=== design 1 ===
**Design 1: signal wires on met1**

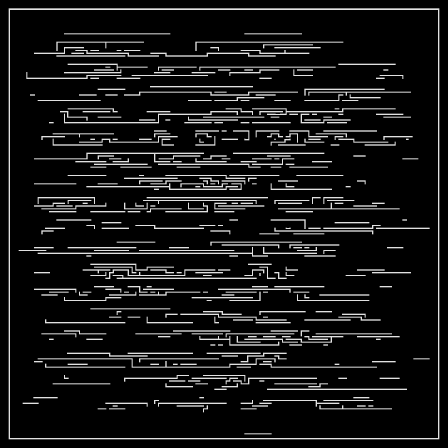
**Design 1: signal wires on met2**

The bar under the picture is 20 um long.
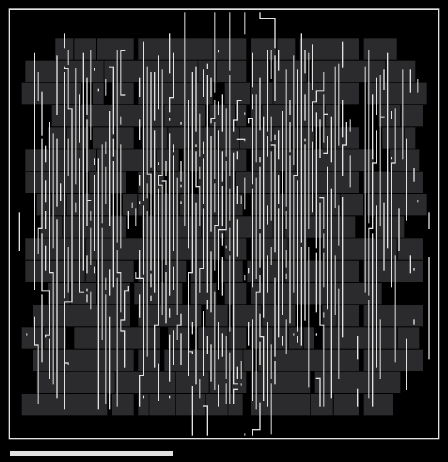
--- src/rtl/ldpc_encode_row_sequencer_if.sv ---
// Handshake and datapath-control bundle for the QC-LDPC encoder row sequencer.
// The master side is the sequencer itself. The slave side is the surrounding
// message source, G row store, accumulator and codeword sink.
interface ldpc_encode_row_sequencer_if #(
  parameter int SEL_W   = 6,
  parameter int SHIFT_W = 4
);
  // block-level handshake
  logic               start;
  logic               ready;
  logic               abort;
  // serial message input
  logic               msg_valid;
  logic               msg_ready;
  // row store / accumulator control
  logic [SEL_W-1:0]   sel;
  logic [SHIFT_W-1:0] shift;
  logic               acc_clear;
  logic               acc_en;
  logic               first;
  logic               last;
  // codeword output handshake
  logic               cw_valid;
  logic               cw_ready;

  modport master (
    input  start,
    output ready,
    input  abort,
    input  msg_valid,
    output msg_ready,
    output sel,
    output shift,
    output acc_clear,
    output acc_en,
    output first,
    output last,
    output cw_valid,
    input  cw_ready
  );

  modport slave (
    output start,
    input  ready,
    output abort,
    output msg_valid,
    input  msg_ready,
    input  sel,
    input  shift,
    input  acc_clear,
    input  acc_en,
    input  first,
    input  last,
    input  cw_valid,
    output cw_ready
  );
endinterface

--- src/rtl/ldpc_encode_row_sequencer.sv ---
// QC-LDPC encoder row sequencer.
// It walks the generator-matrix block-rows one message bit at a time, with
// bit k = sel*CIRC_SIZE + shift. For each bit it issues the row select, the
// circulant shift and the accumulate strobes to the XOR-accumulate datapath.
// It then holds the finished codeword until the downstream sink takes it.
// Every output is registered except msg_ready and acc_en. Those two must
// react in the same cycle as msg_valid so that no beat is lost.
module ldpc_encode_row_sequencer #(
  parameter int NUM_ROWS  = 39,
  parameter int CIRC_SIZE = 16,
  parameter int SEL_W     = 6,
  parameter int SHIFT_W   = 4
) (
  input  logic                        clk,
  input  logic                        rst,
  ldpc_encode_row_sequencer_if.master bus
);

  typedef enum logic [2:0] {
    IDLE  = 3'd0,
    CLEAR = 3'd1,
    RUN   = 3'd2,
    FLUSH = 3'd3,
    DONE  = 3'd4
  } state_t;

  localparam logic [SEL_W-1:0]   SEL_ZERO   = {SEL_W{1'b0}};
  localparam logic [SHIFT_W-1:0] SHIFT_ZERO = {SHIFT_W{1'b0}};
  localparam logic [SEL_W-1:0]   SEL_ONE    = {{(SEL_W-1){1'b0}}, 1'b1};
  localparam logic [SHIFT_W-1:0] SHIFT_ONE  = {{(SHIFT_W-1){1'b0}}, 1'b1};
  localparam logic [SEL_W-1:0]   SEL_LAST   = SEL_W'(NUM_ROWS - 1);
  localparam logic [SHIFT_W-1:0] SHIFT_LAST = SHIFT_W'(CIRC_SIZE - 1);

  // registered state, counters and outputs
  state_t             state_r;
  logic [SEL_W-1:0]   sel_r;
  logic [SHIFT_W-1:0] shift_r;
  logic               ready_r;
  logic               acc_clear_r;
  logic               first_r;
  logic               last_r;
  logic               cw_valid_r;

  // next-cycle values
  state_t             state_nxt_s;
  logic [SEL_W-1:0]   sel_nxt_s;
  logic [SHIFT_W-1:0] shift_nxt_s;
  logic               ready_nxt_s;
  logic               acc_clear_nxt_s;
  logic               first_nxt_s;
  logic               last_nxt_s;
  logic               cw_valid_nxt_s;

  // per-cycle decodes
  logic               run_s;
  logic               beat_s;
  logic               at_end_s;

  // A beat is a consumed message bit. Abort suppresses it, so the
  // accumulator is left untouched in the abort cycle.
  assign run_s    = (state_r == RUN);
  assign beat_s   = run_s & bus.msg_valid & ~bus.abort;
  assign at_end_s = (sel_r == SEL_LAST) & (shift_r == SHIFT_LAST);

  assign bus.ready     = ready_r;
  assign bus.msg_ready = run_s;
  assign bus.acc_en    = beat_s;
  assign bus.sel       = sel_r;
  assign bus.shift     = shift_r;
  assign bus.acc_clear = acc_clear_r;
  assign bus.first     = first_r;
  assign bus.last      = last_r;
  assign bus.cw_valid  = cw_valid_r;

  // State, counter and output registers; async reset forces IDLE immediately.
  always_ff @(posedge clk or posedge rst) begin
    if (rst) begin
      state_r     <= IDLE;
      sel_r       <= SEL_ZERO;
      shift_r     <= SHIFT_ZERO;
      ready_r     <= 1'b1;
      acc_clear_r <= 1'b0;
      first_r     <= 1'b0;
      last_r      <= 1'b0;
      cw_valid_r  <= 1'b0;
    end else begin
      state_r     <= state_nxt_s;
      sel_r       <= sel_nxt_s;
      shift_r     <= shift_nxt_s;
      ready_r     <= ready_nxt_s;
      acc_clear_r <= acc_clear_nxt_s;
      first_r     <= first_nxt_s;
      last_r      <= last_nxt_s;
      cw_valid_r  <= cw_valid_nxt_s;
    end
  end

  // Next-state logic; abort beats every other request, including start in IDLE.
  always_comb begin
    state_nxt_s = state_r;
    case (state_r)
      IDLE: begin
        if (bus.abort) begin
          state_nxt_s = IDLE;
        end else if (bus.start) begin
          state_nxt_s = CLEAR;
        end else begin
          state_nxt_s = IDLE;
        end
      end
      CLEAR: begin
        if (bus.abort) begin
          state_nxt_s = IDLE;
        end else begin
          state_nxt_s = RUN;
        end
      end
      RUN: begin
        if (bus.abort) begin
          state_nxt_s = IDLE;
        end else if (beat_s && at_end_s) begin
          state_nxt_s = FLUSH;
        end else begin
          state_nxt_s = RUN;
        end
      end
      FLUSH: begin
        if (bus.abort) begin
          state_nxt_s = IDLE;
        end else begin
          state_nxt_s = DONE;
        end
      end
      DONE: begin
        if (bus.abort || bus.cw_ready) begin
          state_nxt_s = IDLE;
        end else begin
          state_nxt_s = DONE;
        end
      end
      default: begin
        state_nxt_s = IDLE;
      end
    endcase
  end

  // Counter advance: shift counts within a block-row and sel counts block-rows.
  // Both are zero outside RUN, and the final beat wraps them back to zero.
  always_comb begin
    sel_nxt_s   = sel_r;
    shift_nxt_s = shift_r;
    if (bus.abort || !run_s) begin
      sel_nxt_s   = SEL_ZERO;
      shift_nxt_s = SHIFT_ZERO;
    end else if (beat_s) begin
      if (shift_r == SHIFT_LAST) begin
        shift_nxt_s = SHIFT_ZERO;
        if (sel_r == SEL_LAST) begin
          sel_nxt_s = SEL_ZERO;
        end else begin
          sel_nxt_s = sel_r + SEL_ONE;
        end
      end else begin
        shift_nxt_s = shift_r + SHIFT_ONE;
        sel_nxt_s   = sel_r;
      end
    end else begin
      sel_nxt_s   = sel_r;
      shift_nxt_s = shift_r;
    end
  end

  // Output decode from the next state, so the registered outputs track the state they describe.
  always_comb begin
    ready_nxt_s     = 1'b0;
    acc_clear_nxt_s = 1'b0;
    first_nxt_s     = 1'b0;
    last_nxt_s      = 1'b0;
    cw_valid_nxt_s  = 1'b0;
    case (state_nxt_s)
      IDLE: begin
        ready_nxt_s = 1'b1;
      end
      CLEAR: begin
        acc_clear_nxt_s = 1'b1;
      end
      RUN: begin
        first_nxt_s = (sel_nxt_s == SEL_ZERO) && (shift_nxt_s == SHIFT_ZERO);
        last_nxt_s  = (sel_nxt_s == SEL_LAST) && (shift_nxt_s == SHIFT_LAST);
      end
      FLUSH: begin
        ready_nxt_s = 1'b0;
      end
      DONE: begin
        cw_valid_nxt_s = 1'b1;
      end
      default: begin
        ready_nxt_s = 1'b0;
      end
    endcase
  end

endmodule

--- src/flat_wrapper.sv ---
// flat-port wrapper written by rule: the top's interface ports become plain ports
module ldpc_encode_row_sequencer_flat 
#(
  parameter int NUM_ROWS  = 39,
  parameter int CIRC_SIZE = 16,
  parameter int SEL_W     = 6,
  parameter int SHIFT_W   = 4
)
  (clk, rst, bus_start, bus_ready, bus_abort, bus_msg_valid, bus_msg_ready, bus_sel, bus_shift, bus_acc_clear, bus_acc_en, bus_first, bus_last, bus_cw_valid, bus_cw_ready);
  ldpc_encode_row_sequencer_if #(.SEL_W(SEL_W), .SHIFT_W(SHIFT_W)) bus_i ();
  input  logic clk;
  input  logic rst;
  input wire logic [$bits(bus_i.start)-1:0] bus_start;
  output wire logic [$bits(bus_i.ready)-1:0] bus_ready;
  input wire logic [$bits(bus_i.abort)-1:0] bus_abort;
  input wire logic [$bits(bus_i.msg_valid)-1:0] bus_msg_valid;
  output wire logic [$bits(bus_i.msg_ready)-1:0] bus_msg_ready;
  output wire logic [$bits(bus_i.sel)-1:0] bus_sel;
  output wire logic [$bits(bus_i.shift)-1:0] bus_shift;
  output wire logic [$bits(bus_i.acc_clear)-1:0] bus_acc_clear;
  output wire logic [$bits(bus_i.acc_en)-1:0] bus_acc_en;
  output wire logic [$bits(bus_i.first)-1:0] bus_first;
  output wire logic [$bits(bus_i.last)-1:0] bus_last;
  output wire logic [$bits(bus_i.cw_valid)-1:0] bus_cw_valid;
  input wire logic [$bits(bus_i.cw_ready)-1:0] bus_cw_ready;
  assign bus_i.start = bus_start;
  assign bus_ready = bus_i.ready;
  assign bus_i.abort = bus_abort;
  assign bus_i.msg_valid = bus_msg_valid;
  assign bus_msg_ready = bus_i.msg_ready;
  assign bus_sel = bus_i.sel;
  assign bus_shift = bus_i.shift;
  assign bus_acc_clear = bus_i.acc_clear;
  assign bus_acc_en = bus_i.acc_en;
  assign bus_first = bus_i.first;
  assign bus_last = bus_i.last;
  assign bus_cw_valid = bus_i.cw_valid;
  assign bus_i.cw_ready = bus_cw_ready;
  ldpc_encode_row_sequencer #(.NUM_ROWS(NUM_ROWS), .CIRC_SIZE(CIRC_SIZE), .SEL_W(SEL_W), .SHIFT_W(SHIFT_W)) u_core (.clk(clk), .rst(rst), .bus(bus_i));
endmodule
--- config.mk ---
export PLATFORM = sky130hd
export DESIGN_NAME = ldpc_encode_row_sequencer_flat
export DESIGN_NICKNAME = d
export VERILOG_FILES = /design/src/rtl/ldpc_encode_row_sequencer_if.sv /design/src/rtl/ldpc_encode_row_sequencer.sv /design/src/flat_wrapper.sv
export SDC_FILE = /design/constraint.sdc
export NUM_CORES = 1
export LEC_CHECK = 0
export ABC_AREA = 0
export CORE_UTILIZATION = 45
export CTS_BUF_LIST = sky130_fd_sc_hd__clkbuf_4
export CTS_CLUSTER_DIAMETER = 50
export DETAILED_ROUTE_END_ITERATION = 6
export PLACE_DENSITY = 0.78
export SYNTH_ARGS = -nofsm -noshare
export SYNTH_HDL_FRONTEND = slang
export SYNTH_SLANG_ARGS = --single-unit
--- constraint.sdc ---
create_clock -name clk -period 1.77 [get_ports clk]
set_input_delay 0.354 -clock clk [delete_from_list [all_inputs] [get_ports clk]]
set_output_delay 0.354 -clock clk [all_outputs]
set_load 0.1 [all_outputs]
==> GITHUB_STEP_SUMMARY <==
### Flow metrics

| Metric | Value |
|---|---|
| Synthesized Nets | 128 |
| Sequential Power Share | 47.5% |
| Crit-path cells | buf_6 > nor4b_4 > buf_6 > and2_4 > buf_12 |
| P_comb | 249 uW |
| Async S/R FF share, synth | 100% |
| RSZ-0062 raised after global routing | true |
| Top cells by area | dfrtp_1 (37%), ha_1 (3.3%), nor2_1 (3.3%) |
| Worst Path Buf+Inv | 3 |
| Crit path DAT | 1.64 ns |
| Vias per cell | 6.39 |
| CTS tree | done |
| Non-clk bufs | 59 |
| Final period util | 112% |
| Final worst slack | -0.220 ns |
| Status | finished with violations |
| Final HPWL DP | 2.47 mm |
| Comb/total area | 38.7% |
| F_max | 0.502 GHz |
| Layout Nets | 184 |
| Setup violators final | 6 |
| Fin Setup TNS | -0.665 ns |
| Yosys cell types | 49 |
| Failing checks | negative setup slack |
## Picture notes: 'signal wires on met1' of design 1
main direction: horizontal
longest straight run: 26.2 um
nets with wire on the layer: 164
met1 Use GR: 36.9%
WL final: 4.66 mm
vias: 1290

## Picture notes: 'signal wires on met2' of design 1
wire length on this layer: 2370 um
share of all routed wire: 51%
nets with wire on the layer: 173
main direction: vertical
longest straight run: 30.6 um
met2 GRT Util: 58.2%

[repair_timing]
item	CTS	global route
buffers inserted	3	6
resized	16	16
pin swaps	5	9
setup endpoints to repair	5	7
hold buffers	0	0
[logic make-up (layout without fill, tap and decap cells)]
kind of cell	Yosys count	count (layout)	synth area share, %
AND-OR/OR-AND	27	27	16.9
XOR/XNOR	4	4	3.07
adder cells (fa/ha/maj)	3	3	3.29
buffers and inverters	13	68	5.80
flip-flops	18	18	39.5
multiplexers	1	1	0.876
AND/OR/NAND/NOR	53	53	30.6

=== design 2 ===
## src/rtl/pcie_pkg.sv

```systemverilog
// Shared definitions for the PCIe transaction-layer egress path:
// flow-control state encoding, VC identifiers and default sizing.
package pcie_pkg;

  typedef enum logic {
    FLOWING = 1'b0,
    PAUSED  = 1'b1
  } flow_state_t;

  localparam logic VC0 = 1'b0;
  localparam logic VC1 = 1'b1;

  localparam int ADDR_WIDTH_DEF = 3;
  localparam int MAX_BURST_DEF  = 4;

endpackage

```

## src/rtl/vc_flow_fsm.sv

```systemverilog
// Per-VC hysteresis FSM: pauses a VC when occupancy reaches umbralA and
// resumes it once occupancy falls to umbralB; freeze suspends all transitions.
module vc_flow_fsm
  import pcie_pkg::*;
#(
  parameter int CNT_W = 4
) (
  input  logic             clk,
  input  logic             reset,
  input  logic [CNT_W-1:0] count,
  input  logic [3:0]       umbralA,
  input  logic [3:0]       umbralB,
  input  logic             freeze,
  output logic             pause,
  output logic             cont,
  output logic             paused
);

  // Compare at a width that holds both the occupancy and the 4-bit thresholds.
  localparam int CMP_W = (CNT_W > 4) ? CNT_W : 4;

  logic [CMP_W-1:0] cnt_x, a_x, b_x;
  flow_state_t      state_q, state_d;
  logic             pause_d, cont_d;

  assign cnt_x = CMP_W'(count);
  assign a_x   = CMP_W'(umbralA);
  assign b_x   = CMP_W'(umbralB);

  always_comb begin
    state_d = state_q;
    pause_d = 1'b0;
    cont_d  = 1'b0;
    if (!freeze) begin
      case (state_q)
        FLOWING: if (cnt_x >= a_x) begin
          state_d = PAUSED;
          pause_d = 1'b1;
        end
        PAUSED: if (cnt_x <= b_x) begin
          state_d = FLOWING;
          cont_d  = 1'b1;
        end
        default: state_d = FLOWING;
      endcase
    end
  end

  always_ff @(posedge clk) begin
    if (reset) begin
      state_q <= FLOWING;
      pause   <= 1'b0;
      cont    <= 1'b0;
    end else begin
      state_q <= state_d;
      pause   <= pause_d;
      cont    <= cont_d;
    end
  end

  assign paused = (state_q == PAUSED);

endmodule

```

## src/rtl/vc_egress_scheduler.sv

```systemverilog
// Egress scheduler for one port: VC0-priority pop arbitration with a VC1
// starvation guard, registered egress valid/vc_id, and per-VC flow control.
module vc_egress_scheduler
  import pcie_pkg::*;
#(
  parameter int ADDR_WIDTH = ADDR_WIDTH_DEF,
  parameter int MAX_BURST  = MAX_BURST_DEF
) (
  input  logic                  clk,
  input  logic                  reset,
  input  logic                  empty_vc0,
  input  logic                  empty_vc1,
  input  logic [ADDR_WIDTH:0]   count_vc0,
  input  logic [ADDR_WIDTH:0]   count_vc1,
  input  logic                  out_ready,
  input  logic [3:0]            umbralA,
  input  logic [3:0]            umbralB,
  output logic                  pop_vc0,
  output logic                  pop_vc1,
  output logic                  valid_out,
  output logic                  vc_id,
  output logic                  pause_vc0,
  output logic                  pause_vc1,
  output logic                  continue_vc0,
  output logic                  continue_vc1,
  output logic                  paused_vc0,
  output logic                  paused_vc1,
  output logic                  cfg_err
);

  localparam logic [3:0] BURST_MAX = 4'(MAX_BURST);

  logic [3:0] burst_cnt;
  logic       starve;
  logic       cfg_bad;
  logic       vld_p1;
  logic       vc_id_p1;

  // Stage p0: combinational grant from FIFO status and burst history
  assign starve  = (burst_cnt == BURST_MAX) & ~empty_vc1;
  assign pop_vc0 = ~reset & out_ready & ~empty_vc0 & ~starve;
  assign pop_vc1 = ~reset & out_ready & ~empty_vc1 & ~pop_vc0;

  always_ff @(posedge clk) begin
    if (reset) begin
      burst_cnt <= '0;
    end else if (empty_vc1 || pop_vc1) begin
      burst_cnt <= '0;
    end else if (pop_vc0 && (burst_cnt != BURST_MAX)) begin
      burst_cnt <= burst_cnt + 4'd1;
    end
  end

  // Stage p1: FIFO data arrives one cycle after the pop
  always_ff @(posedge clk) begin
    if (reset) begin
      vld_p1   <= 1'b0;
      vc_id_p1 <= VC0;
    end else begin
      vld_p1 <= pop_vc0 | pop_vc1;
      if (pop_vc0 || pop_vc1)
        vc_id_p1 <= pop_vc1 ? VC1 : VC0;
    end
  end

  assign valid_out = vld_p1;
  assign vc_id     = vc_id_p1;

  // Inverted thresholds leave no hysteresis band, so flow control holds still.
  assign cfg_bad = (umbralB >= umbralA);

  always_ff @(posedge clk) begin
    if (reset) cfg_err <= 1'b0;
    else       cfg_err <= cfg_bad;
  end

  vc_flow_fsm #(.CNT_W(ADDR_WIDTH + 1)) u_flow_vc0 (
    .clk     (clk),
    .reset   (reset),
    .count   (count_vc0),
    .umbralA (umbralA),
    .umbralB (umbralB),
    .freeze  (cfg_bad),
    .pause   (pause_vc0),
    .cont    (continue_vc0),
    .paused  (paused_vc0)
  );

  vc_flow_fsm #(.CNT_W(ADDR_WIDTH + 1)) u_flow_vc1 (
    .clk     (clk),
    .reset   (reset),
    .count   (count_vc1),
    .umbralA (umbralA),
    .umbralB (umbralB),
    .freeze  (cfg_bad),
    .pause   (pause_vc1),
    .cont    (continue_vc1),
    .paused  (paused_vc1)
  );

endmodule
```

## config.mk

```make
export PLATFORM = sky130hd
export DESIGN_NAME = vc_egress_scheduler
export DESIGN_NICKNAME = d
export VERILOG_FILES = /design/src/rtl/pcie_pkg.sv /design/src/rtl/vc_flow_fsm.sv /design/src/rtl/vc_egress_scheduler.sv
export SDC_FILE = /design/constraint.sdc
export NUM_CORES = 1
export LEC_CHECK = 0
export CORE_ASPECT_RATIO = 1.4
export CORE_MARGIN = 5
export CORE_UTILIZATION = 38
export DETAILED_ROUTE_END_ITERATION = 12
export PLACE_DENSITY = 0.75
export SKIP_CTS_REPAIR_TIMING = 1
export SYNTH_ARGS = -nofsm -noshare
export SYNTH_HDL_FRONTEND = slang
export SYNTH_HIERARCHICAL = 1
export SYNTH_SLANG_ARGS = --single-unit
```

## constraint.sdc

```tcl
create_clock -name clk -period 1.91 [get_ports clk]
set_input_delay 0.382 -clock clk [delete_from_list [all_inputs] [get_ports clk]]
set_output_delay 0.382 -clock clk [all_outputs]
set_load 0.03 [all_outputs]
```

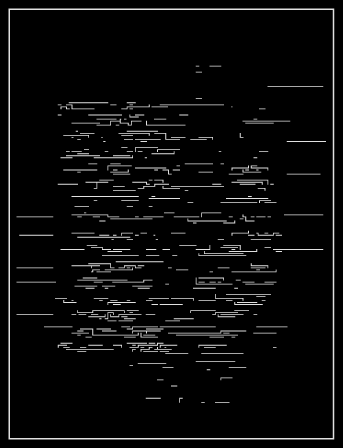
**Above:** design 2 (signal wires on met1).
nets with wire on the layer: 193
longest straight run: 11.0 um
main direction: horizontal
vias: 1027
WL final: 2.60 mm

==> GITHUB_STEP_SUMMARY <==
### Flow metrics

| Metric | Value |
|---|---|
| CTS tree | done |
| M3 GR Usage | 3.95% |
| GR peak layer | met2 |
| Async S/R FF share, synth | 0% |
| Chip Area, Yosys | 1020 um2 |
| Hold Startpoint | empty_vc1 |
| Switch share | 31.5% |
| I/O pin total | 32 |
| Clock sink count | 13 |
| Max_cap viols | 0 |
| Pwr Total | 755 uW |
| Synthesized Nets | 162 |
| Vias in the first global route | 1047 |
| Final worst slack | 0.0339 ns |
| Worst-margin pin slew | 0.321 ns |
| Drt first pass iters | 4 |
| Setup violators final | 0 |
| Post-Syn Area per Cell | 8.60 um2 |
| Die x size | 53.9 um |
| Critical Path Max Stage Delay | 0.37 ns |
| Crit path DAT | 1.49 ns |
| Final core utilization | 60.7% |
| Status | completed |
| Layout Nets | 215 |
| Top cell family by delay on the critical path | flip-flops |
| First-pass GRT wire length | 4.33 mm |
## layout make-up
cell class                      count  area, um2  share of cell area, %
Clock buffer                        4       26.3                   1.66
Tap cell                           36       45.0                   2.84
Inverter                           22       82.6                   5.21
Sequential cell                    13        265                   16.7
Multi-Input combinational cell     84        717                   45.2
Timing Repair Buffer               48        450                   28.4
## logic make-up after synthesis
family,Yosys count
AND-OR/OR-AND,27
adder cells (fa/ha/maj),22
buffers and inverters,22
flip-flops,13
multiplexers,1
AND/OR/NAND/NOR,34

=== design 3 ===
--- src/rtl/grid_sram_seq.sv ---
// ROWS x COLS word store with single-cycle access port and a sequencer
// that either zero-fills the whole array or streams one row out.
module grid_sram_seq #(
    parameter int WIDTH = 16,
    parameter int ROWS  = 10,
    parameter int COLS  = 10,
    parameter int RW    = 4,
    parameter int CW    = 4
) (
    input  logic             clk,
    input  logic             rst,
    input  logic             en,
    input  logic             we,
    input  logic [RW-1:0]    row,
    input  logic [CW-1:0]    col,
    input  logic [WIDTH-1:0] m2result,
    input  logic [WIDTH-1:0] lutdata,
    input  logic             inmuxsel,
    input  logic             clr_start,
    input  logic             scan_start,
    input  logic [RW-1:0]    scan_row,
    output logic [WIDTH-1:0] rdata,
    output logic             rvalid,
    output logic             busy,
    output logic             scan_done,
    output logic             addr_err
);

    typedef enum logic [1:0] {IDLE, CLEAR, SCAN} state_t;

    localparam int RW1 = RW + 1;
    localparam int CW1 = CW + 1;
    localparam logic [RW:0]   ROW_LIM  = RW1'(ROWS);
    localparam logic [CW:0]   COL_LIM  = CW1'(COLS);
    localparam logic [RW-1:0] ROW_LAST = RW'(ROWS - 1);
    localparam logic [CW-1:0] COL_LAST = CW'(COLS - 1);

    state_t           state;
    logic [RW-1:0]    r_cnt;
    logic [CW-1:0]    c_cnt;
    logic [WIDTH-1:0] mem [ROWS][COLS];

    logic             acc_ok;
    logic             scan_ok;
    logic [WIDTH-1:0] wsrc;
    logic             mem_we;
    logic [RW-1:0]    mem_r;
    logic [CW-1:0]    mem_c;
    logic [WIDTH-1:0] mem_d;

    assign acc_ok  = ({1'b0, row} < ROW_LIM) && ({1'b0, col} < COL_LIM);
    assign scan_ok = ({1'b0, scan_row} < ROW_LIM);
    assign wsrc    = inmuxsel ? lutdata : m2result;

    // Write port is shared by the clear sequencer and single-access writes;
    // reset blocks writes so an aborted clear stops immediately.
    always_comb begin
        mem_we = 1'b0;
        mem_r  = row;
        mem_c  = col;
        mem_d  = wsrc;
        if (!rst) begin
            case (state)
                CLEAR: begin
                    mem_we = 1'b1;
                    mem_r  = r_cnt;
                    mem_c  = c_cnt;
                    mem_d  = '0;
                end
                IDLE: begin
                    if (!clr_start && !scan_start && en && we && acc_ok)
                        mem_we = 1'b1;
                end
                default: mem_we = 1'b0;
            endcase
        end
    end

    always_ff @(posedge clk) begin
        if (mem_we)
            mem[mem_r][mem_c] <= mem_d;
    end

    always_ff @(posedge clk or posedge rst) begin
        if (rst) begin
            state     <= IDLE;
            r_cnt     <= '0;
            c_cnt     <= '0;
            rdata     <= '0;
            rvalid    <= 1'b0;
            busy      <= 1'b0;
            scan_done <= 1'b0;
            addr_err  <= 1'b0;
        end else begin
            rvalid    <= 1'b0;
            scan_done <= 1'b0;
            addr_err  <= 1'b0;
            case (state)
                IDLE: begin
                    if (clr_start) begin
                        state <= CLEAR;
                        busy  <= 1'b1;
                        r_cnt <= '0;
                        c_cnt <= '0;
                    end else if (scan_start) begin
                        if (scan_ok) begin
                            state <= SCAN;
                            busy  <= 1'b1;
                            r_cnt <= scan_row;
                            c_cnt <= '0;
                        end else begin
                            addr_err <= 1'b1;
                        end
                    end else if (en) begin
                        if (acc_ok) begin
                            rdata  <= mem[row][col];
                            rvalid <= 1'b1;
                        end else begin
                            addr_err <= 1'b1;
                        end
                    end
                end
                CLEAR: begin
                    if (c_cnt == COL_LAST) begin
                        c_cnt <= '0;
                        if (r_cnt == ROW_LAST) begin
                            state <= IDLE;
                            busy  <= 1'b0;
                            r_cnt <= '0;
                        end else begin
                            r_cnt <= r_cnt + 1'b1;
                        end
                    end else begin
                        c_cnt <= c_cnt + 1'b1;
                    end
                end
                SCAN: begin
                    rdata  <= mem[r_cnt][c_cnt];
                    rvalid <= 1'b1;
                    if (c_cnt == COL_LAST) begin
                        scan_done <= 1'b1;
                        state     <= IDLE;
                        busy      <= 1'b0;
                        r_cnt     <= '0;
                        c_cnt     <= '0;
                    end else begin
                        c_cnt <= c_cnt + 1'b1;
                    end
                end
                default: begin
                    state <= IDLE;
                    busy  <= 1'b0;
                end
            endcase
        end
    end

endmodule

--- config.mk ---
export PLATFORM = sky130hd
export DESIGN_NAME = grid_sram_seq
export DESIGN_NICKNAME = d
export VERILOG_FILES = /design/src/rtl/grid_sram_seq.sv
export SDC_FILE = /design/constraint.sdc
export NUM_CORES = 2
export LEC_CHECK = 0
export ABC_AREA = 0
export CORE_MARGIN = 2
export CORE_UTILIZATION = 42
export DETAILED_ROUTE_END_ITERATION = 7
export PLACE_DENSITY_LB_ADDON = 0.05
export SYNTH_ARGS = -nofsm -noshare
export SYNTH_HDL_FRONTEND = slang
export SYNTH_SLANG_ARGS = --single-unit
--- constraint.sdc ---
create_clock -name clk -period 5.9 [get_ports clk]
set_input_delay 0.885 -clock clk [delete_from_list [all_inputs] [get_ports clk]]
set_output_delay 0.885 -clock clk [all_outputs]
set_load 0.02 [all_outputs]
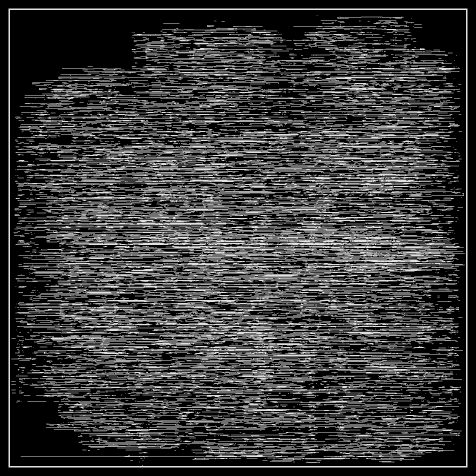
**Above:** design 3 (signal wires on met1).
longest straight run: 149 um
nets with wire on the layer: 4225
wire length on this layer: 117 mm
share of all routed wire: 41%
main direction: horizontal
WL final: 287 mm
met1 Use GR: 43.2%
vias: 45900

==> GITHUB_STEP_SUMMARY <==
### Flow metrics

| Metric | Value |
|---|---|
| Dominant cell area share | 62.2% |
| Critical Path Max Stage Delay | 1.13 ns |
| DRC errors left | 0 |
| Critical path depth in cells | 8 |
| Main flop type after synthesis | edfxtp_1 |
| Setup violators final | 0 |
| Ys cells | 4092 |
| Met3 wire len | 26.6 mm |
| Status | completed |
| Detail Route Antenna Nets | 0 |
| Fin cells | 6946 |
| H-tree level count | 4 |
| Final worst slack | 1.60 ns |
| Initial antenna violation count | 10 |
| Xor+xnor area frac | 0% |
| Syn Inst Count | 4092 |
| Crit-path max FO | 34 |
| Area of the mapped netlist | 77300 um2 |
| Async S/R FF share, synth | 1.84% |
| P_int | 23.1 mW |
| Clock network power share | 33.1% |
| CP startpoint | r_cnt[1]$_DFFE_PP0P_ |
| Setup bufs post-CTS | 0 |
| Number of flip-flops in the largest register | 1600 |
| Chip Area, Yosys | 77300 um2 |
| Die x size | 433 um |
| Worst Path Buf+Inv | 2 |
| Final period util | 72.8% |
| Top Layout Cells | edfxtp_1 (1600), mux4_2 (772), buf_4 (262), mux2i_1 (251), nand2_1 (222) |
| Psw | 11.2 mW |
| GRT Residual Overflow | 0 |
| Clock tree root driver cell | clkbuf_16 |
| F_max | 0.233 GHz |
-- layout make-up --
cell class	instances	area share, %
Sequential cell	1630	55.5
Antenna cell	6	0.0171
Multi-Input combinational cell	2134	30.4
Inverter	19	0.0839
Tap cell	2464	3.51
Timing Repair Buffer	365	3.80
Clock inverter	122	1.38
Clock buffer	206	5.31
-- per-stage QoR --
step	utilization, %	hold slack, ns	area, um2
floorplan	-	0.560	77300
global placement	44.9	0.581	82000
detailed placement	44.9	0.577	82000
CTS	48.1	0.587	87900
global route	48.1	0.614	87900
finish	48.1	0.600	87900

=== design 4 ===
**Design 4: signal wires on met1**

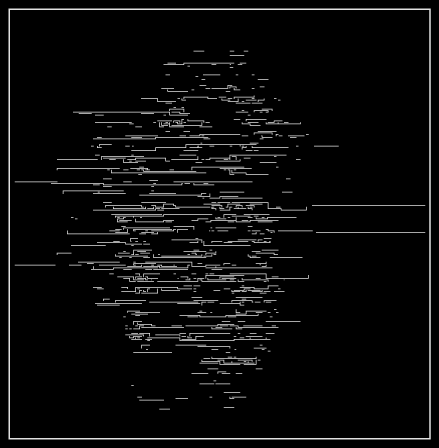
**Design 4: signal wires on met2**

The bar under the picture is 20 um long.
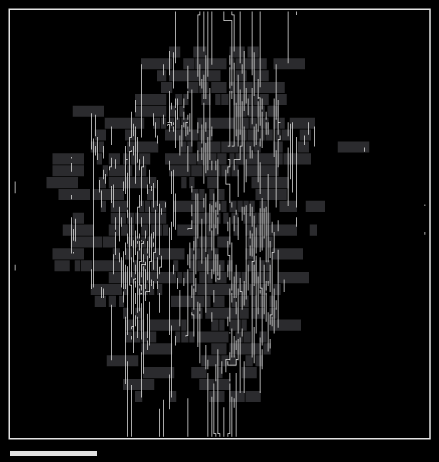
**Design 4: metal 3**

The bar under the picture is 20 um long.
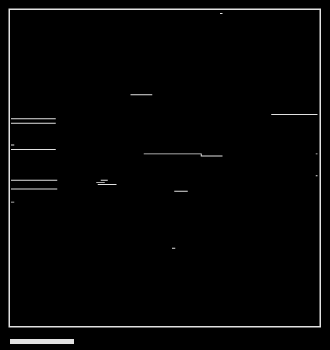
[src/rtl/vsram_stream_ctrl_pkg.sv]
// Shared definitions for the V-vector SRAM stream sequencer.
`ifndef MAX_SEQ_LENGTH
`define MAX_SEQ_LENGTH 8
`endif

package vsram_stream_ctrl_pkg;

    typedef enum logic [2:0] {
        ST_IDLE,
        ST_CLEAR,
        ST_FILL,
        ST_STREAM,
        ST_DONE
    } vstream_state_t;

    localparam int ROW_IDX_W = $clog2(`MAX_SEQ_LENGTH);
    localparam int PASS_W_DEFAULT = 8;

endpackage

[src/rtl/vsram_stream_ctrl.sv]
// Clears the V FIFO, loads ROWS vectors, then replays them to the PEs
// once per pass and reports row, pass and job progress.
`ifndef MAX_SEQ_LENGTH
`define MAX_SEQ_LENGTH 8
`endif

module vsram_stream_ctrl
    import vsram_stream_ctrl_pkg::*;
#(
    parameter int ROWS   = `MAX_SEQ_LENGTH,
    parameter int PASS_W = PASS_W_DEFAULT
) (
    input  logic                     clock,
    input  logic                     reset,
    input  logic                     start,
    input  logic [PASS_W-1:0]        num_passes,
    input  logic                     mem_v_valid,
    output logic                     mem_v_ready,
    output logic                     vsram_clear,
    output logic                     vsram_write_enable,
    input  logic                     vsram_ready,
    input  logic                     vsram_read_data_valid,
    output logic                     vsram_read_enable,
    input  logic                     pe_ready,
    output logic                     v_row_valid,
    output logic [$clog2(ROWS)-1:0]  row_idx,
    output logic                     last_row,
    output logic [PASS_W-1:0]        pass_idx,
    output logic                     pass_done,
    output logic                     busy,
    output logic                     done
);

    localparam int RW = $clog2(ROWS);
    localparam logic [RW:0] WR_LAST = (RW+1)'(ROWS - 1);
    localparam logic [RW-1:0] ROW_LAST = RW'(ROWS - 1);

    vstream_state_t state;
    vstream_state_t state_next;

    logic [RW:0]       wr_cnt;
    logic [RW-1:0]     row_cnt;
    logic [PASS_W-1:0] pass_cnt;
    logic [PASS_W-1:0] pass_max;

    assign row_idx  = row_cnt;
    assign pass_idx = pass_cnt;
    assign last_row = (row_cnt == ROW_LAST);
    assign busy     = (state != ST_IDLE);
    assign done     = (state == ST_DONE);

    always_comb begin
        state_next         = state;
        mem_v_ready        = 1'b0;
        vsram_write_enable = 1'b0;
        vsram_clear        = 1'b0;
        v_row_valid        = 1'b0;
        vsram_read_enable  = 1'b0;
        pass_done          = 1'b0;
        unique case (state)
            ST_IDLE: begin
                if (start) state_next = ST_CLEAR;
            end
            ST_CLEAR: begin
                vsram_clear = 1'b1;
                state_next  = ST_FILL;
            end
            ST_FILL: begin
                mem_v_ready        = vsram_ready;
                vsram_write_enable = mem_v_valid & vsram_ready;
                if (vsram_write_enable && wr_cnt == WR_LAST)
                    state_next = ST_STREAM;
            end
            ST_STREAM: begin
                v_row_valid       = vsram_read_data_valid;
                vsram_read_enable = pe_ready & vsram_read_data_valid;
                if (vsram_read_enable && last_row) begin
                    pass_done = 1'b1;
                    if (pass_cnt == pass_max - PASS_W'(1))
                        state_next = ST_DONE;
                end
            end
            ST_DONE: begin
                state_next = ST_IDLE;
            end
            default: begin
                state_next = ST_IDLE;
            end
        endcase
    end

    always_ff @(posedge clock) begin
        if (reset) begin
            state    <= ST_IDLE;
            wr_cnt   <= '0;
            row_cnt  <= '0;
            pass_cnt <= '0;
            pass_max <= '0;
        end else begin
            state <= state_next;
            if (state == ST_IDLE && start) begin
                wr_cnt   <= '0;
                row_cnt  <= '0;
                pass_cnt <= '0;
                // a zero pass request still replays the set once
                pass_max <= (num_passes == '0) ? PASS_W'(1) : num_passes;
            end
            if (vsram_write_enable)
                wr_cnt <= wr_cnt + (RW+1)'(1);
            if (vsram_read_enable) begin
                row_cnt <= row_cnt + RW'(1);
                if (last_row)
                    pass_cnt <= pass_cnt + PASS_W'(1);
            end
        end
    end

endmodule
[config.mk]
export PLATFORM = sky130hd
export DESIGN_NAME = vsram_stream_ctrl
export DESIGN_NICKNAME = d
export VERILOG_FILES = /design/src/rtl/vsram_stream_ctrl_pkg.sv /design/src/rtl/vsram_stream_ctrl.sv
export SDC_FILE = /design/constraint.sdc
export NUM_CORES = 1
export LEC_CHECK = 0
export ABC_AREA = 1
export CAP_MARGIN = 20
export CORE_AREA = 8 8 88 90
export DETAILED_ROUTE_END_ITERATION = 12
export DIE_AREA = 0 0 96 98
export RECOVER_POWER = 100
export SYNTH_ARGS = -nofsm -noshare
export SYNTH_HDL_FRONTEND = slang
export SYNTH_SLANG_ARGS = --single-unit
export TNS_END_PERCENT = 5
[constraint.sdc]
create_clock -name clock -period 1.82 [get_ports clock]
set_clock_uncertainty 0.2 [all_clocks]
set_input_delay 0.364 -clock clock [delete_from_list [all_inputs] [get_ports clock]]
set_output_delay 0.364 -clock clock [all_outputs]
set_load 0.05 [all_outputs]
==> GITHUB_STEP_SUMMARY <==
### Flow metrics

| Metric | Value |
|---|---|
| Die area | 9410 um2 |
| Fillers | 662 |
| Async S/R FF share, synth | 0% |
| Drt first pass iters | 4 |
| Largest net degree at the start of global routing | 16 |
| Syn Inst Count | 228 |
| Failing checks | negative setup slack |
| End point of the critical path | vsram_write_enable |
| Detail Route Antenna Nets | 0 |
| EDFF count, synth | 0 |
| Setup crit end kind | output pin |
| Main flop type after synthesis | dfxtp_1 |
| Signal buf overhead | 29.7% |
| Pwr dens | 838 nW/um2 |
| Die Ht | 98 um |
| Largest class | multi-input combinational cells |
| Row count | 30 |
| CTS tree | done |
| Synth cell count leaders | nand2_1 (54), dfxtp_1 (26), inv_1 (25) |
| Top cells by area | dfxtp_1 (34%), nand2_1 (13%), a21oi_1 (7.9%) |
| Setup violators final | 4 |
| Leading power group | combinational logic |
| Cell type with the largest total area | dfxtp_1 |
| Final worst slack | -0.0370 ns |
| Max_cap viols | 0 |
| Post-Syn Area per Cell | 6.70 um2 |
| Fin. Hold Viols | 0 |
| RSZ-0062 raised after global routing | true |
| Dominant cell area share | 34.1% |
| Status | finished with violations |
| Final min period | 1.86 ns |
| Wirelength per Cell | 11.8 um |
| Clk. pwr | 378 uW |
| Peak supply drop | 349 uV |
| Met3 wire len | 130 um |
| Clock sink count | 26 |
| Clock tree root driver cell | clkbuf_8 |
## Picture notes: 'signal wires on met1' of design 4
longest straight run: 25.8 um
nets with wire on the layer: 293
wire length on this layer: 1930 um
vias: 1676
WL final: 4.41 mm

## Picture notes: 'signal wires on met2' of design 4
main direction: vertical
nets with wire on the layer: 261
met2 GRT Util: 17.5%

## Picture notes: 'metal 3' of design 4
nets with wire on the layer: 16
main direction: horizontal
longest straight run: 17.7 um
share of all routed wire: 3.0%
M3 GR Usage: 1.77%

==> critical path, stage by stage <==
cell	delay, ns
clkdlybuf4s50_1	0.46
inv_1	0.07
nor2_4	0.14
nand2_4	0.07
inv_4	0.06
buf_12	0.12
==> stage by stage <==
step           instance area [um2]  setup TNS [ns]  hold WS, ns  util [%]
2_1_floorplan                 1550          -0.459        0.250         -
3_3_place_gp                  2330           -1.66        0.271      35.9
3_5_place_dp                  2330           -1.78        0.273      35.9
4_1_cts                       2490         -0.0601        0.292      38.3
5_1_grt                       2520          -0.789        0.307      38.8
6_report                      2520          -0.121        0.291      38.8

=== design 5 ===
**config.mk**
```make
export PLATFORM = sky130hd
export DESIGN_NAME = core_wb_arb
export DESIGN_NICKNAME = d
export VERILOG_FILES = /design/src/rtl/core_wb_arb_pkg.sv /design/src/rtl/gnrl_dfflr.sv /design/src/rtl/gnrl_dffr.sv /design/src/rtl/gnrl_rr_arb2.sv /design/src/rtl/core_wb_arb.sv
export SDC_FILE = /design/constraint.sdc
export NUM_CORES = 1
export LEC_CHECK = 0
export CORE_ASPECT_RATIO = 0.9
export CORE_MARGIN = 1
export CORE_UTILIZATION = 28
export CTS_BUF_LIST = sky130_fd_sc_hd__clkbuf_4 sky130_fd_sc_hd__clkbuf_8 sky130_fd_sc_hd__clkbuf_16
export DETAILED_ROUTE_END_ITERATION = 8
export PLACE_DENSITY_LB_ADDON = 0.05
export SLEW_MARGIN = 20
export SYNTH_ARGS = -nofsm -noshare
export SYNTH_HDL_FRONTEND = slang
export SYNTH_SLANG_ARGS = --single-unit
```
**constraint.sdc**
```tcl
create_clock -name clk -period 6.19 [get_ports clk]
set_input_delay 0.9285 -clock clk [delete_from_list [all_inputs] [get_ports clk]]
set_output_delay 0.9285 -clock clk [all_outputs]
set_load 0.01 [all_outputs]
```
**src/rtl/core_wb_arb_pkg.sv**
```systemverilog
// Shared constants for the writeback arbiter: datapath widths and the
// requester encoding used by the last-grant pointer.
package core_wb_arb_pkg;

  localparam int CORE_XLEN        = 32;
  localparam int CORE_RFIDX_WIDTH = 5;

  typedef enum logic {
    WB_SRC_EX  = 1'b0,
    WB_SRC_LSU = 1'b1
  } wb_src_e;

endpackage

```
**src/rtl/gnrl_dfflr.sv**
```systemverilog
// Generic load-enabled flop with synchronous active-low reset to zero.
module gnrl_dfflr #(
  parameter int DW = 1
) (
  input  logic          clk,
  input  logic          rst_n,
  input  logic          lden,
  input  logic [DW-1:0] dnxt,
  output logic [DW-1:0] qout
);

  always_ff @(posedge clk) begin
    if (!rst_n)    qout <= '0;
    else if (lden) qout <= dnxt;
  end

endmodule

```
**src/rtl/gnrl_dffr.sv**
```systemverilog
// Generic flop with synchronous active-low reset to zero.
module gnrl_dffr #(
  parameter int DW = 1
) (
  input  logic          clk,
  input  logic          rst_n,
  input  logic [DW-1:0] dnxt,
  output logic [DW-1:0] qout
);

  always_ff @(posedge clk) begin
    if (!rst_n) qout <= '0;
    else        qout <= dnxt;
  end

endmodule

```
**src/rtl/gnrl_rr_arb2.sv**
```systemverilog
// Two-way arbiter: round-robin on contention using a last-grant pointer,
// or fixed priority to requester 1 when RR_EN is cleared.
module gnrl_rr_arb2
  import core_wb_arb_pkg::*;
#(
  parameter bit RR_EN = 1'b1
) (
  input  logic       clk,
  input  logic       rst_n,
  input  logic [1:0] req,
  output logic [1:0] gnt
);

  logic last_q;
  logic last_nxt;

  always_comb begin
    gnt = req;
    if (req[0] & req[1]) begin
      if (RR_EN && (last_q == WB_SRC_LSU)) gnt = 2'b01;
      else                                 gnt = 2'b10;
    end
  end

  // Pointer follows every grant, contended or not.
  assign last_nxt = gnt[1] ? WB_SRC_LSU : WB_SRC_EX;

  gnrl_dfflr #(.DW(1)) u_last (
    .clk   (clk),
    .rst_n (rst_n),
    .lden  (|gnt),
    .dnxt  (last_nxt),
    .qout  (last_q)
  );

endmodule

```
**src/rtl/core_wb_arb.sv**
```systemverilog
// Writeback arbiter for the single RF write port shared by EX and LSU,
// with a registered write stage and a saturating contention counter.
module core_wb_arb
  import core_wb_arb_pkg::*;
#(
  parameter int XLEN    = CORE_XLEN,
  parameter int RFIDX_W = CORE_RFIDX_WIDTH,
  parameter bit RR_EN   = 1'b1,
  parameter int CNT_W   = 32
) (
  input  logic               clk,
  input  logic               rst_n,
  input  logic               ex_valid,
  output logic               ex_ready,
  input  logic               ex_rd_wen,
  input  logic [RFIDX_W-1:0] ex_rd_idx,
  input  logic [XLEN-1:0]    ex_rd_dat,
  input  logic               lsu_valid,
  output logic               lsu_ready,
  input  logic               lsu_rd_wen,
  input  logic [RFIDX_W-1:0] lsu_rd_idx,
  input  logic [XLEN-1:0]    lsu_rd_dat,
  input  logic               cnt_clr,
  output logic               o_rf_wen,
  output logic [RFIDX_W-1:0] o_rf_waddr,
  output logic [XLEN-1:0]    o_rf_wdat,
  output logic [CNT_W-1:0]   o_conflict_cnt
);

  logic               wr_ex;
  logic               wr_lsu;
  logic [1:0]         gnt;
  logic               any_gnt;
  logic               conflict;
  logic [RFIDX_W-1:0] win_idx;
  logic [XLEN-1:0]    win_dat;
  logic [CNT_W-1:0]   cnt_nxt;

  // Writes to x0 or without rd_wen never need the port.
  assign wr_ex    = ex_valid  & ex_rd_wen  & (ex_rd_idx  != '0);
  assign wr_lsu   = lsu_valid & lsu_rd_wen & (lsu_rd_idx != '0);
  assign conflict = wr_ex & wr_lsu;

  gnrl_rr_arb2 #(.RR_EN(RR_EN)) u_arb (
    .clk   (clk),
    .rst_n (rst_n),
    .req   ({wr_lsu, wr_ex}),
    .gnt   (gnt)
  );

  assign any_gnt   = |gnt;
  assign ex_ready  = rst_n & ex_valid  & (~wr_ex  | gnt[0]);
  assign lsu_ready = rst_n & lsu_valid & (~wr_lsu | gnt[1]);

  assign win_idx = gnt[1] ? lsu_rd_idx : ex_rd_idx;
  assign win_dat = gnt[1] ? lsu_rd_dat : ex_rd_dat;

  gnrl_dffr #(.DW(1)) u_wen (
    .clk   (clk),
    .rst_n (rst_n),
    .dnxt  (any_gnt),
    .qout  (o_rf_wen)
  );

  gnrl_dfflr #(.DW(RFIDX_W)) u_waddr (
    .clk   (clk),
    .rst_n (rst_n),
    .lden  (any_gnt),
    .dnxt  (win_idx),
    .qout  (o_rf_waddr)
  );

  gnrl_dfflr #(.DW(XLEN)) u_wdat (
    .clk   (clk),
    .rst_n (rst_n),
    .lden  (any_gnt),
    .dnxt  (win_dat),
    .qout  (o_rf_wdat)
  );

  // Clear beats a same-cycle increment; the count sticks at all-ones.
  always_comb begin
    cnt_nxt = o_conflict_cnt;
    if (cnt_clr)
      cnt_nxt = '0;
    else if (conflict && (o_conflict_cnt != {CNT_W{1'b1}}))
      cnt_nxt = o_conflict_cnt + CNT_W'(1);
  end

  gnrl_dffr #(.DW(CNT_W)) u_cnt (
    .clk   (clk),
    .rst_n (rst_n),
    .dnxt  (cnt_nxt),
    .qout  (o_conflict_cnt)
  );

endmodule
```
==> GITHUB_STEP_SUMMARY <==
### Flow metrics

| Metric | Value |
|---|---|
| Max_cap viols | 0 |
| Antenna fix cells | 0 |
| Mux share | 11.2% |
| Clock tree buffer depth | 2 |
| WS Path Type | input pin to output pin |
| Yosys top cell by instances | dfxtp_1 |
| Comb gates | 280 |
| Chip Area, Yosys | 3300 um2 |
| Status | completed |
| Fin. Hold Viols | 0 |
| Worst-margin pin slew | 0.918 ns |
| WL met2 | 4.56 mm |
| Synth Warn # | 0 |
| Placed cells | 667 |
| Compound Share, Synth | 18.3% |
| Post-route cell area | 5210 um2 |
| Flip-flops | 71 |
| Initial detailed-routing violation count | 135 |
| Worst Reg2Reg Path Length in Cells | 5 |
| Syn Inst Count | 377 |
| Place WS | 2.20 ns |
| Final worst slack | 2.18 ns |
| Vias in the first global route | 3087 |
| Pwr Total | 1.13 mW |
| Main flop type after synthesis | dfxtp_1 |
| Final period util | 64.8% |
| Hold Startpoint | u_wdat.qout[16]$_SDFFE_PN0P_ |
| Largest class | multi-input combinational cells |
| Fin cells | 683 |
| Core Util at FP | 28.8% |
| M1 WL | 4.43 mm |
| Layout Nets | 604 |
| Synth cell count leaders | dfxtp_1 (71), nand2_1 (57), o21ai_0 (43) |
| CP startpoint | lsu_rd_idx[1] |
| CTS tree | done |
| Final core utilization | 45.5% |
| Gp weighted congestion | 0.706 |
| Worst EP required | 5.26 ns |
| Pwr dens | 218 nW/um2 |
| Critical path depth in cells | 5 |
| Port buffer count | 152 |
| Final min period | 4.01 ns |
| Path category of the worst min-delay check | flip-flop to flip-flop |
| Layout cells sized above 1 | 4.74% |
| Slew margin rel. | 38.7% |
| Critical path startpoint category | input pin |
| Area of the mapped netlist | 3300 um2 |
| End point of the critical path | ex_ready |
| DRC errors left | 0 |
| Worst Path Buf+Inv | 2 |
| Top cell family by delay on the critical path | buffers and inverters |
| Comb/total area | 33.5% |
| Wirelength per Cell | 14.5 um |
## power by group
| group | switching (mW) | total, mW | internal [mW] |
|---|---|---|---|
| sequential | 0.00904 | 0.486 | 0.477 |
| clock | 0.190 | 0.485 | 0.295 |
| combinational | 0.0642 | 0.162 | 0.0977 |
## metal layers
| metal | vias up | GRT usage (%) |
|---|---|---|
| li1 | 1691 | - |
| met1 | 1560 | 20.2 |
| met2 | 88 | 25.9 |
| met3 | 12 | 6.21 |
| met4 | 0 | 5.86 |
| met5 | - | 0 |
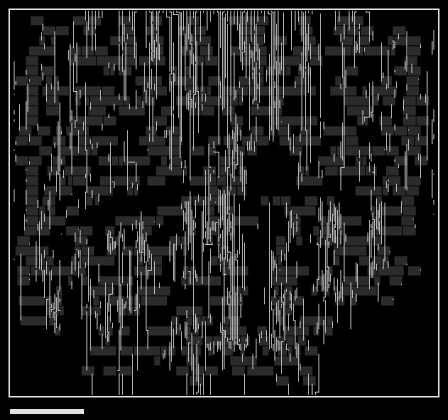
**Above:** design 5 (signal wires on met2).
The bar under the picture is 20 um long.
longest straight run: 42.8 um
share of all routed wire: 46%
vias: 3351
WL final: 9.93 mm
met2 GRT Util: 25.9%


=== design 6 ===
### config.mk
export PLATFORM = sky130hd
export DESIGN_NAME = display_arbiter
export DESIGN_NICKNAME = d
export VERILOG_FILES = /design/src/rtl/display_pkg.sv /design/src/rtl/display_arbiter_rr.sv /design/src/rtl/display_arbiter.sv
export SDC_FILE = /design/constraint.sdc
export NUM_CORES = 1
export LEC_CHECK = 0
export ABC_AREA = 0
export CORE_MARGIN = 1.5
export CORE_UTILIZATION = 25
export DETAILED_ROUTE_END_ITERATION = 8
export GPL_TIMING_DRIVEN = 0
export PLACE_DENSITY_LB_ADDON = 0.05
export SETUP_SLACK_MARGIN = 0.02
export SLEW_MARGIN = 20
export SYNTH_ARGS = -nofsm -noshare
export SYNTH_HDL_FRONTEND = slang
export SYNTH_SLANG_ARGS = --single-unit
### constraint.sdc
create_clock -name i_clk -period 4.7 [get_ports i_clk]
set_input_delay 0.705 -clock i_clk [delete_from_list [all_inputs] [get_ports i_clk]]
set_output_delay 0.705 -clock i_clk [all_outputs]
set_load 0.02 [all_outputs]
### src/rtl/display_pkg.sv
// Purpose: shared state encoding and default timing constants for the display arbiter.
// Latency: n/a (types and constants only).
// Backpressure: n/a.
package display_pkg;

    typedef enum logic [0:0] {
        IDLE = 1'b0,
        HOLD = 1'b1
    } state_t;

    // One second at 50 MHz per shown value, quarter-second blink half-period.
    localparam int HOLD_CYCLES  = 50_000_000;
    localparam int BLINK_CYCLES = 12_500_000;

endpackage

### src/rtl/display_arbiter_rr.sv
// Purpose: round-robin search over a request vector, starting just after the last owner.
// Latency: purely combinational.
// Backpressure: none; the caller decides whether the grant is actually taken.
module rr_arbiter
    import display_pkg::*;
#(
    parameter int NREQ = 4
) (
    input  logic [NREQ-1:0]         req,
    input  logic [$clog2(NREQ)-1:0] last,
    output logic [NREQ-1:0]         grant,
    output logic [$clog2(NREQ)-1:0] idx
);

    localparam int IW = $clog2(NREQ);

    // Walk the ring from farthest to nearest so the nearest requester after last wins.
    always_comb begin
        int c;
        c     = 0;
        grant = '0;
        idx   = '0;
        for (int k = NREQ; k >= 1; k--) begin
            c = (int'(last) + k) % NREQ;
            if (req[c[IW-1:0]]) begin
                grant             = '0;
                grant[c[IW-1:0]]  = 1'b1;
                idx               = c[IW-1:0];
            end
        end
    end

endmodule

### src/rtl/display_arbiter.sv
// Purpose: round-robin picks one requester's 6-bit value and holds it on the display for HOLD_CYCLES (optional DISP_BLINK_EN blinks the tail of each hold).
// Latency: accepted value appears on o_data the cycle after its ready strobe, then stays for HOLD_CYCLES cycles.
// Backpressure: o_req_ready strobes only when idle or on the last hold cycle; requesters hold valid until they see it, abort/reset suppress it.
module display_arbiter
    import display_pkg::*;
#(
    parameter int NREQ         = 4,
    parameter int HOLD_CYCLES  = display_pkg::HOLD_CYCLES,
    parameter int BLINK_CYCLES = display_pkg::BLINK_CYCLES
) (
    input  logic                    i_clk,
    input  logic                    i_rst,
    input  logic [NREQ-1:0]         i_req_valid,
    input  logic [NREQ-1:0][5:0]    i_req_data,
    output logic [NREQ-1:0]         o_req_ready,
    input  logic                    i_abort,
    output logic [5:0]              o_data,
    output logic                    o_blank,
    output logic [$clog2(NREQ)-1:0] o_owner,
    output logic                    o_busy
);

    localparam int IW = $clog2(NREQ);
    localparam int CW = $clog2(HOLD_CYCLES);
    localparam logic [CW-1:0] CNT_INIT = CW'(HOLD_CYCLES - 1);
    localparam logic [IW-1:0] LAST_INIT = IW'(NREQ - 1);

    state_t          state_q;
    state_t          state_d;
    logic [CW-1:0]   cnt_q;
    logic [IW-1:0]   last_q;
    logic [NREQ-1:0] rr_grant;
    logic [IW-1:0]   rr_idx;
    logic            grant_en;

`ifdef DISP_BLINK_EN
    localparam int BW = (BLINK_CYCLES > 1) ? $clog2(BLINK_CYCLES) : 1;
    localparam logic [BW-1:0] BLINK_INIT = BW'(BLINK_CYCLES - 1);
    // Blinking covers the final quarter of each hold.
    localparam logic [CW-1:0] BLINK_TH = CW'(HOLD_CYCLES / 4);
    logic [BW-1:0]   blink_q;
`else
    // Only the blinking build consumes BLINK_CYCLES.
    localparam int blink_unused = BLINK_CYCLES;
`endif

    rr_arbiter #(
        .NREQ (NREQ)
    ) u_rr (
        .req   (i_req_valid),
        .last  (last_q),
        .grant (rr_grant),
        .idx   (rr_idx)
    );

    // A grant may only happen when the display is free: idle, or the final hold cycle.
    assign grant_en    = !i_rst && !i_abort && (|i_req_valid) &&
                         ((state_q == IDLE) || (cnt_q == '0));
    assign o_req_ready = grant_en ? rr_grant : '0;
    assign o_busy      = (state_q == HOLD);

    // State register.
    always_ff @(posedge i_clk or posedge i_rst) begin
        if (i_rst) begin
            state_q <= IDLE;
        end else begin
            state_q <= state_d;
        end
    end

    // Next state: abort beats a grant, grant beats expiry.
    always_comb begin
        state_d = state_q;
        if (i_abort) begin
            state_d = IDLE;
        end else if (grant_en) begin
            state_d = HOLD;
        end else if ((state_q == HOLD) && (cnt_q == '0)) begin
            state_d = IDLE;
        end
    end

    // Hold counter, displayed value, owner and blanking.
    always_ff @(posedge i_clk or posedge i_rst) begin
        if (i_rst) begin
            cnt_q   <= '0;
            o_data  <= '0;
            o_owner <= '0;
            o_blank <= 1'b1;
            last_q  <= LAST_INIT;
`ifdef DISP_BLINK_EN
            blink_q <= '0;
`endif
        end else if (i_abort) begin
            cnt_q   <= '0;
            o_blank <= 1'b1;
        end else if (grant_en) begin
            cnt_q   <= CNT_INIT;
            o_data  <= i_req_data[rr_idx];
            o_owner <= rr_idx;
            last_q  <= rr_idx;
            o_blank <= 1'b0;
        end else if (state_q == HOLD) begin
            if (cnt_q != '0) begin
                cnt_q <= cnt_q - CW'(1);
`ifdef DISP_BLINK_EN
                if (cnt_q == BLINK_TH) begin
                    o_blank <= 1'b1;
                    blink_q <= BLINK_INIT;
                end else if (cnt_q < BLINK_TH) begin
                    if (blink_q == '0) begin
                        o_blank <= ~o_blank;
                        blink_q <= BLINK_INIT;
                    end else begin
                        blink_q <= blink_q - BW'(1);
                    end
                end
`endif
            end
`ifdef DISP_BLINK_EN
            else begin
                // Hold expired with nobody waiting: leave the last value visible.
                o_blank <= 1'b0;
            end
`endif
        end
    end

endmodule

==> GITHUB_STEP_SUMMARY <==
### Flow metrics

| Metric | Value |
|---|---|
| Sequential area share after synthesis | 34.9% |
| Post-Syn Area per Cell | 8.76 um2 |
| Status | completed |
| Psw | 729 uW |
| Pwr dens | 495 nW/um2 |
| Vias in the first global route | 2681 |
| Critical Path Max Stage Delay | 0.59 ns |
| Number of flip-flops in the largest register | 26 |
| Initial detailed-routing violation count | 144 |
| Fin. Hold Viols | 0 |
| EDFF count, synth | 0 |
| Layout cells sized above 1 | 12.2% |
| Post-route cell area | 3500 um2 |
| Log Warnings | 33 |
| First-pass GRT wire length | 14.2 mm |
| Synthesized Nets | 352 |
| Final core utilization | 33.5% |
| Syn Inst Count | 312 |
| Largest net degree at the start of global routing | 23 |
| Fin cells | 497 |
| Clock tree root driver cell | clkbuf_8 |
| Core Util at FP | 26.1% |
| Clk. pwr | 352 uW |
| Simple Share, Synth | 21.0% |
| Main flop type after synthesis | dfrtp_1 |
| Drt first pass iters | 4 |
| Clock-pin slew on the worst setup and hold paths | 0.08 ns |
| Clock tree buffer depth | 2 |
| Ys flops | 38 |
| Worst Reg2Reg Path Length in Cells | 9 |
| Met3 wire len | 313 um |
| Initial antenna violation count | 0 |
| I/O pin total | 45 |
| Number of cells on the worst hold path | 2 |
| Met1 Use GR | 20.5% |
| Worst-margin pin slew | 0.835 ns |
| Leading power group | combinational logic |
| Compound Share, Synth | 28.2% |
| Row count | 37 |
| Worst Hold Slack | 0.488 ns |
| Vias per cell | 5.20 |
| Crit-path max FO | 10 |
| Reg2Reg Launch Point | last_q[0]$_DFFE_PP1P_ |
| Place WS | -0.225 ns |
| Most flop-heavy register | cnt_q |
| Max-slew violations | 0 |
| Antenna fix cells | 0 |
| DRC errors left | 0 |
| Fa+ha+maj area frac | 4.12% |
| Ys cells | 312 |
| Post-DP Area | 3360 um2 |
| Crit-path cells | inv_1 > ha_1 > or3b_1 > or4_4 > or4_4 > and2_2 > clkbuf_1 > clkbuf_8 > a21oi_1 > dlygate4sd2_1 |
area by class of cell:
type | instances | area [um2]
fillers | 1113 | 6960
multi-input cells | 236 | 1650
flip-flops and latches | 38 | 955
repair buffers | 43 | 443
well taps | 136 | 170
clock buffers | 6 | 82.6
inverters | 20 | 75.1
plain buffers | 16 | 71.3
clock inverters | 2 | 60.1
layout by cell type, fill, tap and decap left out, types with 8 or more instances in the layout:
cell type,n
nand2_1,24
clkdlybuf4s50_1,38
inv_1,19
nor2_1,24
nor3_1,13
o21ai_0,27
nand3_1,14
dfrtp_1,35
ha_1,9
a21oi_1,15
nor4_1,8
clkbuf_1,14
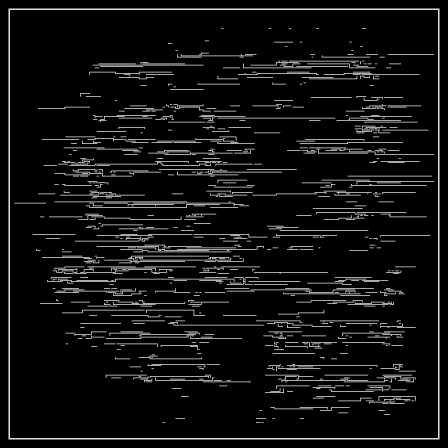
**Above:** design 6 (signal wires on met1).
longest straight run: 33.1 um
main direction: horizontal
wire length on this layer: 3940 um
share of all routed wire: 47%
nets with wire on the layer: 356
WL final: 8.39 mm
vias: 2585


=== design 7 ===
**Design 7: signal wires on met1**

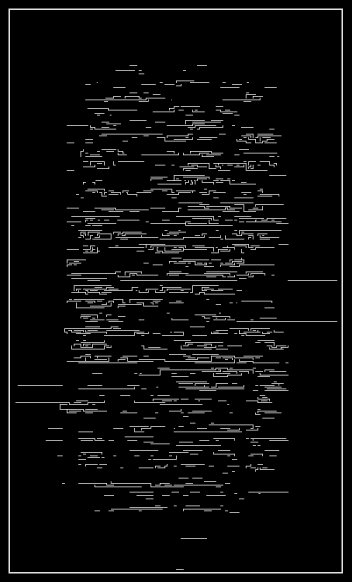
**Design 7: signal wires on met2**

The bar under the picture is 20 um long.
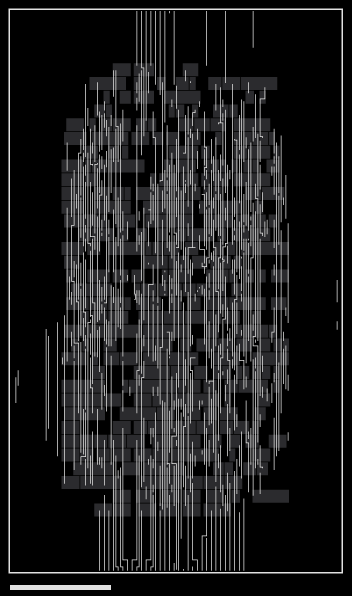
## src/rtl/router_pkg.sv

```systemverilog
// Shared router definitions: packet FSM states, header field layout, helpers.
// Latency: n/a (types, constants and pure functions only).
// Backpressure: n/a.
package router_pkg;

  typedef enum logic [2:0] {
    IDLE,
    HDR,
    PLD,
    PAR,
    DROP
  } state_t;

  localparam logic [1:0] ADDR_INVALID = 2'b11;

  // Header byte = {len[5:0], addr[1:0]}
  localparam int HDR_ADDR_LSB = 0;
  localparam int HDR_ADDR_MSB = 1;
  localparam int HDR_LEN_LSB  = 2;
  localparam int HDR_LEN_MSB  = 7;
  localparam int LEN_W        = 6;

  function automatic logic [1:0] hdr_addr(input logic [7:0] h);
    return h[HDR_ADDR_MSB:HDR_ADDR_LSB];
  endfunction

  function automatic logic [LEN_W-1:0] hdr_len(input logic [7:0] h);
    return h[HDR_LEN_MSB:HDR_LEN_LSB];
  endfunction

endpackage

```

## src/rtl/router_ingress_arb_if.sv

```systemverilog
// Ingress bundle: N_SRC source byte lanes with req/ready, router data/pkt_valid/busy, status.
// Latency: n/a (wires only).
// Backpressure: busy from the router, src_ready back to the sources.
// slave modport = arbiter side, master modport = sources/router side.
interface router_ingress_arb_if #(
  parameter int N_SRC = 4
);
  logic [N_SRC-1:0]   src_req;
  logic [8*N_SRC-1:0] src_data;
  logic [N_SRC-1:0]   src_ready;
  logic               busy;
  logic [7:0]         rtr_data;
  logic               rtr_pkt_valid;
  logic [N_SRC-1:0]   grant;
  logic               addr_err;
  logic               proto_err;

  modport slave (
    input  src_req, src_data, busy,
    output src_ready, rtr_data, rtr_pkt_valid, grant, addr_err, proto_err
  );

  modport master (
    output src_req, src_data, busy,
    input  src_ready, rtr_data, rtr_pkt_valid, grant, addr_err, proto_err
  );
endinterface

```

## src/rtl/router_rr_pick.sv

```systemverilog
// Round-robin picker: first requester strictly after ptr (wrapping); ports req, ptr -> gnt (one-hot), idx, vld.
// Latency: combinational.
// Backpressure: none; vld low when no request.
module router_rr_pick #(
  parameter int N  = 4,
  parameter int IW = (N > 1) ? $clog2(N) : 1
) (
  input  logic [N-1:0]  req,
  input  logic [IW-1:0] ptr,
  output logic [N-1:0]  gnt,
  output logic [IW-1:0] idx,
  output logic          vld
);
  logic [IW-1:0] cand;

  always_comb begin
    gnt  = '0;
    idx  = '0;
    vld  = 1'b0;
    cand = '0;
    // k = N wraps back to ptr itself, so the last owner gets lowest priority.
    for (int k = 1; k <= N; k++) begin
      cand = IW'((int'(ptr) + k) % N);
      if (!vld && req[cand]) begin
        vld       = 1'b1;
        gnt[cand] = 1'b1;
        idx       = cand;
      end
    end
  end
endmodule

```

## src/rtl/router_ingress_arb.sv

```systemverilog
// Packet-level round-robin arbiter muxing N_SRC sources onto the router input; drops addr-3 packets.
// Latency: grant 1 cycle after request; data path source->router combinational; 1 idle cycle between packets.
// Backpressure: router busy gates src_ready of the owner (except while dropping); ports clock, reset, bus.
module router_ingress_arb
  import router_pkg::*;
#(
  parameter int N_SRC = 4
) (
  input  logic                 clock,
  input  logic                 reset,
  router_ingress_arb_if.slave  bus
);
  localparam int IW = $clog2(N_SRC);

  state_t             state, state_nxt;
  logic [N_SRC-1:0]   grant_q, grant_nxt;
  logic [IW-1:0]      gidx_q, gidx_nxt;
  logic [IW-1:0]      rr_ptr, rr_ptr_nxt;
  logic [6:0]         cnt, cnt_nxt;

  logic [N_SRC-1:0]   pick_gnt;
  logic [IW-1:0]      pick_idx;
  logic               pick_vld;

  logic [7:0]         lane;
  logic               req_g;
  logic               ready_g;
  logic               pv;
  logic [7:0]         rd;
  logic               aerr;
  logic               perr;

  router_rr_pick #(.N(N_SRC), .IW(IW)) u_pick (
    .req (bus.src_req),
    .ptr (rr_ptr),
    .gnt (pick_gnt),
    .idx (pick_idx),
    .vld (pick_vld)
  );

  // Owner lane: byte and request of the granted source.
  always_comb begin
    lane  = '0;
    req_g = 1'b0;
    for (int i = 0; i < N_SRC; i++) begin
      if (gidx_q == IW'(i)) begin
        lane  = bus.src_data[8*i +: 8];
        req_g = bus.src_req[i];
      end
    end
  end

  always_comb begin
    state_nxt  = state;
    grant_nxt  = grant_q;
    gidx_nxt   = gidx_q;
    rr_ptr_nxt = rr_ptr;
    cnt_nxt    = cnt;
    ready_g    = 1'b0;
    pv         = 1'b0;
    rd         = '0;
    aerr       = 1'b0;
    perr       = 1'b0;

    case (state)
      IDLE: begin
        if (pick_vld) begin
          grant_nxt = pick_gnt;
          gidx_nxt  = pick_idx;
          state_nxt = HDR;
        end
      end
      HDR: begin
        if (hdr_addr(lane) == ADDR_INVALID) begin
          // Unrouteable: swallow header, payload and parity without stalling on busy.
          ready_g = 1'b1;
          if (req_g) begin
            aerr      = 1'b1;
            cnt_nxt   = {1'b0, hdr_len(lane)} + 7'd1;
            state_nxt = DROP;
          end
        end else begin
          pv      = 1'b1;
          rd      = lane;
          ready_g = ~bus.busy;
          if (req_g && ready_g) begin
            cnt_nxt   = {1'b0, hdr_len(lane)};
            state_nxt = (hdr_len(lane) == '0) ? PAR : PLD;
          end
        end
      end
      PLD: begin
        pv      = 1'b1;
        rd      = lane;
        ready_g = ~bus.busy;
        if (req_g && ready_g) begin
          cnt_nxt = cnt - 7'd1;
          if (cnt == 7'd1) state_nxt = PAR;
        end
      end
      PAR: begin
        rd      = lane;
        ready_g = ~bus.busy;
        if (req_g && ready_g) begin
          state_nxt  = IDLE;
          grant_nxt  = '0;
          rr_ptr_nxt = gidx_q;
        end
      end
      DROP: begin
        ready_g = 1'b1;
        if (req_g) begin
          cnt_nxt = cnt - 7'd1;
          if (cnt == 7'd1) begin
            state_nxt  = IDLE;
            grant_nxt  = '0;
            rr_ptr_nxt = gidx_q;
          end
        end
      end
      default: begin
        state_nxt = IDLE;
        grant_nxt = '0;
      end
    endcase

    // Owner abandoned its packet: release the port; router parity catches the truncation.
    if (state != IDLE && !req_g) begin
      perr       = 1'b1;
      state_nxt  = IDLE;
      grant_nxt  = '0;
      rr_ptr_nxt = gidx_q;
    end
  end

  always_ff @(posedge clock) begin
    if (reset) begin
      state   <= IDLE;
      grant_q <= '0;
      gidx_q  <= '0;
      rr_ptr  <= IW'(N_SRC - 1);
      cnt     <= '0;
    end else begin
      state   <= state_nxt;
      grant_q <= grant_nxt;
      gidx_q  <= gidx_nxt;
      rr_ptr  <= rr_ptr_nxt;
      cnt     <= cnt_nxt;
    end
  end

  assign bus.src_ready     = ready_g ? grant_q : '0;
  assign bus.rtr_data      = rd;
  assign bus.rtr_pkt_valid = pv;
  assign bus.grant         = grant_q;
  assign bus.addr_err      = aerr;
  assign bus.proto_err     = perr;

endmodule

```

## src/flat_wrapper.sv

```systemverilog
// flat-port wrapper written by rule: the top's interface ports become plain ports
module router_ingress_arb_flat import router_pkg::*;
#(
  parameter int N_SRC = 4
)
  (clock, reset, bus_src_req, bus_src_data, bus_busy, bus_src_ready, bus_rtr_data, bus_rtr_pkt_valid, bus_grant, bus_addr_err, bus_proto_err);
  router_ingress_arb_if #(.N_SRC(N_SRC)) bus_i ();
  input  logic clock;
  input  logic reset;
  input wire logic [$bits(bus_i.src_req)-1:0] bus_src_req;
  input wire logic [$bits(bus_i.src_data)-1:0] bus_src_data;
  input wire logic [$bits(bus_i.busy)-1:0] bus_busy;
  output wire logic [$bits(bus_i.src_ready)-1:0] bus_src_ready;
  output wire logic [$bits(bus_i.rtr_data)-1:0] bus_rtr_data;
  output wire logic [$bits(bus_i.rtr_pkt_valid)-1:0] bus_rtr_pkt_valid;
  output wire logic [$bits(bus_i.grant)-1:0] bus_grant;
  output wire logic [$bits(bus_i.addr_err)-1:0] bus_addr_err;
  output wire logic [$bits(bus_i.proto_err)-1:0] bus_proto_err;
  assign bus_i.src_req = bus_src_req;
  assign bus_i.src_data = bus_src_data;
  assign bus_i.busy = bus_busy;
  assign bus_src_ready = bus_i.src_ready;
  assign bus_rtr_data = bus_i.rtr_data;
  assign bus_rtr_pkt_valid = bus_i.rtr_pkt_valid;
  assign bus_grant = bus_i.grant;
  assign bus_addr_err = bus_i.addr_err;
  assign bus_proto_err = bus_i.proto_err;
  router_ingress_arb #(.N_SRC(N_SRC)) u_core (.clock(clock), .reset(reset), .bus(bus_i));
endmodule
```

## config.mk

```make
export PLATFORM = sky130hd
export DESIGN_NAME = router_ingress_arb_flat
export DESIGN_NICKNAME = d
export VERILOG_FILES = /design/src/rtl/router_pkg.sv /design/src/rtl/router_ingress_arb_if.sv /design/src/rtl/router_rr_pick.sv /design/src/rtl/router_ingress_arb.sv /design/src/flat_wrapper.sv
export SDC_FILE = /design/constraint.sdc
export NUM_CORES = 1
export LEC_CHECK = 0
export CAP_MARGIN = 20
export CORE_ASPECT_RATIO = 2
export CORE_MARGIN = 10
export CORE_UTILIZATION = 48
export CTS_CLUSTER_DIAMETER = 30
export DETAILED_ROUTE_END_ITERATION = 12
export PLACE_DENSITY_LB_ADDON = 0.1
export SLEW_MARGIN = 20
export SYNTH_ARGS = -nofsm -noshare
export SYNTH_HDL_FRONTEND = slang
export SYNTH_SLANG_ARGS = --single-unit
```

## constraint.sdc

```tcl
create_clock -name clock -period 2.7 [get_ports clock]
set_input_delay 0.405 -clock clock [delete_from_list [all_inputs] [get_ports clock]]
set_output_delay 0.405 -clock clock [all_outputs]
set_load 0.02 [all_outputs]
```

==> GITHUB_STEP_SUMMARY <==
### Flow metrics

| Metric | Value |
|---|---|
| Dominant cell area share | 18.1% |
| Synth cell count leaders | nor2_1 (25), dfxtp_1 (18), a21oi_1 (17) |
| Crit-path cells | clkdlybuf4s50_1 > mux4_2 > nand2_4 > buf_4 > ha_1 > nand2_1 > o21ai_0 > clkdlybuf4s15_1 |
| Vias per cell | 5.86 |
| Num CTS Buffers | 3 |
| Path category of the worst min-delay check | flip-flop to flip-flop |
| Sequential Power Share | 17.2% |
| Simple Share, Synth | 25.4% |
| Core area | 4050 um2 |
| Worst R2R Setup Slack | 0.23 ns |
| Area of the mapped netlist | 1990 um2 |
| Final min period | 2.63 ns |
| Clock skew | 0.00144 ns |
| Setup violators final | 0 |
| Layout cells sized above 1 | 19.8% |
| WL met2 | 4.27 mm |
| H-tree level count | 1 |
| Critical path depth in cells | 8 |
| CP startpoint | bus_src_data[25] |
| Async S/R FF share, synth | 0% |
| Reg2Reg Capture Point | u_core.state[0]$_SDFFE_PP0P_ |
| Yosys top cell by instances | nor2_1 |
| Slew margin rel. | 58.1% |
| Post-route cell area | 2780 um2 |
| Critical Path Max Stage Delay | 0.55 ns |
| GRT Residual Overflow | 0 |
| Max_cap viols | 0 |
| Largest net degree at the start of global routing | 15 |
| P_seq | 457 uW |
| Initial antenna violation count | 0 |
| Top cell family by delay on the critical path | buffers and inverters |
| Status | completed |
| Top cells by area | dfxtp_1 (18%), ha_1 (8.2%), mux4_1 (7.9%) |
| Gate power share | 73.9% |
| Crit-path slowest cell | mux4_2 |
| Post-DP Area | 2750 um2 |
| Worst-Skew Late Latency | 0.26 ns |
| Log Warnings | 36 |
About 'signal wires on met1' of design 7:
longest straight run: 23.0 um
main direction: horizontal
wire length on this layer: 2120 um
met1 Use GR: 14.2%
WL final: 6.86 mm
vias: 2139

About 'signal wires on met2' of design 7:
wire length on this layer: 4270 um
longest straight run: 61.9 um
share of all routed wire: 62%
met2 GRT Util: 39.4%

==> repair_timing <==
item | in CTS | in global routing
gates cloned | 0 | 0
pin swaps | 0 | 1
buffers inserted | 1 | 1
setup endpoints to repair | 14 | 12
resized | 16 | 24
==> area by class of cell <==
class                           instances  area [um2]
Tap cell                               52        65.1
Timing Repair Buffer                   83         717
Clock buffer                            4        55.1
Multi-Input combinational cell        192        1520
Inverter                               16        60.1
Fill cell                             356        1270
Sequential cell                        18         360
==> state kept, by name (all words and copies together), names as in the netlist <==
register          flops
u_core.bus.grant      4
u_core.cnt            7
u_core.rr_ptr         2
u_core.state          3
u_core.gidx_q         2

=== design 8 ===
**Design 8: signal wires on met1**

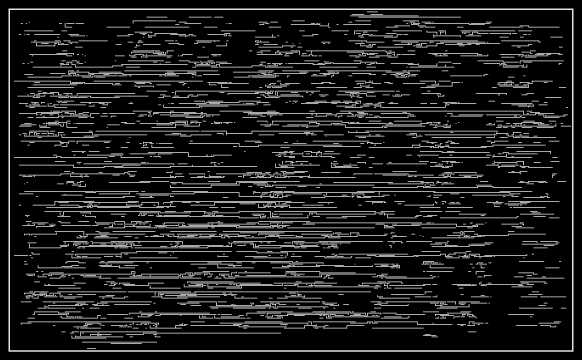
**Design 8: signal wires on met2**

The bar under the picture is 50 um long.
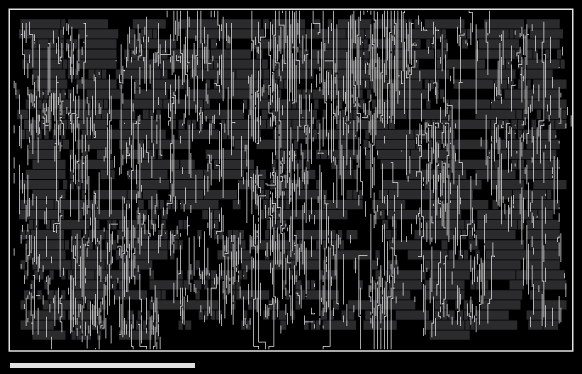
==> src/rtl/bennett_inst_sequencer.sv <==
// Instruction sequencer behind bennett_clock: fetches words over req/gnt/rvalid and commits one per inst_flag.
// Define BENNETT_PREFETCH_EN for a two-entry prefetch buffer (default: single entry).
module bennett_inst_sequencer #(
    parameter int              PHASES   = 4,
    parameter int              AW       = 16,
    parameter int              IW       = 32,
    parameter logic [AW-1:0]   RESET_PC = '0,
    parameter logic [IW-1:0]   NOP_INST = '0,
    parameter int              SCW      = 8
) (
    input  logic              clk,
    input  logic              reset_n,
    input  logic              inst_flag,
    input  logic [PHASES-1:0] clkp,
    input  logic              pc_load,
    input  logic [AW-1:0]     pc_target,
    output logic              imem_req,
    output logic [AW-1:0]     imem_addr,
    input  logic              imem_gnt,
    input  logic              imem_rvalid,
    input  logic [IW-1:0]     imem_rdata,
    output logic [IW-1:0]     inst,
    output logic [AW-1:0]     inst_pc,
    output logic              inst_valid,
    output logic [SCW-1:0]    stall_cnt,
    output logic              phase_err
);

`ifdef BENNETT_PREFETCH_EN
    localparam logic [1:0] DEPTH = 2'd2;
`else
    localparam logic [1:0] DEPTH = 2'd1;
`endif

    typedef enum logic [1:0] {F_IDLE, F_REQ, F_WAIT} fstate_t;
    fstate_t state, state_nxt;

    logic [AW-1:0] fetch_pc, req_addr, pend_pc;
    logic          pend, discard;
    logic [1:0]    cnt;
    logic [AW-1:0] fifo_pc   [2];
    logic [IW-1:0] fifo_data [2];
    logic          redirect, pop, push, start, wr_idx;

    always_comb begin
        redirect = inst_flag & pend;
        pop      = inst_flag & ~pend & (cnt != 2'd0);
        // a response landing on a redirect commit is stale and dropped with the flush
        push     = (state == F_WAIT) & imem_rvalid & ~discard & ~redirect;
        start    = (cnt < DEPTH) & ~redirect;
        wr_idx   = pop ? cnt[1] : cnt[0];
    end

    always_ff @(posedge clk or negedge reset_n) begin
        if (!reset_n) state <= F_IDLE;
        else          state <= state_nxt;
    end

    always_comb begin
        state_nxt = state;
        imem_req  = 1'b0;
        case (state)
            F_IDLE: if (start) state_nxt = F_REQ;
            F_REQ: begin
                imem_req = 1'b1;
                if (imem_gnt) state_nxt = F_WAIT;
            end
            F_WAIT:  if (imem_rvalid) state_nxt = F_IDLE;
            default: state_nxt = F_IDLE;
        endcase
    end

    assign imem_addr = req_addr;

    // req_addr is latched separately so a redirect cannot move the address under a live request
    always_ff @(posedge clk or negedge reset_n) begin
        if (!reset_n) begin
            fetch_pc <= RESET_PC;
            req_addr <= RESET_PC;
            discard  <= 1'b0;
            pend     <= 1'b0;
            pend_pc  <= RESET_PC;
        end else begin
            if (state == F_IDLE && start) req_addr <= fetch_pc;
            if (redirect)
                fetch_pc <= pend_pc;
            else if (state == F_REQ && imem_gnt && !discard)
                fetch_pc <= fetch_pc + 1'b1;
            if (redirect && (state == F_REQ || (state == F_WAIT && !imem_rvalid)))
                discard <= 1'b1;
            else if (state == F_WAIT && imem_rvalid)
                discard <= 1'b0;
            if (pc_load) begin
                pend    <= 1'b1;
                pend_pc <= pc_target;
            end else if (redirect) begin
                pend    <= 1'b0;
            end
        end
    end

    always_ff @(posedge clk or negedge reset_n) begin
        if (!reset_n)                   cnt <= 2'd0;
        else if (redirect)              cnt <= 2'd0;
        else if (push && !pop)          cnt <= cnt + 2'd1;
        else if (pop && !push)          cnt <= cnt - 2'd1;
    end

    always_ff @(posedge clk) begin
        if (pop) begin
            fifo_pc[0]   <= fifo_pc[1];
            fifo_data[0] <= fifo_data[1];
        end
        if (push) begin
            fifo_pc[wr_idx]   <= req_addr;
            fifo_data[wr_idx] <= imem_rdata;
        end
    end

    always_ff @(posedge clk or negedge reset_n) begin
        if (!reset_n) begin
            inst       <= NOP_INST;
            inst_pc    <= RESET_PC;
            inst_valid <= 1'b0;
            stall_cnt  <= '0;
            phase_err  <= 1'b0;
        end else begin
            // case inequality so an X on any phase also flags
            if (inst_flag && (clkp !== '0)) phase_err <= 1'b1;
            if (inst_flag) begin
                if (pend) begin
                    inst       <= NOP_INST;
                    inst_valid <= 1'b0;
                end else if (cnt != 2'd0) begin
                    inst       <= fifo_data[0];
                    inst_pc    <= fifo_pc[0];
                    inst_valid <= 1'b1;
                end else begin
                    inst       <= NOP_INST;
                    inst_valid <= 1'b0;
                    if (stall_cnt != '1) stall_cnt <= stall_cnt + 1'b1;
                end
            end
        end
    end

endmodule

==> config.mk <==
export PLATFORM = sky130hd
export DESIGN_NAME = bennett_inst_sequencer
export DESIGN_NICKNAME = d
export VERILOG_FILES = /design/src/rtl/bennett_inst_sequencer.sv
export SDC_FILE = /design/constraint.sdc
export NUM_CORES = 1
export LEC_CHECK = 0
export ABC_AREA = 1
export CORE_ASPECT_RATIO = 0.6
export CORE_UTILIZATION = 63
export CTS_CLUSTER_DIAMETER = 50
export CTS_CLUSTER_SIZE = 40
export DETAILED_ROUTE_END_ITERATION = 10
export DONT_BUFFER_PORTS = 1
export GPL_TIMING_DRIVEN = 0
export MAX_ROUTING_LAYER = met4
export PLACE_DENSITY_LB_ADDON = 0.2
export SYNTH_ARGS = -nofsm -noshare
export SYNTH_HDL_FRONTEND = slang
export SYNTH_SLANG_ARGS = --single-unit
==> constraint.sdc <==
create_clock -name clk -period 4.35 [get_ports clk]
set_input_delay 0.87 -clock clk [delete_from_list [all_inputs] [get_ports clk]]
set_output_delay 0.87 -clock clk [all_outputs]
set_load 0.02 [all_outputs]
==> GITHUB_STEP_SUMMARY <==
### Flow metrics

| Metric | Value |
|---|---|
| DRC errors left | 11 |
| Final worst slack | 1.95 ns |
| Syn Inst Count | 820 |
| Final core utilization | 70.8% |
| Port buffer count | 0 |
| Top cell family by delay on the critical path | buffers and inverters |
| Final period util | 55.3% |
| WL met2 | 7.78 mm |
| I/O pin total | 133 |
| Crit-path slowest cell | nor3_4 |
| Fin Setup TNS | 0 ns |
| Vias in the first global route | 5556 |
| Pwr Total | 5.02 mW |
| Top logic family | simple AND/OR/NAND/NOR gates |
| Yosys top cell by instances | nand2_1 |
| Status | finished with violations |
| Failing checks | design-rule violations |
| End point of the critical path | fifo_data[0][19]$_DFFE_PP_ |
| Antenna fix cells | 0 |
| Main flop type after synthesis | dfrtp_1 |
| Initial detailed-routing violation count | 482 |
## Picture notes: 'signal wires on met1' of design 8
longest straight run: 50.1 um
main direction: horizontal
nets with wire on the layer: 857
wire length on this layer: 8650 um
vias: 5855
met1 Use GR: 42.1%
WL final: 18.5 mm

## Picture notes: 'signal wires on met2' of design 8
longest straight run: 40.8 um
nets with wire on the layer: 698
met2 GRT Util: 38.6%

where the power goes:
group          switching (mW)  total [mW]  internal [mW]
Sequential              0.548        2.96           2.41
Clock                   0.670        1.25          0.579
Combinational           0.538       0.818          0.280
Total                    1.76        5.02           3.27
layout by cell type (no fill, tap or decap), drive strengths merged, types with 4 or more instances in the layout:
cell type	netlist	routed
nor2	22	22
clkbuf	23	36
ha	4	4
nand2	232	232
buf	13	15
mux2	18	18
nand3	107	107
xor2	6	6
clkinv	1	6
edfxtp	96	96
o21ai	81	81
dfrtp	112	112
nand4	5	5
inv	83	84

=== design 9 ===
==> config.mk <==
export PLATFORM = sky130hd
export DESIGN_NAME = stream_demux_flat
export DESIGN_NICKNAME = d
export VERILOG_FILES = /design/src/rtl/stream_demux_pkg.sv /design/src/rtl/stream_demux_if.sv /design/src/rtl/stream_slot.sv /design/src/rtl/stream_demux.sv /design/src/flat_wrapper.sv
export SDC_FILE = /design/constraint.sdc
export NUM_CORES = 1
export LEC_CHECK = 0
export CORE_ASPECT_RATIO = 0.5
export CORE_MARGIN = 2
export CORE_UTILIZATION = 45
export DETAILED_ROUTE_END_ITERATION = 16
export PLACE_DENSITY = 0.79
export SETUP_SLACK_MARGIN = 0.5
export SYNTH_ARGS = -nofsm -noshare
export SYNTH_HDL_FRONTEND = slang
export SYNTH_SLANG_ARGS = --single-unit
==> constraint.sdc <==
create_clock -name clock -period 2.35 [get_ports clock]
set_clock_uncertainty 0.1 [all_clocks]
set_input_delay 0.235 -clock clock [delete_from_list [all_inputs] [get_ports clock]]
set_output_delay 0.235 -clock clock [all_outputs]
set_load 0.005 [all_outputs]
==> src/rtl/stream_demux_pkg.sv <==
// Shared definitions for the stream demultiplexer.
// Mode encodings used by the top-level target decode.
package stream_demux_pkg;

  typedef enum logic [1:0] {
    MODE_FIXED = 2'b00,
    MODE_RR    = 2'b01,
    MODE_BCAST = 2'b10,
    MODE_RSVD  = 2'b11
  } mode_e;

endpackage

==> src/rtl/stream_demux_if.sv <==
// Handshake bundle between one producer, the demux and N consumers.
// The slave side is the demux; the master side drives it.
interface stream_demux_if #(
  parameter int WIDTH = 8,
  parameter int N     = 4
);
  logic [WIDTH-1:0]   in_data;
  logic               in_valid;
  logic               in_ready;
  logic [N*WIDTH-1:0] out_data;
  logic [N-1:0]       out_valid;
  logic [N-1:0]       out_ready;

  modport master (
    output in_data,
    output in_valid,
    input  in_ready,
    input  out_data,
    input  out_valid,
    output out_ready
  );

  modport slave (
    input  in_data,
    input  in_valid,
    output in_ready,
    output out_data,
    output out_valid,
    input  out_ready
  );
endinterface

==> src/rtl/stream_slot.sv <==
// One-entry output register for a single demux channel.
// A load wins over a drain so back-to-back beats keep valid high.
module stream_slot #(
  parameter int WIDTH = 8
) (
  input  logic             clock,
  input  logic             reset,
  input  logic             load,
  input  logic [WIDTH-1:0] din,
  input  logic             ready,
  output logic [WIDTH-1:0] dout,
  output logic             valid,
  output logic             free
);

  assign free = !valid || ready;

  always_ff @(posedge clock) begin
    if (reset) begin
      valid <= 1'b0;
      dout  <= '0;
    end else if (load) begin
      valid <= 1'b1;
      dout  <= din;
    end else if (ready) begin
      valid <= 1'b0;
    end
  end

endmodule

==> src/rtl/stream_demux.sv <==
// Registered 1-to-N stream demux: fixed, round-robin or broadcast.
// Target decode, ready reduction, rr pointer and drop flag live here.
module stream_demux
  import stream_demux_pkg::*;
#(
  parameter  int WIDTH = 8,
  parameter  int N     = 4,
  localparam int SELW  = $clog2(N)
) (
  input  logic            clock,
  input  logic            reset,
  input  logic [1:0]      mode,
  input  logic [SELW-1:0] sel,
  stream_demux_if.slave   bus,
  output logic [SELW-1:0] rr_ptr,
  output logic            err_drop
);

  mode_e        m;
  logic [N-1:0] tgt;
  logic [N-1:0] free;
  logic [N-1:0] load;
  logic         fixed;
  logic         oob;
  logic         accept;

  assign m   = mode_e'(mode);
  assign oob = 32'(sel) >= 32'(N);

  always_comb begin
    tgt   = '0;
    fixed = 1'b0;
    unique case (1'b1)
      (m == MODE_FIXED): begin
        fixed = 1'b1;
        if (!oob) tgt[sel] = 1'b1;
      end
      (m == MODE_RR):    tgt[rr_ptr] = 1'b1;
      (m == MODE_BCAST): tgt = '1;
      default:           tgt = '0;
    endcase
  end

  // out-of-range sel is swallowed so the producer never stalls on it
  assign bus.in_ready = (fixed && oob) ||
                        ((|tgt) && ((tgt & ~free) == '0));
  assign accept = bus.in_valid && bus.in_ready;
  assign load   = accept ? tgt : '0;

  for (genvar i = 0; i < N; i++) begin : g_slot
    stream_slot #(.WIDTH(WIDTH)) u_slot (
      .clock (clock),
      .reset (reset),
      .load  (load[i]),
      .din   (bus.in_data),
      .ready (bus.out_ready[i]),
      .dout  (bus.out_data[i*WIDTH +: WIDTH]),
      .valid (bus.out_valid[i]),
      .free  (free[i])
    );
  end

  always_ff @(posedge clock) begin
    if (reset) begin
      rr_ptr   <= '0;
      err_drop <= 1'b0;
    end else begin
      err_drop <= accept && fixed && oob;
      if (accept && m == MODE_RR)
        rr_ptr <= (rr_ptr == SELW'(N - 1)) ? '0 : rr_ptr + 1'b1;
    end
  end

endmodule
==> src/flat_wrapper.sv <==
// flat-port wrapper written by rule: the top's interface ports become plain ports
module stream_demux_flat import stream_demux_pkg::*;
#(
  parameter  int WIDTH = 8,
  parameter  int N     = 4,
  localparam int SELW  = $clog2(N)
)
  (clock, reset, mode, sel, rr_ptr, err_drop, bus_in_data, bus_in_valid, bus_in_ready, bus_out_data, bus_out_valid, bus_out_ready);
  stream_demux_if #(.WIDTH(WIDTH), .N(N)) bus_i ();
  input  logic clock;
  input  logic reset;
  input  logic [1:0] mode;
  input  logic [SELW-1:0] sel;
  output logic [SELW-1:0] rr_ptr;
  output logic err_drop;
  input wire logic [$bits(bus_i.in_data)-1:0] bus_in_data;
  input wire logic [$bits(bus_i.in_valid)-1:0] bus_in_valid;
  output wire logic [$bits(bus_i.in_ready)-1:0] bus_in_ready;
  output wire logic [$bits(bus_i.out_data)-1:0] bus_out_data;
  output wire logic [$bits(bus_i.out_valid)-1:0] bus_out_valid;
  input wire logic [$bits(bus_i.out_ready)-1:0] bus_out_ready;
  assign bus_i.in_data = bus_in_data;
  assign bus_i.in_valid = bus_in_valid;
  assign bus_in_ready = bus_i.in_ready;
  assign bus_out_data = bus_i.out_data;
  assign bus_out_valid = bus_i.out_valid;
  assign bus_i.out_ready = bus_out_ready;
  stream_demux #(.WIDTH(WIDTH), .N(N)) u_core (.clock(clock), .reset(reset), .mode(mode), .sel(sel), .bus(bus_i), .rr_ptr(rr_ptr), .err_drop(err_drop));
endmodule
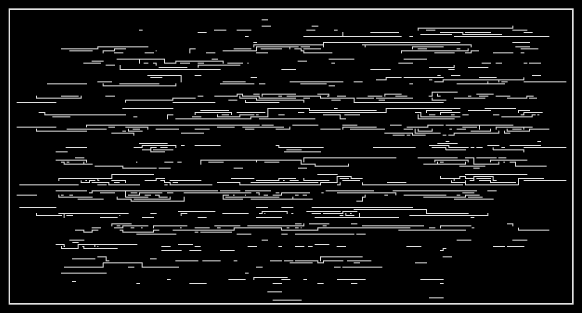
**Above:** design 9 (signal wires on met1).
share of all routed wire: 47%
main direction: horizontal
wire length on this layer: 2040 um
vias: 1463
met1 Use GR: 24.5%

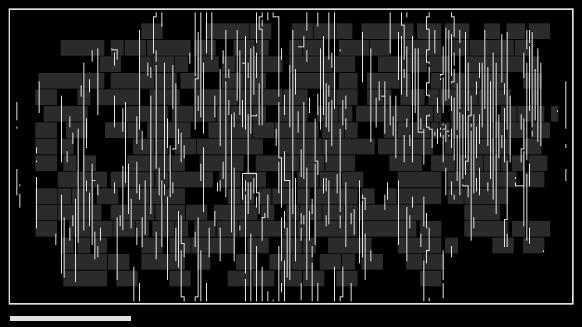
**Above:** design 9 (signal wires on met2).
The bar under the picture is 20 um long.
longest straight run: 30.3 um
wire length on this layer: 2140 um
main direction: vertical
WL final: 4.36 mm
met2 GRT Util: 33.0%

[flip-flops by register name (all words and copies together), names as in the netlist]
name                        cells
u_core.rr_ptr                   2
u_core.g_slot.u_slot.dout      32
u_core.g_slot.u_slot.valid      4
[cell families after synthesis]
family / Yosys count / share of synthesized area, %
adder cells (fa/ha/maj): 4 / 2.82
AND/OR/NAND/NOR: 64 / 22.1
other: 1 / 0.211
flip-flops: 38 / 42.9
buffers and inverters: 19 / 5.64
AND-OR/OR-AND: 17 / 7.12
multiplexers: 34 / 19.3
==> GITHUB_STEP_SUMMARY <==
### Flow metrics

| Metric | Value |
|---|---|
| Fillers | 283 |
| Post-Syn Area per Cell | 10.0 um2 |
| Met3 wire len | 135 um |
| Row count | 16 |
| P_comb | 291 uW |
| Top Layout Cells | clkdlybuf4s50_1 (52), nand2b_1 (43), dfxtp_1 (36), mux2i_1 (33), buf_4 (9) |
| Clock-pin slew on the worst setup and hold paths | 0.08 ns |
| M3 GR Usage | 3.43% |
| Psw | 373 uW |
| Well tap count | 54 |
| Clock network power share | 40.2% |
| Async S/R FF share, synth | 0% |
| Worst Hold Slack | 0.377 ns |
| Non-clk bufs | 73 |
| Critical path depth in cells | 7 |
| Most numerous logic cell after layout | clkdlybuf4s50_1 |
| Top cells by area | dfxtp_1 (43%), mux2i_1 (19%), nand2b_1 (16%) |
| Yosys cell types | 31 |
| Vias per cell | 4.91 |
| Status | completed |
| DRC errors left | 0 |
| Final HPWL DP | 2.83 mm |
| Sequential Power Share | 42.1% |
| Sequential cell area | 768 um2 |
| Setup violators final | 0 |

=== design 10 ===
**Design 10: signal wires on met1**

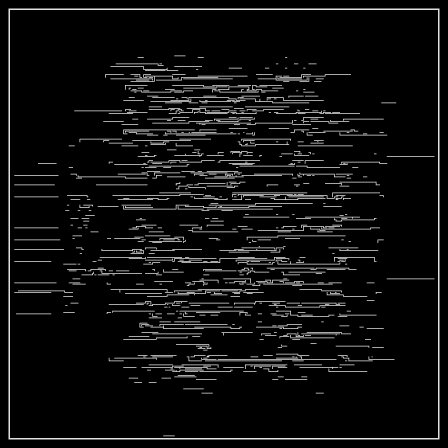
**Design 10: signal wires on met2**

The bar under the picture is 20 um long.
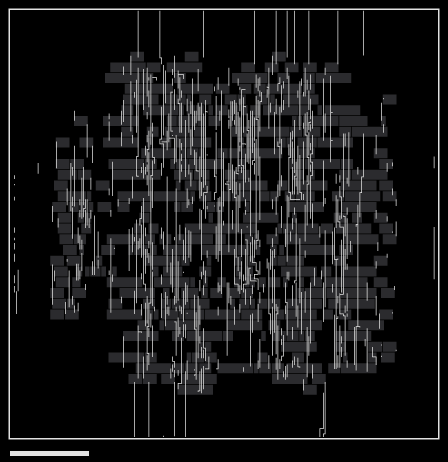
===== config.mk =====
export PLATFORM = sky130hd
export DESIGN_NAME = crossing_period_flat
export DESIGN_NICKNAME = d
export VERILOG_FILES = /design/src/rtl/crossing_period_if.sv /design/src/rtl/crossing_period.sv /design/src/flat_wrapper.sv
export SDC_FILE = /design/constraint.sdc
export NUM_CORES = 1
export LEC_CHECK = 0
export CORE_MARGIN = 10
export CORE_UTILIZATION = 40
export CTS_CLUSTER_SIZE = 40
export DETAILED_ROUTE_END_ITERATION = 8
export SKIP_CTS_REPAIR_TIMING = 1
export SLEW_MARGIN = 5
export SYNTH_ARGS = -nofsm -noshare
export SYNTH_HDL_FRONTEND = slang
export SYNTH_SLANG_ARGS = --single-unit

===== constraint.sdc =====
create_clock -name clk -period 2.34 [get_ports clk]
set_input_delay 0.234 -clock clk [delete_from_list [all_inputs] [get_ports clk]]
set_output_delay 0.234 -clock clk [all_outputs]
set_load 0.01 [all_outputs]

===== src/rtl/crossing_period_if.sv =====
// crossing_period_if -- sample stream in, period result out, plus status.
//   in_valid / in_data : filtered sample stream (producer -> detector)
//   out_valid / out_ready / out_period : result handshake (detector -> consumer)
//   stalled : no rotation detected
//   overrun : sticky, an unconsumed result was overwritten
// The master modport is the environment side; the slave modport is the
// period detector.
interface crossing_period_if #(
  parameter int unsigned DATA_WIDTH   = 20,
  parameter int unsigned PERIOD_WIDTH = 32
);
  logic                    in_valid;
  logic [DATA_WIDTH-1:0]   in_data;
  logic                    out_valid;
  logic                    out_ready;
  logic [PERIOD_WIDTH-1:0] out_period;
  logic                    stalled;
  logic                    overrun;

  modport master (
    output in_valid, in_data, out_ready,
    input  out_valid, out_period, stalled, overrun
  );

  modport slave (
    input  in_valid, in_data, out_ready,
    output out_valid, out_period, stalled, overrun
  );
endinterface


===== src/rtl/crossing_period.sv =====
// crossing_period -- measures clk cycles between successive rising crossings
// of a hysteresis comparator on a filtered sample stream.
//   clk  : sole clock, rising edge
//   rst  : asynchronous, active-high reset
//   bus  : crossing_period_if slave (samples in, period/handshake/status out)
// A period of 0 is the zero-speed token emitted when no crossing arrives
// within TIMEOUT cycles of the last one.
module crossing_period #(
  parameter int unsigned DATA_WIDTH   = 20,
  parameter int unsigned PERIOD_WIDTH = 32,
  parameter int unsigned THRESH_HI    = 1000,
  parameter int unsigned THRESH_LO    = 800,
  parameter int unsigned TIMEOUT      = 1000000
) (
  input  logic              clk,
  input  logic              rst,
  crossing_period_if.slave  bus
);

  localparam logic [DATA_WIDTH-1:0]   HI  = DATA_WIDTH'(THRESH_HI);
  localparam logic [DATA_WIDTH-1:0]   LO  = DATA_WIDTH'(THRESH_LO);
  localparam logic [PERIOD_WIDTH-1:0] TMO = PERIOD_WIDTH'(TIMEOUT);

  typedef enum logic {IDLE, RUN} state_t;

  state_t                  state, state_nx;
  logic [PERIOD_WIDTH-1:0] timer, timer_nx;
  logic                    lvl;
  logic                    rise, fall;
  logic                    load;
  logic [PERIOD_WIDTH-1:0] load_val;
  logic                    stall_set, stall_clr;

  logic                    out_valid_q;
  logic [PERIOD_WIDTH-1:0] out_period_q;
  logic                    stalled_q;
  logic                    overrun_q;

  // Hysteresis: only valid samples move the level; samples between the
  // thresholds can never flip it, so they never create a crossing.
  assign rise = bus.in_valid && !lvl && (bus.in_data >= HI);
  assign fall = bus.in_valid &&  lvl && (bus.in_data <= LO);

  // Timer holds cycles elapsed since the reference crossing, so on the next
  // crossing its current value is exactly the period. It counts clk cycles
  // regardless of in_valid.
  always_comb begin
    // NOTE: every output of this block gets a default first, so no path can
    // leave a signal unassigned and infer a latch.
    state_nx  = state;
    timer_nx  = timer;
    load      = 1'b0;
    load_val  = '0;
    stall_set = 1'b0;
    stall_clr = 1'b0;
    case (state)
      IDLE: begin
        timer_nx = '0;
        if (rise) begin
          state_nx  = RUN;
          timer_nx  = PERIOD_WIDTH'(1);
          stall_clr = 1'b1;
        end
      end
      RUN: begin
        if (rise) begin
          // A crossing on the timeout cycle wins over the timeout.
          load     = 1'b1;
          load_val = timer;
          timer_nx = PERIOD_WIDTH'(1);
        end else if (timer == TMO) begin
          state_nx  = IDLE;
          timer_nx  = '0;
          load      = 1'b1;
          load_val  = '0;
          stall_set = 1'b1;
        end else begin
          timer_nx = timer + PERIOD_WIDTH'(1);
        end
      end
      default: state_nx = IDLE;
    endcase
  end

  // NOTE: sequential state uses non-blocking assignments so every register
  // samples pre-edge values, independent of statement order.
  always_ff @(posedge clk or posedge rst) begin
    if (rst) begin
      state        <= IDLE;
      timer        <= '0;
      lvl          <= 1'b0;
      out_valid_q  <= 1'b0;
      out_period_q <= '0;
      stalled_q    <= 1'b1;
      overrun_q    <= 1'b0;
    end else begin
      state <= state_nx;
      timer <= timer_nx;

      if (rise)      lvl <= 1'b1;
      else if (fall) lvl <= 1'b0;

      if (stall_set)      stalled_q <= 1'b1;
      else if (stall_clr) stalled_q <= 1'b0;

      if (load) begin
        out_period_q <= load_val;
        out_valid_q  <= 1'b1;
        // Overwriting a result nobody has taken is the only overrun case;
        // a same-cycle handshake means the old value was consumed.
        if (out_valid_q && !bus.out_ready) overrun_q <= 1'b1;
      end else if (out_valid_q && bus.out_ready) begin
        out_valid_q <= 1'b0;
      end
    end
  end

  assign bus.out_valid  = out_valid_q;
  assign bus.out_period = out_period_q;
  assign bus.stalled    = stalled_q;
  assign bus.overrun    = overrun_q;

endmodule


===== src/flat_wrapper.sv =====
// flat-port wrapper written by rule: the top's interface ports become plain ports
module crossing_period_flat 
#(
  parameter int unsigned DATA_WIDTH   = 20,
  parameter int unsigned PERIOD_WIDTH = 32,
  parameter int unsigned THRESH_HI    = 1000,
  parameter int unsigned THRESH_LO    = 800,
  parameter int unsigned TIMEOUT      = 1000000
)
  (clk, rst, bus_in_valid, bus_in_data, bus_out_ready, bus_out_valid, bus_out_period, bus_stalled, bus_overrun);
  crossing_period_if #(.DATA_WIDTH(DATA_WIDTH), .PERIOD_WIDTH(PERIOD_WIDTH)) bus_i ();
  input  logic clk;
  input  logic rst;
  input wire logic [$bits(bus_i.in_valid)-1:0] bus_in_valid;
  input wire logic [$bits(bus_i.in_data)-1:0] bus_in_data;
  input wire logic [$bits(bus_i.out_ready)-1:0] bus_out_ready;
  output wire logic [$bits(bus_i.out_valid)-1:0] bus_out_valid;
  output wire logic [$bits(bus_i.out_period)-1:0] bus_out_period;
  output wire logic [$bits(bus_i.stalled)-1:0] bus_stalled;
  output wire logic [$bits(bus_i.overrun)-1:0] bus_overrun;
  assign bus_i.in_valid = bus_in_valid;
  assign bus_i.in_data = bus_in_data;
  assign bus_i.out_ready = bus_out_ready;
  assign bus_out_valid = bus_i.out_valid;
  assign bus_out_period = bus_i.out_period;
  assign bus_stalled = bus_i.stalled;
  assign bus_overrun = bus_i.overrun;
  crossing_period #(.DATA_WIDTH(DATA_WIDTH), .PERIOD_WIDTH(PERIOD_WIDTH), .THRESH_HI(THRESH_HI), .THRESH_LO(THRESH_LO), .TIMEOUT(TIMEOUT)) u_core (.clk(clk), .rst(rst), .bus(bus_i));
endmodule

==> GITHUB_STEP_SUMMARY <==
### Flow metrics

| Metric | Value |
|---|---|
| Area growth, synth to finish | 34.1% |
| WL met2 | 3.36 mm |
| End point of the critical path | u_core.bus.out_period[8]$_DFFE_PP0P_ |
| Fin cells | 478 |
| Worst Path Buf+Inv | 1 |
| Fin Setup TNS | 0 ns |
| Syn Inst Count | 287 |
| Clock tree buffer depth | 2 |
| Main flop type after synthesis | dfrtp_1 |
| Post-DP Area | 3980 um2 |
| Top Layout Cells | dfrtp_1 (68), clkdlybuf4s50_1 (58), nor2_1 (41), a22o_1 (28), buf_4 (26) |
| Largest net degree at the start of global routing | 38 |
| Final worst slack | 0.0970 ns |
| Gp weighted congestion | 0.771 |
| Clock-pin slew on the worst setup and hold paths | 0.07 ns |
| Status | completed |
| Gate power share | 17.8% |
| Top cell family by delay on the critical path | simple AND/OR/NAND/NOR gates |
| Die x size | 108 um |
## Picture notes: 'signal wires on met1' of design 10
share of all routed wire: 46%
main direction: horizontal
nets with wire on the layer: 349
wire length on this layer: 3450 um
WL final: 7.48 mm
met1 Use GR: 16.5%

## Picture notes: 'signal wires on met2' of design 10
main direction: vertical
wire length on this layer: 3360 um
vias: 2463
met2 GRT Util: 20.0%

-- final cells by class --
cell class	count	share of cell area, %
Sequential cell	69	41.3
Multi-Input combinational cell	191	30.0
Timing Repair Buffer	87	20.0
Clock buffer	11	3.38
Tap cell	102	3.05
Clock inverter	5	1.20
Inverter	13	1.17
-- sequential cells by signal, indices dropped and copies added, names as in the netlist --
name / flops
u_core.bus.overrun: 1
u_core.bus.out_period: 32
u_core.lvl: 1
u_core.bus.stalled: 1
u_core.state: 1
u_core.timer: 32
u_core.bus.out_valid: 1

=== design 11 ===
`src/rtl/vram_arb_pkg.sv`:
```
// ---------------------------------------------------------------------------
// vram_arb_pkg
// Shared types and default sizing for the frame-buffer VRAM arbiter.
//   state_t       : arbiter FSM states
//   *_DEF         : default geometry / fairness constants (320x240 RGB444)
//   pixel_t       : one frame-buffer word at the default pixel width
// ---------------------------------------------------------------------------
package vram_arb_pkg;

    localparam int ADDR_W_DEF       = 17;
    localparam int DATA_W_DEF       = 12;
    localparam int FRAME_PIXELS_DEF = 76800;
    localparam int RD_BURST_DEF     = 8;
    localparam int WR_RUN_DEF       = 16;
    localparam int STARVE_MAX_DEF   = 4;

    typedef enum logic [1:0] {
        IDLE  = 2'd0,
        WRITE = 2'd1,
        READ  = 2'd2,
        DRAIN = 2'd3
    } state_t;

    typedef logic [DATA_W_DEF-1:0] pixel_t;

endpackage

```
`src/rtl/vram_arbiter_addr_ctr.sv`:
```
// ---------------------------------------------------------------------------
// frame_addr_ctr
// Frame address counter: increments on inc_i, wraps FRAME_PIXELS-1 -> 0,
// synchronous clear (clear beats increment, so a coincident increment is
// discarded and the result is 0).
//   sys_clk_pin, reset : clock, synchronous active-high reset
//   inc_i              : advance address
//   clr_i              : force address to 0 next cycle
//   addr_o             : current address
//   wrap_o             : registered pulse, high in the cycle the address
//                        has just wrapped to 0
// ---------------------------------------------------------------------------
module frame_addr_ctr
    import vram_arb_pkg::*;
#(
    parameter int ADDR_W       = ADDR_W_DEF,
    parameter int FRAME_PIXELS = FRAME_PIXELS_DEF
) (
    input  logic              sys_clk_pin,
    input  logic              reset,
    input  logic              inc_i,
    input  logic              clr_i,
    output logic [ADDR_W-1:0] addr_o,
    output logic              wrap_o
);

    localparam logic [ADDR_W-1:0] LAST = ADDR_W'(FRAME_PIXELS - 1);

    logic [ADDR_W-1:0] addr_q, addr_d;
    logic              wrap_q;
    logic              at_last;

    assign at_last = (addr_q == LAST);

    always_comb begin
        addr_d = addr_q;
        if (clr_i)
            addr_d = '0;
        else if (inc_i)
            addr_d = at_last ? '0 : addr_q + 1'b1;
    end

    always_ff @(posedge sys_clk_pin) begin
        if (reset) begin
            addr_q <= '0;
            wrap_q <= 1'b0;
        end else begin
            addr_q <= addr_d;
            wrap_q <= inc_i && at_last;
        end
    end

    assign addr_o = addr_q;
    assign wrap_o = wrap_q;

endmodule

```
`src/rtl/vram_arbiter.sv`:
```
// ---------------------------------------------------------------------------
// vram_arbiter
// Schedules the single frame-buffer BRAM port between the camera capture
// FIFO (writes) and the display FIFO (burst reads). Owns both frame address
// counters, handles frame-start resync, read/write fairness and sticky
// capture-overflow flagging.
//   sys_clk_pin, reset   : 100 MHz clock, synchronous active-high reset
//   cap_*                : capture FIFO (FWFT) side; cap_rd pops the head
//   disp_almost_full     : display FIFO cannot take another RD_BURST words
//   disp_wr/disp_data    : display FIFO push, one cycle after each read
//   ram_*                : BRAM port; ram_dout valid 1 cycle after issue
//   frame_done           : pulse when the read address wraps to 0
//   overflow_err         : sticky, capture FIFO full while not writing
// ---------------------------------------------------------------------------
module vram_arbiter
    import vram_arb_pkg::*;
#(
    parameter int ADDR_W       = ADDR_W_DEF,
    parameter int DATA_W       = DATA_W_DEF,
    parameter int FRAME_PIXELS = FRAME_PIXELS_DEF,
    parameter int RD_BURST     = RD_BURST_DEF,
    parameter int WR_RUN       = WR_RUN_DEF,
    parameter int STARVE_MAX   = STARVE_MAX_DEF
) (
    input  logic              sys_clk_pin,
    input  logic              reset,
    input  logic              cap_empty,
    input  logic              cap_full,
    input  logic [DATA_W-1:0] cap_data,
    output logic              cap_rd,
    input  logic              cap_frame_start,
    input  logic              disp_almost_full,
    input  logic              disp_frame_start,
    output logic              disp_wr,
    output logic [DATA_W-1:0] disp_data,
    output logic              ram_en,
    output logic              ram_we,
    output logic [ADDR_W-1:0] ram_addr,
    output logic [DATA_W-1:0] ram_din,
    input  logic [DATA_W-1:0] ram_dout,
    output logic              frame_done,
    output logic              overflow_err
);

    localparam int BEAT_W   = (RD_BURST > 1) ? $clog2(RD_BURST) : 1;
    localparam int RUN_W    = $clog2(WR_RUN + 1);
    localparam int STARVE_W = $clog2(STARVE_MAX + 1);

    localparam logic [BEAT_W-1:0]   LAST_BEAT = BEAT_W'(RD_BURST - 1);
    localparam logic [RUN_W-1:0]    RUN_MAX   = RUN_W'(WR_RUN);
    localparam logic [STARVE_W-1:0] STV_MAX   = STARVE_W'(STARVE_MAX);

    state_t              state_q;
    logic [STARVE_W-1:0] starve_q;
    logic [RUN_W-1:0]    run_q;
    logic [BEAT_W-1:0]   beat_q;
    logic                disp_pend_q;
    logic                disp_wr_q;
    logic                overflow_q;

    logic              rd_ok, cap_ok;
    logic              rd_grant;
    logic              wr_issue, rd_issue;
    logic              rd_clr;
    logic [ADDR_W-1:0] wr_addr, rd_addr;
    logic              rd_wrap;
    logic              wr_wrap_unused;

    assign rd_ok  = !disp_almost_full;
    assign cap_ok = !cap_empty;

    // Reads win unless capture data has already waited STARVE_MAX bursts.
    assign rd_grant = (state_q == IDLE) && rd_ok &&
                      (!cap_ok || (starve_q < STV_MAX));

    // The cycle after the WR_RUN-th word (or an empty FIFO) is a dead exit
    // cycle in WRITE: no RAM access, no pop.
    assign wr_issue = (state_q == WRITE) && cap_ok && (run_q < RUN_MAX);
    assign rd_issue = (state_q == READ);

    // A latched display vsync restarts the frame at the grant decision, so
    // the first issue of the new burst already sees address 0.
    assign rd_clr = rd_grant && disp_pend_q;

    frame_addr_ctr #(
        .ADDR_W      (ADDR_W),
        .FRAME_PIXELS(FRAME_PIXELS)
    ) u_wr_ctr (
        .sys_clk_pin(sys_clk_pin),
        .reset      (reset),
        .inc_i      (wr_issue),
        .clr_i      (cap_frame_start),
        .addr_o     (wr_addr),
        .wrap_o     (wr_wrap_unused)
    );

    frame_addr_ctr #(
        .ADDR_W      (ADDR_W),
        .FRAME_PIXELS(FRAME_PIXELS)
    ) u_rd_ctr (
        .sys_clk_pin(sys_clk_pin),
        .reset      (reset),
        .inc_i      (rd_issue),
        .clr_i      (rd_clr),
        .addr_o     (rd_addr),
        .wrap_o     (rd_wrap)
    );

    always_ff @(posedge sys_clk_pin) begin
        if (reset) begin
            state_q     <= IDLE;
            starve_q    <= '0;
            run_q       <= '0;
            beat_q      <= '0;
            disp_pend_q <= 1'b0;
            disp_wr_q   <= 1'b0;
            overflow_q  <= 1'b0;
        end else begin
            disp_wr_q <= rd_issue;

            if (cap_full && (state_q != WRITE))
                overflow_q <= 1'b1;

            // A new vsync arriving on the grant cycle stays pending for the
            // following burst.
            if (disp_frame_start)
                disp_pend_q <= 1'b1;
            else if (rd_grant)
                disp_pend_q <= 1'b0;

            case (state_q)
                IDLE: begin
                    if (rd_grant) begin
                        state_q <= READ;
                        beat_q  <= '0;
                        if (cap_ok && (starve_q != STV_MAX))
                            starve_q <= starve_q + 1'b1;
                    end else if (cap_ok) begin
                        state_q  <= WRITE;
                        run_q    <= '0;
                        starve_q <= '0;
                    end
                end
                WRITE: begin
                    if (wr_issue)
                        run_q <= run_q + 1'b1;
                    else
                        state_q <= IDLE;
                end
                READ: begin
                    // Burst length is fixed; disp_almost_full is not
                    // re-examined once the burst is granted.
                    if (beat_q == LAST_BEAT)
                        state_q <= DRAIN;
                    else
                        beat_q <= beat_q + 1'b1;
                end
                DRAIN: state_q <= IDLE;
                default: state_q <= IDLE;
            endcase
        end
    end

    assign cap_rd   = wr_issue;
    assign ram_en   = wr_issue || rd_issue;
    assign ram_we   = wr_issue;
    assign ram_addr = wr_issue ? wr_addr : (rd_issue ? rd_addr : '0);
    assign ram_din  = wr_issue ? cap_data : '0;

    // RAM read data lands in the same cycle as the registered push strobe;
    // gate it so the FIFO data bus is quiet between bursts.
    assign disp_wr      = disp_wr_q;
    assign disp_data    = disp_wr_q ? ram_dout : '0;
    assign frame_done   = rd_wrap;
    assign overflow_err = overflow_q;

endmodule
```
`config.mk`:
```
export PLATFORM = sky130hd
export DESIGN_NAME = vram_arbiter
export DESIGN_NICKNAME = d
export VERILOG_FILES = /design/src/rtl/vram_arb_pkg.sv /design/src/rtl/vram_arbiter_addr_ctr.sv /design/src/rtl/vram_arbiter.sv
export SDC_FILE = /design/constraint.sdc
export NUM_CORES = 1
export LEC_CHECK = 0
export CAP_MARGIN = 25
export CORE_UTILIZATION = 48
export CTS_CLUSTER_DIAMETER = 120
export DETAILED_ROUTE_END_ITERATION = 8
export GPL_TIMING_DRIVEN = 0
export PLACE_DENSITY = 0.84
export SLEW_MARGIN = 25
export SYNTH_ARGS = -nofsm -noshare
export SYNTH_HDL_FRONTEND = slang
export SYNTH_SLANG_ARGS = --single-unit
```
`constraint.sdc`:
```
create_clock -name sys_clk_pin -period 2.6 [get_ports sys_clk_pin]
set_input_delay 0.52 -clock sys_clk_pin [delete_from_list [all_inputs] [get_ports sys_clk_pin]]
set_output_delay 0.52 -clock sys_clk_pin [all_outputs]
set_load 0.02 [all_outputs]
```
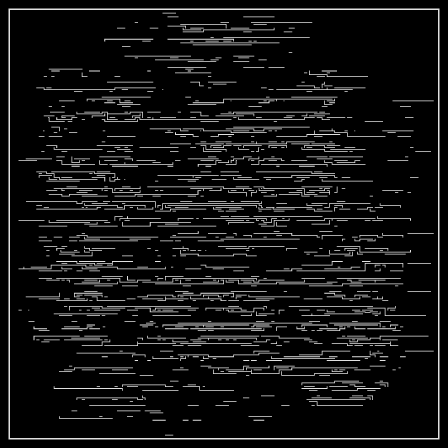
**Above:** design 11 (signal wires on met1).
nets with wire on the layer: 428
longest straight run: 24.4 um
wire length on this layer: 3210 um
main direction: horizontal
WL final: 7.38 mm
vias: 2857

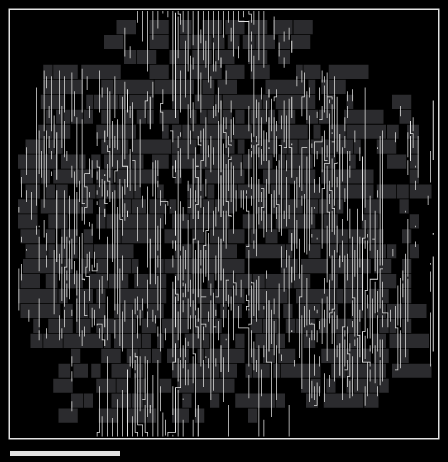
**Above:** design 11 (signal wires on met2).
The bar under the picture is 20 um long.
wire length on this layer: 3690 um
share of all routed wire: 50%
main direction: vertical
nets with wire on the layer: 404
met2 GRT Util: 43.6%

==> GITHUB_STEP_SUMMARY <==
### Flow metrics

| Metric | Value |
|---|---|
| Worst-margin pin slew | 0.930 ns |
| Clock sink count | 51 |
| Top Layout Cells | dfxtp_1 (49), clkdlybuf4s50_1 (44), nor2_1 (36), buf_2 (30), nand2_1 (27) |
| Critical Path Max Stage Delay | 0.47 ns |
| Die area | 6070 um2 |
| Top cells by area | dfxtp_1 (37%), and2_1 (5.9%), nor2_1 (4.9%) |
| Ys flops | 51 |
| Reg2Reg Capture Point | u_wr_ctr.addr_o[3]$_SDFFE_PP0P_ |
| Number of cells on the worst hold path | 2 |
| Syn Inst Count | 344 |
| Setup violators final | 0 |
| Peak supply drop | 479 uV |
| Main flop type after synthesis | dfxtp_1 |
| Critical path depth in cells | 7 |
| Hold Path End | beat_q[2]$_SDFFE_PP0P_ |
| Core area | 5540 um2 |
| Worst Reg2Reg Path Length in Cells | 7 |
| Inverters | 8 |
| Register fraction of the total cell area | 28.2% |
| Placed cells | 493 |
| Vias per cell | 5.70 |
| M1 WL | 3.21 mm |
| Status | completed |
| H-tree level count | 2 |
| Clock skew | 0.0114 ns |
| Wirelength per Cell | 14.7 um |
| Worst-Skew Late Latency | 0.31 ns |
| Synthesized Nets | 382 |
| Xor+xnor area frac | 6.02% |
| Area growth, synth to finish | 31.0% |
| Worst EP required | 2.08 ns |
| Max-slew violations | 0 |
| Ys cells | 344 |
| Post-cts resize count | 129 |
| Num CTS Buffers | 5 |
| Final HPWL DP | 5.54 mm |
| Yosys cell types | 45 |
| Die x size | 77.9 um |
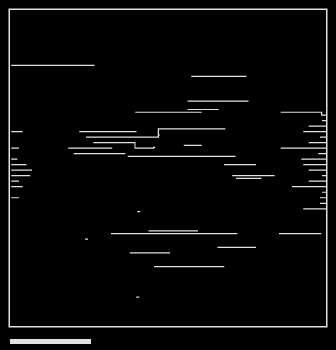
**Above:** design 11 (metal 3).
The bar under the picture is 20 um long.
share of all routed wire: 5.5%
main direction: horizontal
wire length on this layer: 403 um
M3 GR Usage: 4.24%

## flip-flops by register name (all words and copies together), names as in the netlist
signal,cells
u_wr_ctr.addr_o,17
run_q,5
beat_q,3
u_rd_ctr.addr_o,17
starve_q,3
disp_wr,1
state_q,2
disp_pend_q,1
u_rd_ctr.wrap_o,1
overflow_err,1
## report_power, final
group | internal (mW) | switching [mW] | total [mW]
Sequential | 0.793 | 0.0145 | 0.808
Combinational | 0.0990 | 0.106 | 0.205
Clock | 0.189 | 0.270 | 0.459

=== design 12 ===
[src/rtl/instr_sequencer.sv]
// ---------------------------------------------------------------------------
// instr_sequencer
//   Program sequencer that feeds COMPUTER. Holds DEPTH slots, each with an
//   instruction and an (x, y) operand pair. When started, it steps a PC
//   through the first len slots. For each slot it spends one FETCH cycle,
//   then issues the slot over valid/ready.
//
// Handshake: an issue is transferred on a rising clk edge where valid && ready.
//   While valid is high, instr_out/addr_out/x_out/y_out stay stable until that
//   edge. ready is ignored while valid is low.
//
// Ports
//   clk, reset        rising-edge clock; asynchronous active-low reset
//   load_en/addr/...  slot write port (accepted in IDLE only)
//   prog_len          number of slots to run (0..DEPTH, clamped), sampled on start
//   start, abort      run control
//   ready             downstream accept
//   instr_out, addr_out, x_out, y_out, valid   issue to COMPUTER
//   busy, done, load_err                       status
//   state_dbg         current FSM state, for observation
// ---------------------------------------------------------------------------
module instr_sequencer #(
    parameter int DW    = 32,
    parameter int AW    = 3,
    parameter int DEPTH = 8
) (
    input  logic          clk,
    input  logic          reset,
    input  logic          load_en,
    input  logic [AW-1:0] load_addr,
    input  logic [DW-1:0] load_instr,
    input  logic [DW-1:0] load_x,
    input  logic [DW-1:0] load_y,
    input  logic [AW:0]   prog_len,
    input  logic          start,
    input  logic          abort,
    input  logic          ready,
    output logic [DW-1:0] instr_out,
    output logic [AW-1:0] addr_out,
    output logic [DW-1:0] x_out,
    output logic [DW-1:0] y_out,
    output logic          valid,
    output logic          busy,
    output logic          done,
    output logic          load_err,
    output logic [1:0]    state_dbg
);

    localparam logic [1:0] S_IDLE  = 2'd0;
    localparam logic [1:0] S_FETCH = 2'd1;
    localparam logic [1:0] S_ISSUE = 2'd2;
    localparam logic [1:0] S_DONE  = 2'd3;

    localparam logic [AW:0]   DEPTH_L = (AW+1)'(DEPTH);
    localparam logic [AW:0]   ONE_L   = (AW+1)'(1);
    localparam logic [AW-1:0] PC_ONE  = AW'(1);

    logic [1:0]    state;
    logic [AW-1:0] pc;
    logic [AW:0]   len;
    logic [DW-1:0] mem_instr [DEPTH];
    logic [DW-1:0] mem_x     [DEPTH];
    logic [DW-1:0] mem_y     [DEPTH];

    // The status outputs are decoded from the state, so an asynchronous reset
    // drops valid without waiting for a clock edge.
    assign valid     = (state == S_ISSUE);
    assign busy      = (state != S_IDLE);
    assign done      = (state == S_DONE);
    assign state_dbg = state;

    always_ff @(posedge clk or negedge reset) begin
        if (!reset) begin
            state     <= S_IDLE;
            pc        <= '0;
            len       <= '0;
            instr_out <= '0;
            addr_out  <= '0;
            x_out     <= '0;
            y_out     <= '0;
            load_err  <= 1'b0;
            for (int i = 0; i < DEPTH; i++) begin
                mem_instr[i] <= '0;
                mem_x[i]     <= '0;
                mem_y[i]     <= '0;
            end
        end else begin
            // A write attempted while a run is in progress is dropped and flagged.
            load_err <= load_en && (state != S_IDLE);

            case (state)
                S_IDLE: begin
                    if (load_en) begin
                        mem_instr[load_addr] <= load_instr;
                        mem_x[load_addr]     <= load_x;
                        mem_y[load_addr]     <= load_y;
                    end
                    // A write in the same cycle as start lands before FETCH
                    // reads the memory, so the run sees the new slot contents.
                    if (start && (prog_len != '0)) begin
                        len   <= (prog_len > DEPTH_L) ? DEPTH_L : prog_len;
                        pc    <= '0;
                        state <= S_FETCH;
                    end
                end

                S_FETCH: begin
                    if (abort) begin
                        pc    <= '0;
                        state <= S_IDLE;
                    end else begin
                        instr_out <= mem_instr[pc];
                        x_out     <= mem_x[pc];
                        y_out     <= mem_y[pc];
                        addr_out  <= pc;
                        state     <= S_ISSUE;
                    end
                end

                S_ISSUE: begin
                    // abort takes priority over an accept in the same cycle.
                    if (abort) begin
                        pc    <= '0;
                        state <= S_IDLE;
                    end else if (ready) begin
                        if ({1'b0, pc} == (len - ONE_L)) begin
                            state <= S_DONE;
                        end else begin
                            pc    <= pc + PC_ONE;
                            state <= S_FETCH;
                        end
                    end
                end

                default: begin
                    // S_DONE: one-cycle done pulse. The data registers keep
                    // the last issue.
                    pc    <= '0;
                    state <= S_IDLE;
                end
            endcase
        end
    end

endmodule

[config.mk]
export PLATFORM = sky130hd
export DESIGN_NAME = instr_sequencer
export DESIGN_NICKNAME = d
export VERILOG_FILES = /design/src/rtl/instr_sequencer.sv
export SDC_FILE = /design/constraint.sdc
export NUM_CORES = 1
export LEC_CHECK = 0
export CAP_MARGIN = 30
export CORE_MARGIN = 2
export CORE_UTILIZATION = 50
export DETAILED_ROUTE_END_ITERATION = 16
export PLACE_DENSITY = 0.71
export SLEW_MARGIN = 20
export SYNTH_ARGS = -nofsm -noshare
export SYNTH_HDL_FRONTEND = slang
export SYNTH_SLANG_ARGS = --single-unit
[constraint.sdc]
create_clock -name clk -period 2 [get_ports clk]
set_input_delay 0.2 -clock clk [delete_from_list [all_inputs] [get_ports clk]]
set_output_delay 0.2 -clock clk [all_outputs]
set_load 0.02 [all_outputs]
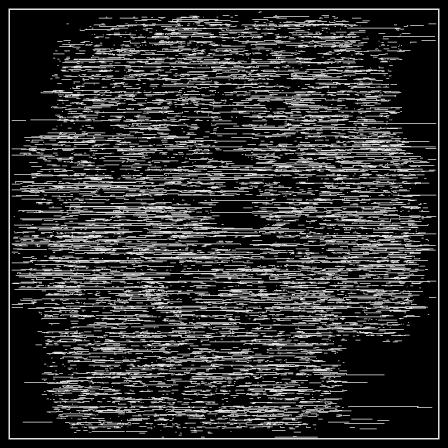
**Above:** design 12 (signal wires on met1).
longest straight run: 62.1 um
wire length on this layer: 39.3 mm
nets with wire on the layer: 2610
share of all routed wire: 45%
WL final: 87.5 mm
met1 Use GR: 31.9%
vias: 21500

==> GITHUB_STEP_SUMMARY <==
### Flow metrics

| Metric | Value |
|---|---|
| Hold buffers post-CTS | 1 |
| GR peak layer | met2 |
| Flip-flops | 877 |
| Final core utilization | 60.7% |
| H-tree level count | 3 |
| Setup bufs post-CTS | 3 |
| Top Layout Cells | dfrtp_1 (872), mux2_2 (696), clkdlybuf4s50_1 (206), mux4_2 (192), nor2_1 (99) |
| Uppermost layer routed | met5 |
| Clock network power share | 29.2% |
| Final worst slack | -0.0408 ns |
| M3 GR Usage | 4.16% |
| Setup violators final | 76 |
| Pwr dens | 1210 nW/um2 |
| Reg2Reg Capture Point | mem_instr[37]$_DFFE_PN0P_ |
| Clock-pin slew on the worst setup and hold paths | 0.06 ns |
| Placed cells | 3535 |
| EDFF count, synth | 0 |
| Sequential Power Share | 47.3% |
| P_comb | 13.1 mW |
| Die Ht | 281 um |
| Syn Inst Count | 2351 |
| Vias per cell | 5.79 |
| GRT Residual Overflow | 0 |
| Clock sink count | 877 |
| Well tap count | 978 |
| Gate Area | 15500 um2 |
| Status | finished with violations |
| Log Warnings | 28 |
| Fin cells | 3714 |
| Met3 wire len | 3.87 mm |
| M1 WL | 39.3 mm |
| Final period util | 102% |
| Clock skew | 0.0104 ns |
| Synthesized Nets | 2462 |
| RSZ-0062 raised after global routing | true |
| First-pass GRT wire length | 139 mm |
| Core area | 75800 um2 |
| Cell type with the largest total area | dfrtp_1 |
| Yosys cell types | 43 |
| Yosys top cell by instances | dfrtp_1 |
| Ys cells | 2351 |
| Final HPWL DP | 55.8 mm |
| Failing checks | negative setup slack |
| Worst EP required | 2.52 ns |
| CP startpoint | state_dbg[0]$_DFFE_PN0P_ |
| Worst Reg2Reg Path Length in Cells | 5 |
| Final min period | 2.04 ns |
| WS Path Type | flip-flop to flip-flop |
| Non-clk bufs | 384 |
| Register fraction of the total cell area | 47.7% |
| Comb gates | 1308 |
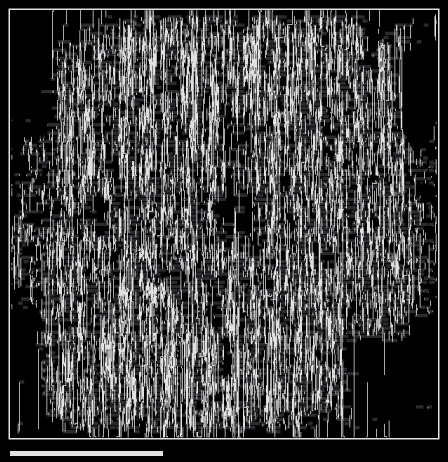
**Above:** design 12 (signal wires on met2).
The bar under the picture is 100 um long.
wire length on this layer: 42.5 mm
main direction: vertical
met2 GRT Util: 36.9%

==> critical path, cell delays in order (launching register included) <==
cell,delay (ns)
dfrtp_2,0.47
buf_6,0.15
nor4b_4,0.32
and3_4,0.30
buf_12,0.26
mux2_2,0.38
==> cells by family (layout without fill, tap and decap cells) <==
kind of cell / after synthesis / in the layout / synth area share (%)
xor+xnor: 2 / 2 / 0.0818
compound gates: 111 / 111 / 1.53
buf+inv: 166 / 546 / 2.44
mux: 1060 / 1060 / 36.9
fa+ha+maj: 2 / 2 / 0.0654
other cells: 0 / 5 / 0
simple gates: 133 / 133 / 1.58
flops: 877 / 877 / 57.4

=== design 13 ===
### src/rtl/pipo_arbiter.sv
// Two-requester arbiter in front of a shared parallel-in parallel-out register.
// The owner reloads the register every cycle for up to HOLD cycles per grant.
// On release, ownership moves straight to the other requester when it is
// waiting; a tie out of IDLE is settled by a round-robin pointer.
module pipo_arbiter #(
    parameter int WIDTH = 4,
    parameter int HOLD  = 3
) (
    input  logic             clk,
    input  logic             rst,
    input  logic             req0,
    input  logic             req1,
    input  logic [WIDTH-1:0] a0,
    input  logic [WIDTH-1:0] a1,
    output logic             gnt0,
    output logic             gnt1,
    output logic [WIDTH-1:0] q,
    output logic             load,
    output logic             owner
);

    typedef enum logic [1:0] {IDLE, OWN0, OWN1} state_t;

    // Loads left in the current grant after the one just made.
    localparam logic [3:0] CNT_INIT = 4'(HOLD - 1);

    state_t     state;
    logic       prio;
    logic [3:0] cnt;

    logic       cur;        // index of the current owner
    logic       own_req;    // current owner still requesting
    logic       oth_req;    // the other requester is asserted
    logic       stay;       // owner keeps the register this edge
    logic       any_req;
    logic       win;        // index granted when a new grant is made

    // Decide between continuing the current grant and handing out a new one.
    always_comb begin
        cur     = (state == OWN1);
        own_req = cur ? req1 : req0;
        oth_req = cur ? req0 : req1;
        any_req = req0 | req1;
        stay    = (state != IDLE) && own_req && (cnt != 4'd0);
        win     = 1'b0;
        if (state == IDLE)
            win = (req0 && req1) ? prio : req1;
        else
            win = oth_req ? ~cur : cur;
    end

    // Arbitration state, shared register and registered status outputs.
    always_ff @(posedge clk or negedge rst) begin
        if (!rst) begin
            state <= IDLE;
            prio  <= 1'b0;
            cnt   <= 4'd0;
            q     <= '0;
            load  <= 1'b0;
            owner <= 1'b0;
        end else if (stay) begin
            q     <= cur ? a1 : a0;
            cnt   <= cnt - 4'd1;
            load  <= 1'b1;
        end else if (any_req) begin
            state <= win ? OWN1 : OWN0;
            q     <= win ? a1 : a0;
            owner <= win;
            cnt   <= CNT_INIT;
            prio  <= ~win;
            load  <= 1'b1;
        end else begin
            state <= IDLE;
            load  <= 1'b0;
        end
    end

    assign gnt0 = (state == OWN0);
    assign gnt1 = (state == OWN1);

endmodule

### config.mk
export PLATFORM = sky130hd
export DESIGN_NAME = pipo_arbiter
export DESIGN_NICKNAME = d
export VERILOG_FILES = /design/src/rtl/pipo_arbiter.sv
export SDC_FILE = /design/constraint.sdc
export NUM_CORES = 1
export LEC_CHECK = 0
export CAP_MARGIN = 10
export CORE_MARGIN = 3
export CORE_UTILIZATION = 41
export DETAILED_ROUTE_END_ITERATION = 10
export PLACE_DENSITY = 0.68
export SYNTH_ARGS = -nofsm -noshare
export SYNTH_HDL_FRONTEND = slang
export SYNTH_SLANG_ARGS = --single-unit
### constraint.sdc
create_clock -name clk -period 1.24 [get_ports clk]
set_input_delay 0.186 -clock clk [delete_from_list [all_inputs] [get_ports clk]]
set_output_delay 0.186 -clock clk [all_outputs]
set_load 0.01 [all_outputs]
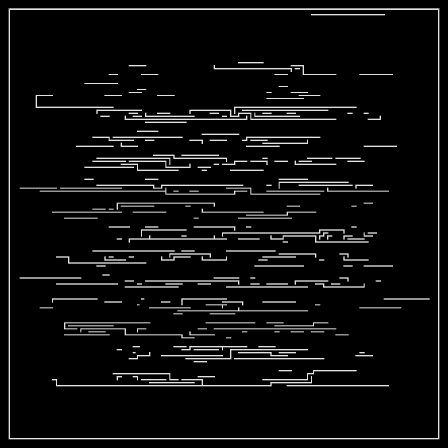
**Above:** design 13 (signal wires on met1).
longest straight run: 24.4 um
nets with wire on the layer: 119
WL final: 2.04 mm
vias: 690
met1 Use GR: 24.7%

==> GITHUB_STEP_SUMMARY <==
### Flow metrics

| Metric | Value |
|---|---|
| Met3 wire len | 106 um |
| Post-cts resize count | 26 |
| Setup violators final | 14 |
| F_max | 0.689 GHz |
| Largest class | multi-input combinational cells |
| Die Ht | 48.6 um |
| M3 GR Usage | 3.68% |
| Die x size | 48.6 um |
| Signal buf overhead | 30.8% |
| Fa+ha+maj area frac | 3.36% |
| Inverters | 5 |
| RSZ-0062 raised after global routing | true |
| Worst Reg2Reg Path Length in Cells | 6 |
| Area growth, synth to finish | 63.1% |
| Flip-flops | 13 |
| Sequential Power Share | 26.7% |
| Simple Share, Synth | 16.6% |
| Setup bufs post-CTS | 5 |
| Clk. pwr | 284 uW |
| Vias per cell | 4.93 |
| Initial antenna violation count | 0 |
| Non-clk bufs | 43 |
| Main flop type after synthesis | dfrtp_1 |
| Pwr Total | 2.68 mW |
| Layout Nets | 131 |
| Critical Path Max Stage Delay | 0.42 ns |
| M1 WL | 914 um |
| Reg2Reg Capture Point | q[3]$_DFFE_PN0P_ |
| Worst Path Buf+Inv | 2 |
| Syn Inst Count | 70 |
| Die area | 2370 um2 |
| Final core utilization | 75.5% |
| Compound Share, Synth | 23.0% |
| First-pass GRT wire length | 3.33 mm |
| Final worst slack | -0.211 ns |
| Clock network power share | 10.6% |
| Ys cells | 70 |
| Max_cap viols | 0 |
| Yosys cell types | 30 |
| DRC errors left | 0 |
| Peak supply drop | 1320 uV |
| Final period util | 117% |
| Antenna fix cells | 0 |
| Initial detailed-routing violation count | 11 |
| Sequential cell area | 328 um2 |
| Worst Hold Slack | 0.191 ns |
| Top cell family by delay on the critical path | AND-OR/OR-AND gates |
| Synth Warn # | 0 |
| I/O pin total | 20 |
| Status | finished with violations |
| Num CTS Buffers | 3 |
| Fin. Hold Viols | 0 |
| Reg2Reg Launch Point | state[0]$_DFFE_PN0N_ |
| Dominant cell area share | 43.6% |
| Synthesized Nets | 84 |
| Failing checks | negative setup slack |
| Slew margin rel. | 79.7% |
| Crit-path max FO | 5 |
| P_int | 1.65 mW |
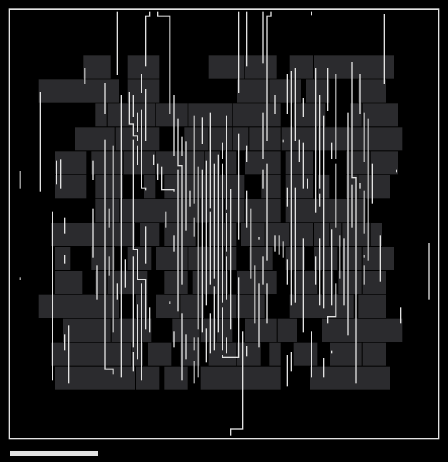
**Above:** design 13 (signal wires on met2).
The bar under the picture is 10 um long.
nets with wire on the layer: 112
main direction: vertical
wire length on this layer: 1010 um
share of all routed wire: 50%
longest straight run: 32.0 um
met2 GRT Util: 28.7%

-- stage by stage --
stage                     setup WS (ns)  std cells
after detailed placement         -0.379        130
after global placement           -0.360        130
after floorplan                 -0.0194         70
final                            -0.211        140
after global routing             -0.324        140
after CTS                        -0.226        138
-- logic make-up after synthesis --
logic type      Yosys count
buf+inv                   6
simple gates             24
fa+ha+maj                 2
compound gates           18
mux                       7
flops                    13
-- flip-flops by register name, summed over array words and instances, names as in the netlist --
| register | flops |
|---|---|
| prio | 1 |
| load | 1 |
| cnt | 4 |
| owner | 1 |
| state | 2 |
| q | 4 |

=== design 14 ===
<file path="src/rtl/dcache_port_arbiter.sv">
// dcache_port_arbiter
// Shares the single D-Cache request port between the MEM stage (port 0) and a
// secondary master (port 1, debug/DMA refill). Port 0 has fixed priority, and a
// starvation counter eventually forces a grant to a waiting port 1. The winning
// request is latched and held on the D-Cache side until dcache_ready.
module dcache_port_arbiter #(
   parameter int ADDR_W     = 12,
   parameter int DATA_W     = 64,
   parameter int STARVE_MAX = 4
) (
   input  logic              clk,
   input  logic              rst,

   input  logic              m0_req_valid,
   input  logic              m0_req_rw,
   input  logic [ADDR_W-1:0] m0_req_addr,
   input  logic [DATA_W-1:0] m0_data_write,
   output logic [DATA_W-1:0] m0_data_read,
   output logic              m0_ready,

   input  logic              m1_req_valid,
   input  logic              m1_req_rw,
   input  logic [ADDR_W-1:0] m1_req_addr,
   input  logic [DATA_W-1:0] m1_data_write,
   output logic [DATA_W-1:0] m1_data_read,
   output logic              m1_ready,

   input  logic              flush_i,

   output logic              dcache_req_valid,
   output logic              dcache_req_rw,
   output logic [ADDR_W-1:0] dcache_req_addr,
   output logic [DATA_W-1:0] dcache_data_write,
   input  logic [DATA_W-1:0] dcache_data_read,
   input  logic              dcache_ready,

   output logic              hold_flag_o
);

   localparam int CNT_W = $clog2(STARVE_MAX + 1);
   localparam logic [CNT_W-1:0] CNT_MAX = CNT_W'(STARVE_MAX);

   typedef enum logic [1:0] {
      IDLE  = 2'd0,
      BUSY0 = 2'd1,
      BUSY1 = 2'd2
   } state_t;

   state_t           state;
   state_t           state_nxt;
   logic [CNT_W-1:0] starve_cnt;
   logic             m0_can;
   logic             m0_win;
   logic             m1_win;

   // Grant decision, only meaningful while idle; port 1 wins when starved or
   // when port 0 has nothing grantable (absent or blocked by flush).
   always_comb begin
      m0_can = m0_req_valid && !flush_i;
      m0_win = 1'b0;
      m1_win = 1'b0;
      if (state == IDLE) begin
         if (m1_req_valid && ((starve_cnt == CNT_MAX) || !m0_can)) begin
            m1_win = 1'b1;
         end else if (m0_can) begin
            m0_win = 1'b1;
         end
      end
   end

   // State register
   always_ff @(posedge clk) begin
      if (rst) begin
         state <= IDLE;
      end else begin
         state <= state_nxt;
      end
   end

   // Next-state logic: a granted transaction always runs to dcache_ready
   always_comb begin
      state_nxt = state;
      case (state)
         IDLE: begin
            if (m1_win) begin
               state_nxt = BUSY1;
            end else if (m0_win) begin
               state_nxt = BUSY0;
            end
         end
         BUSY0, BUSY1: begin
            if (dcache_ready) begin
               state_nxt = IDLE;
            end
         end
         default: state_nxt = IDLE;
      endcase
   end

   // Latch the winner's request at the grant edge; held until the next grant
   always_ff @(posedge clk) begin
      if (rst) begin
         dcache_req_rw     <= 1'b0;
         dcache_req_addr   <= '0;
         dcache_data_write <= '0;
      end else if (m1_win) begin
         dcache_req_rw     <= m1_req_rw;
         dcache_req_addr   <= m1_req_addr;
         dcache_data_write <= m1_data_write;
      end else if (m0_win) begin
         dcache_req_rw     <= m0_req_rw;
         dcache_req_addr   <= m0_req_addr;
         dcache_data_write <= m0_data_write;
      end
   end

   // Starvation counter: counts port-0 grants taken while port 1 is waiting
   always_ff @(posedge clk) begin
      if (rst) begin
         starve_cnt <= '0;
      end else if (!m1_req_valid || m1_win) begin
         starve_cnt <= '0;
      end else if (m0_win && (starve_cnt != CNT_MAX)) begin
         starve_cnt <= starve_cnt + CNT_W'(1);
      end
   end

   // Output decode: ready and read data only reach the port that owns the cache
   always_comb begin
      dcache_req_valid = (state != IDLE);
      m0_ready         = dcache_ready && (state == BUSY0);
      m1_ready         = dcache_ready && (state == BUSY1);
      m0_data_read     = (state == BUSY0) ? dcache_data_read : '0;
      m1_data_read     = (state == BUSY1) ? dcache_data_read : '0;
      hold_flag_o      = m0_req_valid && !m0_ready;
   end

endmodule
</file>
<file path="config.mk">
export PLATFORM = sky130hd
export DESIGN_NAME = dcache_port_arbiter
export DESIGN_NICKNAME = d
export VERILOG_FILES = /design/src/rtl/dcache_port_arbiter.sv
export SDC_FILE = /design/constraint.sdc
export NUM_CORES = 1
export LEC_CHECK = 0
export CAP_MARGIN = 20
export CORE_AREA = 2 2 167 169
export CTS_CLUSTER_SIZE = 40
export DETAILED_ROUTE_END_ITERATION = 10
export DIE_AREA = 0 0 169 171
export RECOVER_POWER = 50
export SLEW_MARGIN = 20
export SYNTH_ARGS = -nofsm -noshare
export SYNTH_HDL_FRONTEND = slang
export SYNTH_SLANG_ARGS = --single-unit
</file>
<file path="constraint.sdc">
create_clock -name clk -period 1.7 [get_ports clk]
set_input_delay 0.17 -clock clk [delete_from_list [all_inputs] [get_ports clk]]
set_output_delay 0.17 -clock clk [all_outputs]
set_load 0.005 [all_outputs]
</file>
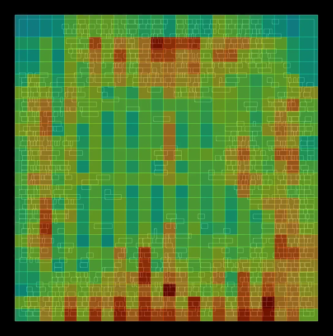
**Above:** design 14 (routing congestion map).
M3 GR Usage: 4.60%
Wirelength per Cell: 18.0 um
met2 GRT Util: 28.2%

==> GITHUB_STEP_SUMMARY <==
### Flow metrics

| Metric | Value |
|---|---|
| Synth cell count leaders | nand2_1 (157), and2_1 (130), dfxtp_1 (82), nor2_1 (82), a311oi_1 (58) |
| Worst Hold Slack | 0.371 ns |
| DRC errors left | 0 |
| Vias in the first global route | 5861 |
| Max-slew violations | 0 |
| Worst-margin pin slew | 0.532 ns |
| Crit-path slowest cell | dfxtp_2 |
| Final worst slack | -0.0823 ns |
| Non-clk bufs | 551 |
| Ys cells | 618 |
| Hold buffers post-CTS | 0 |
| Comb/total area | 27.8% |
| Clk. pwr | 1.93 mW |
| GR peak layer | met2 |
| Layout Nets | 1351 |
| Setup violators final | 123 |
| Async S/R FF share, synth | 0% |
| Dominant cell area share | 35.3% |
| Xor+xnor area frac | 0% |
| Peak supply drop | 386 uV |
| Failing checks | negative setup slack |
| Final core utilization | 43.3% |
| Sequential area share after synthesis | 35.3% |
| Switch share | 30.7% |
| Uppermost layer routed | met4 |
| Fin. Hold Viols | 0 |
| Status | finished with violations |
| Area of the mapped netlist | 4650 um2 |
| Gate power share | 46.5% |
| Num CTS Buffers | 9 |
| P_comb | 3.67 mW |
| Well tap count | 346 |
## worst paths after layout
check | from | end
max | state[1]$_SDFFE_PP0P_ | m0_data_read[9]
min reg2reg | dcache_data_write[60]$_SDFFE_PP0P_ | dcache_data_write[60]$_SDFFE_PP0P_
min | rst | dcache_data_write[0]$_SDFFE_PP0P_
max reg2reg | starve_cnt[0]$_SDFFE_PP0P_ | dcache_req_addr[11]$_SDFFE_PP0P_
## sequential cells by signal (all words and copies together), names as in the netlist
| name | flops |
|---|---|
| starve_cnt | 3 |
| dcache_req_rw | 1 |
| state | 2 |
| dcache_req_addr | 12 |
| dcache_data_write | 64 |

=== design 15 ===
**Design 15: signal wires on met1**

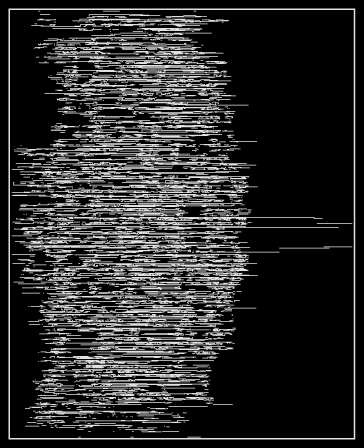
**Design 15: signal wires on met2**

The bar under the picture is 50 um long.
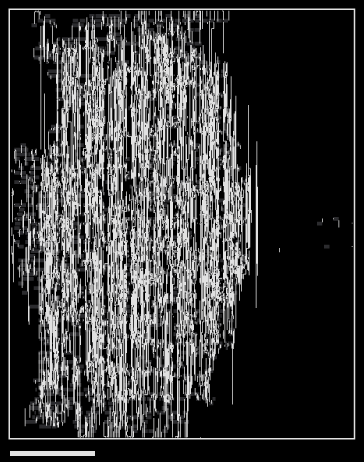
--- src/rtl/lu_pkg.sv ---
// Shared definitions for the multicycle logic unit: op codes,
// shift modes, FSM state encoding and op classification helpers.
package lu_pkg;

    localparam logic [3:0] LU_OP_PASS_A = 4'd0;
    localparam logic [3:0] LU_OP_ADD    = 4'd1;
    localparam logic [3:0] LU_OP_SUB    = 4'd2;
    localparam logic [3:0] LU_OP_AND    = 4'd3;
    localparam logic [3:0] LU_OP_OR     = 4'd4;
    localparam logic [3:0] LU_OP_XOR    = 4'd5;
    localparam logic [3:0] LU_OP_NOT_A  = 4'd6;
    localparam logic [3:0] LU_OP_INC_A  = 4'd7;
    localparam logic [3:0] LU_OP_SLT    = 4'd8;
    localparam logic [3:0] LU_OP_SLL    = 4'd9;
    localparam logic [3:0] LU_OP_SRL    = 4'd10;
    localparam logic [3:0] LU_OP_SRA    = 4'd11;
    localparam logic [3:0] LU_OP_ROR    = 4'd12;
    localparam logic [3:0] LU_OP_BEQ    = 4'd13;
    localparam logic [3:0] LU_OP_BNE    = 4'd14;
    localparam logic [3:0] LU_OP_BGT    = 4'd15;

    localparam logic [1:0] SH_SLL = 2'd0;
    localparam logic [1:0] SH_SRL = 2'd1;
    localparam logic [1:0] SH_SRA = 2'd2;
    localparam logic [1:0] SH_ROR = 2'd3;

    typedef enum logic [1:0] {
        ST_IDLE  = 2'd0,
        ST_SHIFT = 2'd1,
        ST_DONE  = 2'd2
    } state_t;

    function automatic logic is_shift_op(input logic [3:0] op);
        return (op >= LU_OP_SLL) && (op <= LU_OP_ROR);
    endfunction

    // Shift ops are contiguous, so the mode is the offset from SLL.
    function automatic logic [1:0] shift_mode(input logic [3:0] op);
        logic [3:0] d;
        d = op - LU_OP_SLL;
        return d[1:0];
    endfunction

endpackage

--- src/rtl/logic_unit_mc_if.sv ---
// Request/response bundle between the control unit and logic_unit_mc.
// master: control side (drives op/operands); slave: execution unit.
interface logic_unit_mc_if #(
    parameter int WIDTH   = 32,
    parameter int SHAMT_W = 5
) ();

    logic               start;
    logic [3:0]         alu_op;
    logic [WIDTH-1:0]   src_a;
    logic [WIDTH-1:0]   src_b;
    logic [SHAMT_W-1:0] shamt;
    logic               shamt_sel;
    logic               busy;
    logic               done;
    logic [WIDTH-1:0]   alu_out;
    logic               zero;
    logic               overflow;
    logic               special;
    logic               br_taken;

    modport master (
        output start, alu_op, src_a, src_b, shamt, shamt_sel,
        input  busy, done, alu_out, zero, overflow, special, br_taken
    );

    modport slave (
        input  start, alu_op, src_a, src_b, shamt, shamt_sel,
        output busy, done, alu_out, zero, overflow, special, br_taken
    );

endinterface

--- src/rtl/lu_shift_iter.sv ---
// Shifter for logic_unit_mc: one bit per cycle after load, or a
// combinational barrel shifter when LU_SHIFT_FAST_EN is defined.
// Ports: clk, reset, load, mode (SLL/SRL/SRA/ROR), amount, operand,
// result, finished (high when no shift steps remain).
module lu_shift_iter
    import lu_pkg::*;
#(
    parameter int WIDTH   = 32,
    parameter int SHAMT_W = 5
) (
    input  logic               clk,
    input  logic               reset,
    input  logic               load,
    input  logic [1:0]         mode,
    input  logic [SHAMT_W-1:0] amount,
    input  logic [WIDTH-1:0]   operand,
    output logic [WIDTH-1:0]   result,
    output logic               finished
);

`ifdef LU_SHIFT_FAST_EN

    logic unused_ok;
    logic [2*WIDTH-1:0] rot;

    assign unused_ok = ^{clk, reset, load};

    always_comb begin
        rot    = {operand, operand} >> amount;
        result = '0;
        unique case (mode)
            SH_SLL: result = operand << amount;
            SH_SRL: result = operand >> amount;
            SH_SRA: result = $signed(operand) >>> amount;
            SH_ROR: result = rot[WIDTH-1:0];
            default: result = '0;
        endcase
    end

    assign finished = 1'b1;

`else

    logic [WIDTH-1:0]   shreg;
    logic [WIDTH-1:0]   step;
    logic [SHAMT_W-1:0] cnt;
    logic [1:0]         mode_q;

    always_comb begin
        step = shreg;
        unique case (mode_q)
            SH_SLL: step = {shreg[WIDTH-2:0], 1'b0};
            SH_SRL: step = {1'b0, shreg[WIDTH-1:1]};
            SH_SRA: step = {shreg[WIDTH-1], shreg[WIDTH-1:1]};
            SH_ROR: step = {shreg[0], shreg[WIDTH-1:1]};
            default: step = shreg;
        endcase
    end

    always_ff @(posedge clk) begin
        if (reset) begin
            shreg  <= '0;
            cnt    <= '0;
            mode_q <= SH_SLL;
        end else if (load) begin
            shreg  <= operand;
            cnt    <= amount;
            mode_q <= mode;
        end else if (cnt != '0) begin
            shreg <= step;
            cnt   <= cnt - 1'b1;
        end
    end

    assign result   = shreg;
    assign finished = (cnt == '0);

`endif

endmodule

--- src/rtl/logic_unit_mc.sv ---
// Multicycle execution unit: ALU, shifter and branch compare behind a
// start/done handshake. Ports: clk, reset (sync, active high), bus
// (logic_unit_mc_if.slave). LU_SHIFT_FAST_EN selects 1-cycle shifts.
module logic_unit_mc
    import lu_pkg::*;
#(
    parameter int WIDTH   = 32,
    parameter int SHAMT_W = 5
) (
    input  logic           clk,
    input  logic           reset,
    logic_unit_mc_if.slave bus
);

    localparam int MSB = WIDTH - 1;

    if (SHAMT_W != $clog2(WIDTH)) begin : g_bad_shamt
        $error("SHAMT_W must equal clog2(WIDTH)");
    end
    if (WIDTH < 8) begin : g_bad_width
        $error("WIDTH must be at least 8");
    end

    state_t             state;
    state_t             state_nxt;
    logic               shift_op;
    logic [1:0]         sh_mode;
    logic [SHAMT_W-1:0] sh_amt;
    logic               sh_load;
    logic [WIDTH-1:0]   sh_res;
    logic               sh_fin;
    logic [WIDTH-1:0]   sum;
    logic [WIDTH-1:0]   diff;
    logic [WIDTH-1:0]   res;
    logic               ovf;
    logic               spc;
    logic               br;

    assign shift_op = is_shift_op(bus.alu_op);
    assign sh_mode  = shift_mode(bus.alu_op);
    assign sh_amt   = bus.shamt_sel ? bus.src_a[SHAMT_W-1:0]
                                    : bus.shamt;

    lu_shift_iter #(
        .WIDTH   (WIDTH),
        .SHAMT_W (SHAMT_W)
    ) u_shift (
        .clk      (clk),
        .reset    (reset),
        .load     (sh_load),
        .mode     (sh_mode),
        .amount   (sh_amt),
        .operand  (bus.src_b),
        .result   (sh_res),
        .finished (sh_fin)
    );

    always_comb begin
        sum  = bus.src_a + bus.src_b;
        diff = bus.src_a - bus.src_b;
        spc  = $signed(bus.src_a) < $signed(bus.src_b);
        res  = '0;
        ovf  = 1'b0;
        br   = 1'b0;
        unique case (bus.alu_op)
            LU_OP_PASS_A: res = bus.src_a;
            LU_OP_ADD: begin
                res = sum;
                ovf = (bus.src_a[MSB] == bus.src_b[MSB]) &&
                      (sum[MSB] != bus.src_a[MSB]);
            end
            LU_OP_SUB: begin
                res = diff;
                ovf = (bus.src_a[MSB] != bus.src_b[MSB]) &&
                      (diff[MSB] != bus.src_a[MSB]);
            end
            LU_OP_AND:   res = bus.src_a & bus.src_b;
            LU_OP_OR:    res = bus.src_a | bus.src_b;
            LU_OP_XOR:   res = bus.src_a ^ bus.src_b;
            LU_OP_NOT_A: res = ~bus.src_a;
            LU_OP_INC_A: begin
                res = bus.src_a + WIDTH'(1);
                // A+1 can only overflow going from max positive.
                ovf = !bus.src_a[MSB] && res[MSB];
            end
            LU_OP_SLT: res = WIDTH'(spc);
            LU_OP_SLL, LU_OP_SRL,
            LU_OP_SRA, LU_OP_ROR: res = sh_res;
            LU_OP_BEQ: begin
                res = diff;
                br  = (diff == '0);
            end
            LU_OP_BNE: begin
                res = diff;
                br  = (diff != '0);
            end
            LU_OP_BGT: begin
                res = diff;
                br  = $signed(bus.src_a) > $signed(bus.src_b);
            end
            default: res = '0;
        endcase
    end

    always_ff @(posedge clk) begin
        if (reset) begin
            state <= ST_IDLE;
        end else begin
            state <= state_nxt;
        end
    end

    always_comb begin
        state_nxt = ST_IDLE;
        case (state)
            ST_IDLE: begin
                if (bus.start) begin
`ifdef LU_SHIFT_FAST_EN
                    state_nxt = ST_DONE;
`else
                    state_nxt = shift_op ? ST_SHIFT : ST_DONE;
`endif
                end
            end
`ifndef LU_SHIFT_FAST_EN
            ST_SHIFT: state_nxt = sh_fin ? ST_DONE : ST_SHIFT;
`endif
            ST_DONE: state_nxt = ST_IDLE;
            default: state_nxt = ST_IDLE;
        endcase
    end

    always_comb begin
        bus.busy = (state == ST_SHIFT);
        bus.done = (state == ST_DONE);
        sh_load  = (state == ST_IDLE) && bus.start && shift_op;
    end

`ifdef LU_SHIFT_FAST_EN
    logic unused_fin;
    assign unused_fin = sh_fin;
`else
    // special is taken from the operands seen at start, not the
    // live inputs present when the shift finishes.
    logic spec_q;
`endif

    always_ff @(posedge clk) begin
        if (reset) begin
            bus.alu_out  <= '0;
            bus.zero     <= 1'b0;
            bus.overflow <= 1'b0;
            bus.special  <= 1'b0;
            bus.br_taken <= 1'b0;
`ifndef LU_SHIFT_FAST_EN
            spec_q       <= 1'b0;
`endif
        end else if (state == ST_IDLE && bus.start) begin
`ifndef LU_SHIFT_FAST_EN
            if (shift_op) begin
                spec_q <= spc;
            end else
`endif
            begin
                bus.alu_out  <= res;
                bus.zero     <= (res == '0);
                bus.overflow <= ovf;
                bus.special  <= spc;
                bus.br_taken <= br;
            end
        end
`ifndef LU_SHIFT_FAST_EN
        else if (state == ST_SHIFT && sh_fin) begin
            bus.alu_out  <= sh_res;
            bus.zero     <= (sh_res == '0);
            bus.overflow <= 1'b0;
            bus.special  <= spec_q;
            bus.br_taken <= 1'b0;
        end
`endif
    end

endmodule

--- src/flat_wrapper.sv ---
// flat-port wrapper written by rule: the top's interface ports become plain ports
module logic_unit_mc_flat import lu_pkg::*;
#(
    parameter int WIDTH   = 32,
    parameter int SHAMT_W = 5
)
  (clk, reset, bus_start, bus_alu_op, bus_src_a, bus_src_b, bus_shamt, bus_shamt_sel, bus_busy, bus_done, bus_alu_out, bus_zero, bus_overflow, bus_special, bus_br_taken);
  logic_unit_mc_if #(.WIDTH(WIDTH), .SHAMT_W(SHAMT_W)) bus_i ();
  input  logic clk;
  input  logic reset;
  input wire logic [$bits(bus_i.start)-1:0] bus_start;
  input wire logic [$bits(bus_i.alu_op)-1:0] bus_alu_op;
  input wire logic [$bits(bus_i.src_a)-1:0] bus_src_a;
  input wire logic [$bits(bus_i.src_b)-1:0] bus_src_b;
  input wire logic [$bits(bus_i.shamt)-1:0] bus_shamt;
  input wire logic [$bits(bus_i.shamt_sel)-1:0] bus_shamt_sel;
  output wire logic [$bits(bus_i.busy)-1:0] bus_busy;
  output wire logic [$bits(bus_i.done)-1:0] bus_done;
  output wire logic [$bits(bus_i.alu_out)-1:0] bus_alu_out;
  output wire logic [$bits(bus_i.zero)-1:0] bus_zero;
  output wire logic [$bits(bus_i.overflow)-1:0] bus_overflow;
  output wire logic [$bits(bus_i.special)-1:0] bus_special;
  output wire logic [$bits(bus_i.br_taken)-1:0] bus_br_taken;
  assign bus_i.start = bus_start;
  assign bus_i.alu_op = bus_alu_op;
  assign bus_i.src_a = bus_src_a;
  assign bus_i.src_b = bus_src_b;
  assign bus_i.shamt = bus_shamt;
  assign bus_i.shamt_sel = bus_shamt_sel;
  assign bus_busy = bus_i.busy;
  assign bus_done = bus_i.done;
  assign bus_alu_out = bus_i.alu_out;
  assign bus_zero = bus_i.zero;
  assign bus_overflow = bus_i.overflow;
  assign bus_special = bus_i.special;
  assign bus_br_taken = bus_i.br_taken;
  logic_unit_mc #(.WIDTH(WIDTH), .SHAMT_W(SHAMT_W)) u_core (.clk(clk), .reset(reset), .bus(bus_i));
endmodule
--- config.mk ---
export PLATFORM = sky130hd
export DESIGN_NAME = logic_unit_mc_flat
export DESIGN_NICKNAME = d
export VERILOG_FILES = /design/src/rtl/lu_pkg.sv /design/src/rtl/logic_unit_mc_if.sv /design/src/rtl/lu_shift_iter.sv /design/src/rtl/logic_unit_mc.sv /design/src/flat_wrapper.sv
export SDC_FILE = /design/constraint.sdc
export NUM_CORES = 1
export LEC_CHECK = 0
export CORE_ASPECT_RATIO = 1.25
export CORE_MARGIN = 2
export CORE_UTILIZATION = 25
export DETAILED_ROUTE_END_ITERATION = 10
export SLEW_MARGIN = 20
export SYNTH_ARGS = -nofsm -noshare
export SYNTH_HDL_FRONTEND = slang
export SYNTH_HIERARCHICAL = 1
export SYNTH_SLANG_ARGS = --single-unit
--- constraint.sdc ---
create_clock -name clk -period 8.1 [get_ports clk]
set_input_delay 1.62 -clock clk [delete_from_list [all_inputs] [get_ports clk]]
set_output_delay 1.62 -clock clk [all_outputs]
set_load 0.1 [all_outputs]
==> GITHUB_STEP_SUMMARY <==
### Flow metrics

| Metric | Value |
|---|---|
| Crit-path max FO | 10 |
| Max-slew violations | 0 |
| Xor+xnor area frac | 3.34% |
| Simple Share, Synth | 26.8% |
| Fin cells | 2399 |
| Largest net degree at the start of global routing | 61 |
| Core Util at FP | 25.2% |
| DRC errors left | 0 |
| Number of cells on the worst hold path | 2 |
| Status | completed |
| Worst-Skew Late Latency | 0.36 ns |
| Psw | 1.18 mW |
| Async S/R FF share, synth | 0% |
| Final min period | 6.60 ns |
| Leading power group | combinational logic |
| Pwr Total | 2.34 mW |
| Fin. Hold Viols | 0 |
| Place WS | 1.30 ns |
| Sequential cell area | 1560 um2 |
| Hold buffers post-CTS | 0 |
| Ys cells | 1732 |
| Worst Reg2Reg Path Length in Cells | 13 |
| Critical path depth in cells | 14 |
| Worst R2R Setup Slack | 4.01 ns |
| Gp weighted congestion | 1.02 |
| Clock tree root driver cell | clkbuf_16 |
| Chip Area, Yosys | 12300 um2 |
| First-pass GRT wire length | 95.8 mm |
| Clock skew | 0.00998 ns |
| Fin Setup TNS | 0 ns |
| RSZ-0062 raised after global routing | false |
| Total track usage | 24.7% |
| Detail Route Antenna Nets | 0 |
| Fa+ha+maj area frac | 10.8% |
| Worst Hold Slack | 0.462 ns |
| EDFF count, synth | 0 |
| Gate Area | 9720 um2 |
| Yosys cell types | 98 |
| Die area | 51200 um2 |
| Drt first pass iters | 5 |
| Clk. pwr | 465 uW |
| P_int | 1.15 mW |
| CTS tree | done |
| F_max | 0.152 GHz |
| Worst EP required | 8.40 ns |
| Gate power share | 58.3% |
| Layout Nets | 1927 |
| Clock network power share | 19.9% |
| Reg2Reg Capture Point | u_core/bus.zero$_SDFFE_PP0P_ |
| H-tree level count | 3 |
| CP startpoint | bus_src_a[0] |
| Main flop type after synthesis | dfxtp_1 |
| Die Ht | 252 um |
About 'signal wires on met1' of design 15:
main direction: horizontal
nets with wire on the layer: 1764
wire length on this layer: 25.2 mm
met1 Use GR: 30.2%
WL final: 65.6 mm

About 'signal wires on met2' of design 15:
share of all routed wire: 45%
longest straight run: 89.8 um
main direction: vertical
wire length on this layer: 29.8 mm
nets with wire on the layer: 1603
vias: 15100
met2 GRT Util: 40.2%

[final cells by class]
class / instances / share of cell area (%)
Timing Repair Buffer: 153 / 9.97
Sequential cell: 78 / 10.9
Clock buffer: 10 / 1.60
Multi-Input combinational cell: 1388 / 68.1
Inverter: 115 / 3.02
Tap cell: 651 / 5.70
Clock inverter: 4 / 0.683
[per-layer routing]
layer  wire length [um]  vias to the layer above  part of all wire [%]  GRT usage, %
li1                   -                     6618                     -             -
met1              25200                     7318                    38          30.2
met2              29800                      957                    45          40.2
met3               5630                      238                   8.6          3.67
met4               4970                        2                   7.6          16.8
met5                 13                        -                 0.020             0

=== design 16 ===
**Design 16: the metal 4 layer**

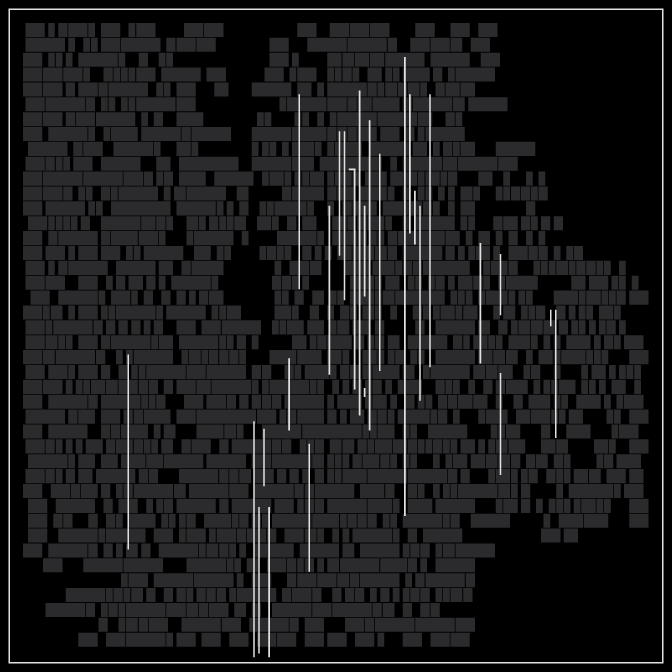
===== src/rtl/vtc_pkg.sv =====
`default_nettype none
// ============================================================================
//  Module      : vtc_pkg
//  Description : Shared types and constants for the vending transaction
//                controller: FSM state encoding, item-word field offsets
//                and credit/coin widths.
//  Revision    : 1.0 - initial release
// ============================================================================
package vtc_pkg;

    // Item-word layout: [15:0] price, [25:16] stock, [31:26] reserved
    localparam int c_PRICE_LSB = 0;
    localparam int c_PRICE_MSB = 15;
    localparam int c_STOCK_LSB = 16;
    localparam int c_STOCK_MSB = 25;
    localparam int c_RSVD_LSB  = 26;
    localparam int c_RSVD_MSB  = 31;

    localparam int c_PRICE_W  = c_PRICE_MSB - c_PRICE_LSB + 1;
    localparam int c_STOCK_W  = c_STOCK_MSB - c_STOCK_LSB + 1;
    localparam int c_RSVD_W   = c_RSVD_MSB - c_RSVD_LSB + 1;
    localparam int c_CREDIT_W = 16;
    localparam int c_COIN_W   = 8;

    // Transaction FSM encoding
    typedef logic [2:0] vtc_state_t;
    localparam vtc_state_t c_ST_IDLE     = 3'd0;
    localparam vtc_state_t c_ST_FETCH    = 3'd1;
    localparam vtc_state_t c_ST_LOAD     = 3'd2;
    localparam vtc_state_t c_ST_COLLECT  = 3'd3;
    localparam vtc_state_t c_ST_DISPENSE = 3'd4;
    localparam vtc_state_t c_ST_CHANGE   = 3'd5;

endpackage
`default_nettype wire


===== src/rtl/vend_txn_ctrl.sv =====
`default_nettype none
// ============================================================================
//  Module      : vend_txn_ctrl
//  Description : Vending transaction controller. Takes an item selection,
//                reads the item's price/stock word, accumulates coin credit,
//                dispenses, writes back decremented stock and returns change.
//                Optional build macro VTC_TIMEOUT_EN adds an auto-refund
//                after TIMEOUT_CYCLES idle cycles in COLLECT.
//  Revision    : 1.0 - initial release
// ============================================================================
module vend_txn_ctrl
    import vtc_pkg::*;
#(
    parameter int MAX_ITEMS      = 1024,
    parameter int TIMEOUT_CYCLES = 4096,
    localparam int AW            = $clog2(MAX_ITEMS)
) (
    input  logic                pclk,
    input  logic                prst,
    input  logic                cfg_mode,
    input  logic                item_sel_valid,
    input  logic [AW-1:0]       item_sel,
    input  logic                coin_valid,
    input  logic [c_COIN_W-1:0] coin_cents,
    input  logic                cancel,
    output logic [AW-1:0]       mem_raddr,
    input  logic [31:0]         mem_rdata,
    output logic                mem_we,
    output logic [AW-1:0]       mem_waddr,
    output logic [31:0]         mem_wdata,
    output logic                busy,
    output logic                coin_rej,
    output logic                soldout,
    output logic                dispense_valid,
    output logic [AW-1:0]       dispense_item,
    output logic                change_valid,
    output logic [15:0]         change_cents
);

    if (TIMEOUT_CYCLES < 1) begin : g_tmo_param_check
        $error("TIMEOUT_CYCLES must be at least 1");
    end

    vtc_state_t              r_state, w_state_next;
    logic [AW-1:0]           r_item, w_item_next;
    logic [c_PRICE_W-1:0]    r_price, w_price_next;
    logic [c_STOCK_W-1:0]    r_stock, w_stock_next;
    logic [c_RSVD_W-1:0]     r_rsvd, w_rsvd_next;
    logic [c_CREDIT_W-1:0]   r_credit, w_credit_next;

    logic                    r_coin_rej, w_coin_rej;
    logic                    r_soldout, w_soldout;
    logic                    r_dispense_valid, w_dispense_valid;
    logic [AW-1:0]           r_dispense_item, w_dispense_item;
    logic                    r_change_valid, w_change_valid;
    logic [15:0]             r_change_cents, w_change_cents;
    logic                    r_mem_we, w_mem_we;
    logic [AW-1:0]           r_mem_waddr, w_mem_waddr;
    logic [31:0]             r_mem_wdata, w_mem_wdata;

    logic [c_CREDIT_W:0]     w_sum_wide;
    logic [c_CREDIT_W-1:0]   w_coin_credit;
    logic [c_PRICE_W-1:0]    w_rd_price;
    logic [c_STOCK_W-1:0]    w_rd_stock;
    logic [c_RSVD_W-1:0]     w_rd_rsvd;
    logic                    w_timeout;

    assign w_rd_price = mem_rdata[c_PRICE_MSB:c_PRICE_LSB];
    assign w_rd_stock = mem_rdata[c_STOCK_MSB:c_STOCK_LSB];
    assign w_rd_rsvd  = mem_rdata[c_RSVD_MSB:c_RSVD_LSB];

    // Coin credit with saturation at all-ones; a coin on this cycle is
    // folded in before any refund so cancel returns the full sum.
    assign w_sum_wide    = {1'b0, r_credit} + {{(c_CREDIT_W + 1 - c_COIN_W){1'b0}}, coin_cents};
    assign w_coin_credit = !coin_valid           ? r_credit :
                           w_sum_wide[c_CREDIT_W] ? {c_CREDIT_W{1'b1}} :
                                                    w_sum_wide[c_CREDIT_W-1:0];

`ifdef VTC_TIMEOUT_EN
    localparam int c_TMO_W = $clog2(TIMEOUT_CYCLES + 1);
    logic [c_TMO_W-1:0] r_tmo_cnt;

    // Idle counter: held at zero outside COLLECT and cleared by every coin
    always_ff @(posedge pclk) begin
        if (prst) begin
            r_tmo_cnt <= '0;
        end else if (r_state != c_ST_COLLECT || coin_valid) begin
            r_tmo_cnt <= '0;
        end else begin
            r_tmo_cnt <= r_tmo_cnt + c_TMO_W'(1);
        end
    end

    assign w_timeout = (r_state == c_ST_COLLECT) && !coin_valid &&
                       (r_tmo_cnt == c_TMO_W'(TIMEOUT_CYCLES - 1));
`else
    assign w_timeout = 1'b0;
`endif

    // Next-state and next-output decode; all pulses are registered
    always_comb begin
        w_state_next     = r_state;
        w_item_next      = r_item;
        w_price_next     = r_price;
        w_stock_next     = r_stock;
        w_rsvd_next      = r_rsvd;
        w_credit_next    = r_credit;
        w_coin_rej       = coin_valid && (r_state != c_ST_COLLECT);
        w_soldout        = 1'b0;
        w_dispense_valid = 1'b0;
        w_dispense_item  = r_dispense_item;
        w_change_valid   = 1'b0;
        w_change_cents   = r_change_cents;
        w_mem_we         = 1'b0;
        w_mem_waddr      = r_mem_waddr;
        w_mem_wdata      = r_mem_wdata;

        case (r_state)
            c_ST_IDLE: begin
                if (item_sel_valid && !cfg_mode) begin
                    w_item_next  = item_sel;
                    w_state_next = c_ST_FETCH;
                end
            end
            c_ST_FETCH: begin
                w_state_next = cfg_mode ? c_ST_IDLE : c_ST_LOAD;
            end
            c_ST_LOAD: begin
                if (cfg_mode) begin
                    w_state_next = c_ST_IDLE;
                end else begin
                    w_price_next = w_rd_price;
                    w_stock_next = w_rd_stock;
                    w_rsvd_next  = w_rd_rsvd;
                    if (w_rd_stock == '0) begin
                        w_soldout    = 1'b1;
                        w_state_next = c_ST_IDLE;
                    end else if (w_rd_price == '0) begin
                        // Free item: skip coin collection entirely
                        w_dispense_valid = 1'b1;
                        w_dispense_item  = r_item;
                        w_mem_we         = 1'b1;
                        w_mem_waddr      = r_item;
                        w_mem_wdata      = {w_rd_rsvd, w_rd_stock - c_STOCK_W'(1), w_rd_price};
                        w_state_next     = c_ST_DISPENSE;
                    end else begin
                        w_state_next = c_ST_COLLECT;
                    end
                end
            end
            c_ST_COLLECT: begin
                w_credit_next = w_coin_credit;
                if (cancel || cfg_mode || w_timeout) begin
                    // Refund path: whatever credit exists (including a coin
                    // arriving this cycle) goes back, nothing is dispensed.
                    if (w_coin_credit != '0) begin
                        w_change_valid = 1'b1;
                        w_change_cents = w_coin_credit;
                    end
                    w_credit_next = '0;
                    w_state_next  = c_ST_IDLE;
                end else if (r_credit >= r_price) begin
                    w_dispense_valid = 1'b1;
                    w_dispense_item  = r_item;
                    w_mem_we         = 1'b1;
                    w_mem_waddr      = r_item;
                    w_mem_wdata      = {r_rsvd, r_stock - c_STOCK_W'(1), r_price};
                    w_state_next     = c_ST_DISPENSE;
                end
            end
            c_ST_DISPENSE: begin
                if (r_credit != r_price) begin
                    w_change_valid = 1'b1;
                    w_change_cents = r_credit - r_price;
                end
                w_state_next = c_ST_CHANGE;
            end
            c_ST_CHANGE: begin
                w_credit_next = '0;
                w_state_next  = c_ST_IDLE;
            end
            default: begin
                w_credit_next = '0;
                w_state_next  = c_ST_IDLE;
            end
        endcase
    end

    // State, transaction context and registered outputs
    always_ff @(posedge pclk) begin
        if (prst) begin
            r_state          <= c_ST_IDLE;
            r_item           <= '0;
            r_price          <= '0;
            r_stock          <= '0;
            r_rsvd           <= '0;
            r_credit         <= '0;
            r_coin_rej       <= 1'b0;
            r_soldout        <= 1'b0;
            r_dispense_valid <= 1'b0;
            r_dispense_item  <= '0;
            r_change_valid   <= 1'b0;
            r_change_cents   <= '0;
            r_mem_we         <= 1'b0;
            r_mem_waddr      <= '0;
            r_mem_wdata      <= '0;
        end else begin
            r_state          <= w_state_next;
            r_item           <= w_item_next;
            r_price          <= w_price_next;
            r_stock          <= w_stock_next;
            r_rsvd           <= w_rsvd_next;
            r_credit         <= w_credit_next;
            r_coin_rej       <= w_coin_rej;
            r_soldout        <= w_soldout;
            r_dispense_valid <= w_dispense_valid;
            r_dispense_item  <= w_dispense_item;
            r_change_valid   <= w_change_valid;
            r_change_cents   <= w_change_cents;
            r_mem_we         <= w_mem_we;
            r_mem_waddr      <= w_mem_waddr;
            r_mem_wdata      <= w_mem_wdata;
        end
    end

    assign mem_raddr      = r_item;
    // Config block owns the memory whenever cfg_mode is high
    assign mem_we         = r_mem_we & ~cfg_mode;
    assign mem_waddr      = r_mem_waddr;
    assign mem_wdata      = r_mem_wdata;
    assign busy           = (r_state != c_ST_IDLE);
    assign coin_rej       = r_coin_rej;
    assign soldout        = r_soldout;
    assign dispense_valid = r_dispense_valid;
    assign dispense_item  = r_dispense_item;
    assign change_valid   = r_change_valid;
    assign change_cents   = r_change_cents;

endmodule
`default_nettype wire


===== config.mk =====
export PLATFORM = sky130hd
export DESIGN_NAME = vend_txn_ctrl
export DESIGN_NICKNAME = d
export VERILOG_FILES = /design/src/rtl/vtc_pkg.sv /design/src/rtl/vend_txn_ctrl.sv
export SDC_FILE = /design/constraint.sdc
export NUM_CORES = 1
export LEC_CHECK = 0
export ABC_AREA = 1
export CORE_MARGIN = 2
export CORE_UTILIZATION = 52
export CTS_BUF_LIST = sky130_fd_sc_hd__clkbuf_8
export DETAILED_ROUTE_END_ITERATION = 8
export PLACE_DENSITY = 0.9
export SLEW_MARGIN = 10
export SYNTH_ARGS = -nofsm -noshare
export SYNTH_HDL_FRONTEND = slang
export SYNTH_SLANG_ARGS = --single-unit

===== constraint.sdc =====
create_clock -name pclk -period 3.2 [get_ports pclk]
set_clock_uncertainty 0.2 [all_clocks]
set_input_delay 0.64 -clock pclk [delete_from_list [all_inputs] [get_ports pclk]]
set_output_delay 0.64 -clock pclk [all_outputs]
set_load 0.05 [all_outputs]

==> GITHUB_STEP_SUMMARY <==
### Flow metrics

| Metric | Value |
|---|---|
| Gate power share | 14.9% |
| Clock tree root driver cell | clkbuf_8 |
| Post-Syn Area per Cell | 6.83 um2 |
| Antenna fix cells | 0 |
| Post-route cell area | 9150 um2 |
| Ys cells | 1011 |
| Met1 Use GR | 32.2% |
| Top logic family | simple AND/OR/NAND/NOR gates |
| Post-cts resize count | 2 |
| Largest class | multi-input combinational cells |
| Largest net degree at the start of global routing | 63 |
| Total track usage | 28.3% |
| Compound Share, Synth | 17.6% |
| Post-DP Area | 8680 um2 |
| Syn Inst Count | 1011 |
| Clock buffer count in the final layout | 19 |
| Area of the mapped netlist | 6910 um2 |
| Met2 GRT Util | 48.7% |
| Core area | 13100 um2 |
| Setup bufs post-CTS | 0 |
| Sequential Power Share | 43.6% |
| Comb gates | 748 |
| Critical path startpoint category | input pin |
| Psw | 965 uW |
| Slew margin rel. | 61.6% |
| Xor+xnor area frac | 1.78% |
| Place WS | -0.494 ns |
| Worst-margin pin slew | 0.575 ns |
| F_max | 0.325 GHz |
| Fin cells | 1353 |
| GR peak layer | met2 |
| Yosys top cell by instances | nand2_1 |
| Well tap count | 176 |
| Async S/R FF share, synth | 0% |
| Cell type with the largest total area | dfxtp_1 |
| Synth cell count leaders | nand2_1 (226), nor2_1 (124), dfxtp_1 (123) |
| Initial antenna violation count | 0 |
| Core Util at FP | 52.8% |
| Crit-path max FO | 14 |
| Met3 wire len | 1.65 mm |
| Vias per cell | 5.42 |
| Crit-path cells | clkdlybuf4s50_1 > ha_1 > fa_2 > nand2_2 > nand3_2 > nand3_2 > nand2_4 > nand2_4 > nand2_4 > nor2_4 > nor2_2 > nor2_2 > nand2_1 > nor2_2 > nand2_2 > nand2_4 > buf_12 > nand3b_1 > nand2_1 > nor2_2 |
| Max_cap viols | 0 |
| Synthesized Nets | 1094 |
| Final core utilization | 69.9% |
| Die x size | 119 um |
| Fillers | 1008 |
| Uppermost layer routed | met4 |
| Row count | 42 |
| Log Warnings | 26 |
| Port buffer count | 139 |
| Worst EP required | 3.32 ns |
| Pwr dens | 396 nW/um2 |
| DRC errors left | 0 |
| Status | completed |
## Picture notes: 'the metal 4 layer' of design 16
share of all routed wire: 3.9%
nets with wire on the layer: 25
longest straight run: 83.6 um
WL final: 20.2 mm
vias: 7330

==> path summary, 6_finish.rpt <==
kind	startpoint	to	slack (ns)	cells past startpoint
hold / removal	r_rsvd[1]$_SDFFE_PP0P_	r_rsvd[1]$_SDFFE_PP0P_	0.25	2
setup / recovery	coin_cents[0]	change_cents[12]$_SDFFE_PP0P_	0.12	20
hold reg to reg	r_rsvd[1]$_SDFFE_PP0P_	r_rsvd[1]$_SDFFE_PP0P_	0.25	2
setup reg to reg	r_credit[0]$_SDFFE_PP0N_	mem_waddr[4]$_SDFFE_PP0P_	0.27	13

=== design 17 ===
**src/rtl/sig_change_logger_if.sv**
```systemverilog
// sig_change_logger_if
// Record stream carrying change records out of the logger.
//   evt_valid : record present on evt_data (source -> sink)
//   evt_ready : sink accepts the record when evt_valid is also high
//   evt_data  : {ovf, ts, mask, value}, REC_W bits
// master = record source (the logger), slave = record consumer.
interface sig_change_logger_if #(
  parameter int REC_W = 23
);
  logic             evt_valid;
  logic             evt_ready;
  logic [REC_W-1:0] evt_data;

  modport master (
    output evt_valid,
    output evt_data,
    input  evt_ready
  );

  modport slave (
    input  evt_valid,
    input  evt_data,
    output evt_ready
  );
endinterface

```
**src/rtl/sig_change_logger.sv**
```systemverilog
// sig_change_logger
// Watches NUM_CH synchronous inputs and, whenever any of them changes while
// capture is enabled, queues one timestamped record {ovf, ts, mask, value}
// into a DEPTH-entry FIFO that drains over a valid/ready stream.
// Ports:
//   clk        : system clock, rising edge
//   reset_     : synchronous reset, active low
//   i_en       : capture enable (changes are still tracked when low)
//   i_sig      : monitored signals, already synchronous to clk
//   evt        : record stream (master side): evt_valid/evt_data out, evt_ready in
//   o_level    : FIFO occupancy, 0..DEPTH
//   o_drop_cnt : saturating count of records lost to a full FIFO
module sig_change_logger #(
  parameter  int NUM_CH = 3,
  parameter  int TS_W   = 16,
  parameter  int DEPTH  = 8,
  parameter  int DROP_W = 8,
  localparam int REC_W  = 1 + TS_W + 2 * NUM_CH,
  localparam int AW     = $clog2(DEPTH),
  localparam int LW     = AW + 1
) (
  input  logic                clk,
  input  logic                reset_,
  input  logic                i_en,
  input  logic [NUM_CH-1:0]   i_sig,
  sig_change_logger_if.master evt,
  output logic [LW-1:0]       o_level,
  output logic [DROP_W-1:0]   o_drop_cnt
);

  logic [TS_W-1:0]   r_ts;
  logic              r_primed;
  logic [NUM_CH-1:0] r_sig_q;
  logic              r_ovf_pend;
  logic [DROP_W-1:0] r_drop_cnt;
  logic [REC_W-1:0]  r_mem [DEPTH];
  logic [AW-1:0]     r_wr_ptr;
  logic [AW-1:0]     r_rd_ptr;
  logic [LW-1:0]     r_level;
  logic              r_out_valid;
  logic [REC_W-1:0]  r_out_data;

  logic [NUM_CH-1:0] w_chg;
  logic              w_pop;
  logic              w_push_req;
  logic              w_full;
  logic              w_accept;
  logic              w_drop;
  logic [REC_W-1:0]  w_rec;
  logic [AW-1:0]     w_rd_next;
  logic [LW-1:0]     w_level_rd;
  logic [LW-1:0]     w_level_next;

  assign w_chg      = i_sig ^ r_sig_q;
  assign w_pop      = r_out_valid && evt.evt_ready;
  assign w_push_req = r_primed && i_en && (w_chg != '0);
  assign w_full     = (r_level == LW'(DEPTH));
  // A full FIFO still takes a record when the head leaves on the same edge.
  assign w_accept   = w_push_req && (!w_full || w_pop);
  assign w_drop     = w_push_req && !w_accept;
  assign w_rec      = {r_ovf_pend, r_ts, w_chg, i_sig};

  // Occupancy after this edge's pop but before its push: the output register
  // is reloaded from this, so a freshly written record is never bypassed and
  // shows up one edge later.
  assign w_rd_next    = r_rd_ptr + AW'(w_pop);
  assign w_level_rd   = r_level - LW'(w_pop);
  assign w_level_next = w_level_rd + LW'(w_accept);

  // Storage needs no reset; occupancy alone decides what is live.
  always_ff @(posedge clk) begin
    if (reset_ && w_accept) begin
      r_mem[r_wr_ptr] <= w_rec;
    end
  end

  always_ff @(posedge clk) begin
    if (!reset_) begin
      r_ts        <= '0;
      r_primed    <= 1'b0;
      r_sig_q     <= '0;
      r_ovf_pend  <= 1'b0;
      r_drop_cnt  <= '0;
      r_wr_ptr    <= '0;
      r_rd_ptr    <= '0;
      r_level     <= '0;
      r_out_valid <= 1'b0;
      r_out_data  <= '0;
    end else begin
      r_ts     <= r_ts + TS_W'(1);
      r_primed <= 1'b1;
      r_sig_q  <= i_sig;

      if (w_accept) begin
        r_wr_ptr   <= r_wr_ptr + AW'(1);
        r_ovf_pend <= 1'b0;
      end else if (w_drop) begin
        r_ovf_pend <= 1'b1;
        if (r_drop_cnt != '1) begin
          r_drop_cnt <= r_drop_cnt + DROP_W'(1);
        end
      end

      r_rd_ptr    <= w_rd_next;
      r_level     <= w_level_next;
      r_out_valid <= (w_level_rd != '0);
      r_out_data  <= (w_level_rd != '0) ? r_mem[w_rd_next] : '0;
    end
  end

  assign evt.evt_valid = r_out_valid;
  assign evt.evt_data  = r_out_data;
  assign o_level       = r_level;
  assign o_drop_cnt    = r_drop_cnt;

endmodule

```
**src/flat_wrapper.sv**
```systemverilog
// flat-port wrapper written by rule: the top's interface ports become plain ports
module sig_change_logger_flat 
#(
  parameter  int NUM_CH = 3,
  parameter  int TS_W   = 16,
  parameter  int DEPTH  = 8,
  parameter  int DROP_W = 8,
  localparam int REC_W  = 1 + TS_W + 2 * NUM_CH,
  localparam int AW     = $clog2(DEPTH),
  localparam int LW     = AW + 1
)
  (clk, reset_, i_en, i_sig, o_level, o_drop_cnt, evt_evt_valid, evt_evt_data, evt_evt_ready);
  sig_change_logger_if #(.REC_W((23))) evt_i ();
  input  logic clk;
  input  logic reset_;
  input  logic i_en;
  input  logic [NUM_CH-1:0] i_sig;
  output logic [LW-1:0] o_level;
  output logic [DROP_W-1:0] o_drop_cnt;
  output wire logic [$bits(evt_i.evt_valid)-1:0] evt_evt_valid;
  output wire logic [$bits(evt_i.evt_data)-1:0] evt_evt_data;
  input wire logic [$bits(evt_i.evt_ready)-1:0] evt_evt_ready;
  assign evt_evt_valid = evt_i.evt_valid;
  assign evt_evt_data = evt_i.evt_data;
  assign evt_i.evt_ready = evt_evt_ready;
  sig_change_logger #(.NUM_CH(NUM_CH), .TS_W(TS_W), .DEPTH(DEPTH), .DROP_W(DROP_W)) u_core (.clk(clk), .reset_(reset_), .i_en(i_en), .i_sig(i_sig), .evt(evt_i), .o_level(o_level), .o_drop_cnt(o_drop_cnt));
endmodule
```
**config.mk**
```make
export PLATFORM = sky130hd
export DESIGN_NAME = sig_change_logger_flat
export DESIGN_NICKNAME = d
export VERILOG_FILES = /design/src/rtl/sig_change_logger_if.sv /design/src/rtl/sig_change_logger.sv /design/src/flat_wrapper.sv
export SDC_FILE = /design/constraint.sdc
export NUM_CORES = 1
export LEC_CHECK = 0
export CAP_MARGIN = 20
export CORE_AREA = 4 4 127 177
export CTS_BUF_LIST = sky130_fd_sc_hd__clkbuf_8
export DETAILED_ROUTE_END_ITERATION = 10
export DIE_AREA = 0 0 131 181
export HOLD_SLACK_MARGIN = 0.06
export PLACE_DENSITY = 0.73
export SLEW_MARGIN = 20
export SYNTH_ARGS = -nofsm -noshare
export SYNTH_HDL_FRONTEND = slang
export SYNTH_SLANG_ARGS = --single-unit
```
**constraint.sdc**
```tcl
create_clock -name clk -period 3.6 [get_ports clk]
set_input_delay 0.72 -clock clk [delete_from_list [all_inputs] [get_ports clk]]
set_output_delay 0.72 -clock clk [all_outputs]
set_load 0.05 [all_outputs]
```
==> GITHUB_STEP_SUMMARY <==
### Flow metrics

| Metric | Value |
|---|---|
| Place WS | 0.289 ns |
| Die area | 23700 um2 |
| Log Warnings | 27 |
| Reg2Reg Launch Point | u_core.o_level[2]$_SDFF_PN0_ |
| Num CTS Buffers | 37 |
| Final min period | 2.81 ns |
| Crit-path cells | clkdlybuf4s50_1 > xor2_1 > o311a_1 > nand3_1 > nor3_4 > buf_4 |
| Initial antenna violation count | 0 |
| Synthesized Nets | 562 |
| Status | completed |
| Worst-margin pin slew | 0.796 ns |
| Crit-path max FO | 15 |
| Hold Path End | u_core.o_drop_cnt[5]$_SDFFE_PN0P_ |
| Yosys cell types | 38 |
| Comb/total area | 22.3% |
| Critical Path Max Stage Delay | 0.68 ns |
| Largest net degree at the start of global routing | 25 |
| Path category of the worst min-delay check | flip-flop to flip-flop |
| Setup bufs post-CTS | 0 |
| Row count | 63 |
| Worst-Skew Late Latency | 0.50 ns |
| Syn Inst Count | 546 |
| Final period util | 78.0% |
-- layer usage --
metal / vias up / track usage [%] / routed length, um
li1: 2282 / - / -
met1: 2495 / 19.1 / 6950
met2: 103 / 27.7 / 9550
met3: 26 / 2.37 / 595
met4: 0 / 4.69 / 337
met5: - / 0 / 0
-- power breakdown --
| group | switching, mW | total, mW | leakage [nW] | internal, mW |
|---|---|---|---|---|
| combinational | 1.03 | 1.77 | 1.08 | 0.738 |
| clock | 0.989 | 2.11 | 0.417 | 1.12 |
| sequential | 0.0695 | 3.28 | 2.22 | 3.21 |
| total | 2.09 | 7.16 | 3.71 | 5.07 |
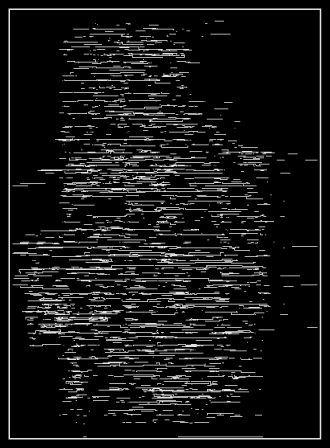
**Above:** design 17 (signal wires on met1).
longest straight run: 35.9 um
wire length on this layer: 6950 um
vias: 4906
WL final: 17.4 mm

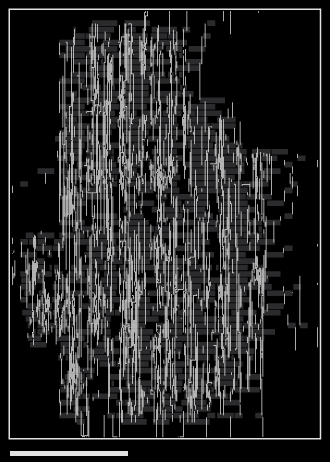
**Above:** design 17 (signal wires on met2).
The bar under the picture is 50 um long.
share of all routed wire: 55%
longest straight run: 92.5 um
met2 GRT Util: 27.7%


=== design 18 ===
**Design 18: signal wires on met1**

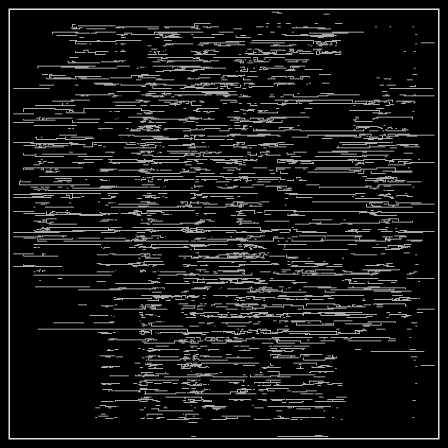
**Design 18: signal wires on met2**

The bar under the picture is 50 um long.
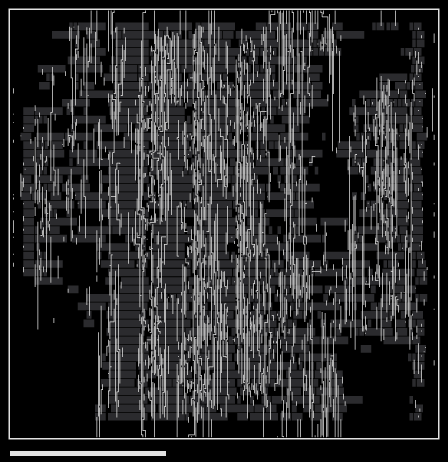
File: config.mk
export PLATFORM = sky130hd
export DESIGN_NAME = turf_command_processor
export DESIGN_NICKNAME = d
export VERILOG_FILES = /design/src/rtl/turf_command_processor.sv
export SDC_FILE = /design/constraint.sdc
export NUM_CORES = 1
export LEC_CHECK = 0
export ABC_AREA = 1
export CAP_MARGIN = 25
export CORE_MARGIN = 3
export CORE_UTILIZATION = 50
export CTS_CLUSTER_SIZE = 10
export DETAILED_ROUTE_END_ITERATION = 7
export GPL_TIMING_DRIVEN = 0
export PLACE_DENSITY = 0.85
export SLEW_MARGIN = 20
export SYNTH_ARGS = -nofsm -noshare
export SYNTH_HDL_FRONTEND = slang
export SYNTH_SLANG_ARGS = --single-unit
File: constraint.sdc
create_clock -name sysclk_i -period 3.6 [get_ports sysclk_i]
set_clock_uncertainty 0.15 [all_clocks]
set_input_delay 0.36 -clock sysclk_i [delete_from_list [all_inputs] [get_ports sysclk_i]]
set_output_delay 0.36 -clock sysclk_i [all_outputs]
set_load 0.02 [all_outputs]
File: src/rtl/turf_command_processor.sv
// TURF command word decoder: trigger strobes plus FIFO-buffered register accesses over req/ack.
// Define TURF_CMD_STATS_EN to build the saturating illegal/overflow counters.
module turf_command_processor #(
    parameter int FIFO_DEPTH = 4
) (
    input  logic        sysclk_i,
    input  logic        rst_i,
    input  logic [31:0] command_i,
    input  logic        command_valid_i,
    input  logic        command_locked_i,
    output logic        trig_o,
    output logic [15:0] trig_payload_o,
    output logic        reg_req_o,
    output logic        reg_we_o,
    output logic [13:0] reg_addr_o,
    output logic [15:0] reg_dat_o,
    input  logic [15:0] reg_dat_i,
    input  logic        reg_ack_i,
    output logic [31:0] response_o,
    output logic [15:0] illegal_count_o,
    output logic [15:0] overflow_count_o
);
    localparam int AW = $clog2(FIFO_DEPTH);
    localparam int CW = AW + 1;

    typedef enum logic {ST_IDLE, ST_REQ} state_t;

    state_t        state_q, state_d;
    logic [30:0]   fifo_mem_q [FIFO_DEPTH];
    logic [AW-1:0] wr_ptr_q, wr_ptr_d, rd_ptr_q, rd_ptr_d;
    logic [CW-1:0] count_q, count_d;
    logic          locked_q;
    logic          trig_q, trig_d;
    logic [15:0]   trig_payload_q, trig_payload_d;
    logic          req_q, req_d;
    logic          we_q, we_d;
    logic [13:0]   addr_q, addr_d;
    logic [15:0]   dat_q, dat_d;
    logic [31:0]   response_q, response_d;

    logic        accept, is_trig, is_reg, flush, fifo_full, fifo_empty, pop, push;
    logic [30:0] head;

    assign accept     = command_valid_i && command_locked_i;
    assign is_trig    = accept && (command_i[31:30] == 2'b01);
    assign is_reg     = accept && command_i[31];
    assign flush      = locked_q && !command_locked_i;
    assign fifo_full  = (count_q == CW'(FIFO_DEPTH));
    assign fifo_empty = (count_q == '0);
    assign pop        = (state_q == ST_REQ) && reg_ack_i && !fifo_empty;
    assign push       = is_reg && (!fifo_full || pop) && !flush;
    assign head       = fifo_mem_q[rd_ptr_q];

    // Entry layout {we, addr[13:0], data[15:0]}; we is the inverse of opcode bit 30.
    always_ff @(posedge sysclk_i) begin
        if (push) begin
            fifo_mem_q[wr_ptr_q] <= {~command_i[30], command_i[29:0]};
        end
    end

    always_comb begin
        trig_d         = is_trig;
        trig_payload_d = is_trig ? command_i[15:0] : trig_payload_q;
        rd_ptr_d       = pop ? rd_ptr_q + AW'(1) : rd_ptr_q;
        wr_ptr_d       = push ? wr_ptr_q + AW'(1) : wr_ptr_q;
        count_d        = count_q + CW'(push) - CW'(pop);
        // The head stays in the FIFO while in flight, so a flush keeps exactly that one entry.
        if (flush) begin
            if (state_q == ST_REQ && !pop) begin
                wr_ptr_d = rd_ptr_q + AW'(1);
                count_d  = CW'(1);
            end else begin
                wr_ptr_d = rd_ptr_d;
                count_d  = '0;
            end
        end

        state_d    = state_q;
        req_d      = req_q;
        we_d       = we_q;
        addr_d     = addr_q;
        dat_d      = dat_q;
        response_d = response_q;
        case (state_q)
            ST_IDLE: begin
                if (!fifo_empty && !flush) begin
                    state_d = ST_REQ;
                    req_d   = 1'b1;
                    we_d    = head[30];
                    addr_d  = head[29:16];
                    dat_d   = head[15:0];
                end
            end
            ST_REQ: begin
                if (reg_ack_i) begin
                    state_d    = ST_IDLE;
                    req_d      = 1'b0;
                    response_d = {1'b1, ~we_q, addr_q, we_q ? dat_q : reg_dat_i};
                end
            end
            default: state_d = ST_IDLE;
        endcase
    end

    always_ff @(posedge sysclk_i or posedge rst_i) begin
        if (rst_i) begin
            state_q        <= ST_IDLE;
            wr_ptr_q       <= '0;
            rd_ptr_q       <= '0;
            count_q        <= '0;
            locked_q       <= 1'b0;
            trig_q         <= 1'b0;
            trig_payload_q <= '0;
            req_q          <= 1'b0;
            we_q           <= 1'b0;
            addr_q         <= '0;
            dat_q          <= '0;
            response_q     <= '0;
        end else begin
            state_q        <= state_d;
            wr_ptr_q       <= wr_ptr_d;
            rd_ptr_q       <= rd_ptr_d;
            count_q        <= count_d;
            locked_q       <= command_locked_i;
            trig_q         <= trig_d;
            trig_payload_q <= trig_payload_d;
            req_q          <= req_d;
            we_q           <= we_d;
            addr_q         <= addr_d;
            dat_q          <= dat_d;
            response_q     <= response_d;
        end
    end

    assign trig_o         = trig_q;
    assign trig_payload_o = trig_payload_q;
    assign reg_req_o      = req_q;
    assign reg_we_o       = we_q;
    assign reg_addr_o     = addr_q;
    assign reg_dat_o      = dat_q;
    assign response_o     = response_q;

`ifdef TURF_CMD_STATS_EN
    logic        is_illegal, overflow;
    logic [15:0] illegal_count_q, illegal_count_d;
    logic [15:0] overflow_count_q, overflow_count_d;

    assign is_illegal = accept && (command_i[31:30] == 2'b00) && (command_i[29:0] != '0);
    // A word lost to a flush is not an overflow.
    assign overflow   = is_reg && fifo_full && !pop && !flush;

    always_comb begin
        illegal_count_d  = illegal_count_q;
        overflow_count_d = overflow_count_q;
        if (is_illegal && illegal_count_q != 16'hFFFF) begin
            illegal_count_d = illegal_count_q + 16'd1;
        end
        if (overflow && overflow_count_q != 16'hFFFF) begin
            overflow_count_d = overflow_count_q + 16'd1;
        end
    end

    always_ff @(posedge sysclk_i or posedge rst_i) begin
        if (rst_i) begin
            illegal_count_q  <= '0;
            overflow_count_q <= '0;
        end else begin
            illegal_count_q  <= illegal_count_d;
            overflow_count_q <= overflow_count_d;
        end
    end

    assign illegal_count_o  = illegal_count_q;
    assign overflow_count_o = overflow_count_q;
`else
    assign illegal_count_o  = '0;
    assign overflow_count_o = '0;
`endif

endmodule

==> GITHUB_STEP_SUMMARY <==
### Flow metrics

| Metric | Value |
|---|---|
| Status | completed |
| Core area | 16700 um2 |
| CP startpoint | command_locked_i |
| Final core utilization | 67.0% |
| Worst Reg2Reg Path Length in Cells | 10 |
| Antenna fix cells | 0 |
| I/O pin total | 166 |
| Vias in the first global route | 5846 |
| Xor+xnor area frac | 0.305% |
| Drt first pass iters | 6 |
| Critical Path Max Stage Delay | 0.55 ns |
| WS Path Type | input pin to flip-flop |
| Area of the mapped netlist | 8600 um2 |
| Crit path DAT | 2.62 ns |
| Layout Nets | 1009 |
| Peak supply drop | 393 uV |
| Initial detailed-routing violation count | 568 |
| Largest net degree at the start of global routing | 60 |
| Ys flops | 214 |
| Top cell family by delay on the critical path | adder cells |
| Crit-path cells | clkdlybuf4s50_1 > nand2_1 > nor2_1 > nand2_2 > ha_1 > inv_1 > ha_1 > inv_1 > fa_1 > xor2_1 > nor2_1 |
| Area growth, synth to finish | 30.0% |
| Critical path startpoint category | input pin |
| Number of flip-flops in the largest register | 124 |
| Top logic family | simple AND/OR/NAND/NOR gates |
| Crit-path max FO | 8 |
| Gp weighted congestion | 0.787 |
| Post-cts resize count | 0 |
| Worst-margin pin slew | 0.655 ns |
| Layout cells sized above 1 | 11.7% |
| H-tree level count | 1 |
| Core Util at FP | 51.5% |
| Crit-path slowest cell | clkdlybuf4s50_1 |
| Fa+ha+maj area frac | 1.11% |
| Top cells by area | edfxtp_1 (43%), dfrtp_1 (26%), nand2_1 (5.4%) |
| Simple Share, Synth | 10.8% |
| Critical path depth in cells | 11 |
| Die x size | 137 um |
| Place WS | 0.699 ns |
| Slew margin rel. | 56.3% |
| Setup violators final | 0 |
| Total track usage | 20.9% |
| Uppermost layer routed | met4 |
| Clock sink count | 214 |
| End point of the critical path | count_q[2]$_DFF_PP0_ |
| Die area | 18800 um2 |
| Top Layout Cells | clkdlybuf4s50_1 (133), nand2_1 (124), edfxtp_1 (124), nor2_1 (97), dfrtp_1 (90) |
About 'signal wires on met1' of design 18:
nets with wire on the layer: 891
main direction: horizontal
wire length on this layer: 8070 um
vias: 6148
WL final: 20.1 mm
met1 Use GR: 28.5%

About 'signal wires on met2' of design 18:
longest straight run: 58.1 um
share of all routed wire: 47%
nets with wire on the layer: 795
wire length on this layer: 9520 um
met2 GRT Util: 34.6%

==> where the power goes <==
part	switching, mW	internal (mW)	total [mW]
clock	0.895	1.29	2.19
combinational	2.17	1.46	3.63
sequential	0.333	3.12	3.46
total	3.40	5.87	9.27
==> layout make-up <==
type | instances | area share (%)
multi-input cells | 450 | 18.8
repair buffers | 138 | 13.0
clock inverters | 2 | 0.123
clock buffers | 42 | 6.16
inverters | 51 | 1.80
well taps | 220 | 2.46
flip-flops and latches | 214 | 53.4
plain buffers | 69 | 4.21

=== design 19 ===
**Design 19: signal wires on met1**

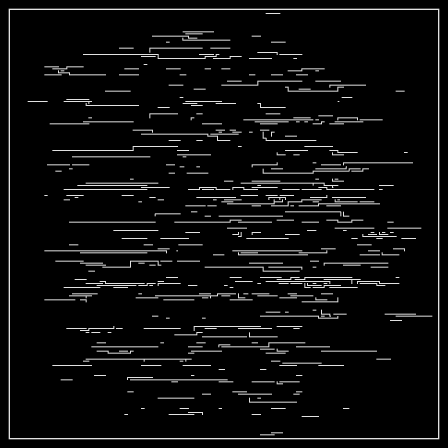
**Design 19: signal wires on met2**

The bar under the picture is 20 um long.
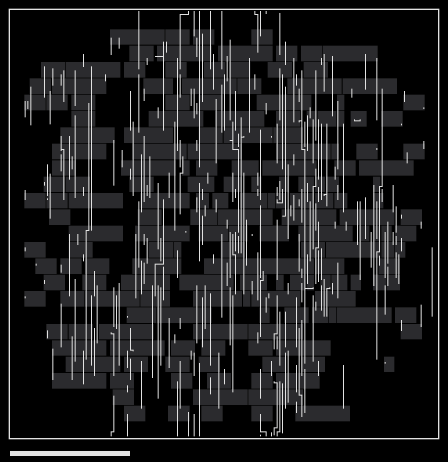
**Design 19: metal 3**

The bar under the picture is 20 um long.
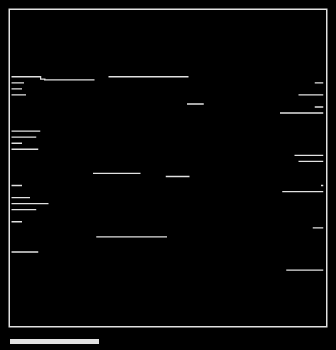
**src/rtl/comp_pkg.sv**
```systemverilog
// Shared types and constants for the serial cascaded magnitude comparator.
package comp_pkg;

   localparam int unsigned NIB_W = 4;

   // Bit positions inside the 3-bit cascade flag vector {gt, le, eq}
   localparam int unsigned GT_I = 2;
   localparam int unsigned LE_I = 1;
   localparam int unsigned EQ_I = 0;

   typedef enum logic [1:0] {
      IDLE = 2'd0,
      RUN  = 2'd1,
      DONE = 2'd2
   } state_t;

endpackage

```
**src/rtl/comp_serial_cascade_if.sv**
```systemverilog
// Request/result bundle between control logic and comp_serial_cascade.
interface comp_serial_cascade_if
   import comp_pkg::*;
#(
   parameter int unsigned NIBBLES = 4
) ();

   localparam int unsigned W = NIB_W * NIBBLES;

   logic         start;
   logic [W-1:0] a;
   logic [W-1:0] b;
   logic         igt;
   logic         ile;
   logic         ieq;
   logic         busy;
   logic         done;
   logic         fgt;
   logic         fle;
   logic         feq;

   modport master (
      output start, a, b, igt, ile, ieq,
      input  busy, done, fgt, fle, feq
   );

   modport slave (
      input  start, a, b, igt, ile, ieq,
      output busy, done, fgt, fle, feq
   );

endinterface

```
**src/rtl/comp.sv**
```systemverilog
// 4-bit cascadable magnitude comparator stage (74HC85 behaviour).
// Equal nibbles pass the cascade inputs through verbatim, one-hot or not.
module comp
   import comp_pkg::*;
(
   input  logic [NIB_W-1:0] a,
   input  logic [NIB_W-1:0] b,
   input  logic             igt,
   input  logic             ile,
   input  logic             ieq,
   output logic             fgt_c,
   output logic             fle_c,
   output logic             feq_c
);

   // Local nibble decision overrides the cascade; ties defer to it
   always_comb begin
      fgt_c = igt;
      fle_c = ile;
      feq_c = ieq;
      if (a > b) begin
         fgt_c = 1'b1;
         fle_c = 1'b0;
         feq_c = 1'b0;
      end else if (a < b) begin
         fgt_c = 1'b0;
         fle_c = 1'b1;
         feq_c = 1'b0;
      end
   end

endmodule

```
**src/rtl/comp_serial_cascade.sv**
```systemverilog
// Sequential wide magnitude comparator: one comp stage reused one nibble
// per clock, with a start/done handshake and registered verdict.
// Optional macro COMP_EARLY_EXIT_EN: scan MSB first and stop at the first
// differing nibble; default is a fixed-length LSB-first cascade.
module comp_serial_cascade
   import comp_pkg::*;
#(
   parameter int unsigned NIBBLES = 4
) (
   input  logic                 clk,
   input  logic                 rst_n,
   comp_serial_cascade_if.slave bus
);

   localparam int unsigned W     = NIB_W * NIBBLES;
   localparam int unsigned CNT_W = (NIBBLES > 1) ? $clog2(NIBBLES) : 1;
   localparam logic [CNT_W-1:0] LAST = CNT_W'(NIBBLES - 1);

   state_t             state;
   state_t             state_nx;
   logic [CNT_W-1:0]   cnt;
   logic [CNT_W-1:0]   nib_sel;
   logic [W-1:0]       a_q;
   logic [W-1:0]       b_q;
   logic [2:0]         casc;
   logic [NIB_W-1:0]   a_nib;
   logic [NIB_W-1:0]   b_nib;
   logic [2:0]         res_c;
   logic               last_c;
   logic               accept_c;
   logic               finish_c;
   logic               busy_q;
   logic               done_q;
   logic               fgt_q;
   logic               fle_q;
   logic               feq_q;

   // Nibble ordering and the RUN termination condition
   always_comb begin
`ifdef COMP_EARLY_EXIT_EN
      nib_sel = LAST - cnt;
`else
      nib_sel = cnt;
`endif
      a_nib = a_q[nib_sel*NIB_W +: NIB_W];
      b_nib = b_q[nib_sel*NIB_W +: NIB_W];
`ifdef COMP_EARLY_EXIT_EN
      last_c = (a_nib != b_nib) || (cnt == LAST);
`else
      last_c = (cnt == LAST);
`endif
   end

   comp u_comp (
      .a     (a_nib),
      .b     (b_nib),
      .igt   (casc[GT_I]),
      .ile   (casc[LE_I]),
      .ieq   (casc[EQ_I]),
      .fgt_c (res_c[GT_I]),
      .fle_c (res_c[LE_I]),
      .feq_c (res_c[EQ_I])
   );

   // State register
   always_ff @(posedge clk or negedge rst_n) begin
      if (!rst_n) state <= IDLE;
      else        state <= state_nx;
   end

   // Next-state and control strobes
   always_comb begin
      state_nx = state;
      accept_c = 1'b0;
      finish_c = 1'b0;
      case (state)
         IDLE: begin
            if (bus.start) begin
               accept_c = 1'b1;
               state_nx = RUN;
            end
         end
         RUN: begin
            if (last_c) begin
               finish_c = 1'b1;
               state_nx = DONE;
            end
         end
         DONE:    state_nx = IDLE;
         default: state_nx = IDLE;
      endcase
   end

   // Operand capture, nibble counter and cascade register
   always_ff @(posedge clk or negedge rst_n) begin
      if (!rst_n) begin
         a_q  <= '0;
         b_q  <= '0;
         casc <= '0;
         cnt  <= '0;
      end else if (accept_c) begin
         a_q        <= bus.a;
         b_q        <= bus.b;
         casc[GT_I] <= bus.igt;
         casc[LE_I] <= bus.ile;
         casc[EQ_I] <= bus.ieq;
         cnt        <= '0;
      end else if (state == RUN) begin
         cnt <= cnt + CNT_W'(1);
`ifndef COMP_EARLY_EXIT_EN
         casc <= res_c;
`endif
      end
   end

   // Registered status and verdict; verdict holds until the next finish
   always_ff @(posedge clk or negedge rst_n) begin
      if (!rst_n) begin
         busy_q <= 1'b0;
         done_q <= 1'b0;
         fgt_q  <= 1'b0;
         fle_q  <= 1'b0;
         feq_q  <= 1'b0;
      end else begin
         busy_q <= (state_nx != IDLE);
         done_q <= (state_nx == DONE);
         if (finish_c) begin
            fgt_q <= res_c[GT_I];
            fle_q <= res_c[LE_I];
            feq_q <= res_c[EQ_I];
         end
      end
   end

   assign bus.busy = busy_q;
   assign bus.done = done_q;
   assign bus.fgt  = fgt_q;
   assign bus.fle  = fle_q;
   assign bus.feq  = feq_q;

endmodule

```
**src/flat_wrapper.sv**
```systemverilog
// flat-port wrapper written by rule: the top's interface ports become plain ports
module comp_serial_cascade_flat import comp_pkg::*;
#(
   parameter int unsigned NIBBLES = 4
)
  (clk, rst_n, bus_start, bus_a, bus_b, bus_igt, bus_ile, bus_ieq, bus_busy, bus_done, bus_fgt, bus_fle, bus_feq);
  comp_serial_cascade_if #(.NIBBLES(NIBBLES)) bus_i ();
  input  logic clk;
  input  logic rst_n;
  input wire logic [$bits(bus_i.start)-1:0] bus_start;
  input wire logic [$bits(bus_i.a)-1:0] bus_a;
  input wire logic [$bits(bus_i.b)-1:0] bus_b;
  input wire logic [$bits(bus_i.igt)-1:0] bus_igt;
  input wire logic [$bits(bus_i.ile)-1:0] bus_ile;
  input wire logic [$bits(bus_i.ieq)-1:0] bus_ieq;
  output wire logic [$bits(bus_i.busy)-1:0] bus_busy;
  output wire logic [$bits(bus_i.done)-1:0] bus_done;
  output wire logic [$bits(bus_i.fgt)-1:0] bus_fgt;
  output wire logic [$bits(bus_i.fle)-1:0] bus_fle;
  output wire logic [$bits(bus_i.feq)-1:0] bus_feq;
  assign bus_i.start = bus_start;
  assign bus_i.a = bus_a;
  assign bus_i.b = bus_b;
  assign bus_i.igt = bus_igt;
  assign bus_i.ile = bus_ile;
  assign bus_i.ieq = bus_ieq;
  assign bus_busy = bus_i.busy;
  assign bus_done = bus_i.done;
  assign bus_fgt = bus_i.fgt;
  assign bus_fle = bus_i.fle;
  assign bus_feq = bus_i.feq;
  comp_serial_cascade #(.NIBBLES(NIBBLES)) u_core (.clk(clk), .rst_n(rst_n), .bus(bus_i));
endmodule
```
**config.mk**
```make
export PLATFORM = sky130hd
export DESIGN_NAME = comp_serial_cascade_flat
export DESIGN_NICKNAME = d
export VERILOG_FILES = /design/src/rtl/comp_pkg.sv /design/src/rtl/comp_serial_cascade_if.sv /design/src/rtl/comp.sv /design/src/rtl/comp_serial_cascade.sv /design/src/flat_wrapper.sv
export SDC_FILE = /design/constraint.sdc
export NUM_CORES = 1
export LEC_CHECK = 0
export CAP_MARGIN = 10
export CORE_MARGIN = 2
export CORE_UTILIZATION = 45
export DETAILED_ROUTE_END_ITERATION = 8
export PLACE_DENSITY = 0.72
export SYNTH_ARGS = -nofsm -noshare
export SYNTH_HDL_FRONTEND = slang
export SYNTH_SLANG_ARGS = --single-unit
```
**constraint.sdc**
```tcl
create_clock -name clk -period 3.8 [get_ports clk]
set_clock_uncertainty 0.05 [all_clocks]
set_input_delay 0.76 -clock clk [delete_from_list [all_inputs] [get_ports clk]]
set_output_delay 0.76 -clock clk [all_outputs]
set_load 0.02 [all_outputs]
```
==> GITHUB_STEP_SUMMARY <==
### Flow metrics

| Metric | Value |
|---|---|
| Status | completed |
| Async S/R FF share, synth | 100% |
| H-tree level count | 2 |
| Pwr dens | 817 nW/um2 |
| Worst-Skew Late Latency | 0.29 ns |
| Final worst slack | 1.28 ns |
| Clock buffer count in the final layout | 6 |
| EDFF count, synth | 0 |
| WS Path Type | flip-flop to flip-flop |
| WL met2 | 1.83 mm |
| Placed cells | 227 |
| Max-slew violations | 0 |
| Reported leakage power | 1.10 nW |
| Vias per cell | 5.34 |
| Fillers | 349 |
| Worst-margin pin slew | 0.958 ns |
| Path category of the worst min-delay check | flip-flop to flip-flop |
| Total track usage | 15.9% |
| Hold buffers post-CTS | 0 |
| Worst R2R Setup Slack | 1.28 ns |
| Post-route cell area | 2570 um2 |
| Most numerous logic cell after layout | dfrtp_1 |
| Simple Share, Synth | 5.74% |
| Clk. pwr | 298 uW |
| Log Warnings | 26 |
| Mux share | 27.2% |
| Clock tree buffer depth | 2 |
| Met1 Use GR | 18.3% |
| Clock-pin slew on the worst setup and hold paths | 0.08 ns |
| RSZ-0062 raised after global routing | false |
| P_int | 1.40 mW |
| Setup crit end kind | flip-flop |
| P_seq | 874 uW |
| Worst Reg2Reg Path Length in Cells | 6 |
| Layout Nets | 225 |
| Reg2Reg Launch Point | u_core.cnt[0]$_DFFE_PN0P_ |
| Core area | 4350 um2 |
| Core Util at FP | 46.6% |
| Critical path startpoint category | flip-flop |
| Peak supply drop | 322 uV |
| ClkCell Share | 3.61% |
| Row count | 24 |
| Gp weighted congestion | 0.796 |
| Port buffer count | 42 |
| Inverters | 7 |
| Final core utilization | 58.9% |
| Gate power share | 44.1% |
| GRT Residual Overflow | 0 |
| Setup violators final | 0 |
| Syn Inst Count | 137 |
| Top Layout Cells | dfrtp_1 (44), clkdlybuf4s50_1 (41), mux2_2 (31), mux4_2 (8), a21oi_1 (8) |
| Num CTS Buffers | 5 |
| P_comb | 924 uW |
| Fin Setup TNS | 0 ns |
About 'signal wires on met1' of design 19:
main direction: horizontal
share of all routed wire: 41%
nets with wire on the layer: 191
WL final: 3.49 mm
vias: 1256

About 'signal wires on met2' of design 19:
main direction: vertical
share of all routed wire: 52%
met2 GRT Util: 27.3%

About 'metal 3' of design 19:
share of all routed wire: 5.0%
wire length on this layer: 174 um
nets with wire on the layer: 25
main direction: horizontal
M3 GR Usage: 5.56%

## critical path: stages (launching register included)
cell      delay (ns)
dfrtp_1         0.69
mux4_2          0.57
ha_1            0.31
nor2b_1         0.13
o211ai_1        0.19
nand2_1         0.16
a41o_2          0.30
## state kept, by name, summed over array words and instances (netlist names)
name,flops
u_core.a_q,16
u_core.b_q,16
u_core.bus.busy,1
u_core.bus.done,1
u_core.bus.feq,1
u_core.bus.fgt,1
u_core.bus.fle,1
u_core.casc,3
u_core.cnt,2
u_core.state,2

=== design 20 ===
**Design 20: signal wires on met1**

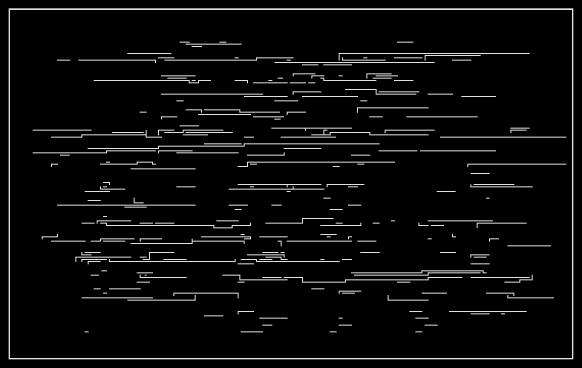
<file path="config.mk">
export PLATFORM = sky130hd
export DESIGN_NAME = rd_req_fsm_flat
export DESIGN_NICKNAME = d
export VERILOG_FILES = /design/src/rtl/rd_req_fsm_pkg.sv /design/src/rtl/rd_req_fsm_if.sv /design/src/rtl/rd_req_fsm_wr_track.sv /design/src/rtl/rd_req_fsm.sv /design/src/flat_wrapper.sv
export SDC_FILE = /design/constraint.sdc
export NUM_CORES = 1
export LEC_CHECK = 0
export CAP_MARGIN = 10
export CELL_PAD_IN_SITES_DETAIL_PLACEMENT = 1
export CELL_PAD_IN_SITES_GLOBAL_PLACEMENT = 2
export CORE_ASPECT_RATIO = 0.6
export CORE_MARGIN = 2
export CORE_UTILIZATION = 26
export DETAILED_ROUTE_END_ITERATION = 6
export GPL_TIMING_DRIVEN = 0
export PLACE_DENSITY_LB_ADDON = 0.1
export RECOVER_POWER = 50
export SETUP_SLACK_MARGIN = 0.15
export SLEW_MARGIN = 40
export SYNTH_ARGS = -nofsm -noshare
export SYNTH_HDL_FRONTEND = slang
export SYNTH_SLANG_ARGS = --single-unit
export TNS_END_PERCENT = 5
</file>
<file path="constraint.sdc">
create_clock -name clk_i -period 1.4 [get_ports clk_i]
set_input_delay 0.35 -clock clk_i [delete_from_list [all_inputs] [get_ports clk_i]]
set_output_delay 0.35 -clock clk_i [all_outputs]
set_load 0.03 [all_outputs]
</file>
<file path="src/rtl/rd_req_fsm_pkg.sv">
// Shared constants for the register-file read path: FSM encodings and default widths.
// The write path and the register file use the same default widths.
package rd_req_fsm_pkg;

    localparam int unsigned DefDataW = 8;
    localparam int unsigned DefAddrW = 3;
    localparam int unsigned CntW     = 3;

    typedef enum logic [2:0] {
        StIdle  = 3'd0,
        StHaz   = 3'd1,
        StIssue = 3'd2,
        StWait  = 3'd3,
        StResp  = 3'd4
    } state_e;

    // Latency counter load value; RD_LAT is restricted to 1..7.
    function automatic logic [CntW-1:0] lat_load(input int unsigned lat);
        return CntW'(lat);
    endfunction

endpackage

</file>
<file path="src/rtl/rd_req_fsm_if.sv">
// Decoder / register-file bundle seen by the read request FSM.
// The slave modport is the FSM's view; master is the decoder and register file.
interface rd_req_fsm_if
    import rd_req_fsm_pkg::*;
#(
    parameter int unsigned DATA_W = DefDataW,
    parameter int unsigned ADDR_W = DefAddrW
) ();

    logic              rd_req;
    logic [ADDR_W-1:0] rd_addr;
    logic              rd_busy;
    logic              wr_req;
    logic [ADDR_W-1:0] wr_addr;
    logic              wr_commit;
    logic              rf_rd_en;
    logic [ADDR_W-1:0] rf_rd_addr;
    logic [DATA_W-1:0] rf_rd_data;
    logic              rd_valid;
    logic [DATA_W-1:0] rd_data;

    modport slave (
        input  rd_req,
        input  rd_addr,
        input  wr_req,
        input  wr_addr,
        input  rf_rd_data,
        output rd_busy,
        output wr_commit,
        output rf_rd_en,
        output rf_rd_addr,
        output rd_valid,
        output rd_data
    );

    modport master (
        output rd_req,
        output rd_addr,
        output wr_req,
        output wr_addr,
        output rf_rd_data,
        input  rd_busy,
        input  wr_commit,
        input  rf_rd_en,
        input  rf_rd_addr,
        input  rd_valid,
        input  rd_data
    );

endinterface

</file>
<file path="src/rtl/rd_req_fsm_wr_track.sv">
// Two-stage shadow of decoder writes with read-after-write hazard compare.
// A write sitting in the second stage commits this cycle, so it never raises a hazard.
module wr_track
    import rd_req_fsm_pkg::*;
#(
    parameter int unsigned ADDR_W = DefAddrW
) (
    input  logic              clk_i,
    input  logic              rst_ni,
    input  logic              wr_req_i,
    input  logic [ADDR_W-1:0] wr_addr_i,
    input  logic [ADDR_W-1:0] test_addr_i,
    output logic              hz_o,
    output logic              wr_commit_o
);

    logic              wp1_q, wp1_d;
    logic [ADDR_W-1:0] wp1_addr_q, wp1_addr_d;
    logic              wp2_q, wp2_d;

    always_ff @(posedge clk_i or negedge rst_ni) begin
        if (!rst_ni) begin
            wp1_q      <= 1'b0;
            wp1_addr_q <= '0;
            wp2_q      <= 1'b0;
        end else begin
            wp1_q      <= wp1_d;
            wp1_addr_q <= wp1_addr_d;
            wp2_q      <= wp2_d;
        end
    end

    always_comb begin
        wp1_d      = wr_req_i;
        wp1_addr_d = wr_addr_i;
        wp2_d      = wp1_q;
    end

    always_comb begin
        hz_o = (wr_req_i && (wr_addr_i == test_addr_i)) ||
               (wp1_q && (wp1_addr_q == test_addr_i));
    end

    assign wr_commit_o = wp2_q;

endmodule

</file>
<file path="src/rtl/rd_req_fsm.sv">
// Read request FSM: accepts a decoder read, stalls on pending writes to the same address,
// strobes the register file, waits its fixed latency and returns the data with a valid pulse.
module rd_req_fsm
    import rd_req_fsm_pkg::*;
#(
    parameter int unsigned DATA_W = DefDataW,
    parameter int unsigned ADDR_W = DefAddrW,
    parameter int unsigned RD_LAT = 1
) (
    input logic         clk_i,
    input logic         rst_ni,
    rd_req_fsm_if.slave bus
);

    state_e            state_q, state_d;
    logic [ADDR_W-1:0] addr_q, addr_d;
    logic [CntW-1:0]   cnt_q, cnt_d;
    logic [DATA_W-1:0] data_q, data_d;
    logic [ADDR_W-1:0] test_addr;
    logic              hz;
    logic              wr_commit;

    // In IDLE the incoming address is checked so a hazard is caught on acceptance.
    assign test_addr = (state_q == StIdle) ? bus.rd_addr : addr_q;

    wr_track #(
        .ADDR_W (ADDR_W)
    ) u_wr_track (
        .clk_i       (clk_i),
        .rst_ni      (rst_ni),
        .wr_req_i    (bus.wr_req),
        .wr_addr_i   (bus.wr_addr),
        .test_addr_i (test_addr),
        .hz_o        (hz),
        .wr_commit_o (wr_commit)
    );

    always_ff @(posedge clk_i or negedge rst_ni) begin
        if (!rst_ni) begin
            state_q <= StIdle;
            addr_q  <= '0;
            cnt_q   <= '0;
            data_q  <= '0;
        end else begin
            state_q <= state_d;
            addr_q  <= addr_d;
            cnt_q   <= cnt_d;
            data_q  <= data_d;
        end
    end

    always_comb begin
        state_d = state_q;
        addr_d  = addr_q;
        cnt_d   = cnt_q;
        data_d  = data_q;
        unique case (state_q)
            StIdle: begin
                if (bus.rd_req) begin
                    addr_d  = bus.rd_addr;
                    state_d = hz ? StHaz : StIssue;
                end
            end
            StHaz: begin
                if (!hz) begin
                    state_d = StIssue;
                end
            end
            StIssue: begin
                cnt_d   = lat_load(RD_LAT);
                state_d = StWait;
            end
            StWait: begin
                cnt_d = cnt_q - 1'b1;
                if (cnt_q == CntW'(1)) begin
                    data_d  = bus.rf_rd_data;
                    state_d = StResp;
                end
            end
            StResp: begin
                state_d = StIdle;
            end
            default: begin
                state_d = StIdle;
            end
        endcase
    end

    assign bus.rd_busy    = (state_q != StIdle);
    assign bus.rf_rd_en   = (state_q == StIssue);
    assign bus.rf_rd_addr = addr_q;
    assign bus.rd_valid   = (state_q == StResp);
    assign bus.rd_data    = data_q;
    assign bus.wr_commit  = wr_commit;

endmodule

</file>
<file path="src/flat_wrapper.sv">
// flat-port wrapper written by rule: the top's interface ports become plain ports
module rd_req_fsm_flat import rd_req_fsm_pkg::*;
#(
    parameter int unsigned DATA_W = DefDataW,
    parameter int unsigned ADDR_W = DefAddrW,
    parameter int unsigned RD_LAT = 1
)
  (clk_i, rst_ni, bus_rd_req, bus_rd_addr, bus_wr_req, bus_wr_addr, bus_rf_rd_data, bus_rd_busy, bus_wr_commit, bus_rf_rd_en, bus_rf_rd_addr, bus_rd_valid, bus_rd_data);
  rd_req_fsm_if #(.DATA_W(DATA_W), .ADDR_W(ADDR_W)) bus_i ();
  input logic clk_i;
  input logic rst_ni;
  input wire logic [$bits(bus_i.rd_req)-1:0] bus_rd_req;
  input wire logic [$bits(bus_i.rd_addr)-1:0] bus_rd_addr;
  input wire logic [$bits(bus_i.wr_req)-1:0] bus_wr_req;
  input wire logic [$bits(bus_i.wr_addr)-1:0] bus_wr_addr;
  input wire logic [$bits(bus_i.rf_rd_data)-1:0] bus_rf_rd_data;
  output wire logic [$bits(bus_i.rd_busy)-1:0] bus_rd_busy;
  output wire logic [$bits(bus_i.wr_commit)-1:0] bus_wr_commit;
  output wire logic [$bits(bus_i.rf_rd_en)-1:0] bus_rf_rd_en;
  output wire logic [$bits(bus_i.rf_rd_addr)-1:0] bus_rf_rd_addr;
  output wire logic [$bits(bus_i.rd_valid)-1:0] bus_rd_valid;
  output wire logic [$bits(bus_i.rd_data)-1:0] bus_rd_data;
  assign bus_i.rd_req = bus_rd_req;
  assign bus_i.rd_addr = bus_rd_addr;
  assign bus_i.wr_req = bus_wr_req;
  assign bus_i.wr_addr = bus_wr_addr;
  assign bus_i.rf_rd_data = bus_rf_rd_data;
  assign bus_rd_busy = bus_i.rd_busy;
  assign bus_wr_commit = bus_i.wr_commit;
  assign bus_rf_rd_en = bus_i.rf_rd_en;
  assign bus_rf_rd_addr = bus_i.rf_rd_addr;
  assign bus_rd_valid = bus_i.rd_valid;
  assign bus_rd_data = bus_i.rd_data;
  rd_req_fsm #(.DATA_W(DATA_W), .ADDR_W(ADDR_W), .RD_LAT(RD_LAT)) u_core (.clk_i(clk_i), .rst_ni(rst_ni), .bus(bus_i));
endmodule
</file>
==> GITHUB_STEP_SUMMARY <==
### Flow metrics

| Metric | Value |
|---|---|
| Post-DP Area | 1390 um2 |
| Compound Share, Synth | 7.44% |
| Worst-Skew Late Latency | 0.27 ns |
| Psw | 1.49 mW |
| Crit-path max FO | 4 |
| Layout cells sized above 1 | 42.5% |
| Clock tree root driver cell | clkbuf_8 |
| Reported leakage power | 0.639 nW |
| Status | finished with violations |
| Fin cells | 167 |
| P_comb | 1.98 mW |
| Top Layout Cells | dfrtp_1 (20), clkdlybuf4s50_1 (16), mux2_2 (10), buf_2 (9) |
| Final min period | 1.72 ns |
| Setup violators final | 16 |
| Path category of the worst min-delay check | input pin to async pin |
| Num CTS Buffers | 3 |
| Leading power group | combinational logic |
| CP startpoint | u_core.state_q[0]$_DFFE_PN0P_ |
| WS Path Type | flip-flop to flip-flop |
| Die area | 4410 um2 |
| Mux share | 14.3% |
| Main flop type after synthesis | dfrtp_1 |
| Worst R2R Setup Slack | -0.32 ns |
| Critical path depth in cells | 7 |
| Fin. Hold Viols | 0 |
| Crit path DAT | 1.91 ns |
| Most numerous logic cell after layout | dfrtp_1 |
| Sequential area share after synthesis | 54.6% |
| Gp weighted congestion | 0.659 |
| Detail Route Antenna Nets | 0 |
| Gate power share | 54.0% |
| Worst path most repeated cell | buf_6 |
| Ys cells | 79 |
| Core Util at FP | 27.2% |
| Clk. pwr | 604 uW |
| Slew margin rel. | 18.9% |
| Top cell family by delay on the critical path | flip-flops |
| Max-slew violations | 0 |
| Die Ht | 52.2 um |
| Die x size | 84.4 um |
| Pwr Total | 3.66 mW |
| Syn Inst Count | 79 |
| Initial antenna violation count | 0 |
| Final core utilization | 40.4% |
| Worst EP required | 1.59 ns |
| Critical path startpoint category | flip-flop |
| Final worst slack | -0.316 ns |
| Ys flops | 22 |
| Place WS | -0.510 ns |
| Synth cell count leaders | dfrtp_1 (22), mux2_2 (11), xnor2_1 (6) |
| Drt first pass iters | 2 |
| P_seq | 1.08 mW |
| Worst-margin pin slew | 1.22 ns |
| Antenna fix cells | 0 |
| H-tree level count | 1 |
| First-pass GRT wire length | 3.92 mm |
| Top cells by area | dfrtp_1 (55%), mux2_2 (12%), xnor2_1 (5.2%) |
| Area of the mapped netlist | 1010 um2 |
| GRT Residual Overflow | 0 |
| EDFF count, synth | 0 |
| Clock sink count | 22 |
| Simple Share, Synth | 9.93% |
| Worst Hold Slack | 0.314 ns |
| Failing checks | negative setup slack |
About 'signal wires on met1' of design 20:
longest straight run: 28.5 um
wire length on this layer: 1220 um
share of all routed wire: 50%
main direction: horizontal
nets with wire on the layer: 121
met1 Use GR: 17.5%
WL final: 2.41 mm

-- area by class of cell --
class                   count  area (um2)  share of cell area (%)
plain buffers               1        11.3                   0.753
flip-flops and latches     22         553                    37.0
well taps                  47        58.8                    3.93
clock buffers               3        41.3                    2.76
inverters                   4        15.0                    1.00
multi-input cells          52         473                    31.6
repair buffers             37         314                    21.0
clock inverters             1        30.0                    2.01
-- metal layers --
metal  vias to the layer above  share of wire [%]  global-route usage (%)
met2                        18                 43                    16.3
met5                         -                  0                       0
met1                       358                 50                    17.5
met4                         0               0.95                    4.76
met3                         2                5.4                    4.57
li1                        360                  -                       -

=== design 21 ===
**Design 21: signal wires on met1**

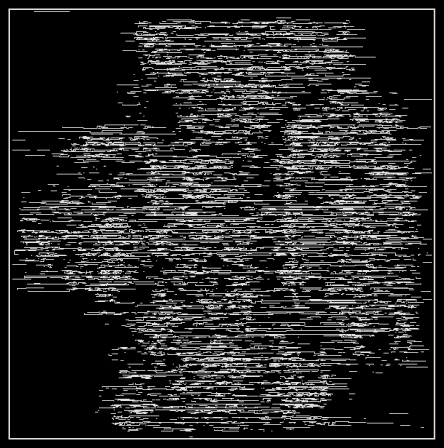
`src/rtl/hdlc_rx_line_monitor.sv`:
```
// HDLC receive-line monitor: per-channel flag/abort/idle/frame classification
// with saturating per-channel event counters read back through a select mux.
//
// Ports:
//   Clk, Rst        clock, asynchronous active-high reset
//   Rx, Rx_En       serial bit and bit strobe per channel
//   Clr             synchronous clear of a channel's three counters
//   Sel             channel select for counter readout (out of range reads 0)
//   FlagDetect      pulse: flag 01111110 completed
//   AbortDetect     pulse: ones run reached ABORT_LEN
//   Idle            level: ones run at IDLE_LEN
//   InFrame         level: channel inside a frame payload
//   FrameOk         pulse: valid frame closed
//   FrameErr        pulse: short, misaligned or oversized frame closed
//   AbortInFrame    pulse: abort inside a frame payload
//   FrameOkCnt, FrameErrCnt, AbortCnt   counters of channel Sel
module hdlc_rx_line_monitor #(
  parameter int CH        = 4,
  parameter int CNT_W     = 16,
  parameter int LEN_W     = 12,
  parameter int ABORT_LEN = 7,
  parameter int IDLE_LEN  = 15,
  parameter int MIN_BITS  = 8
) (
  input  logic                               Clk,
  input  logic                               Rst,
  input  logic [CH-1:0]                      Rx,
  input  logic [CH-1:0]                      Rx_En,
  input  logic [CH-1:0]                      Clr,
  input  logic [((CH>1)?$clog2(CH):1)-1:0]   Sel,
  output logic [CH-1:0]                      FlagDetect,
  output logic [CH-1:0]                      AbortDetect,
  output logic [CH-1:0]                      Idle,
  output logic [CH-1:0]                      InFrame,
  output logic [CH-1:0]                      FrameOk,
  output logic [CH-1:0]                      FrameErr,
  output logic [CH-1:0]                      AbortInFrame,
  output logic [CNT_W-1:0]                   FrameOkCnt,
  output logic [CNT_W-1:0]                   FrameErrCnt,
  output logic [CNT_W-1:0]                   AbortCnt
);

  localparam int RUN_W = $clog2(IDLE_LEN + 1);
  localparam logic [RUN_W-1:0] R_STUFF = RUN_W'(5);
  localparam logic [RUN_W-1:0] R_AB1   = RUN_W'(ABORT_LEN - 1);
  localparam logic [RUN_W-1:0] R_IDLE  = RUN_W'(IDLE_LEN);

  typedef enum logic [1:0] {HUNT, OPEN, DATA} state_t;

  logic [CNT_W-1:0] ok_arr  [CH];
  logic [CNT_W-1:0] err_arr [CH];
  logic [CNT_W-1:0] ab_arr  [CH];

  function automatic logic [CNT_W-1:0] cnt_next(
    input logic [CNT_W-1:0] v,
    input logic             clr,
    input logic             inc
  );
    // A clear coinciding with an increment keeps that event: result is 1.
    if (clr) return inc ? CNT_W'(1) : '0;
    if (inc && (v != '1)) return v + CNT_W'(1);
    return v;
  endfunction

  for (genvar c = 0; c < CH; c++) begin : g_ch
    state_t           state, state_n;
    logic [7:0]       sr, sr_n;
    logic [RUN_W-1:0] run, run_n;
    logic [LEN_W-1:0] bcnt, bcnt_n, pay;
    logic             stuffed, flag, abort, good;
    logic             ok, err, aif;
    logic             flag_q, abort_q, idle_q, ok_q, err_q, aif_q;
    logic [CNT_W-1:0] ok_cnt, err_cnt, ab_cnt;

    always_comb begin
      // A 0 after five ones is a zero-deleted bit: invisible to flag
      // matching and to the length count.
      stuffed = ~Rx[c] && (run == R_STUFF);
      sr_n    = stuffed ? sr : {sr[6:0], Rx[c]};
      if (!Rx[c])            run_n = '0;
      else if (run == R_IDLE) run_n = run;
      else                    run_n = run + RUN_W'(1);
      flag  = Rx_En[c] && !stuffed && (sr_n == 8'h7E);
      abort = Rx_En[c] && Rx[c] && (run == R_AB1);
      if (flag)                       bcnt_n = '0;
      else if (stuffed || bcnt == '1) bcnt_n = bcnt;
      else                            bcnt_n = bcnt + LEN_W'(1);
      // bcnt still includes the first 7 bits of the closing flag.
      pay  = bcnt - LEN_W'(7);
      good = (pay >= LEN_W'(MIN_BITS)) && (pay[2:0] == 3'd0) &&
             (bcnt != '1);
    end

    always_comb begin
      state_n = state;
      ok      = 1'b0;
      err     = 1'b0;
      aif     = 1'b0;
      if (Rx_En[c]) begin
        unique case (state)
          HUNT: if (flag) state_n = OPEN;
          OPEN: begin
            if (abort)                        state_n = HUNT;
            else if (flag)                    state_n = OPEN;
            else if (bcnt_n == LEN_W'(8))     state_n = DATA;
          end
          DATA: begin
            if (abort) begin
              aif     = 1'b1;
              state_n = HUNT;
            end else if (flag) begin
              ok      = good;
              err     = ~good;
              state_n = OPEN;
            end
          end
          default: state_n = HUNT;
        endcase
      end
    end

    always_ff @(posedge Clk or posedge Rst) begin
      if (Rst) begin
        state   <= HUNT;
        sr      <= '0;
        run     <= '0;
        bcnt    <= '0;
        idle_q  <= 1'b0;
        flag_q  <= 1'b0;
        abort_q <= 1'b0;
        ok_q    <= 1'b0;
        err_q   <= 1'b0;
        aif_q   <= 1'b0;
      end else begin
        state   <= state_n;
        flag_q  <= flag;
        abort_q <= abort;
        ok_q    <= ok;
        err_q   <= err;
        aif_q   <= aif;
        if (Rx_En[c]) begin
          sr     <= sr_n;
          run    <= run_n;
          bcnt   <= bcnt_n;
          idle_q <= (run_n == R_IDLE);
        end
      end
    end

    always_ff @(posedge Clk or posedge Rst) begin
      if (Rst) begin
        ok_cnt  <= '0;
        err_cnt <= '0;
        ab_cnt  <= '0;
      end else begin
        ok_cnt  <= cnt_next(ok_cnt, Clr[c], ok);
        err_cnt <= cnt_next(err_cnt, Clr[c], err);
        ab_cnt  <= cnt_next(ab_cnt, Clr[c], aif);
      end
    end

    assign FlagDetect[c]   = flag_q;
    assign AbortDetect[c]  = abort_q;
    assign Idle[c]         = idle_q;
    assign InFrame[c]      = (state == DATA);
    assign FrameOk[c]      = ok_q;
    assign FrameErr[c]     = err_q;
    assign AbortInFrame[c] = aif_q;
    assign ok_arr[c]       = ok_cnt;
    assign err_arr[c]      = err_cnt;
    assign ab_arr[c]       = ab_cnt;
  end

  always_comb begin
    FrameOkCnt  = '0;
    FrameErrCnt = '0;
    AbortCnt    = '0;
    for (int c = 0; c < CH; c++) begin
      if (int'(Sel) == c) begin
        FrameOkCnt  = ok_arr[c];
        FrameErrCnt = err_arr[c];
        AbortCnt    = ab_arr[c];
      end
    end
  end

endmodule

```
`config.mk`:
```
export PLATFORM = sky130hd
export DESIGN_NAME = hdlc_rx_line_monitor
export DESIGN_NICKNAME = d
export VERILOG_FILES = /design/src/rtl/hdlc_rx_line_monitor.sv
export SDC_FILE = /design/constraint.sdc
export NUM_CORES = 1
export LEC_CHECK = 0
export CORE_AREA = 2 2 196 198
export CTS_BUF_LIST = sky130_fd_sc_hd__clkbuf_4
export CTS_CLUSTER_DIAMETER = 60
export DETAILED_ROUTE_END_ITERATION = 12
export DIE_AREA = 0 0 198 200
export PLACE_DENSITY = 0.79
export SYNTH_ARGS = -nofsm -noshare
export SYNTH_HDL_FRONTEND = slang
export SYNTH_SLANG_ARGS = --single-unit
export TNS_END_PERCENT = 10
```
`constraint.sdc`:
```
create_clock -name Clk -period 10.9 [get_ports Clk]
set_clock_uncertainty 0.2 [all_clocks]
set_input_delay 1.635 -clock Clk [delete_from_list [all_inputs] [get_ports Clk]]
set_output_delay 1.635 -clock Clk [all_outputs]
set_load 0.1 [all_outputs]
```
==> GITHUB_STEP_SUMMARY <==
### Flow metrics

| Metric | Value |
|---|---|
| Status | completed |
| Row count | 71 |
| Yosys cell types | 76 |
| GRT Residual Overflow | 0 |
| Top Layout Cells | dfrtp_1 (316), nor2_1 (222), nand2_1 (178), clkbuf_4 (120), nand3_1 (111) |
| Worst Hold Slack | 0.278 ns |
| M1 WL | 20.2 mm |
| P_seq | 1.38 mW |
| Crit-path cells | buf_2 > buf_4 > mux4_2 > clkdlybuf4s50_1 |
| Inverters | 58 |
| Clock network power share | 37.6% |
| Wirelength per Cell | 18.4 um |
| Uppermost layer routed | met4 |
| Async S/R FF share, synth | 100% |
| Well tap count | 511 |
| Ys flops | 316 |
| Fin cells | 2592 |
| Dominant cell area share | 42.8% |
| Reg2Reg Launch Point | g_ch[1].run[0]$_DFFE_PP0P_ |
| Slew margin rel. | 19.8% |
| Leading power group | sequential cells |
| Xor+xnor area frac | 7.16% |
## Picture notes: 'signal wires on met1' of design 21
main direction: horizontal
share of all routed wire: 42%
wire length on this layer: 20.2 mm
longest straight run: 50.8 um
nets with wire on the layer: 1927
met1 Use GR: 33.1%
WL final: 47.6 mm
vias: 15400

path summary, 6_finish.rpt:
check                      slack, ns                             to
setup / recovery                5.07                 FrameErrCnt[9]
hold / removal                  0.28     g_ch[0].idle_q$_DFFE_PP0P_
setup reg to reg                7.23  g_ch[1].ok_cnt[2]$_DFFE_PP0P_
hold reg to reg                 0.28     g_ch[0].idle_q$_DFFE_PP0P_
max in group asynchronous       7.61    g_ch[2].bcnt[8]$_DFFE_PP0P_
min in group asynchronous       1.28  g_ch[0].ok_cnt[7]$_DFFE_PP0P_

=== design 22 ===
[src/rtl/dnn_pkg.sv]
// Shared DNN types and helpers.
// Used by the hidden layers for state encoding and output clamping.
package dnn_pkg;

  localparam int NUM_IN  = 4;
  localparam int NUM_NEU = 4;

  typedef enum logic [1:0] {
    IDLE,
    ACC,
    DONE
  } state_t;

  // Clamp to [0, 2^(out_w-1)-1]; caller narrows the result to out_w bits
  function automatic logic signed [31:0] relu_sat(
    input logic signed [31:0] v,
    input int                 out_w
  );
    logic signed [31:0] max_v;
    max_v = (32'sd1 <<< (out_w - 1)) - 32'sd1;
    if (v < 0)
      relu_sat = '0;
    else if (v > max_v)
      relu_sat = max_v;
    else
      relu_sat = v;
  endfunction

endpackage

[src/rtl/neuron_mac.sv]
// Single neuron: bias load, one MAC term per step,
// shift/ReLU/saturate into the output register on fire.
module neuron_mac
  import dnn_pkg::*;
#(
  parameter int input_width  = 5,
  parameter int weight_width = 5,
  parameter int output_width = 7,
  parameter int frac_shift   = 0,
  parameter int acc_width    = input_width + weight_width + 3
) (
  input  logic                           clk,
  input  logic                           rst_n,
  input  logic                           load,
  input  logic                           step,
  input  logic                           fire,
  input  logic signed [weight_width-1:0] bias,
  input  logic signed [input_width-1:0]  x,
  input  logic signed [weight_width-1:0] w,
  output logic signed [output_width-1:0] y
);

  localparam int PW = input_width + weight_width;

  logic signed [PW-1:0]        prod;
  logic signed [acc_width-1:0] prod_ext;
  logic signed [acc_width-1:0] bias_ext;
  logic signed [acc_width-1:0] acc;
  logic signed [acc_width-1:0] shifted;

  assign prod     = x * w;
  assign prod_ext = {{(acc_width-PW){prod[PW-1]}}, prod};
  assign bias_ext = {{(acc_width-weight_width){bias[weight_width-1]}}, bias};
  assign shifted  = acc >>> frac_shift;

  always_ff @(posedge clk or negedge rst_n) begin
    if (!rst_n) begin
      acc <= '0;
      y   <= '0;
    end else begin
      if (load)
        acc <= bias_ext;
      else if (step)
        acc <= acc + prod_ext;
      if (fire)
        y <= output_width'(relu_sat(32'(shifted), output_width));
    end
  end

endmodule

[src/rtl/hidden_layer_mac.sv]
// First hidden layer: four neurons sharing one FSM and term counter,
// one input term per cycle, result every 6 cycles.
module hidden_layer_mac
  import dnn_pkg::*;
#(
  parameter int input_width  = 5,
  parameter int weight_width = 5,
  parameter int output_width = 7,
  parameter int frac_shift   = 0,
  parameter int acc_width    = input_width + weight_width + 3
) (
  input  logic                              clk,
  input  logic                              rst_n,
  input  logic                              input_ready,
  input  logic signed [input_width-1:0]     in0,
  input  logic signed [input_width-1:0]     in1,
  input  logic signed [input_width-1:0]     in2,
  input  logic signed [input_width-1:0]     in3,
  input  logic [16*weight_width-1:0]        weights,
  input  logic [4*weight_width-1:0]         biases,
  output logic signed [output_width-1:0]    out0,
  output logic signed [output_width-1:0]    out1,
  output logic signed [output_width-1:0]    out2,
  output logic signed [output_width-1:0]    out3,
  output logic                              output_ready,
  output logic                              busy
);

  state_t state, next_state;
  logic [1:0] k;
  logic load, step, fire;

  logic signed [input_width-1:0]  x_q [NUM_IN];
  logic signed [weight_width-1:0] w_q [NUM_NEU][NUM_IN];
  logic signed [output_width-1:0] y   [NUM_NEU];

  always_ff @(posedge clk or negedge rst_n) begin
    if (!rst_n)
      state <= IDLE;
    else
      state <= next_state;
  end

  always_comb begin
    next_state = state;
    load       = 1'b0;
    step       = 1'b0;
    fire       = 1'b0;
    unique case (state)
      IDLE: begin
        if (input_ready) begin
          load       = 1'b1;
          next_state = ACC;
        end
      end
      ACC: begin
        step = 1'b1;
        if (k == 2'(NUM_IN - 1))
          next_state = DONE;
      end
      DONE: begin
        fire       = 1'b1;
        next_state = IDLE;
      end
      default: next_state = IDLE;
    endcase
  end

  always_ff @(posedge clk or negedge rst_n) begin
    if (!rst_n) begin
      k            <= '0;
      output_ready <= 1'b0;
      for (int i = 0; i < NUM_IN; i++)
        x_q[i] <= '0;
      for (int n = 0; n < NUM_NEU; n++)
        for (int j = 0; j < NUM_IN; j++)
          w_q[n][j] <= '0;
    end else begin
      output_ready <= fire;
      if (load) begin
        k      <= '0;
        x_q[0] <= in0;
        x_q[1] <= in1;
        x_q[2] <= in2;
        x_q[3] <= in3;
        for (int n = 0; n < NUM_NEU; n++)
          for (int j = 0; j < NUM_IN; j++)
            w_q[n][j] <= weights[(n*NUM_IN+j)*weight_width +: weight_width];
      end else if (step) begin
        k <= k + 2'd1;
      end
    end
  end

  // Bias goes straight into each accumulator on the capture edge
  for (genvar n = 0; n < NUM_NEU; n++) begin : g_neu
    neuron_mac #(
      .input_width (input_width),
      .weight_width(weight_width),
      .output_width(output_width),
      .frac_shift  (frac_shift),
      .acc_width   (acc_width)
    ) u_neu (
      .clk  (clk),
      .rst_n(rst_n),
      .load (load),
      .step (step),
      .fire (fire),
      .bias (biases[n*weight_width +: weight_width]),
      .x    (x_q[k]),
      .w    (w_q[n][k]),
      .y    (y[n])
    );
  end

  assign out0 = y[0];
  assign out1 = y[1];
  assign out2 = y[2];
  assign out3 = y[3];
  assign busy = (state != IDLE);

endmodule

[config.mk]
export PLATFORM = sky130hd
export DESIGN_NAME = hidden_layer_mac
export DESIGN_NICKNAME = d
export VERILOG_FILES = /design/src/rtl/dnn_pkg.sv /design/src/rtl/neuron_mac.sv /design/src/rtl/hidden_layer_mac.sv
export SDC_FILE = /design/constraint.sdc
export NUM_CORES = 1
export LEC_CHECK = 0
export CAP_MARGIN = 20
export CORE_ASPECT_RATIO = 0.7
export CORE_MARGIN = 8
export CORE_UTILIZATION = 53
export CTS_BUF_LIST = sky130_fd_sc_hd__clkbuf_4
export DETAILED_ROUTE_END_ITERATION = 16
export PLACE_DENSITY = 0.73
export RECOVER_POWER = 50
export SYNTH_ARGS = -nofsm -noshare
export SYNTH_HDL_FRONTEND = slang
export SYNTH_SLANG_ARGS = --single-unit
export TNS_END_PERCENT = 5
[constraint.sdc]
create_clock -name clk -period 6.85 [get_ports clk]
set_clock_uncertainty 0.05 [all_clocks]
set_input_delay 2.055 -clock clk [delete_from_list [all_inputs] [get_ports clk]]
set_output_delay 2.055 -clock clk [all_outputs]
set_load 0.01 [all_outputs]
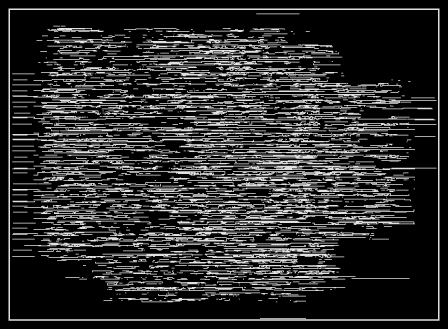
**Above:** design 22 (signal wires on met1).
wire length on this layer: 18400 um
share of all routed wire: 51%
longest straight run: 44.2 um
main direction: horizontal
nets with wire on the layer: 1829
WL final: 36.3 mm
met1 Use GR: 37.2%
vias: 10600

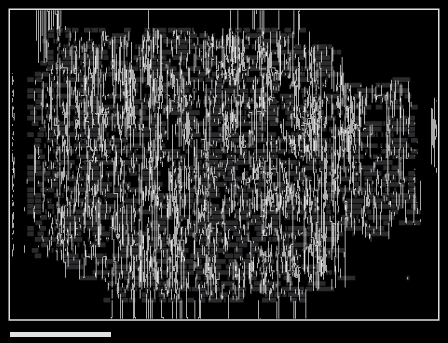
**Above:** design 22 (signal wires on met2).
The bar under the picture is 50 um long.
share of all routed wire: 37%
wire length on this layer: 13500 um
main direction: vertical
nets with wire on the layer: 1551
met2 GRT Util: 28.9%

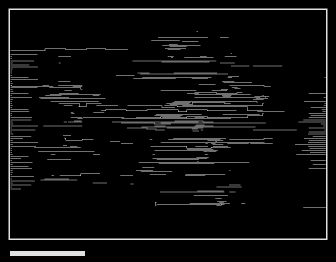
**Above:** design 22 (metal 3).
The bar under the picture is 50 um long.
nets with wire on the layer: 234
longest straight run: 75.9 um
share of all routed wire: 11%
M3 GR Usage: 8.26%

==> per-layer routing <==
metal / vias to the layer above / routed length (um) / part of all wire [%]
li1: 5052 / - / -
met1: 5100 / 18400 / 51
met2: 459 / 13500 / 37
met3: 24 / 4080 / 11
met4: 0 / 335 / 0.92
met5: - / 0 / 0
==> logic make-up after synthesis <==
family,synth area share [%]
xor gates and xnor gates,2.48
AOI/OAI and AO/OA,8.12
muxes,3.94
and+or+nand+nor,17.9
DFF,32.7
adders and majority gates,28.9
buffers and inverters,5.92
==> GITHUB_STEP_SUMMARY <==
### Flow metrics

| Metric | Value |
|---|---|
| Status | finished with violations |
| Failing checks | max-capacitance violations, max-slew violations |
| Log Warnings | 38 |
| Path category of the worst min-delay check | flip-flop to flip-flop |
| Most flop-heavy register | w_q |
| Critical Path Max Stage Delay | 0.74 ns |
| Ys cells | 1494 |
| Crit-path max FO | 20 |
| Hold buffers post-CTS | 0 |
| Die Ht | 153 um |
| Max-slew violations | 244 |
| Slew margin rel. | -73.2% |
| Worst R2R Setup Slack | 1.01 ns |
| GR peak layer | met1 |
| Layout Nets | 1972 |
| Worst Path Buf+Inv | 4 |
| Non-clk bufs | 161 |
| Max_cap viols | 4 |
| WS Path Type | flip-flop to flip-flop |
| Largest class | multi-input combinational cells |
| Top cell family by delay on the critical path | adder cells |
| RSZ-0062 raised after global routing | false |
| Signal buf overhead | 9.74% |
| Fin cells | 1981 |
| Worst-margin pin slew | 2.60 ns |
| Num CTS Buffers | 17 |
| Number of cells on the worst hold path | 2 |
| Critical path startpoint category | flip-flop |
| Fillers | 2242 |

=== design 23 ===
[src/rtl/train_scheduler.sv]
// train_scheduler: EPOCHS training passes then one test pass over SIZE samples; optional `LR_DECAY_EN halves oLR after each training pass.
// Latency: valids are registered and rise one cycle after the issue decision; one idle cycle separates samples.
// Backpressure: each channel holds valid until its own ready; no new sample starts while MAXINF samples are in flight.
module train_scheduler #(
    parameter int SIZE   = 3,
    parameter int EPOCHS = 2,
    parameter int LR     = 64,
    parameter int MAXINF = 4
) (
    input  logic                         iCLK,
    input  logic                         iRST,
    input  logic                         iStart,
    output logic                         oBusy,
    output logic                         oDone,
    output logic                         oMode,
    output logic [7:0]                   oLR,
    output logic [$clog2(SIZE)-1:0]      oAddr,
    output logic [$clog2(EPOCHS+1)-1:0]  oEpoch,
    output logic                         oValid_BM_Input,
    input  logic                         iReady_BM_Input,
    output logic                         oValid_BM_Teacher,
    input  logic                         iReady_BM_Teacher,
    input  logic                         iValid_AM_Output,
    output logic                         oReady_AM_Output,
    output logic [$clog2(SIZE+1)-1:0]    oCount_Output
);
    localparam int AW = $clog2(SIZE);
    localparam int EW = $clog2(EPOCHS+1);
    localparam int CW = $clog2(SIZE+1);
    localparam int FW = $clog2(MAXINF+1);
    localparam logic [AW-1:0] ADDR_LAST  = AW'(SIZE-1);
    localparam logic [CW-1:0] CNT_FULL   = CW'(SIZE);
    localparam logic [FW-1:0] INF_MAX    = FW'(MAXINF);
    localparam logic [EW-1:0] EPOCH_LAST = EW'(EPOCHS-1);
    localparam logic [7:0]    LR_INIT    = 8'(LR);

    typedef enum logic [2:0] {IDLE, TRAIN, TDRAIN, TEST, XDRAIN, DONE} state_t;

    state_t         r_state;
    logic           r_busy, r_done, r_mode, r_rdy;
    logic           r_vld_in, r_vld_tch, r_active;
    logic [AW-1:0]  r_addr;
    logic [EW-1:0]  r_epoch;
    logic [CW-1:0]  r_cnt;
    logic [FW-1:0]  r_inflight;

    logic w_issuing, w_out_hs, w_sample_done, w_launch, w_pass_full;

    assign w_issuing     = (r_state == TRAIN) || (r_state == TEST);
    assign w_out_hs      = iValid_AM_Output && r_rdy;
    // A sample is complete once every channel it raised has handshaked, in any order.
    assign w_sample_done = r_active && (!r_vld_in || iReady_BM_Input)
                                    && (!r_vld_tch || iReady_BM_Teacher);
    assign w_launch      = w_issuing && !r_active && (r_inflight < INF_MAX);
    assign w_pass_full   = (r_cnt == CNT_FULL);

    always_ff @(posedge iCLK or negedge iRST) begin
        if (!iRST) begin
            r_state    <= IDLE;
            r_busy     <= 1'b0;
            r_done     <= 1'b0;
            r_mode     <= 1'b0;
            r_rdy      <= 1'b0;
            r_vld_in   <= 1'b0;
            r_vld_tch  <= 1'b0;
            r_active   <= 1'b0;
            r_addr     <= '0;
            r_epoch    <= '0;
            r_cnt      <= '0;
            r_inflight <= '0;
        end else begin
            if (r_vld_in && iReady_BM_Input)   r_vld_in  <= 1'b0;
            if (r_vld_tch && iReady_BM_Teacher) r_vld_tch <= 1'b0;
            if (w_launch) begin
                r_active  <= 1'b1;
                r_vld_in  <= 1'b1;
                r_vld_tch <= (r_state == TRAIN);
            end
            if (w_sample_done) r_active <= 1'b0;

            case ({w_sample_done, w_out_hs})
                2'b10:   r_inflight <= r_inflight + 1'b1;
                2'b01:   if (r_inflight != '0) r_inflight <= r_inflight - 1'b1;
                default: r_inflight <= r_inflight;
            endcase
            if (w_out_hs) r_cnt <= r_cnt + 1'b1;

            case (r_state)
                IDLE: if (iStart) begin
                    r_state <= TRAIN;
                    r_busy  <= 1'b1;
                    r_mode  <= 1'b1;
                    r_rdy   <= 1'b1;
                    r_addr  <= '0;
                    r_epoch <= '0;
                    r_cnt   <= '0;
                end
                TRAIN, TEST: if (w_sample_done) begin
                    if (r_addr == ADDR_LAST)
                        r_state <= (r_state == TRAIN) ? TDRAIN : XDRAIN;
                    else
                        r_addr <= r_addr + 1'b1;
                end
                // Full count implies nothing in flight, so the mode switch is safe here.
                TDRAIN: if (w_pass_full) begin
                    r_epoch <= r_epoch + 1'b1;
                    r_addr  <= '0;
                    r_cnt   <= '0;
                    if (r_epoch < EPOCH_LAST) begin
                        r_state <= TRAIN;
                    end else begin
                        r_state <= TEST;
                        r_mode  <= 1'b0;
                    end
                end
                XDRAIN: if (w_pass_full) begin
                    r_state <= DONE;
                    r_done  <= 1'b1;
                    r_rdy   <= 1'b0;
                end
                DONE: begin
                    r_state <= IDLE;
                    r_done  <= 1'b0;
                    r_busy  <= 1'b0;
                end
                default: r_state <= IDLE;
            endcase
        end
    end

`ifdef LR_DECAY_EN
    logic [7:0] r_lr;

    always_ff @(posedge iCLK or negedge iRST) begin
        if (!iRST) begin
            r_lr <= LR_INIT;
        end else if (r_state == IDLE && iStart) begin
            r_lr <= LR_INIT;
        end else if (r_state == TDRAIN && w_pass_full) begin
            r_lr <= (r_lr[7:1] == 7'd0) ? 8'd1 : {1'b0, r_lr[7:1]};
        end
    end

    assign oLR = r_lr;
`else
    assign oLR = LR_INIT;
`endif

    assign oBusy             = r_busy;
    assign oDone             = r_done;
    assign oMode             = r_mode;
    assign oAddr             = r_addr;
    assign oEpoch            = r_epoch;
    assign oValid_BM_Input   = r_vld_in;
    assign oValid_BM_Teacher = r_vld_tch;
    assign oReady_AM_Output  = r_rdy;
    assign oCount_Output     = r_cnt;

endmodule

[config.mk]
export PLATFORM = sky130hd
export DESIGN_NAME = train_scheduler
export DESIGN_NICKNAME = d
export VERILOG_FILES = /design/src/rtl/train_scheduler.sv
export SDC_FILE = /design/constraint.sdc
export NUM_CORES = 1
export LEC_CHECK = 0
export CAP_MARGIN = 20
export CORE_AREA = 8 8 59 61
export CTS_BUF_LIST = sky130_fd_sc_hd__clkbuf_8
export DETAILED_ROUTE_END_ITERATION = 8
export DIE_AREA = 0 0 67 69
export GPL_ROUTABILITY_DRIVEN = 1
export PLACE_DENSITY = 0.73
export RECOVER_POWER = 25
export SLEW_MARGIN = 10
export SYNTH_ARGS = -nofsm -noshare
export SYNTH_HDL_FRONTEND = slang
export SYNTH_SLANG_ARGS = --single-unit
[constraint.sdc]
create_clock -name iCLK -period 2.1 [get_ports iCLK]
set_clock_uncertainty 0.2 [all_clocks]
set_input_delay 0.315 -clock iCLK [delete_from_list [all_inputs] [get_ports iCLK]]
set_output_delay 0.315 -clock iCLK [all_outputs]
set_load 0.01 [all_outputs]
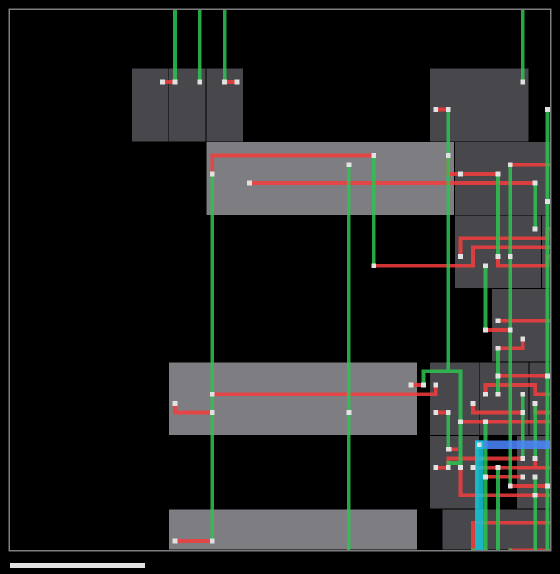
**Above:** design 23 (zoomed window).
The bar under the picture is 5 um long. Region (7, 42) to (27, 62) um. Cells in gray, sequential cells in the stronger gray; small squares are vias.
[green] M2
[blue] M3
[red] M1
[cyan] M4
cells with their middle in the window: 16
most frequent: conb_1 (3), dfrtp_1 (3)
sequential cells in the window: 3

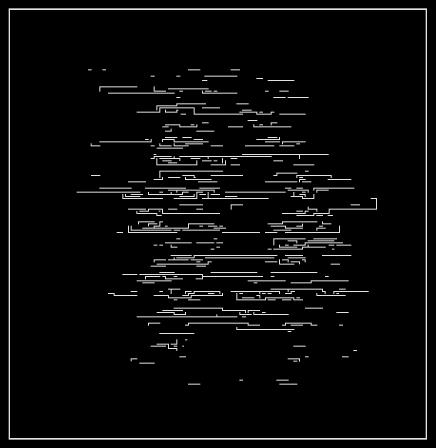
**Above:** design 23 (signal wires on met1).
longest straight run: 16.1 um
share of all routed wire: 39%
wire length on this layer: 951 um
nets with wire on the layer: 134
main direction: horizontal
vias: 933
WL final: 2.42 mm

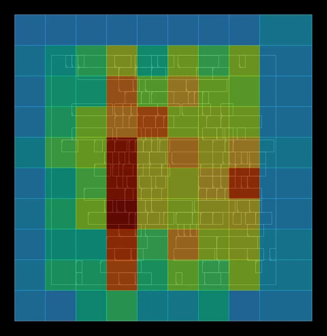
**Above:** design 23 (routing congestion map).
total track usage: 10.7%
GR peak layer: met2
met2 GRT Util: 18.2%
met1 Use GR: 10.7%
final core utilization: 52.8%

==> GITHUB_STEP_SUMMARY <==
### Flow metrics

| Metric | Value |
|---|---|
| Clock tree root driver cell | clkbuf_8 |
| Num CTS Buffers | 3 |
| Initial antenna violation count | 0 |
| DRC errors left | 0 |
| Largest class | multi-input combinational cells |
| Top cells by area | dfrtp_1 (42%), buf_4 (5.3%), mux2i_1 (4.4%) |
| Area growth, synth to finish | 22.8% |
| H-tree level count | 1 |
| Log Warnings | 26 |
| Simple Share, Synth | 16.2% |
| Slew margin rel. | 31.2% |
| Yosys top cell by instances | dfrtp_1 |
| Sequential cell area | 475 um2 |
| Antenna fix cells | 0 |
| Port buffer count | 17 |
| Status | completed |
| Biggest regs | r_inflight x3, r_state x3 |
| Ys flops | 19 |
| Most numerous logic cell after layout | dfrtp_1 |
| End point of the critical path | r_inflight[2]$_DFFE_PN0P_ |
| Layout Nets | 156 |
| Clock sink count | 19 |
| RSZ-0062 raised after global routing | false |
| F_max | 0.506 GHz |
| Hold Path End | oAddr[0]$_DFFE_PN0P_ |
| CP startpoint | iReady_BM_Teacher |
| Vias in the first global route | 904 |
| Clk. pwr | 250 uW |
| Pwr dens | 1460 nW/um2 |
| Worst-margin pin slew | 1.03 ns |
| Worst-Skew Late Latency | 0.26 ns |
| Non-clk bufs | 27 |
| Well tap count | 31 |
| Fin Setup TNS | 0 ns |
| Path category of the worst min-delay check | flip-flop to flip-flop |
| Top logic family | AND-OR/OR-AND gates |
| ClkCell Share | 3.26% |
| Core Util at FP | 43.0% |
| Uppermost layer routed | met4 |
| Signal buf overhead | 17.5% |
| Met3 wire len | 119 um |
| Die x size | 67 um |
| Crit path DAT | 1.91 ns |
| Leading power group | combinational logic |
worst max-delay path: stages:
cell	delay [ns]
clkdlybuf4s50_1	0.38
nand2b_1	0.16
nand3_1	0.12
nand3_1	0.12
fa_2	0.37
a21oi_1	0.12
nand4_1	0.13
o211ai_1	0.12
o21ai_1	0.08
per-stage QoR:
step	worst slack (ns)	utilization [%]	power [mW]
after floorplan	0.251	-	1.39
after detailed placement	-0.190	51.1	1.77
final	0.125	52.8	2.02
after global placement	-0.123	51.1	1.73
after CTS	0.0744	52.9	2.03
after global routing	0.0351	52.8	2.18

=== design 24 ===
$ cat config.mk
export PLATFORM = sky130hd
export DESIGN_NAME = pw_bit_cell
export DESIGN_NICKNAME = d
export VERILOG_FILES = /design/src/rtl/pw_bit_cell.sv
export SDC_FILE = /design/constraint.sdc
export NUM_CORES = 1
export LEC_CHECK = 0
export CAP_MARGIN = 20
export CORE_ASPECT_RATIO = 0.6
export CORE_MARGIN = 3
export CORE_UTILIZATION = 50
export DETAILED_ROUTE_END_ITERATION = 10
export HOLD_SLACK_MARGIN = 0.02
export PLACE_DENSITY = 0.81
export REMOVE_ABC_BUFFERS = 1
export SYNTH_ARGS = -nofsm -noshare
export SYNTH_HDL_FRONTEND = slang
export SYNTH_SLANG_ARGS = --single-unit
$ cat constraint.sdc
create_clock -name aclk -period 11.1 [get_ports aclk]
set_clock_uncertainty 0.05 [all_clocks]
set_input_delay 3.33 -clock aclk [delete_from_list [all_inputs] [get_ports aclk]]
set_output_delay 3.33 -clock aclk [all_outputs]
set_load 0.01 [all_outputs]
$ cat src/rtl/pw_bit_cell.sv
// pw_bit_cell: pulse-width bit encoder.
//
// Takes words from an AXI4-Stream slave and sends each one MSB-first on txd.
// Every bit gets a slot of P clocks. The line is high for duty_hi clocks when
// the bit is 1 and for duty_lo clocks when it is 0, then low for the rest of
// the slot. After a word marked tlast the line stays low for one more P-clock
// gap before the next word is accepted.
//
// Ports
//   aclk, aresetn        clock; asynchronous active-low reset
//   txd                  encoded serial output (registered)
//   data_s_axis_*        word stream in (tdata, tlast, tvalid, tready)
//   period               slot length in clocks (0 is treated as 1)
//   duty_hi, duty_lo     high time of a 1 / 0 bit
//
// The configuration is captured on every accepted beat. Only its low
// COUNTER_WIDTH bits are used.
//
// state | meaning
// IDLE  | waiting for a beat, tready high
// BIT   | sending a word; cnt is the position in the slot, idx is the bit index
// GAP   | P low clocks after a tlast word
module pw_bit_cell #(
  parameter int COUNTER_WIDTH        = 32,
  parameter int DATA_AXIS_DATA_WIDTH = 8,
  parameter int CFG_AXIS_DATA_WIDTH  = COUNTER_WIDTH*2
) (
  input  logic                            aclk,
  input  logic                            aresetn,
  output logic                            txd,
  input  logic [DATA_AXIS_DATA_WIDTH-1:0] data_s_axis_tdata,
  input  logic                            data_s_axis_tlast,
  input  logic                            data_s_axis_tvalid,
  output logic                            data_s_axis_tready,
  input  logic [CFG_AXIS_DATA_WIDTH-1:0]  period,
  input  logic [CFG_AXIS_DATA_WIDTH-1:0]  duty_hi,
  input  logic [CFG_AXIS_DATA_WIDTH-1:0]  duty_lo
);

  localparam int CW = COUNTER_WIDTH;
  localparam int DW = DATA_AXIS_DATA_WIDTH;
  localparam int IW = (DW > 1) ? $clog2(DW) : 1;
  localparam logic [IW-1:0] IDX_MSB = IW'(DW-1);
  localparam logic [CW-1:0] ONE     = CW'(1);

  typedef enum logic [1:0] {IDLE, BIT, GAP} state_t;

  state_t          state, state_n;
  logic [CW-1:0]   cnt, cnt_n;
  logic [IW-1:0]   idx, idx_n;
  logic [DW-1:0]   word, word_n;
  logic            word_last, word_last_n;
  logic [CW-1:0]   per, per_n;
  logic [CW-1:0]   dhi, dhi_n;
  logic [CW-1:0]   dlo, dlo_n;
  logic            txd_n, tready_n;

  logic [CW-1:0]   period_in, duty_hi_in, duty_lo_in, period_eff;
  logic [CW-1:0]   duty_cur;
  logic            accept, slot_end;

  // Bring the configuration inputs to counter width.
  generate
    if (CFG_AXIS_DATA_WIDTH >= CW) begin : g_cfg_trunc
      assign period_in  = period[CW-1:0];
      assign duty_hi_in = duty_hi[CW-1:0];
      assign duty_lo_in = duty_lo[CW-1:0];
      if (CFG_AXIS_DATA_WIDTH > CW) begin : g_cfg_unused
        logic unused_cfg_hi;
        assign unused_cfg_hi = ^{period[CFG_AXIS_DATA_WIDTH-1:CW],
                                 duty_hi[CFG_AXIS_DATA_WIDTH-1:CW],
                                 duty_lo[CFG_AXIS_DATA_WIDTH-1:CW]};
      end
    end else begin : g_cfg_ext
      assign period_in  = {{(CW-CFG_AXIS_DATA_WIDTH){1'b0}}, period};
      assign duty_hi_in = {{(CW-CFG_AXIS_DATA_WIDTH){1'b0}}, duty_hi};
      assign duty_lo_in = {{(CW-CFG_AXIS_DATA_WIDTH){1'b0}}, duty_lo};
    end
  endgenerate

  assign period_eff = (period_in == '0) ? ONE : period_in;
  assign accept     = data_s_axis_tvalid && data_s_axis_tready;
  assign duty_cur   = word[idx] ? dhi : dlo;
  assign slot_end   = (cnt == per - ONE);

  always_comb begin
    state_n     = state;
    cnt_n       = cnt;
    idx_n       = idx;
    word_n      = word;
    word_last_n = word_last;
    per_n       = per;
    dhi_n       = dhi;
    dlo_n       = dlo;

    // txd is registered, so the value for slot position cnt shows on the
    // following edge. This places slot k at E0+1+k*P .. E0+(k+1)*P.
    txd_n = (state == BIT) && (cnt < duty_cur);

    case (state)
      BIT: begin
        if (slot_end) begin
          cnt_n = '0;
          if (idx != '0)
            idx_n = idx - IW'(1);
          else if (word_last)
            state_n = GAP;
          else
            state_n = IDLE;
        end else begin
          cnt_n = cnt + ONE;
        end
      end
      GAP: begin
        if (slot_end) begin
          cnt_n   = '0;
          state_n = IDLE;
        end else begin
          cnt_n = cnt + ONE;
        end
      end
      default: ;
    endcase

    // Acceptance can only happen in IDLE or in the final cycle of a
    // non-tlast word. In that final cycle it overrides the return to IDLE.
    if (accept) begin
      state_n     = BIT;
      cnt_n       = '0;
      idx_n       = IDX_MSB;
      word_n      = data_s_axis_tdata;
      word_last_n = data_s_axis_tlast;
      per_n       = period_eff;
      dhi_n       = duty_hi_in;
      dlo_n       = duty_lo_in;
    end

    // tready is registered. It is computed from the next state so that it is
    // high exactly during the last cycle of the last slot of a non-tlast word.
    tready_n = (state_n == IDLE) ||
               ((state_n == BIT) && (idx_n == '0) &&
                (cnt_n == per_n - ONE) && !word_last_n);
  end

  always_ff @(posedge aclk or negedge aresetn) begin
    if (!aresetn) begin
      state              <= IDLE;
      cnt                <= '0;
      idx                <= '0;
      word               <= '0;
      word_last          <= 1'b0;
      per                <= '0;
      dhi                <= '0;
      dlo                <= '0;
      txd                <= 1'b0;
      data_s_axis_tready <= 1'b0;
    end else begin
      state              <= state_n;
      cnt                <= cnt_n;
      idx                <= idx_n;
      word               <= word_n;
      word_last          <= word_last_n;
      per                <= per_n;
      dhi                <= dhi_n;
      dlo                <= dlo_n;
      txd                <= txd_n;
      data_s_axis_tready <= tready_n;
    end
  end

endmodule

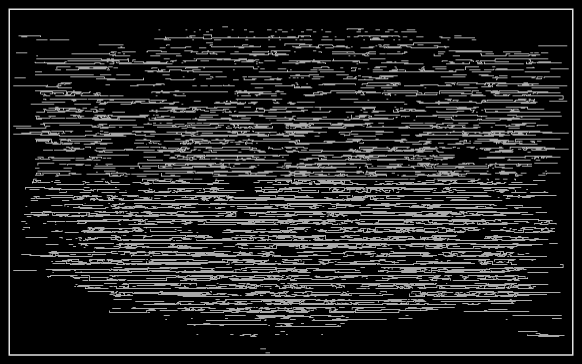
**Above:** design 24 (signal wires on met1).
nets with wire on the layer: 1306
main direction: horizontal
vias: 9456
WL final: 31.3 mm
met1 Use GR: 41.3%

==> GITHUB_STEP_SUMMARY <==
### Flow metrics

| Metric | Value |
|---|---|
| Final min period | 8.61 ns |
| Reported leakage power | 6.01 nW |
| Worst Hold Slack | 0.423 ns |
| Post-Syn Area per Cell | 8.52 um2 |
| Hold Path End | dhi[7]$_DFFE_PN0P_ |
| Num CTS Buffers | 17 |
| Dominant cell area share | 35.3% |
| Die x size | 191 um |
| Switch share | 20.7% |
| Reg2Reg Capture Point | data_s_axis_tready$_DFF_PN0_ |
| Worst EP required | 11.41 ns |
| WL met2 | 12.6 mm |
| Reg2Reg Launch Point | per[12]$_DFF_PN0_ |
| End point of the critical path | data_s_axis_tready$_DFF_PN0_ |
| Wirelength per Cell | 20.1 um |
| Synth Warn # | 0 |
| Most numerous logic cell after layout | nand2_1 |
| Crit path DAT | 8.92 ns |
| Initial detailed-routing violation count | 1014 |
| Final period util | 77.6% |
| WS Path Type | input pin to flip-flop |
| Post-DP Area | 11400 um2 |
| Leading power group | the clock network |
| Clock tree root driver cell | clkbuf_16 |
| Port buffer count | 109 |
| I/O pin total | 206 |
| Fin Setup TNS | 0 ns |
| RSZ-0062 raised after global routing | false |
| Drt first pass iters | 7 |
| Setup violators final | 0 |
| Status | completed |
| CP startpoint | period[18] |
| Async S/R FF share, synth | 100% |
| Layout Nets | 1518 |
| Uppermost layer routed | met4 |
| Post-cts resize count | 0 |
| Die area | 22200 um2 |
| Ys cells | 1199 |
| GRT Residual Overflow | 0 |
| M1 WL | 14.3 mm |
| Place WS | 2.21 ns |
| Area of the mapped netlist | 10200 um2 |
| Log Warnings | 123 |
| Top cells by area | dfrtp_1 (35%), nand2_1 (11%), xnor2_1 (5.6%) |
| GR peak layer | met1 |
| P_seq | 525 uW |
| Sequential area share after synthesis | 35.3% |
| First-pass GRT wire length | 48.8 mm |
| Critical path depth in cells | 16 |
| Pwr Total | 1.25 mW |
| Number of cells on the worst hold path | 2 |
| Crit-path cells | clkdlybuf4s50_1 > nor4_1 > nand4_1 > or4_1 > and3_1 > ha_1 > o21ai_1 > nor4_2 > buf_4 > nand4_1 > xnor2_1 > a221o_1 > a2111oi_0 > o2111ai_1 > nor4_1 > o21a_1 |
| Clock sink count | 144 |
-- layout make-up --
| type | instances | area, um2 |
|---|---|---|
| sequential | 144 | 3600 |
| clock buffer | 19 | 453 |
| multi-input combinational | 958 | 6170 |
| timing repair buffer | 122 | 1190 |
| inverter | 33 | 124 |
| clock inverter | 11 | 211 |
| fill | 1681 | 7440 |
| tap | 266 | 333 |
-- cells by family after synthesis --
kind of cell / synth area share, %
buffers and inverters: 4.52
and+or+nand+nor: 29.2
xor gates and xnor gates: 8.88
muxes: 6.73
DFF: 35.3
AOI/OAI and AO/OA: 10.8
adders and majority gates: 4.66


==> gallery <==
Signal wires on met2.
panel A
The bar under the picture is 20 um long.
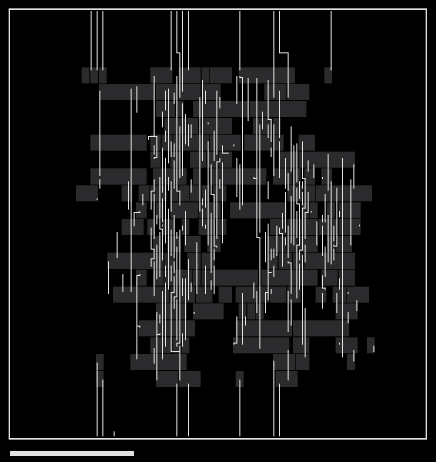
panel B
The bar under the picture is 20 um long.
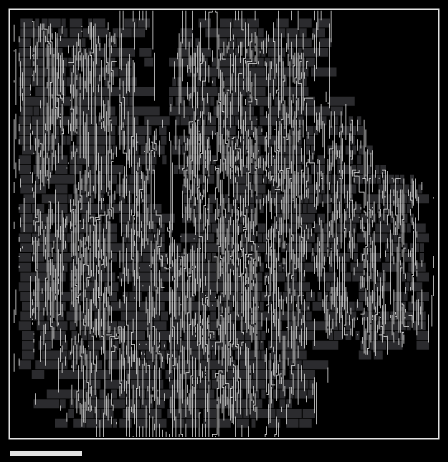
panel C
The bar under the picture is 50 um long.
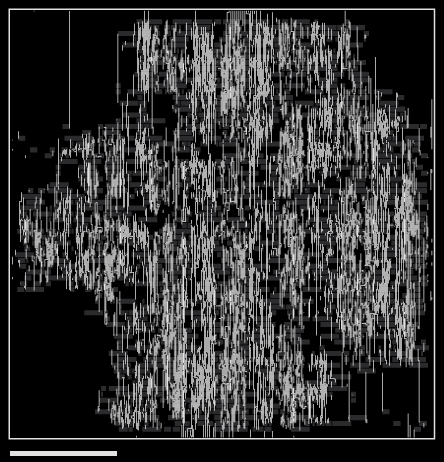
panel D
The bar under the picture is 50 um long.
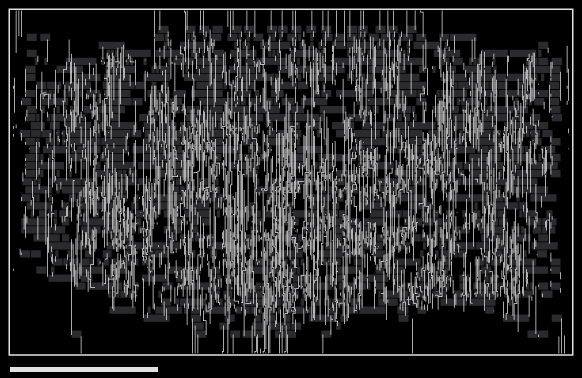
panel E
The bar under the picture is 20 um long.
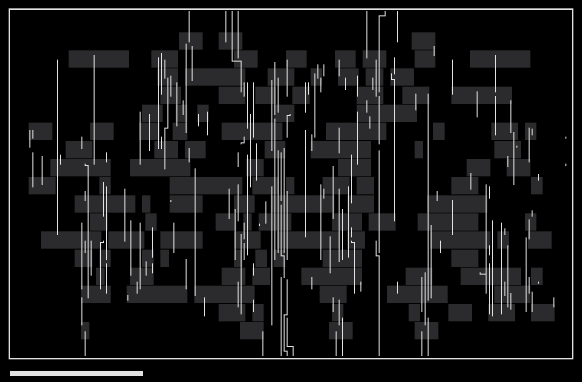
panel F
The bar under the picture is 50 um long.
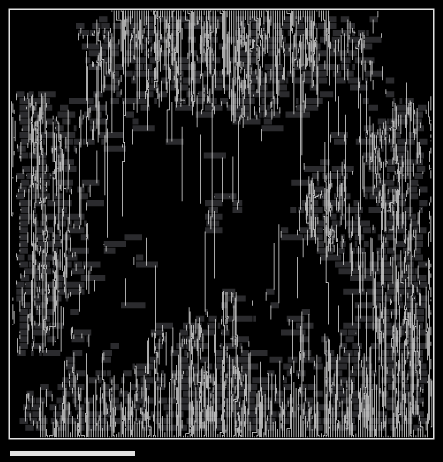
- largest die: panel C
panel F -> design 14
panel D -> design 24
panel C -> design 21
panel E -> design 20
panel A -> design 23
panel B -> design 16

Key to panel A:
longest straight run: 32.6 um
share of all routed wire: 52%
wire length on this layer: 1260 um


==> gallery <==
Signal wires on met1.
(a)
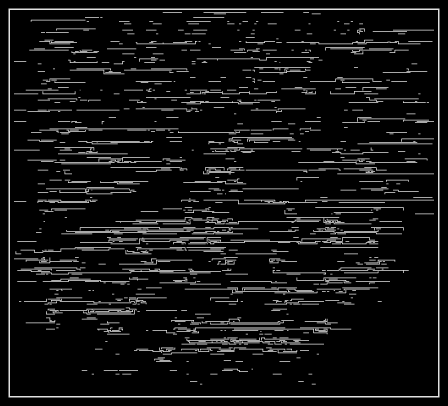
(b)
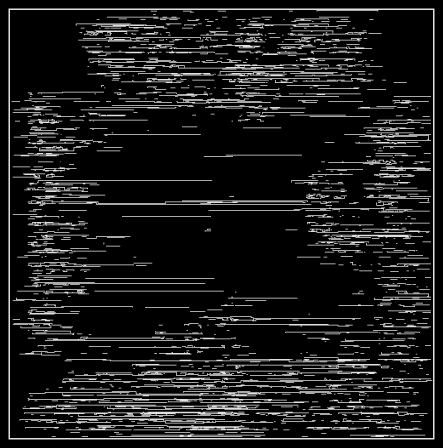
(c)
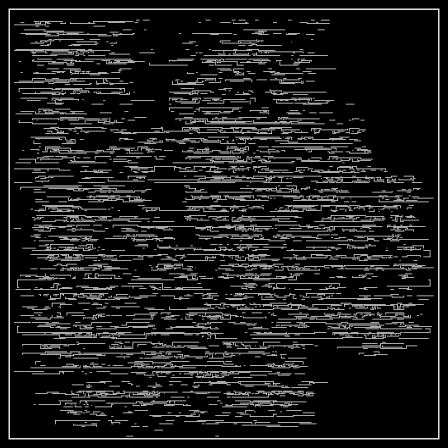
(b) comes from design 14.
(c) comes from design 16.
(a) comes from design 5.

Key to (a):
share of all routed wire: 45%
wire length on this layer: 4430 um
main direction: horizontal
longest straight run: 35.0 um
nets with wire on the layer: 518

Power is estimated from default activity; no workload was simulated.
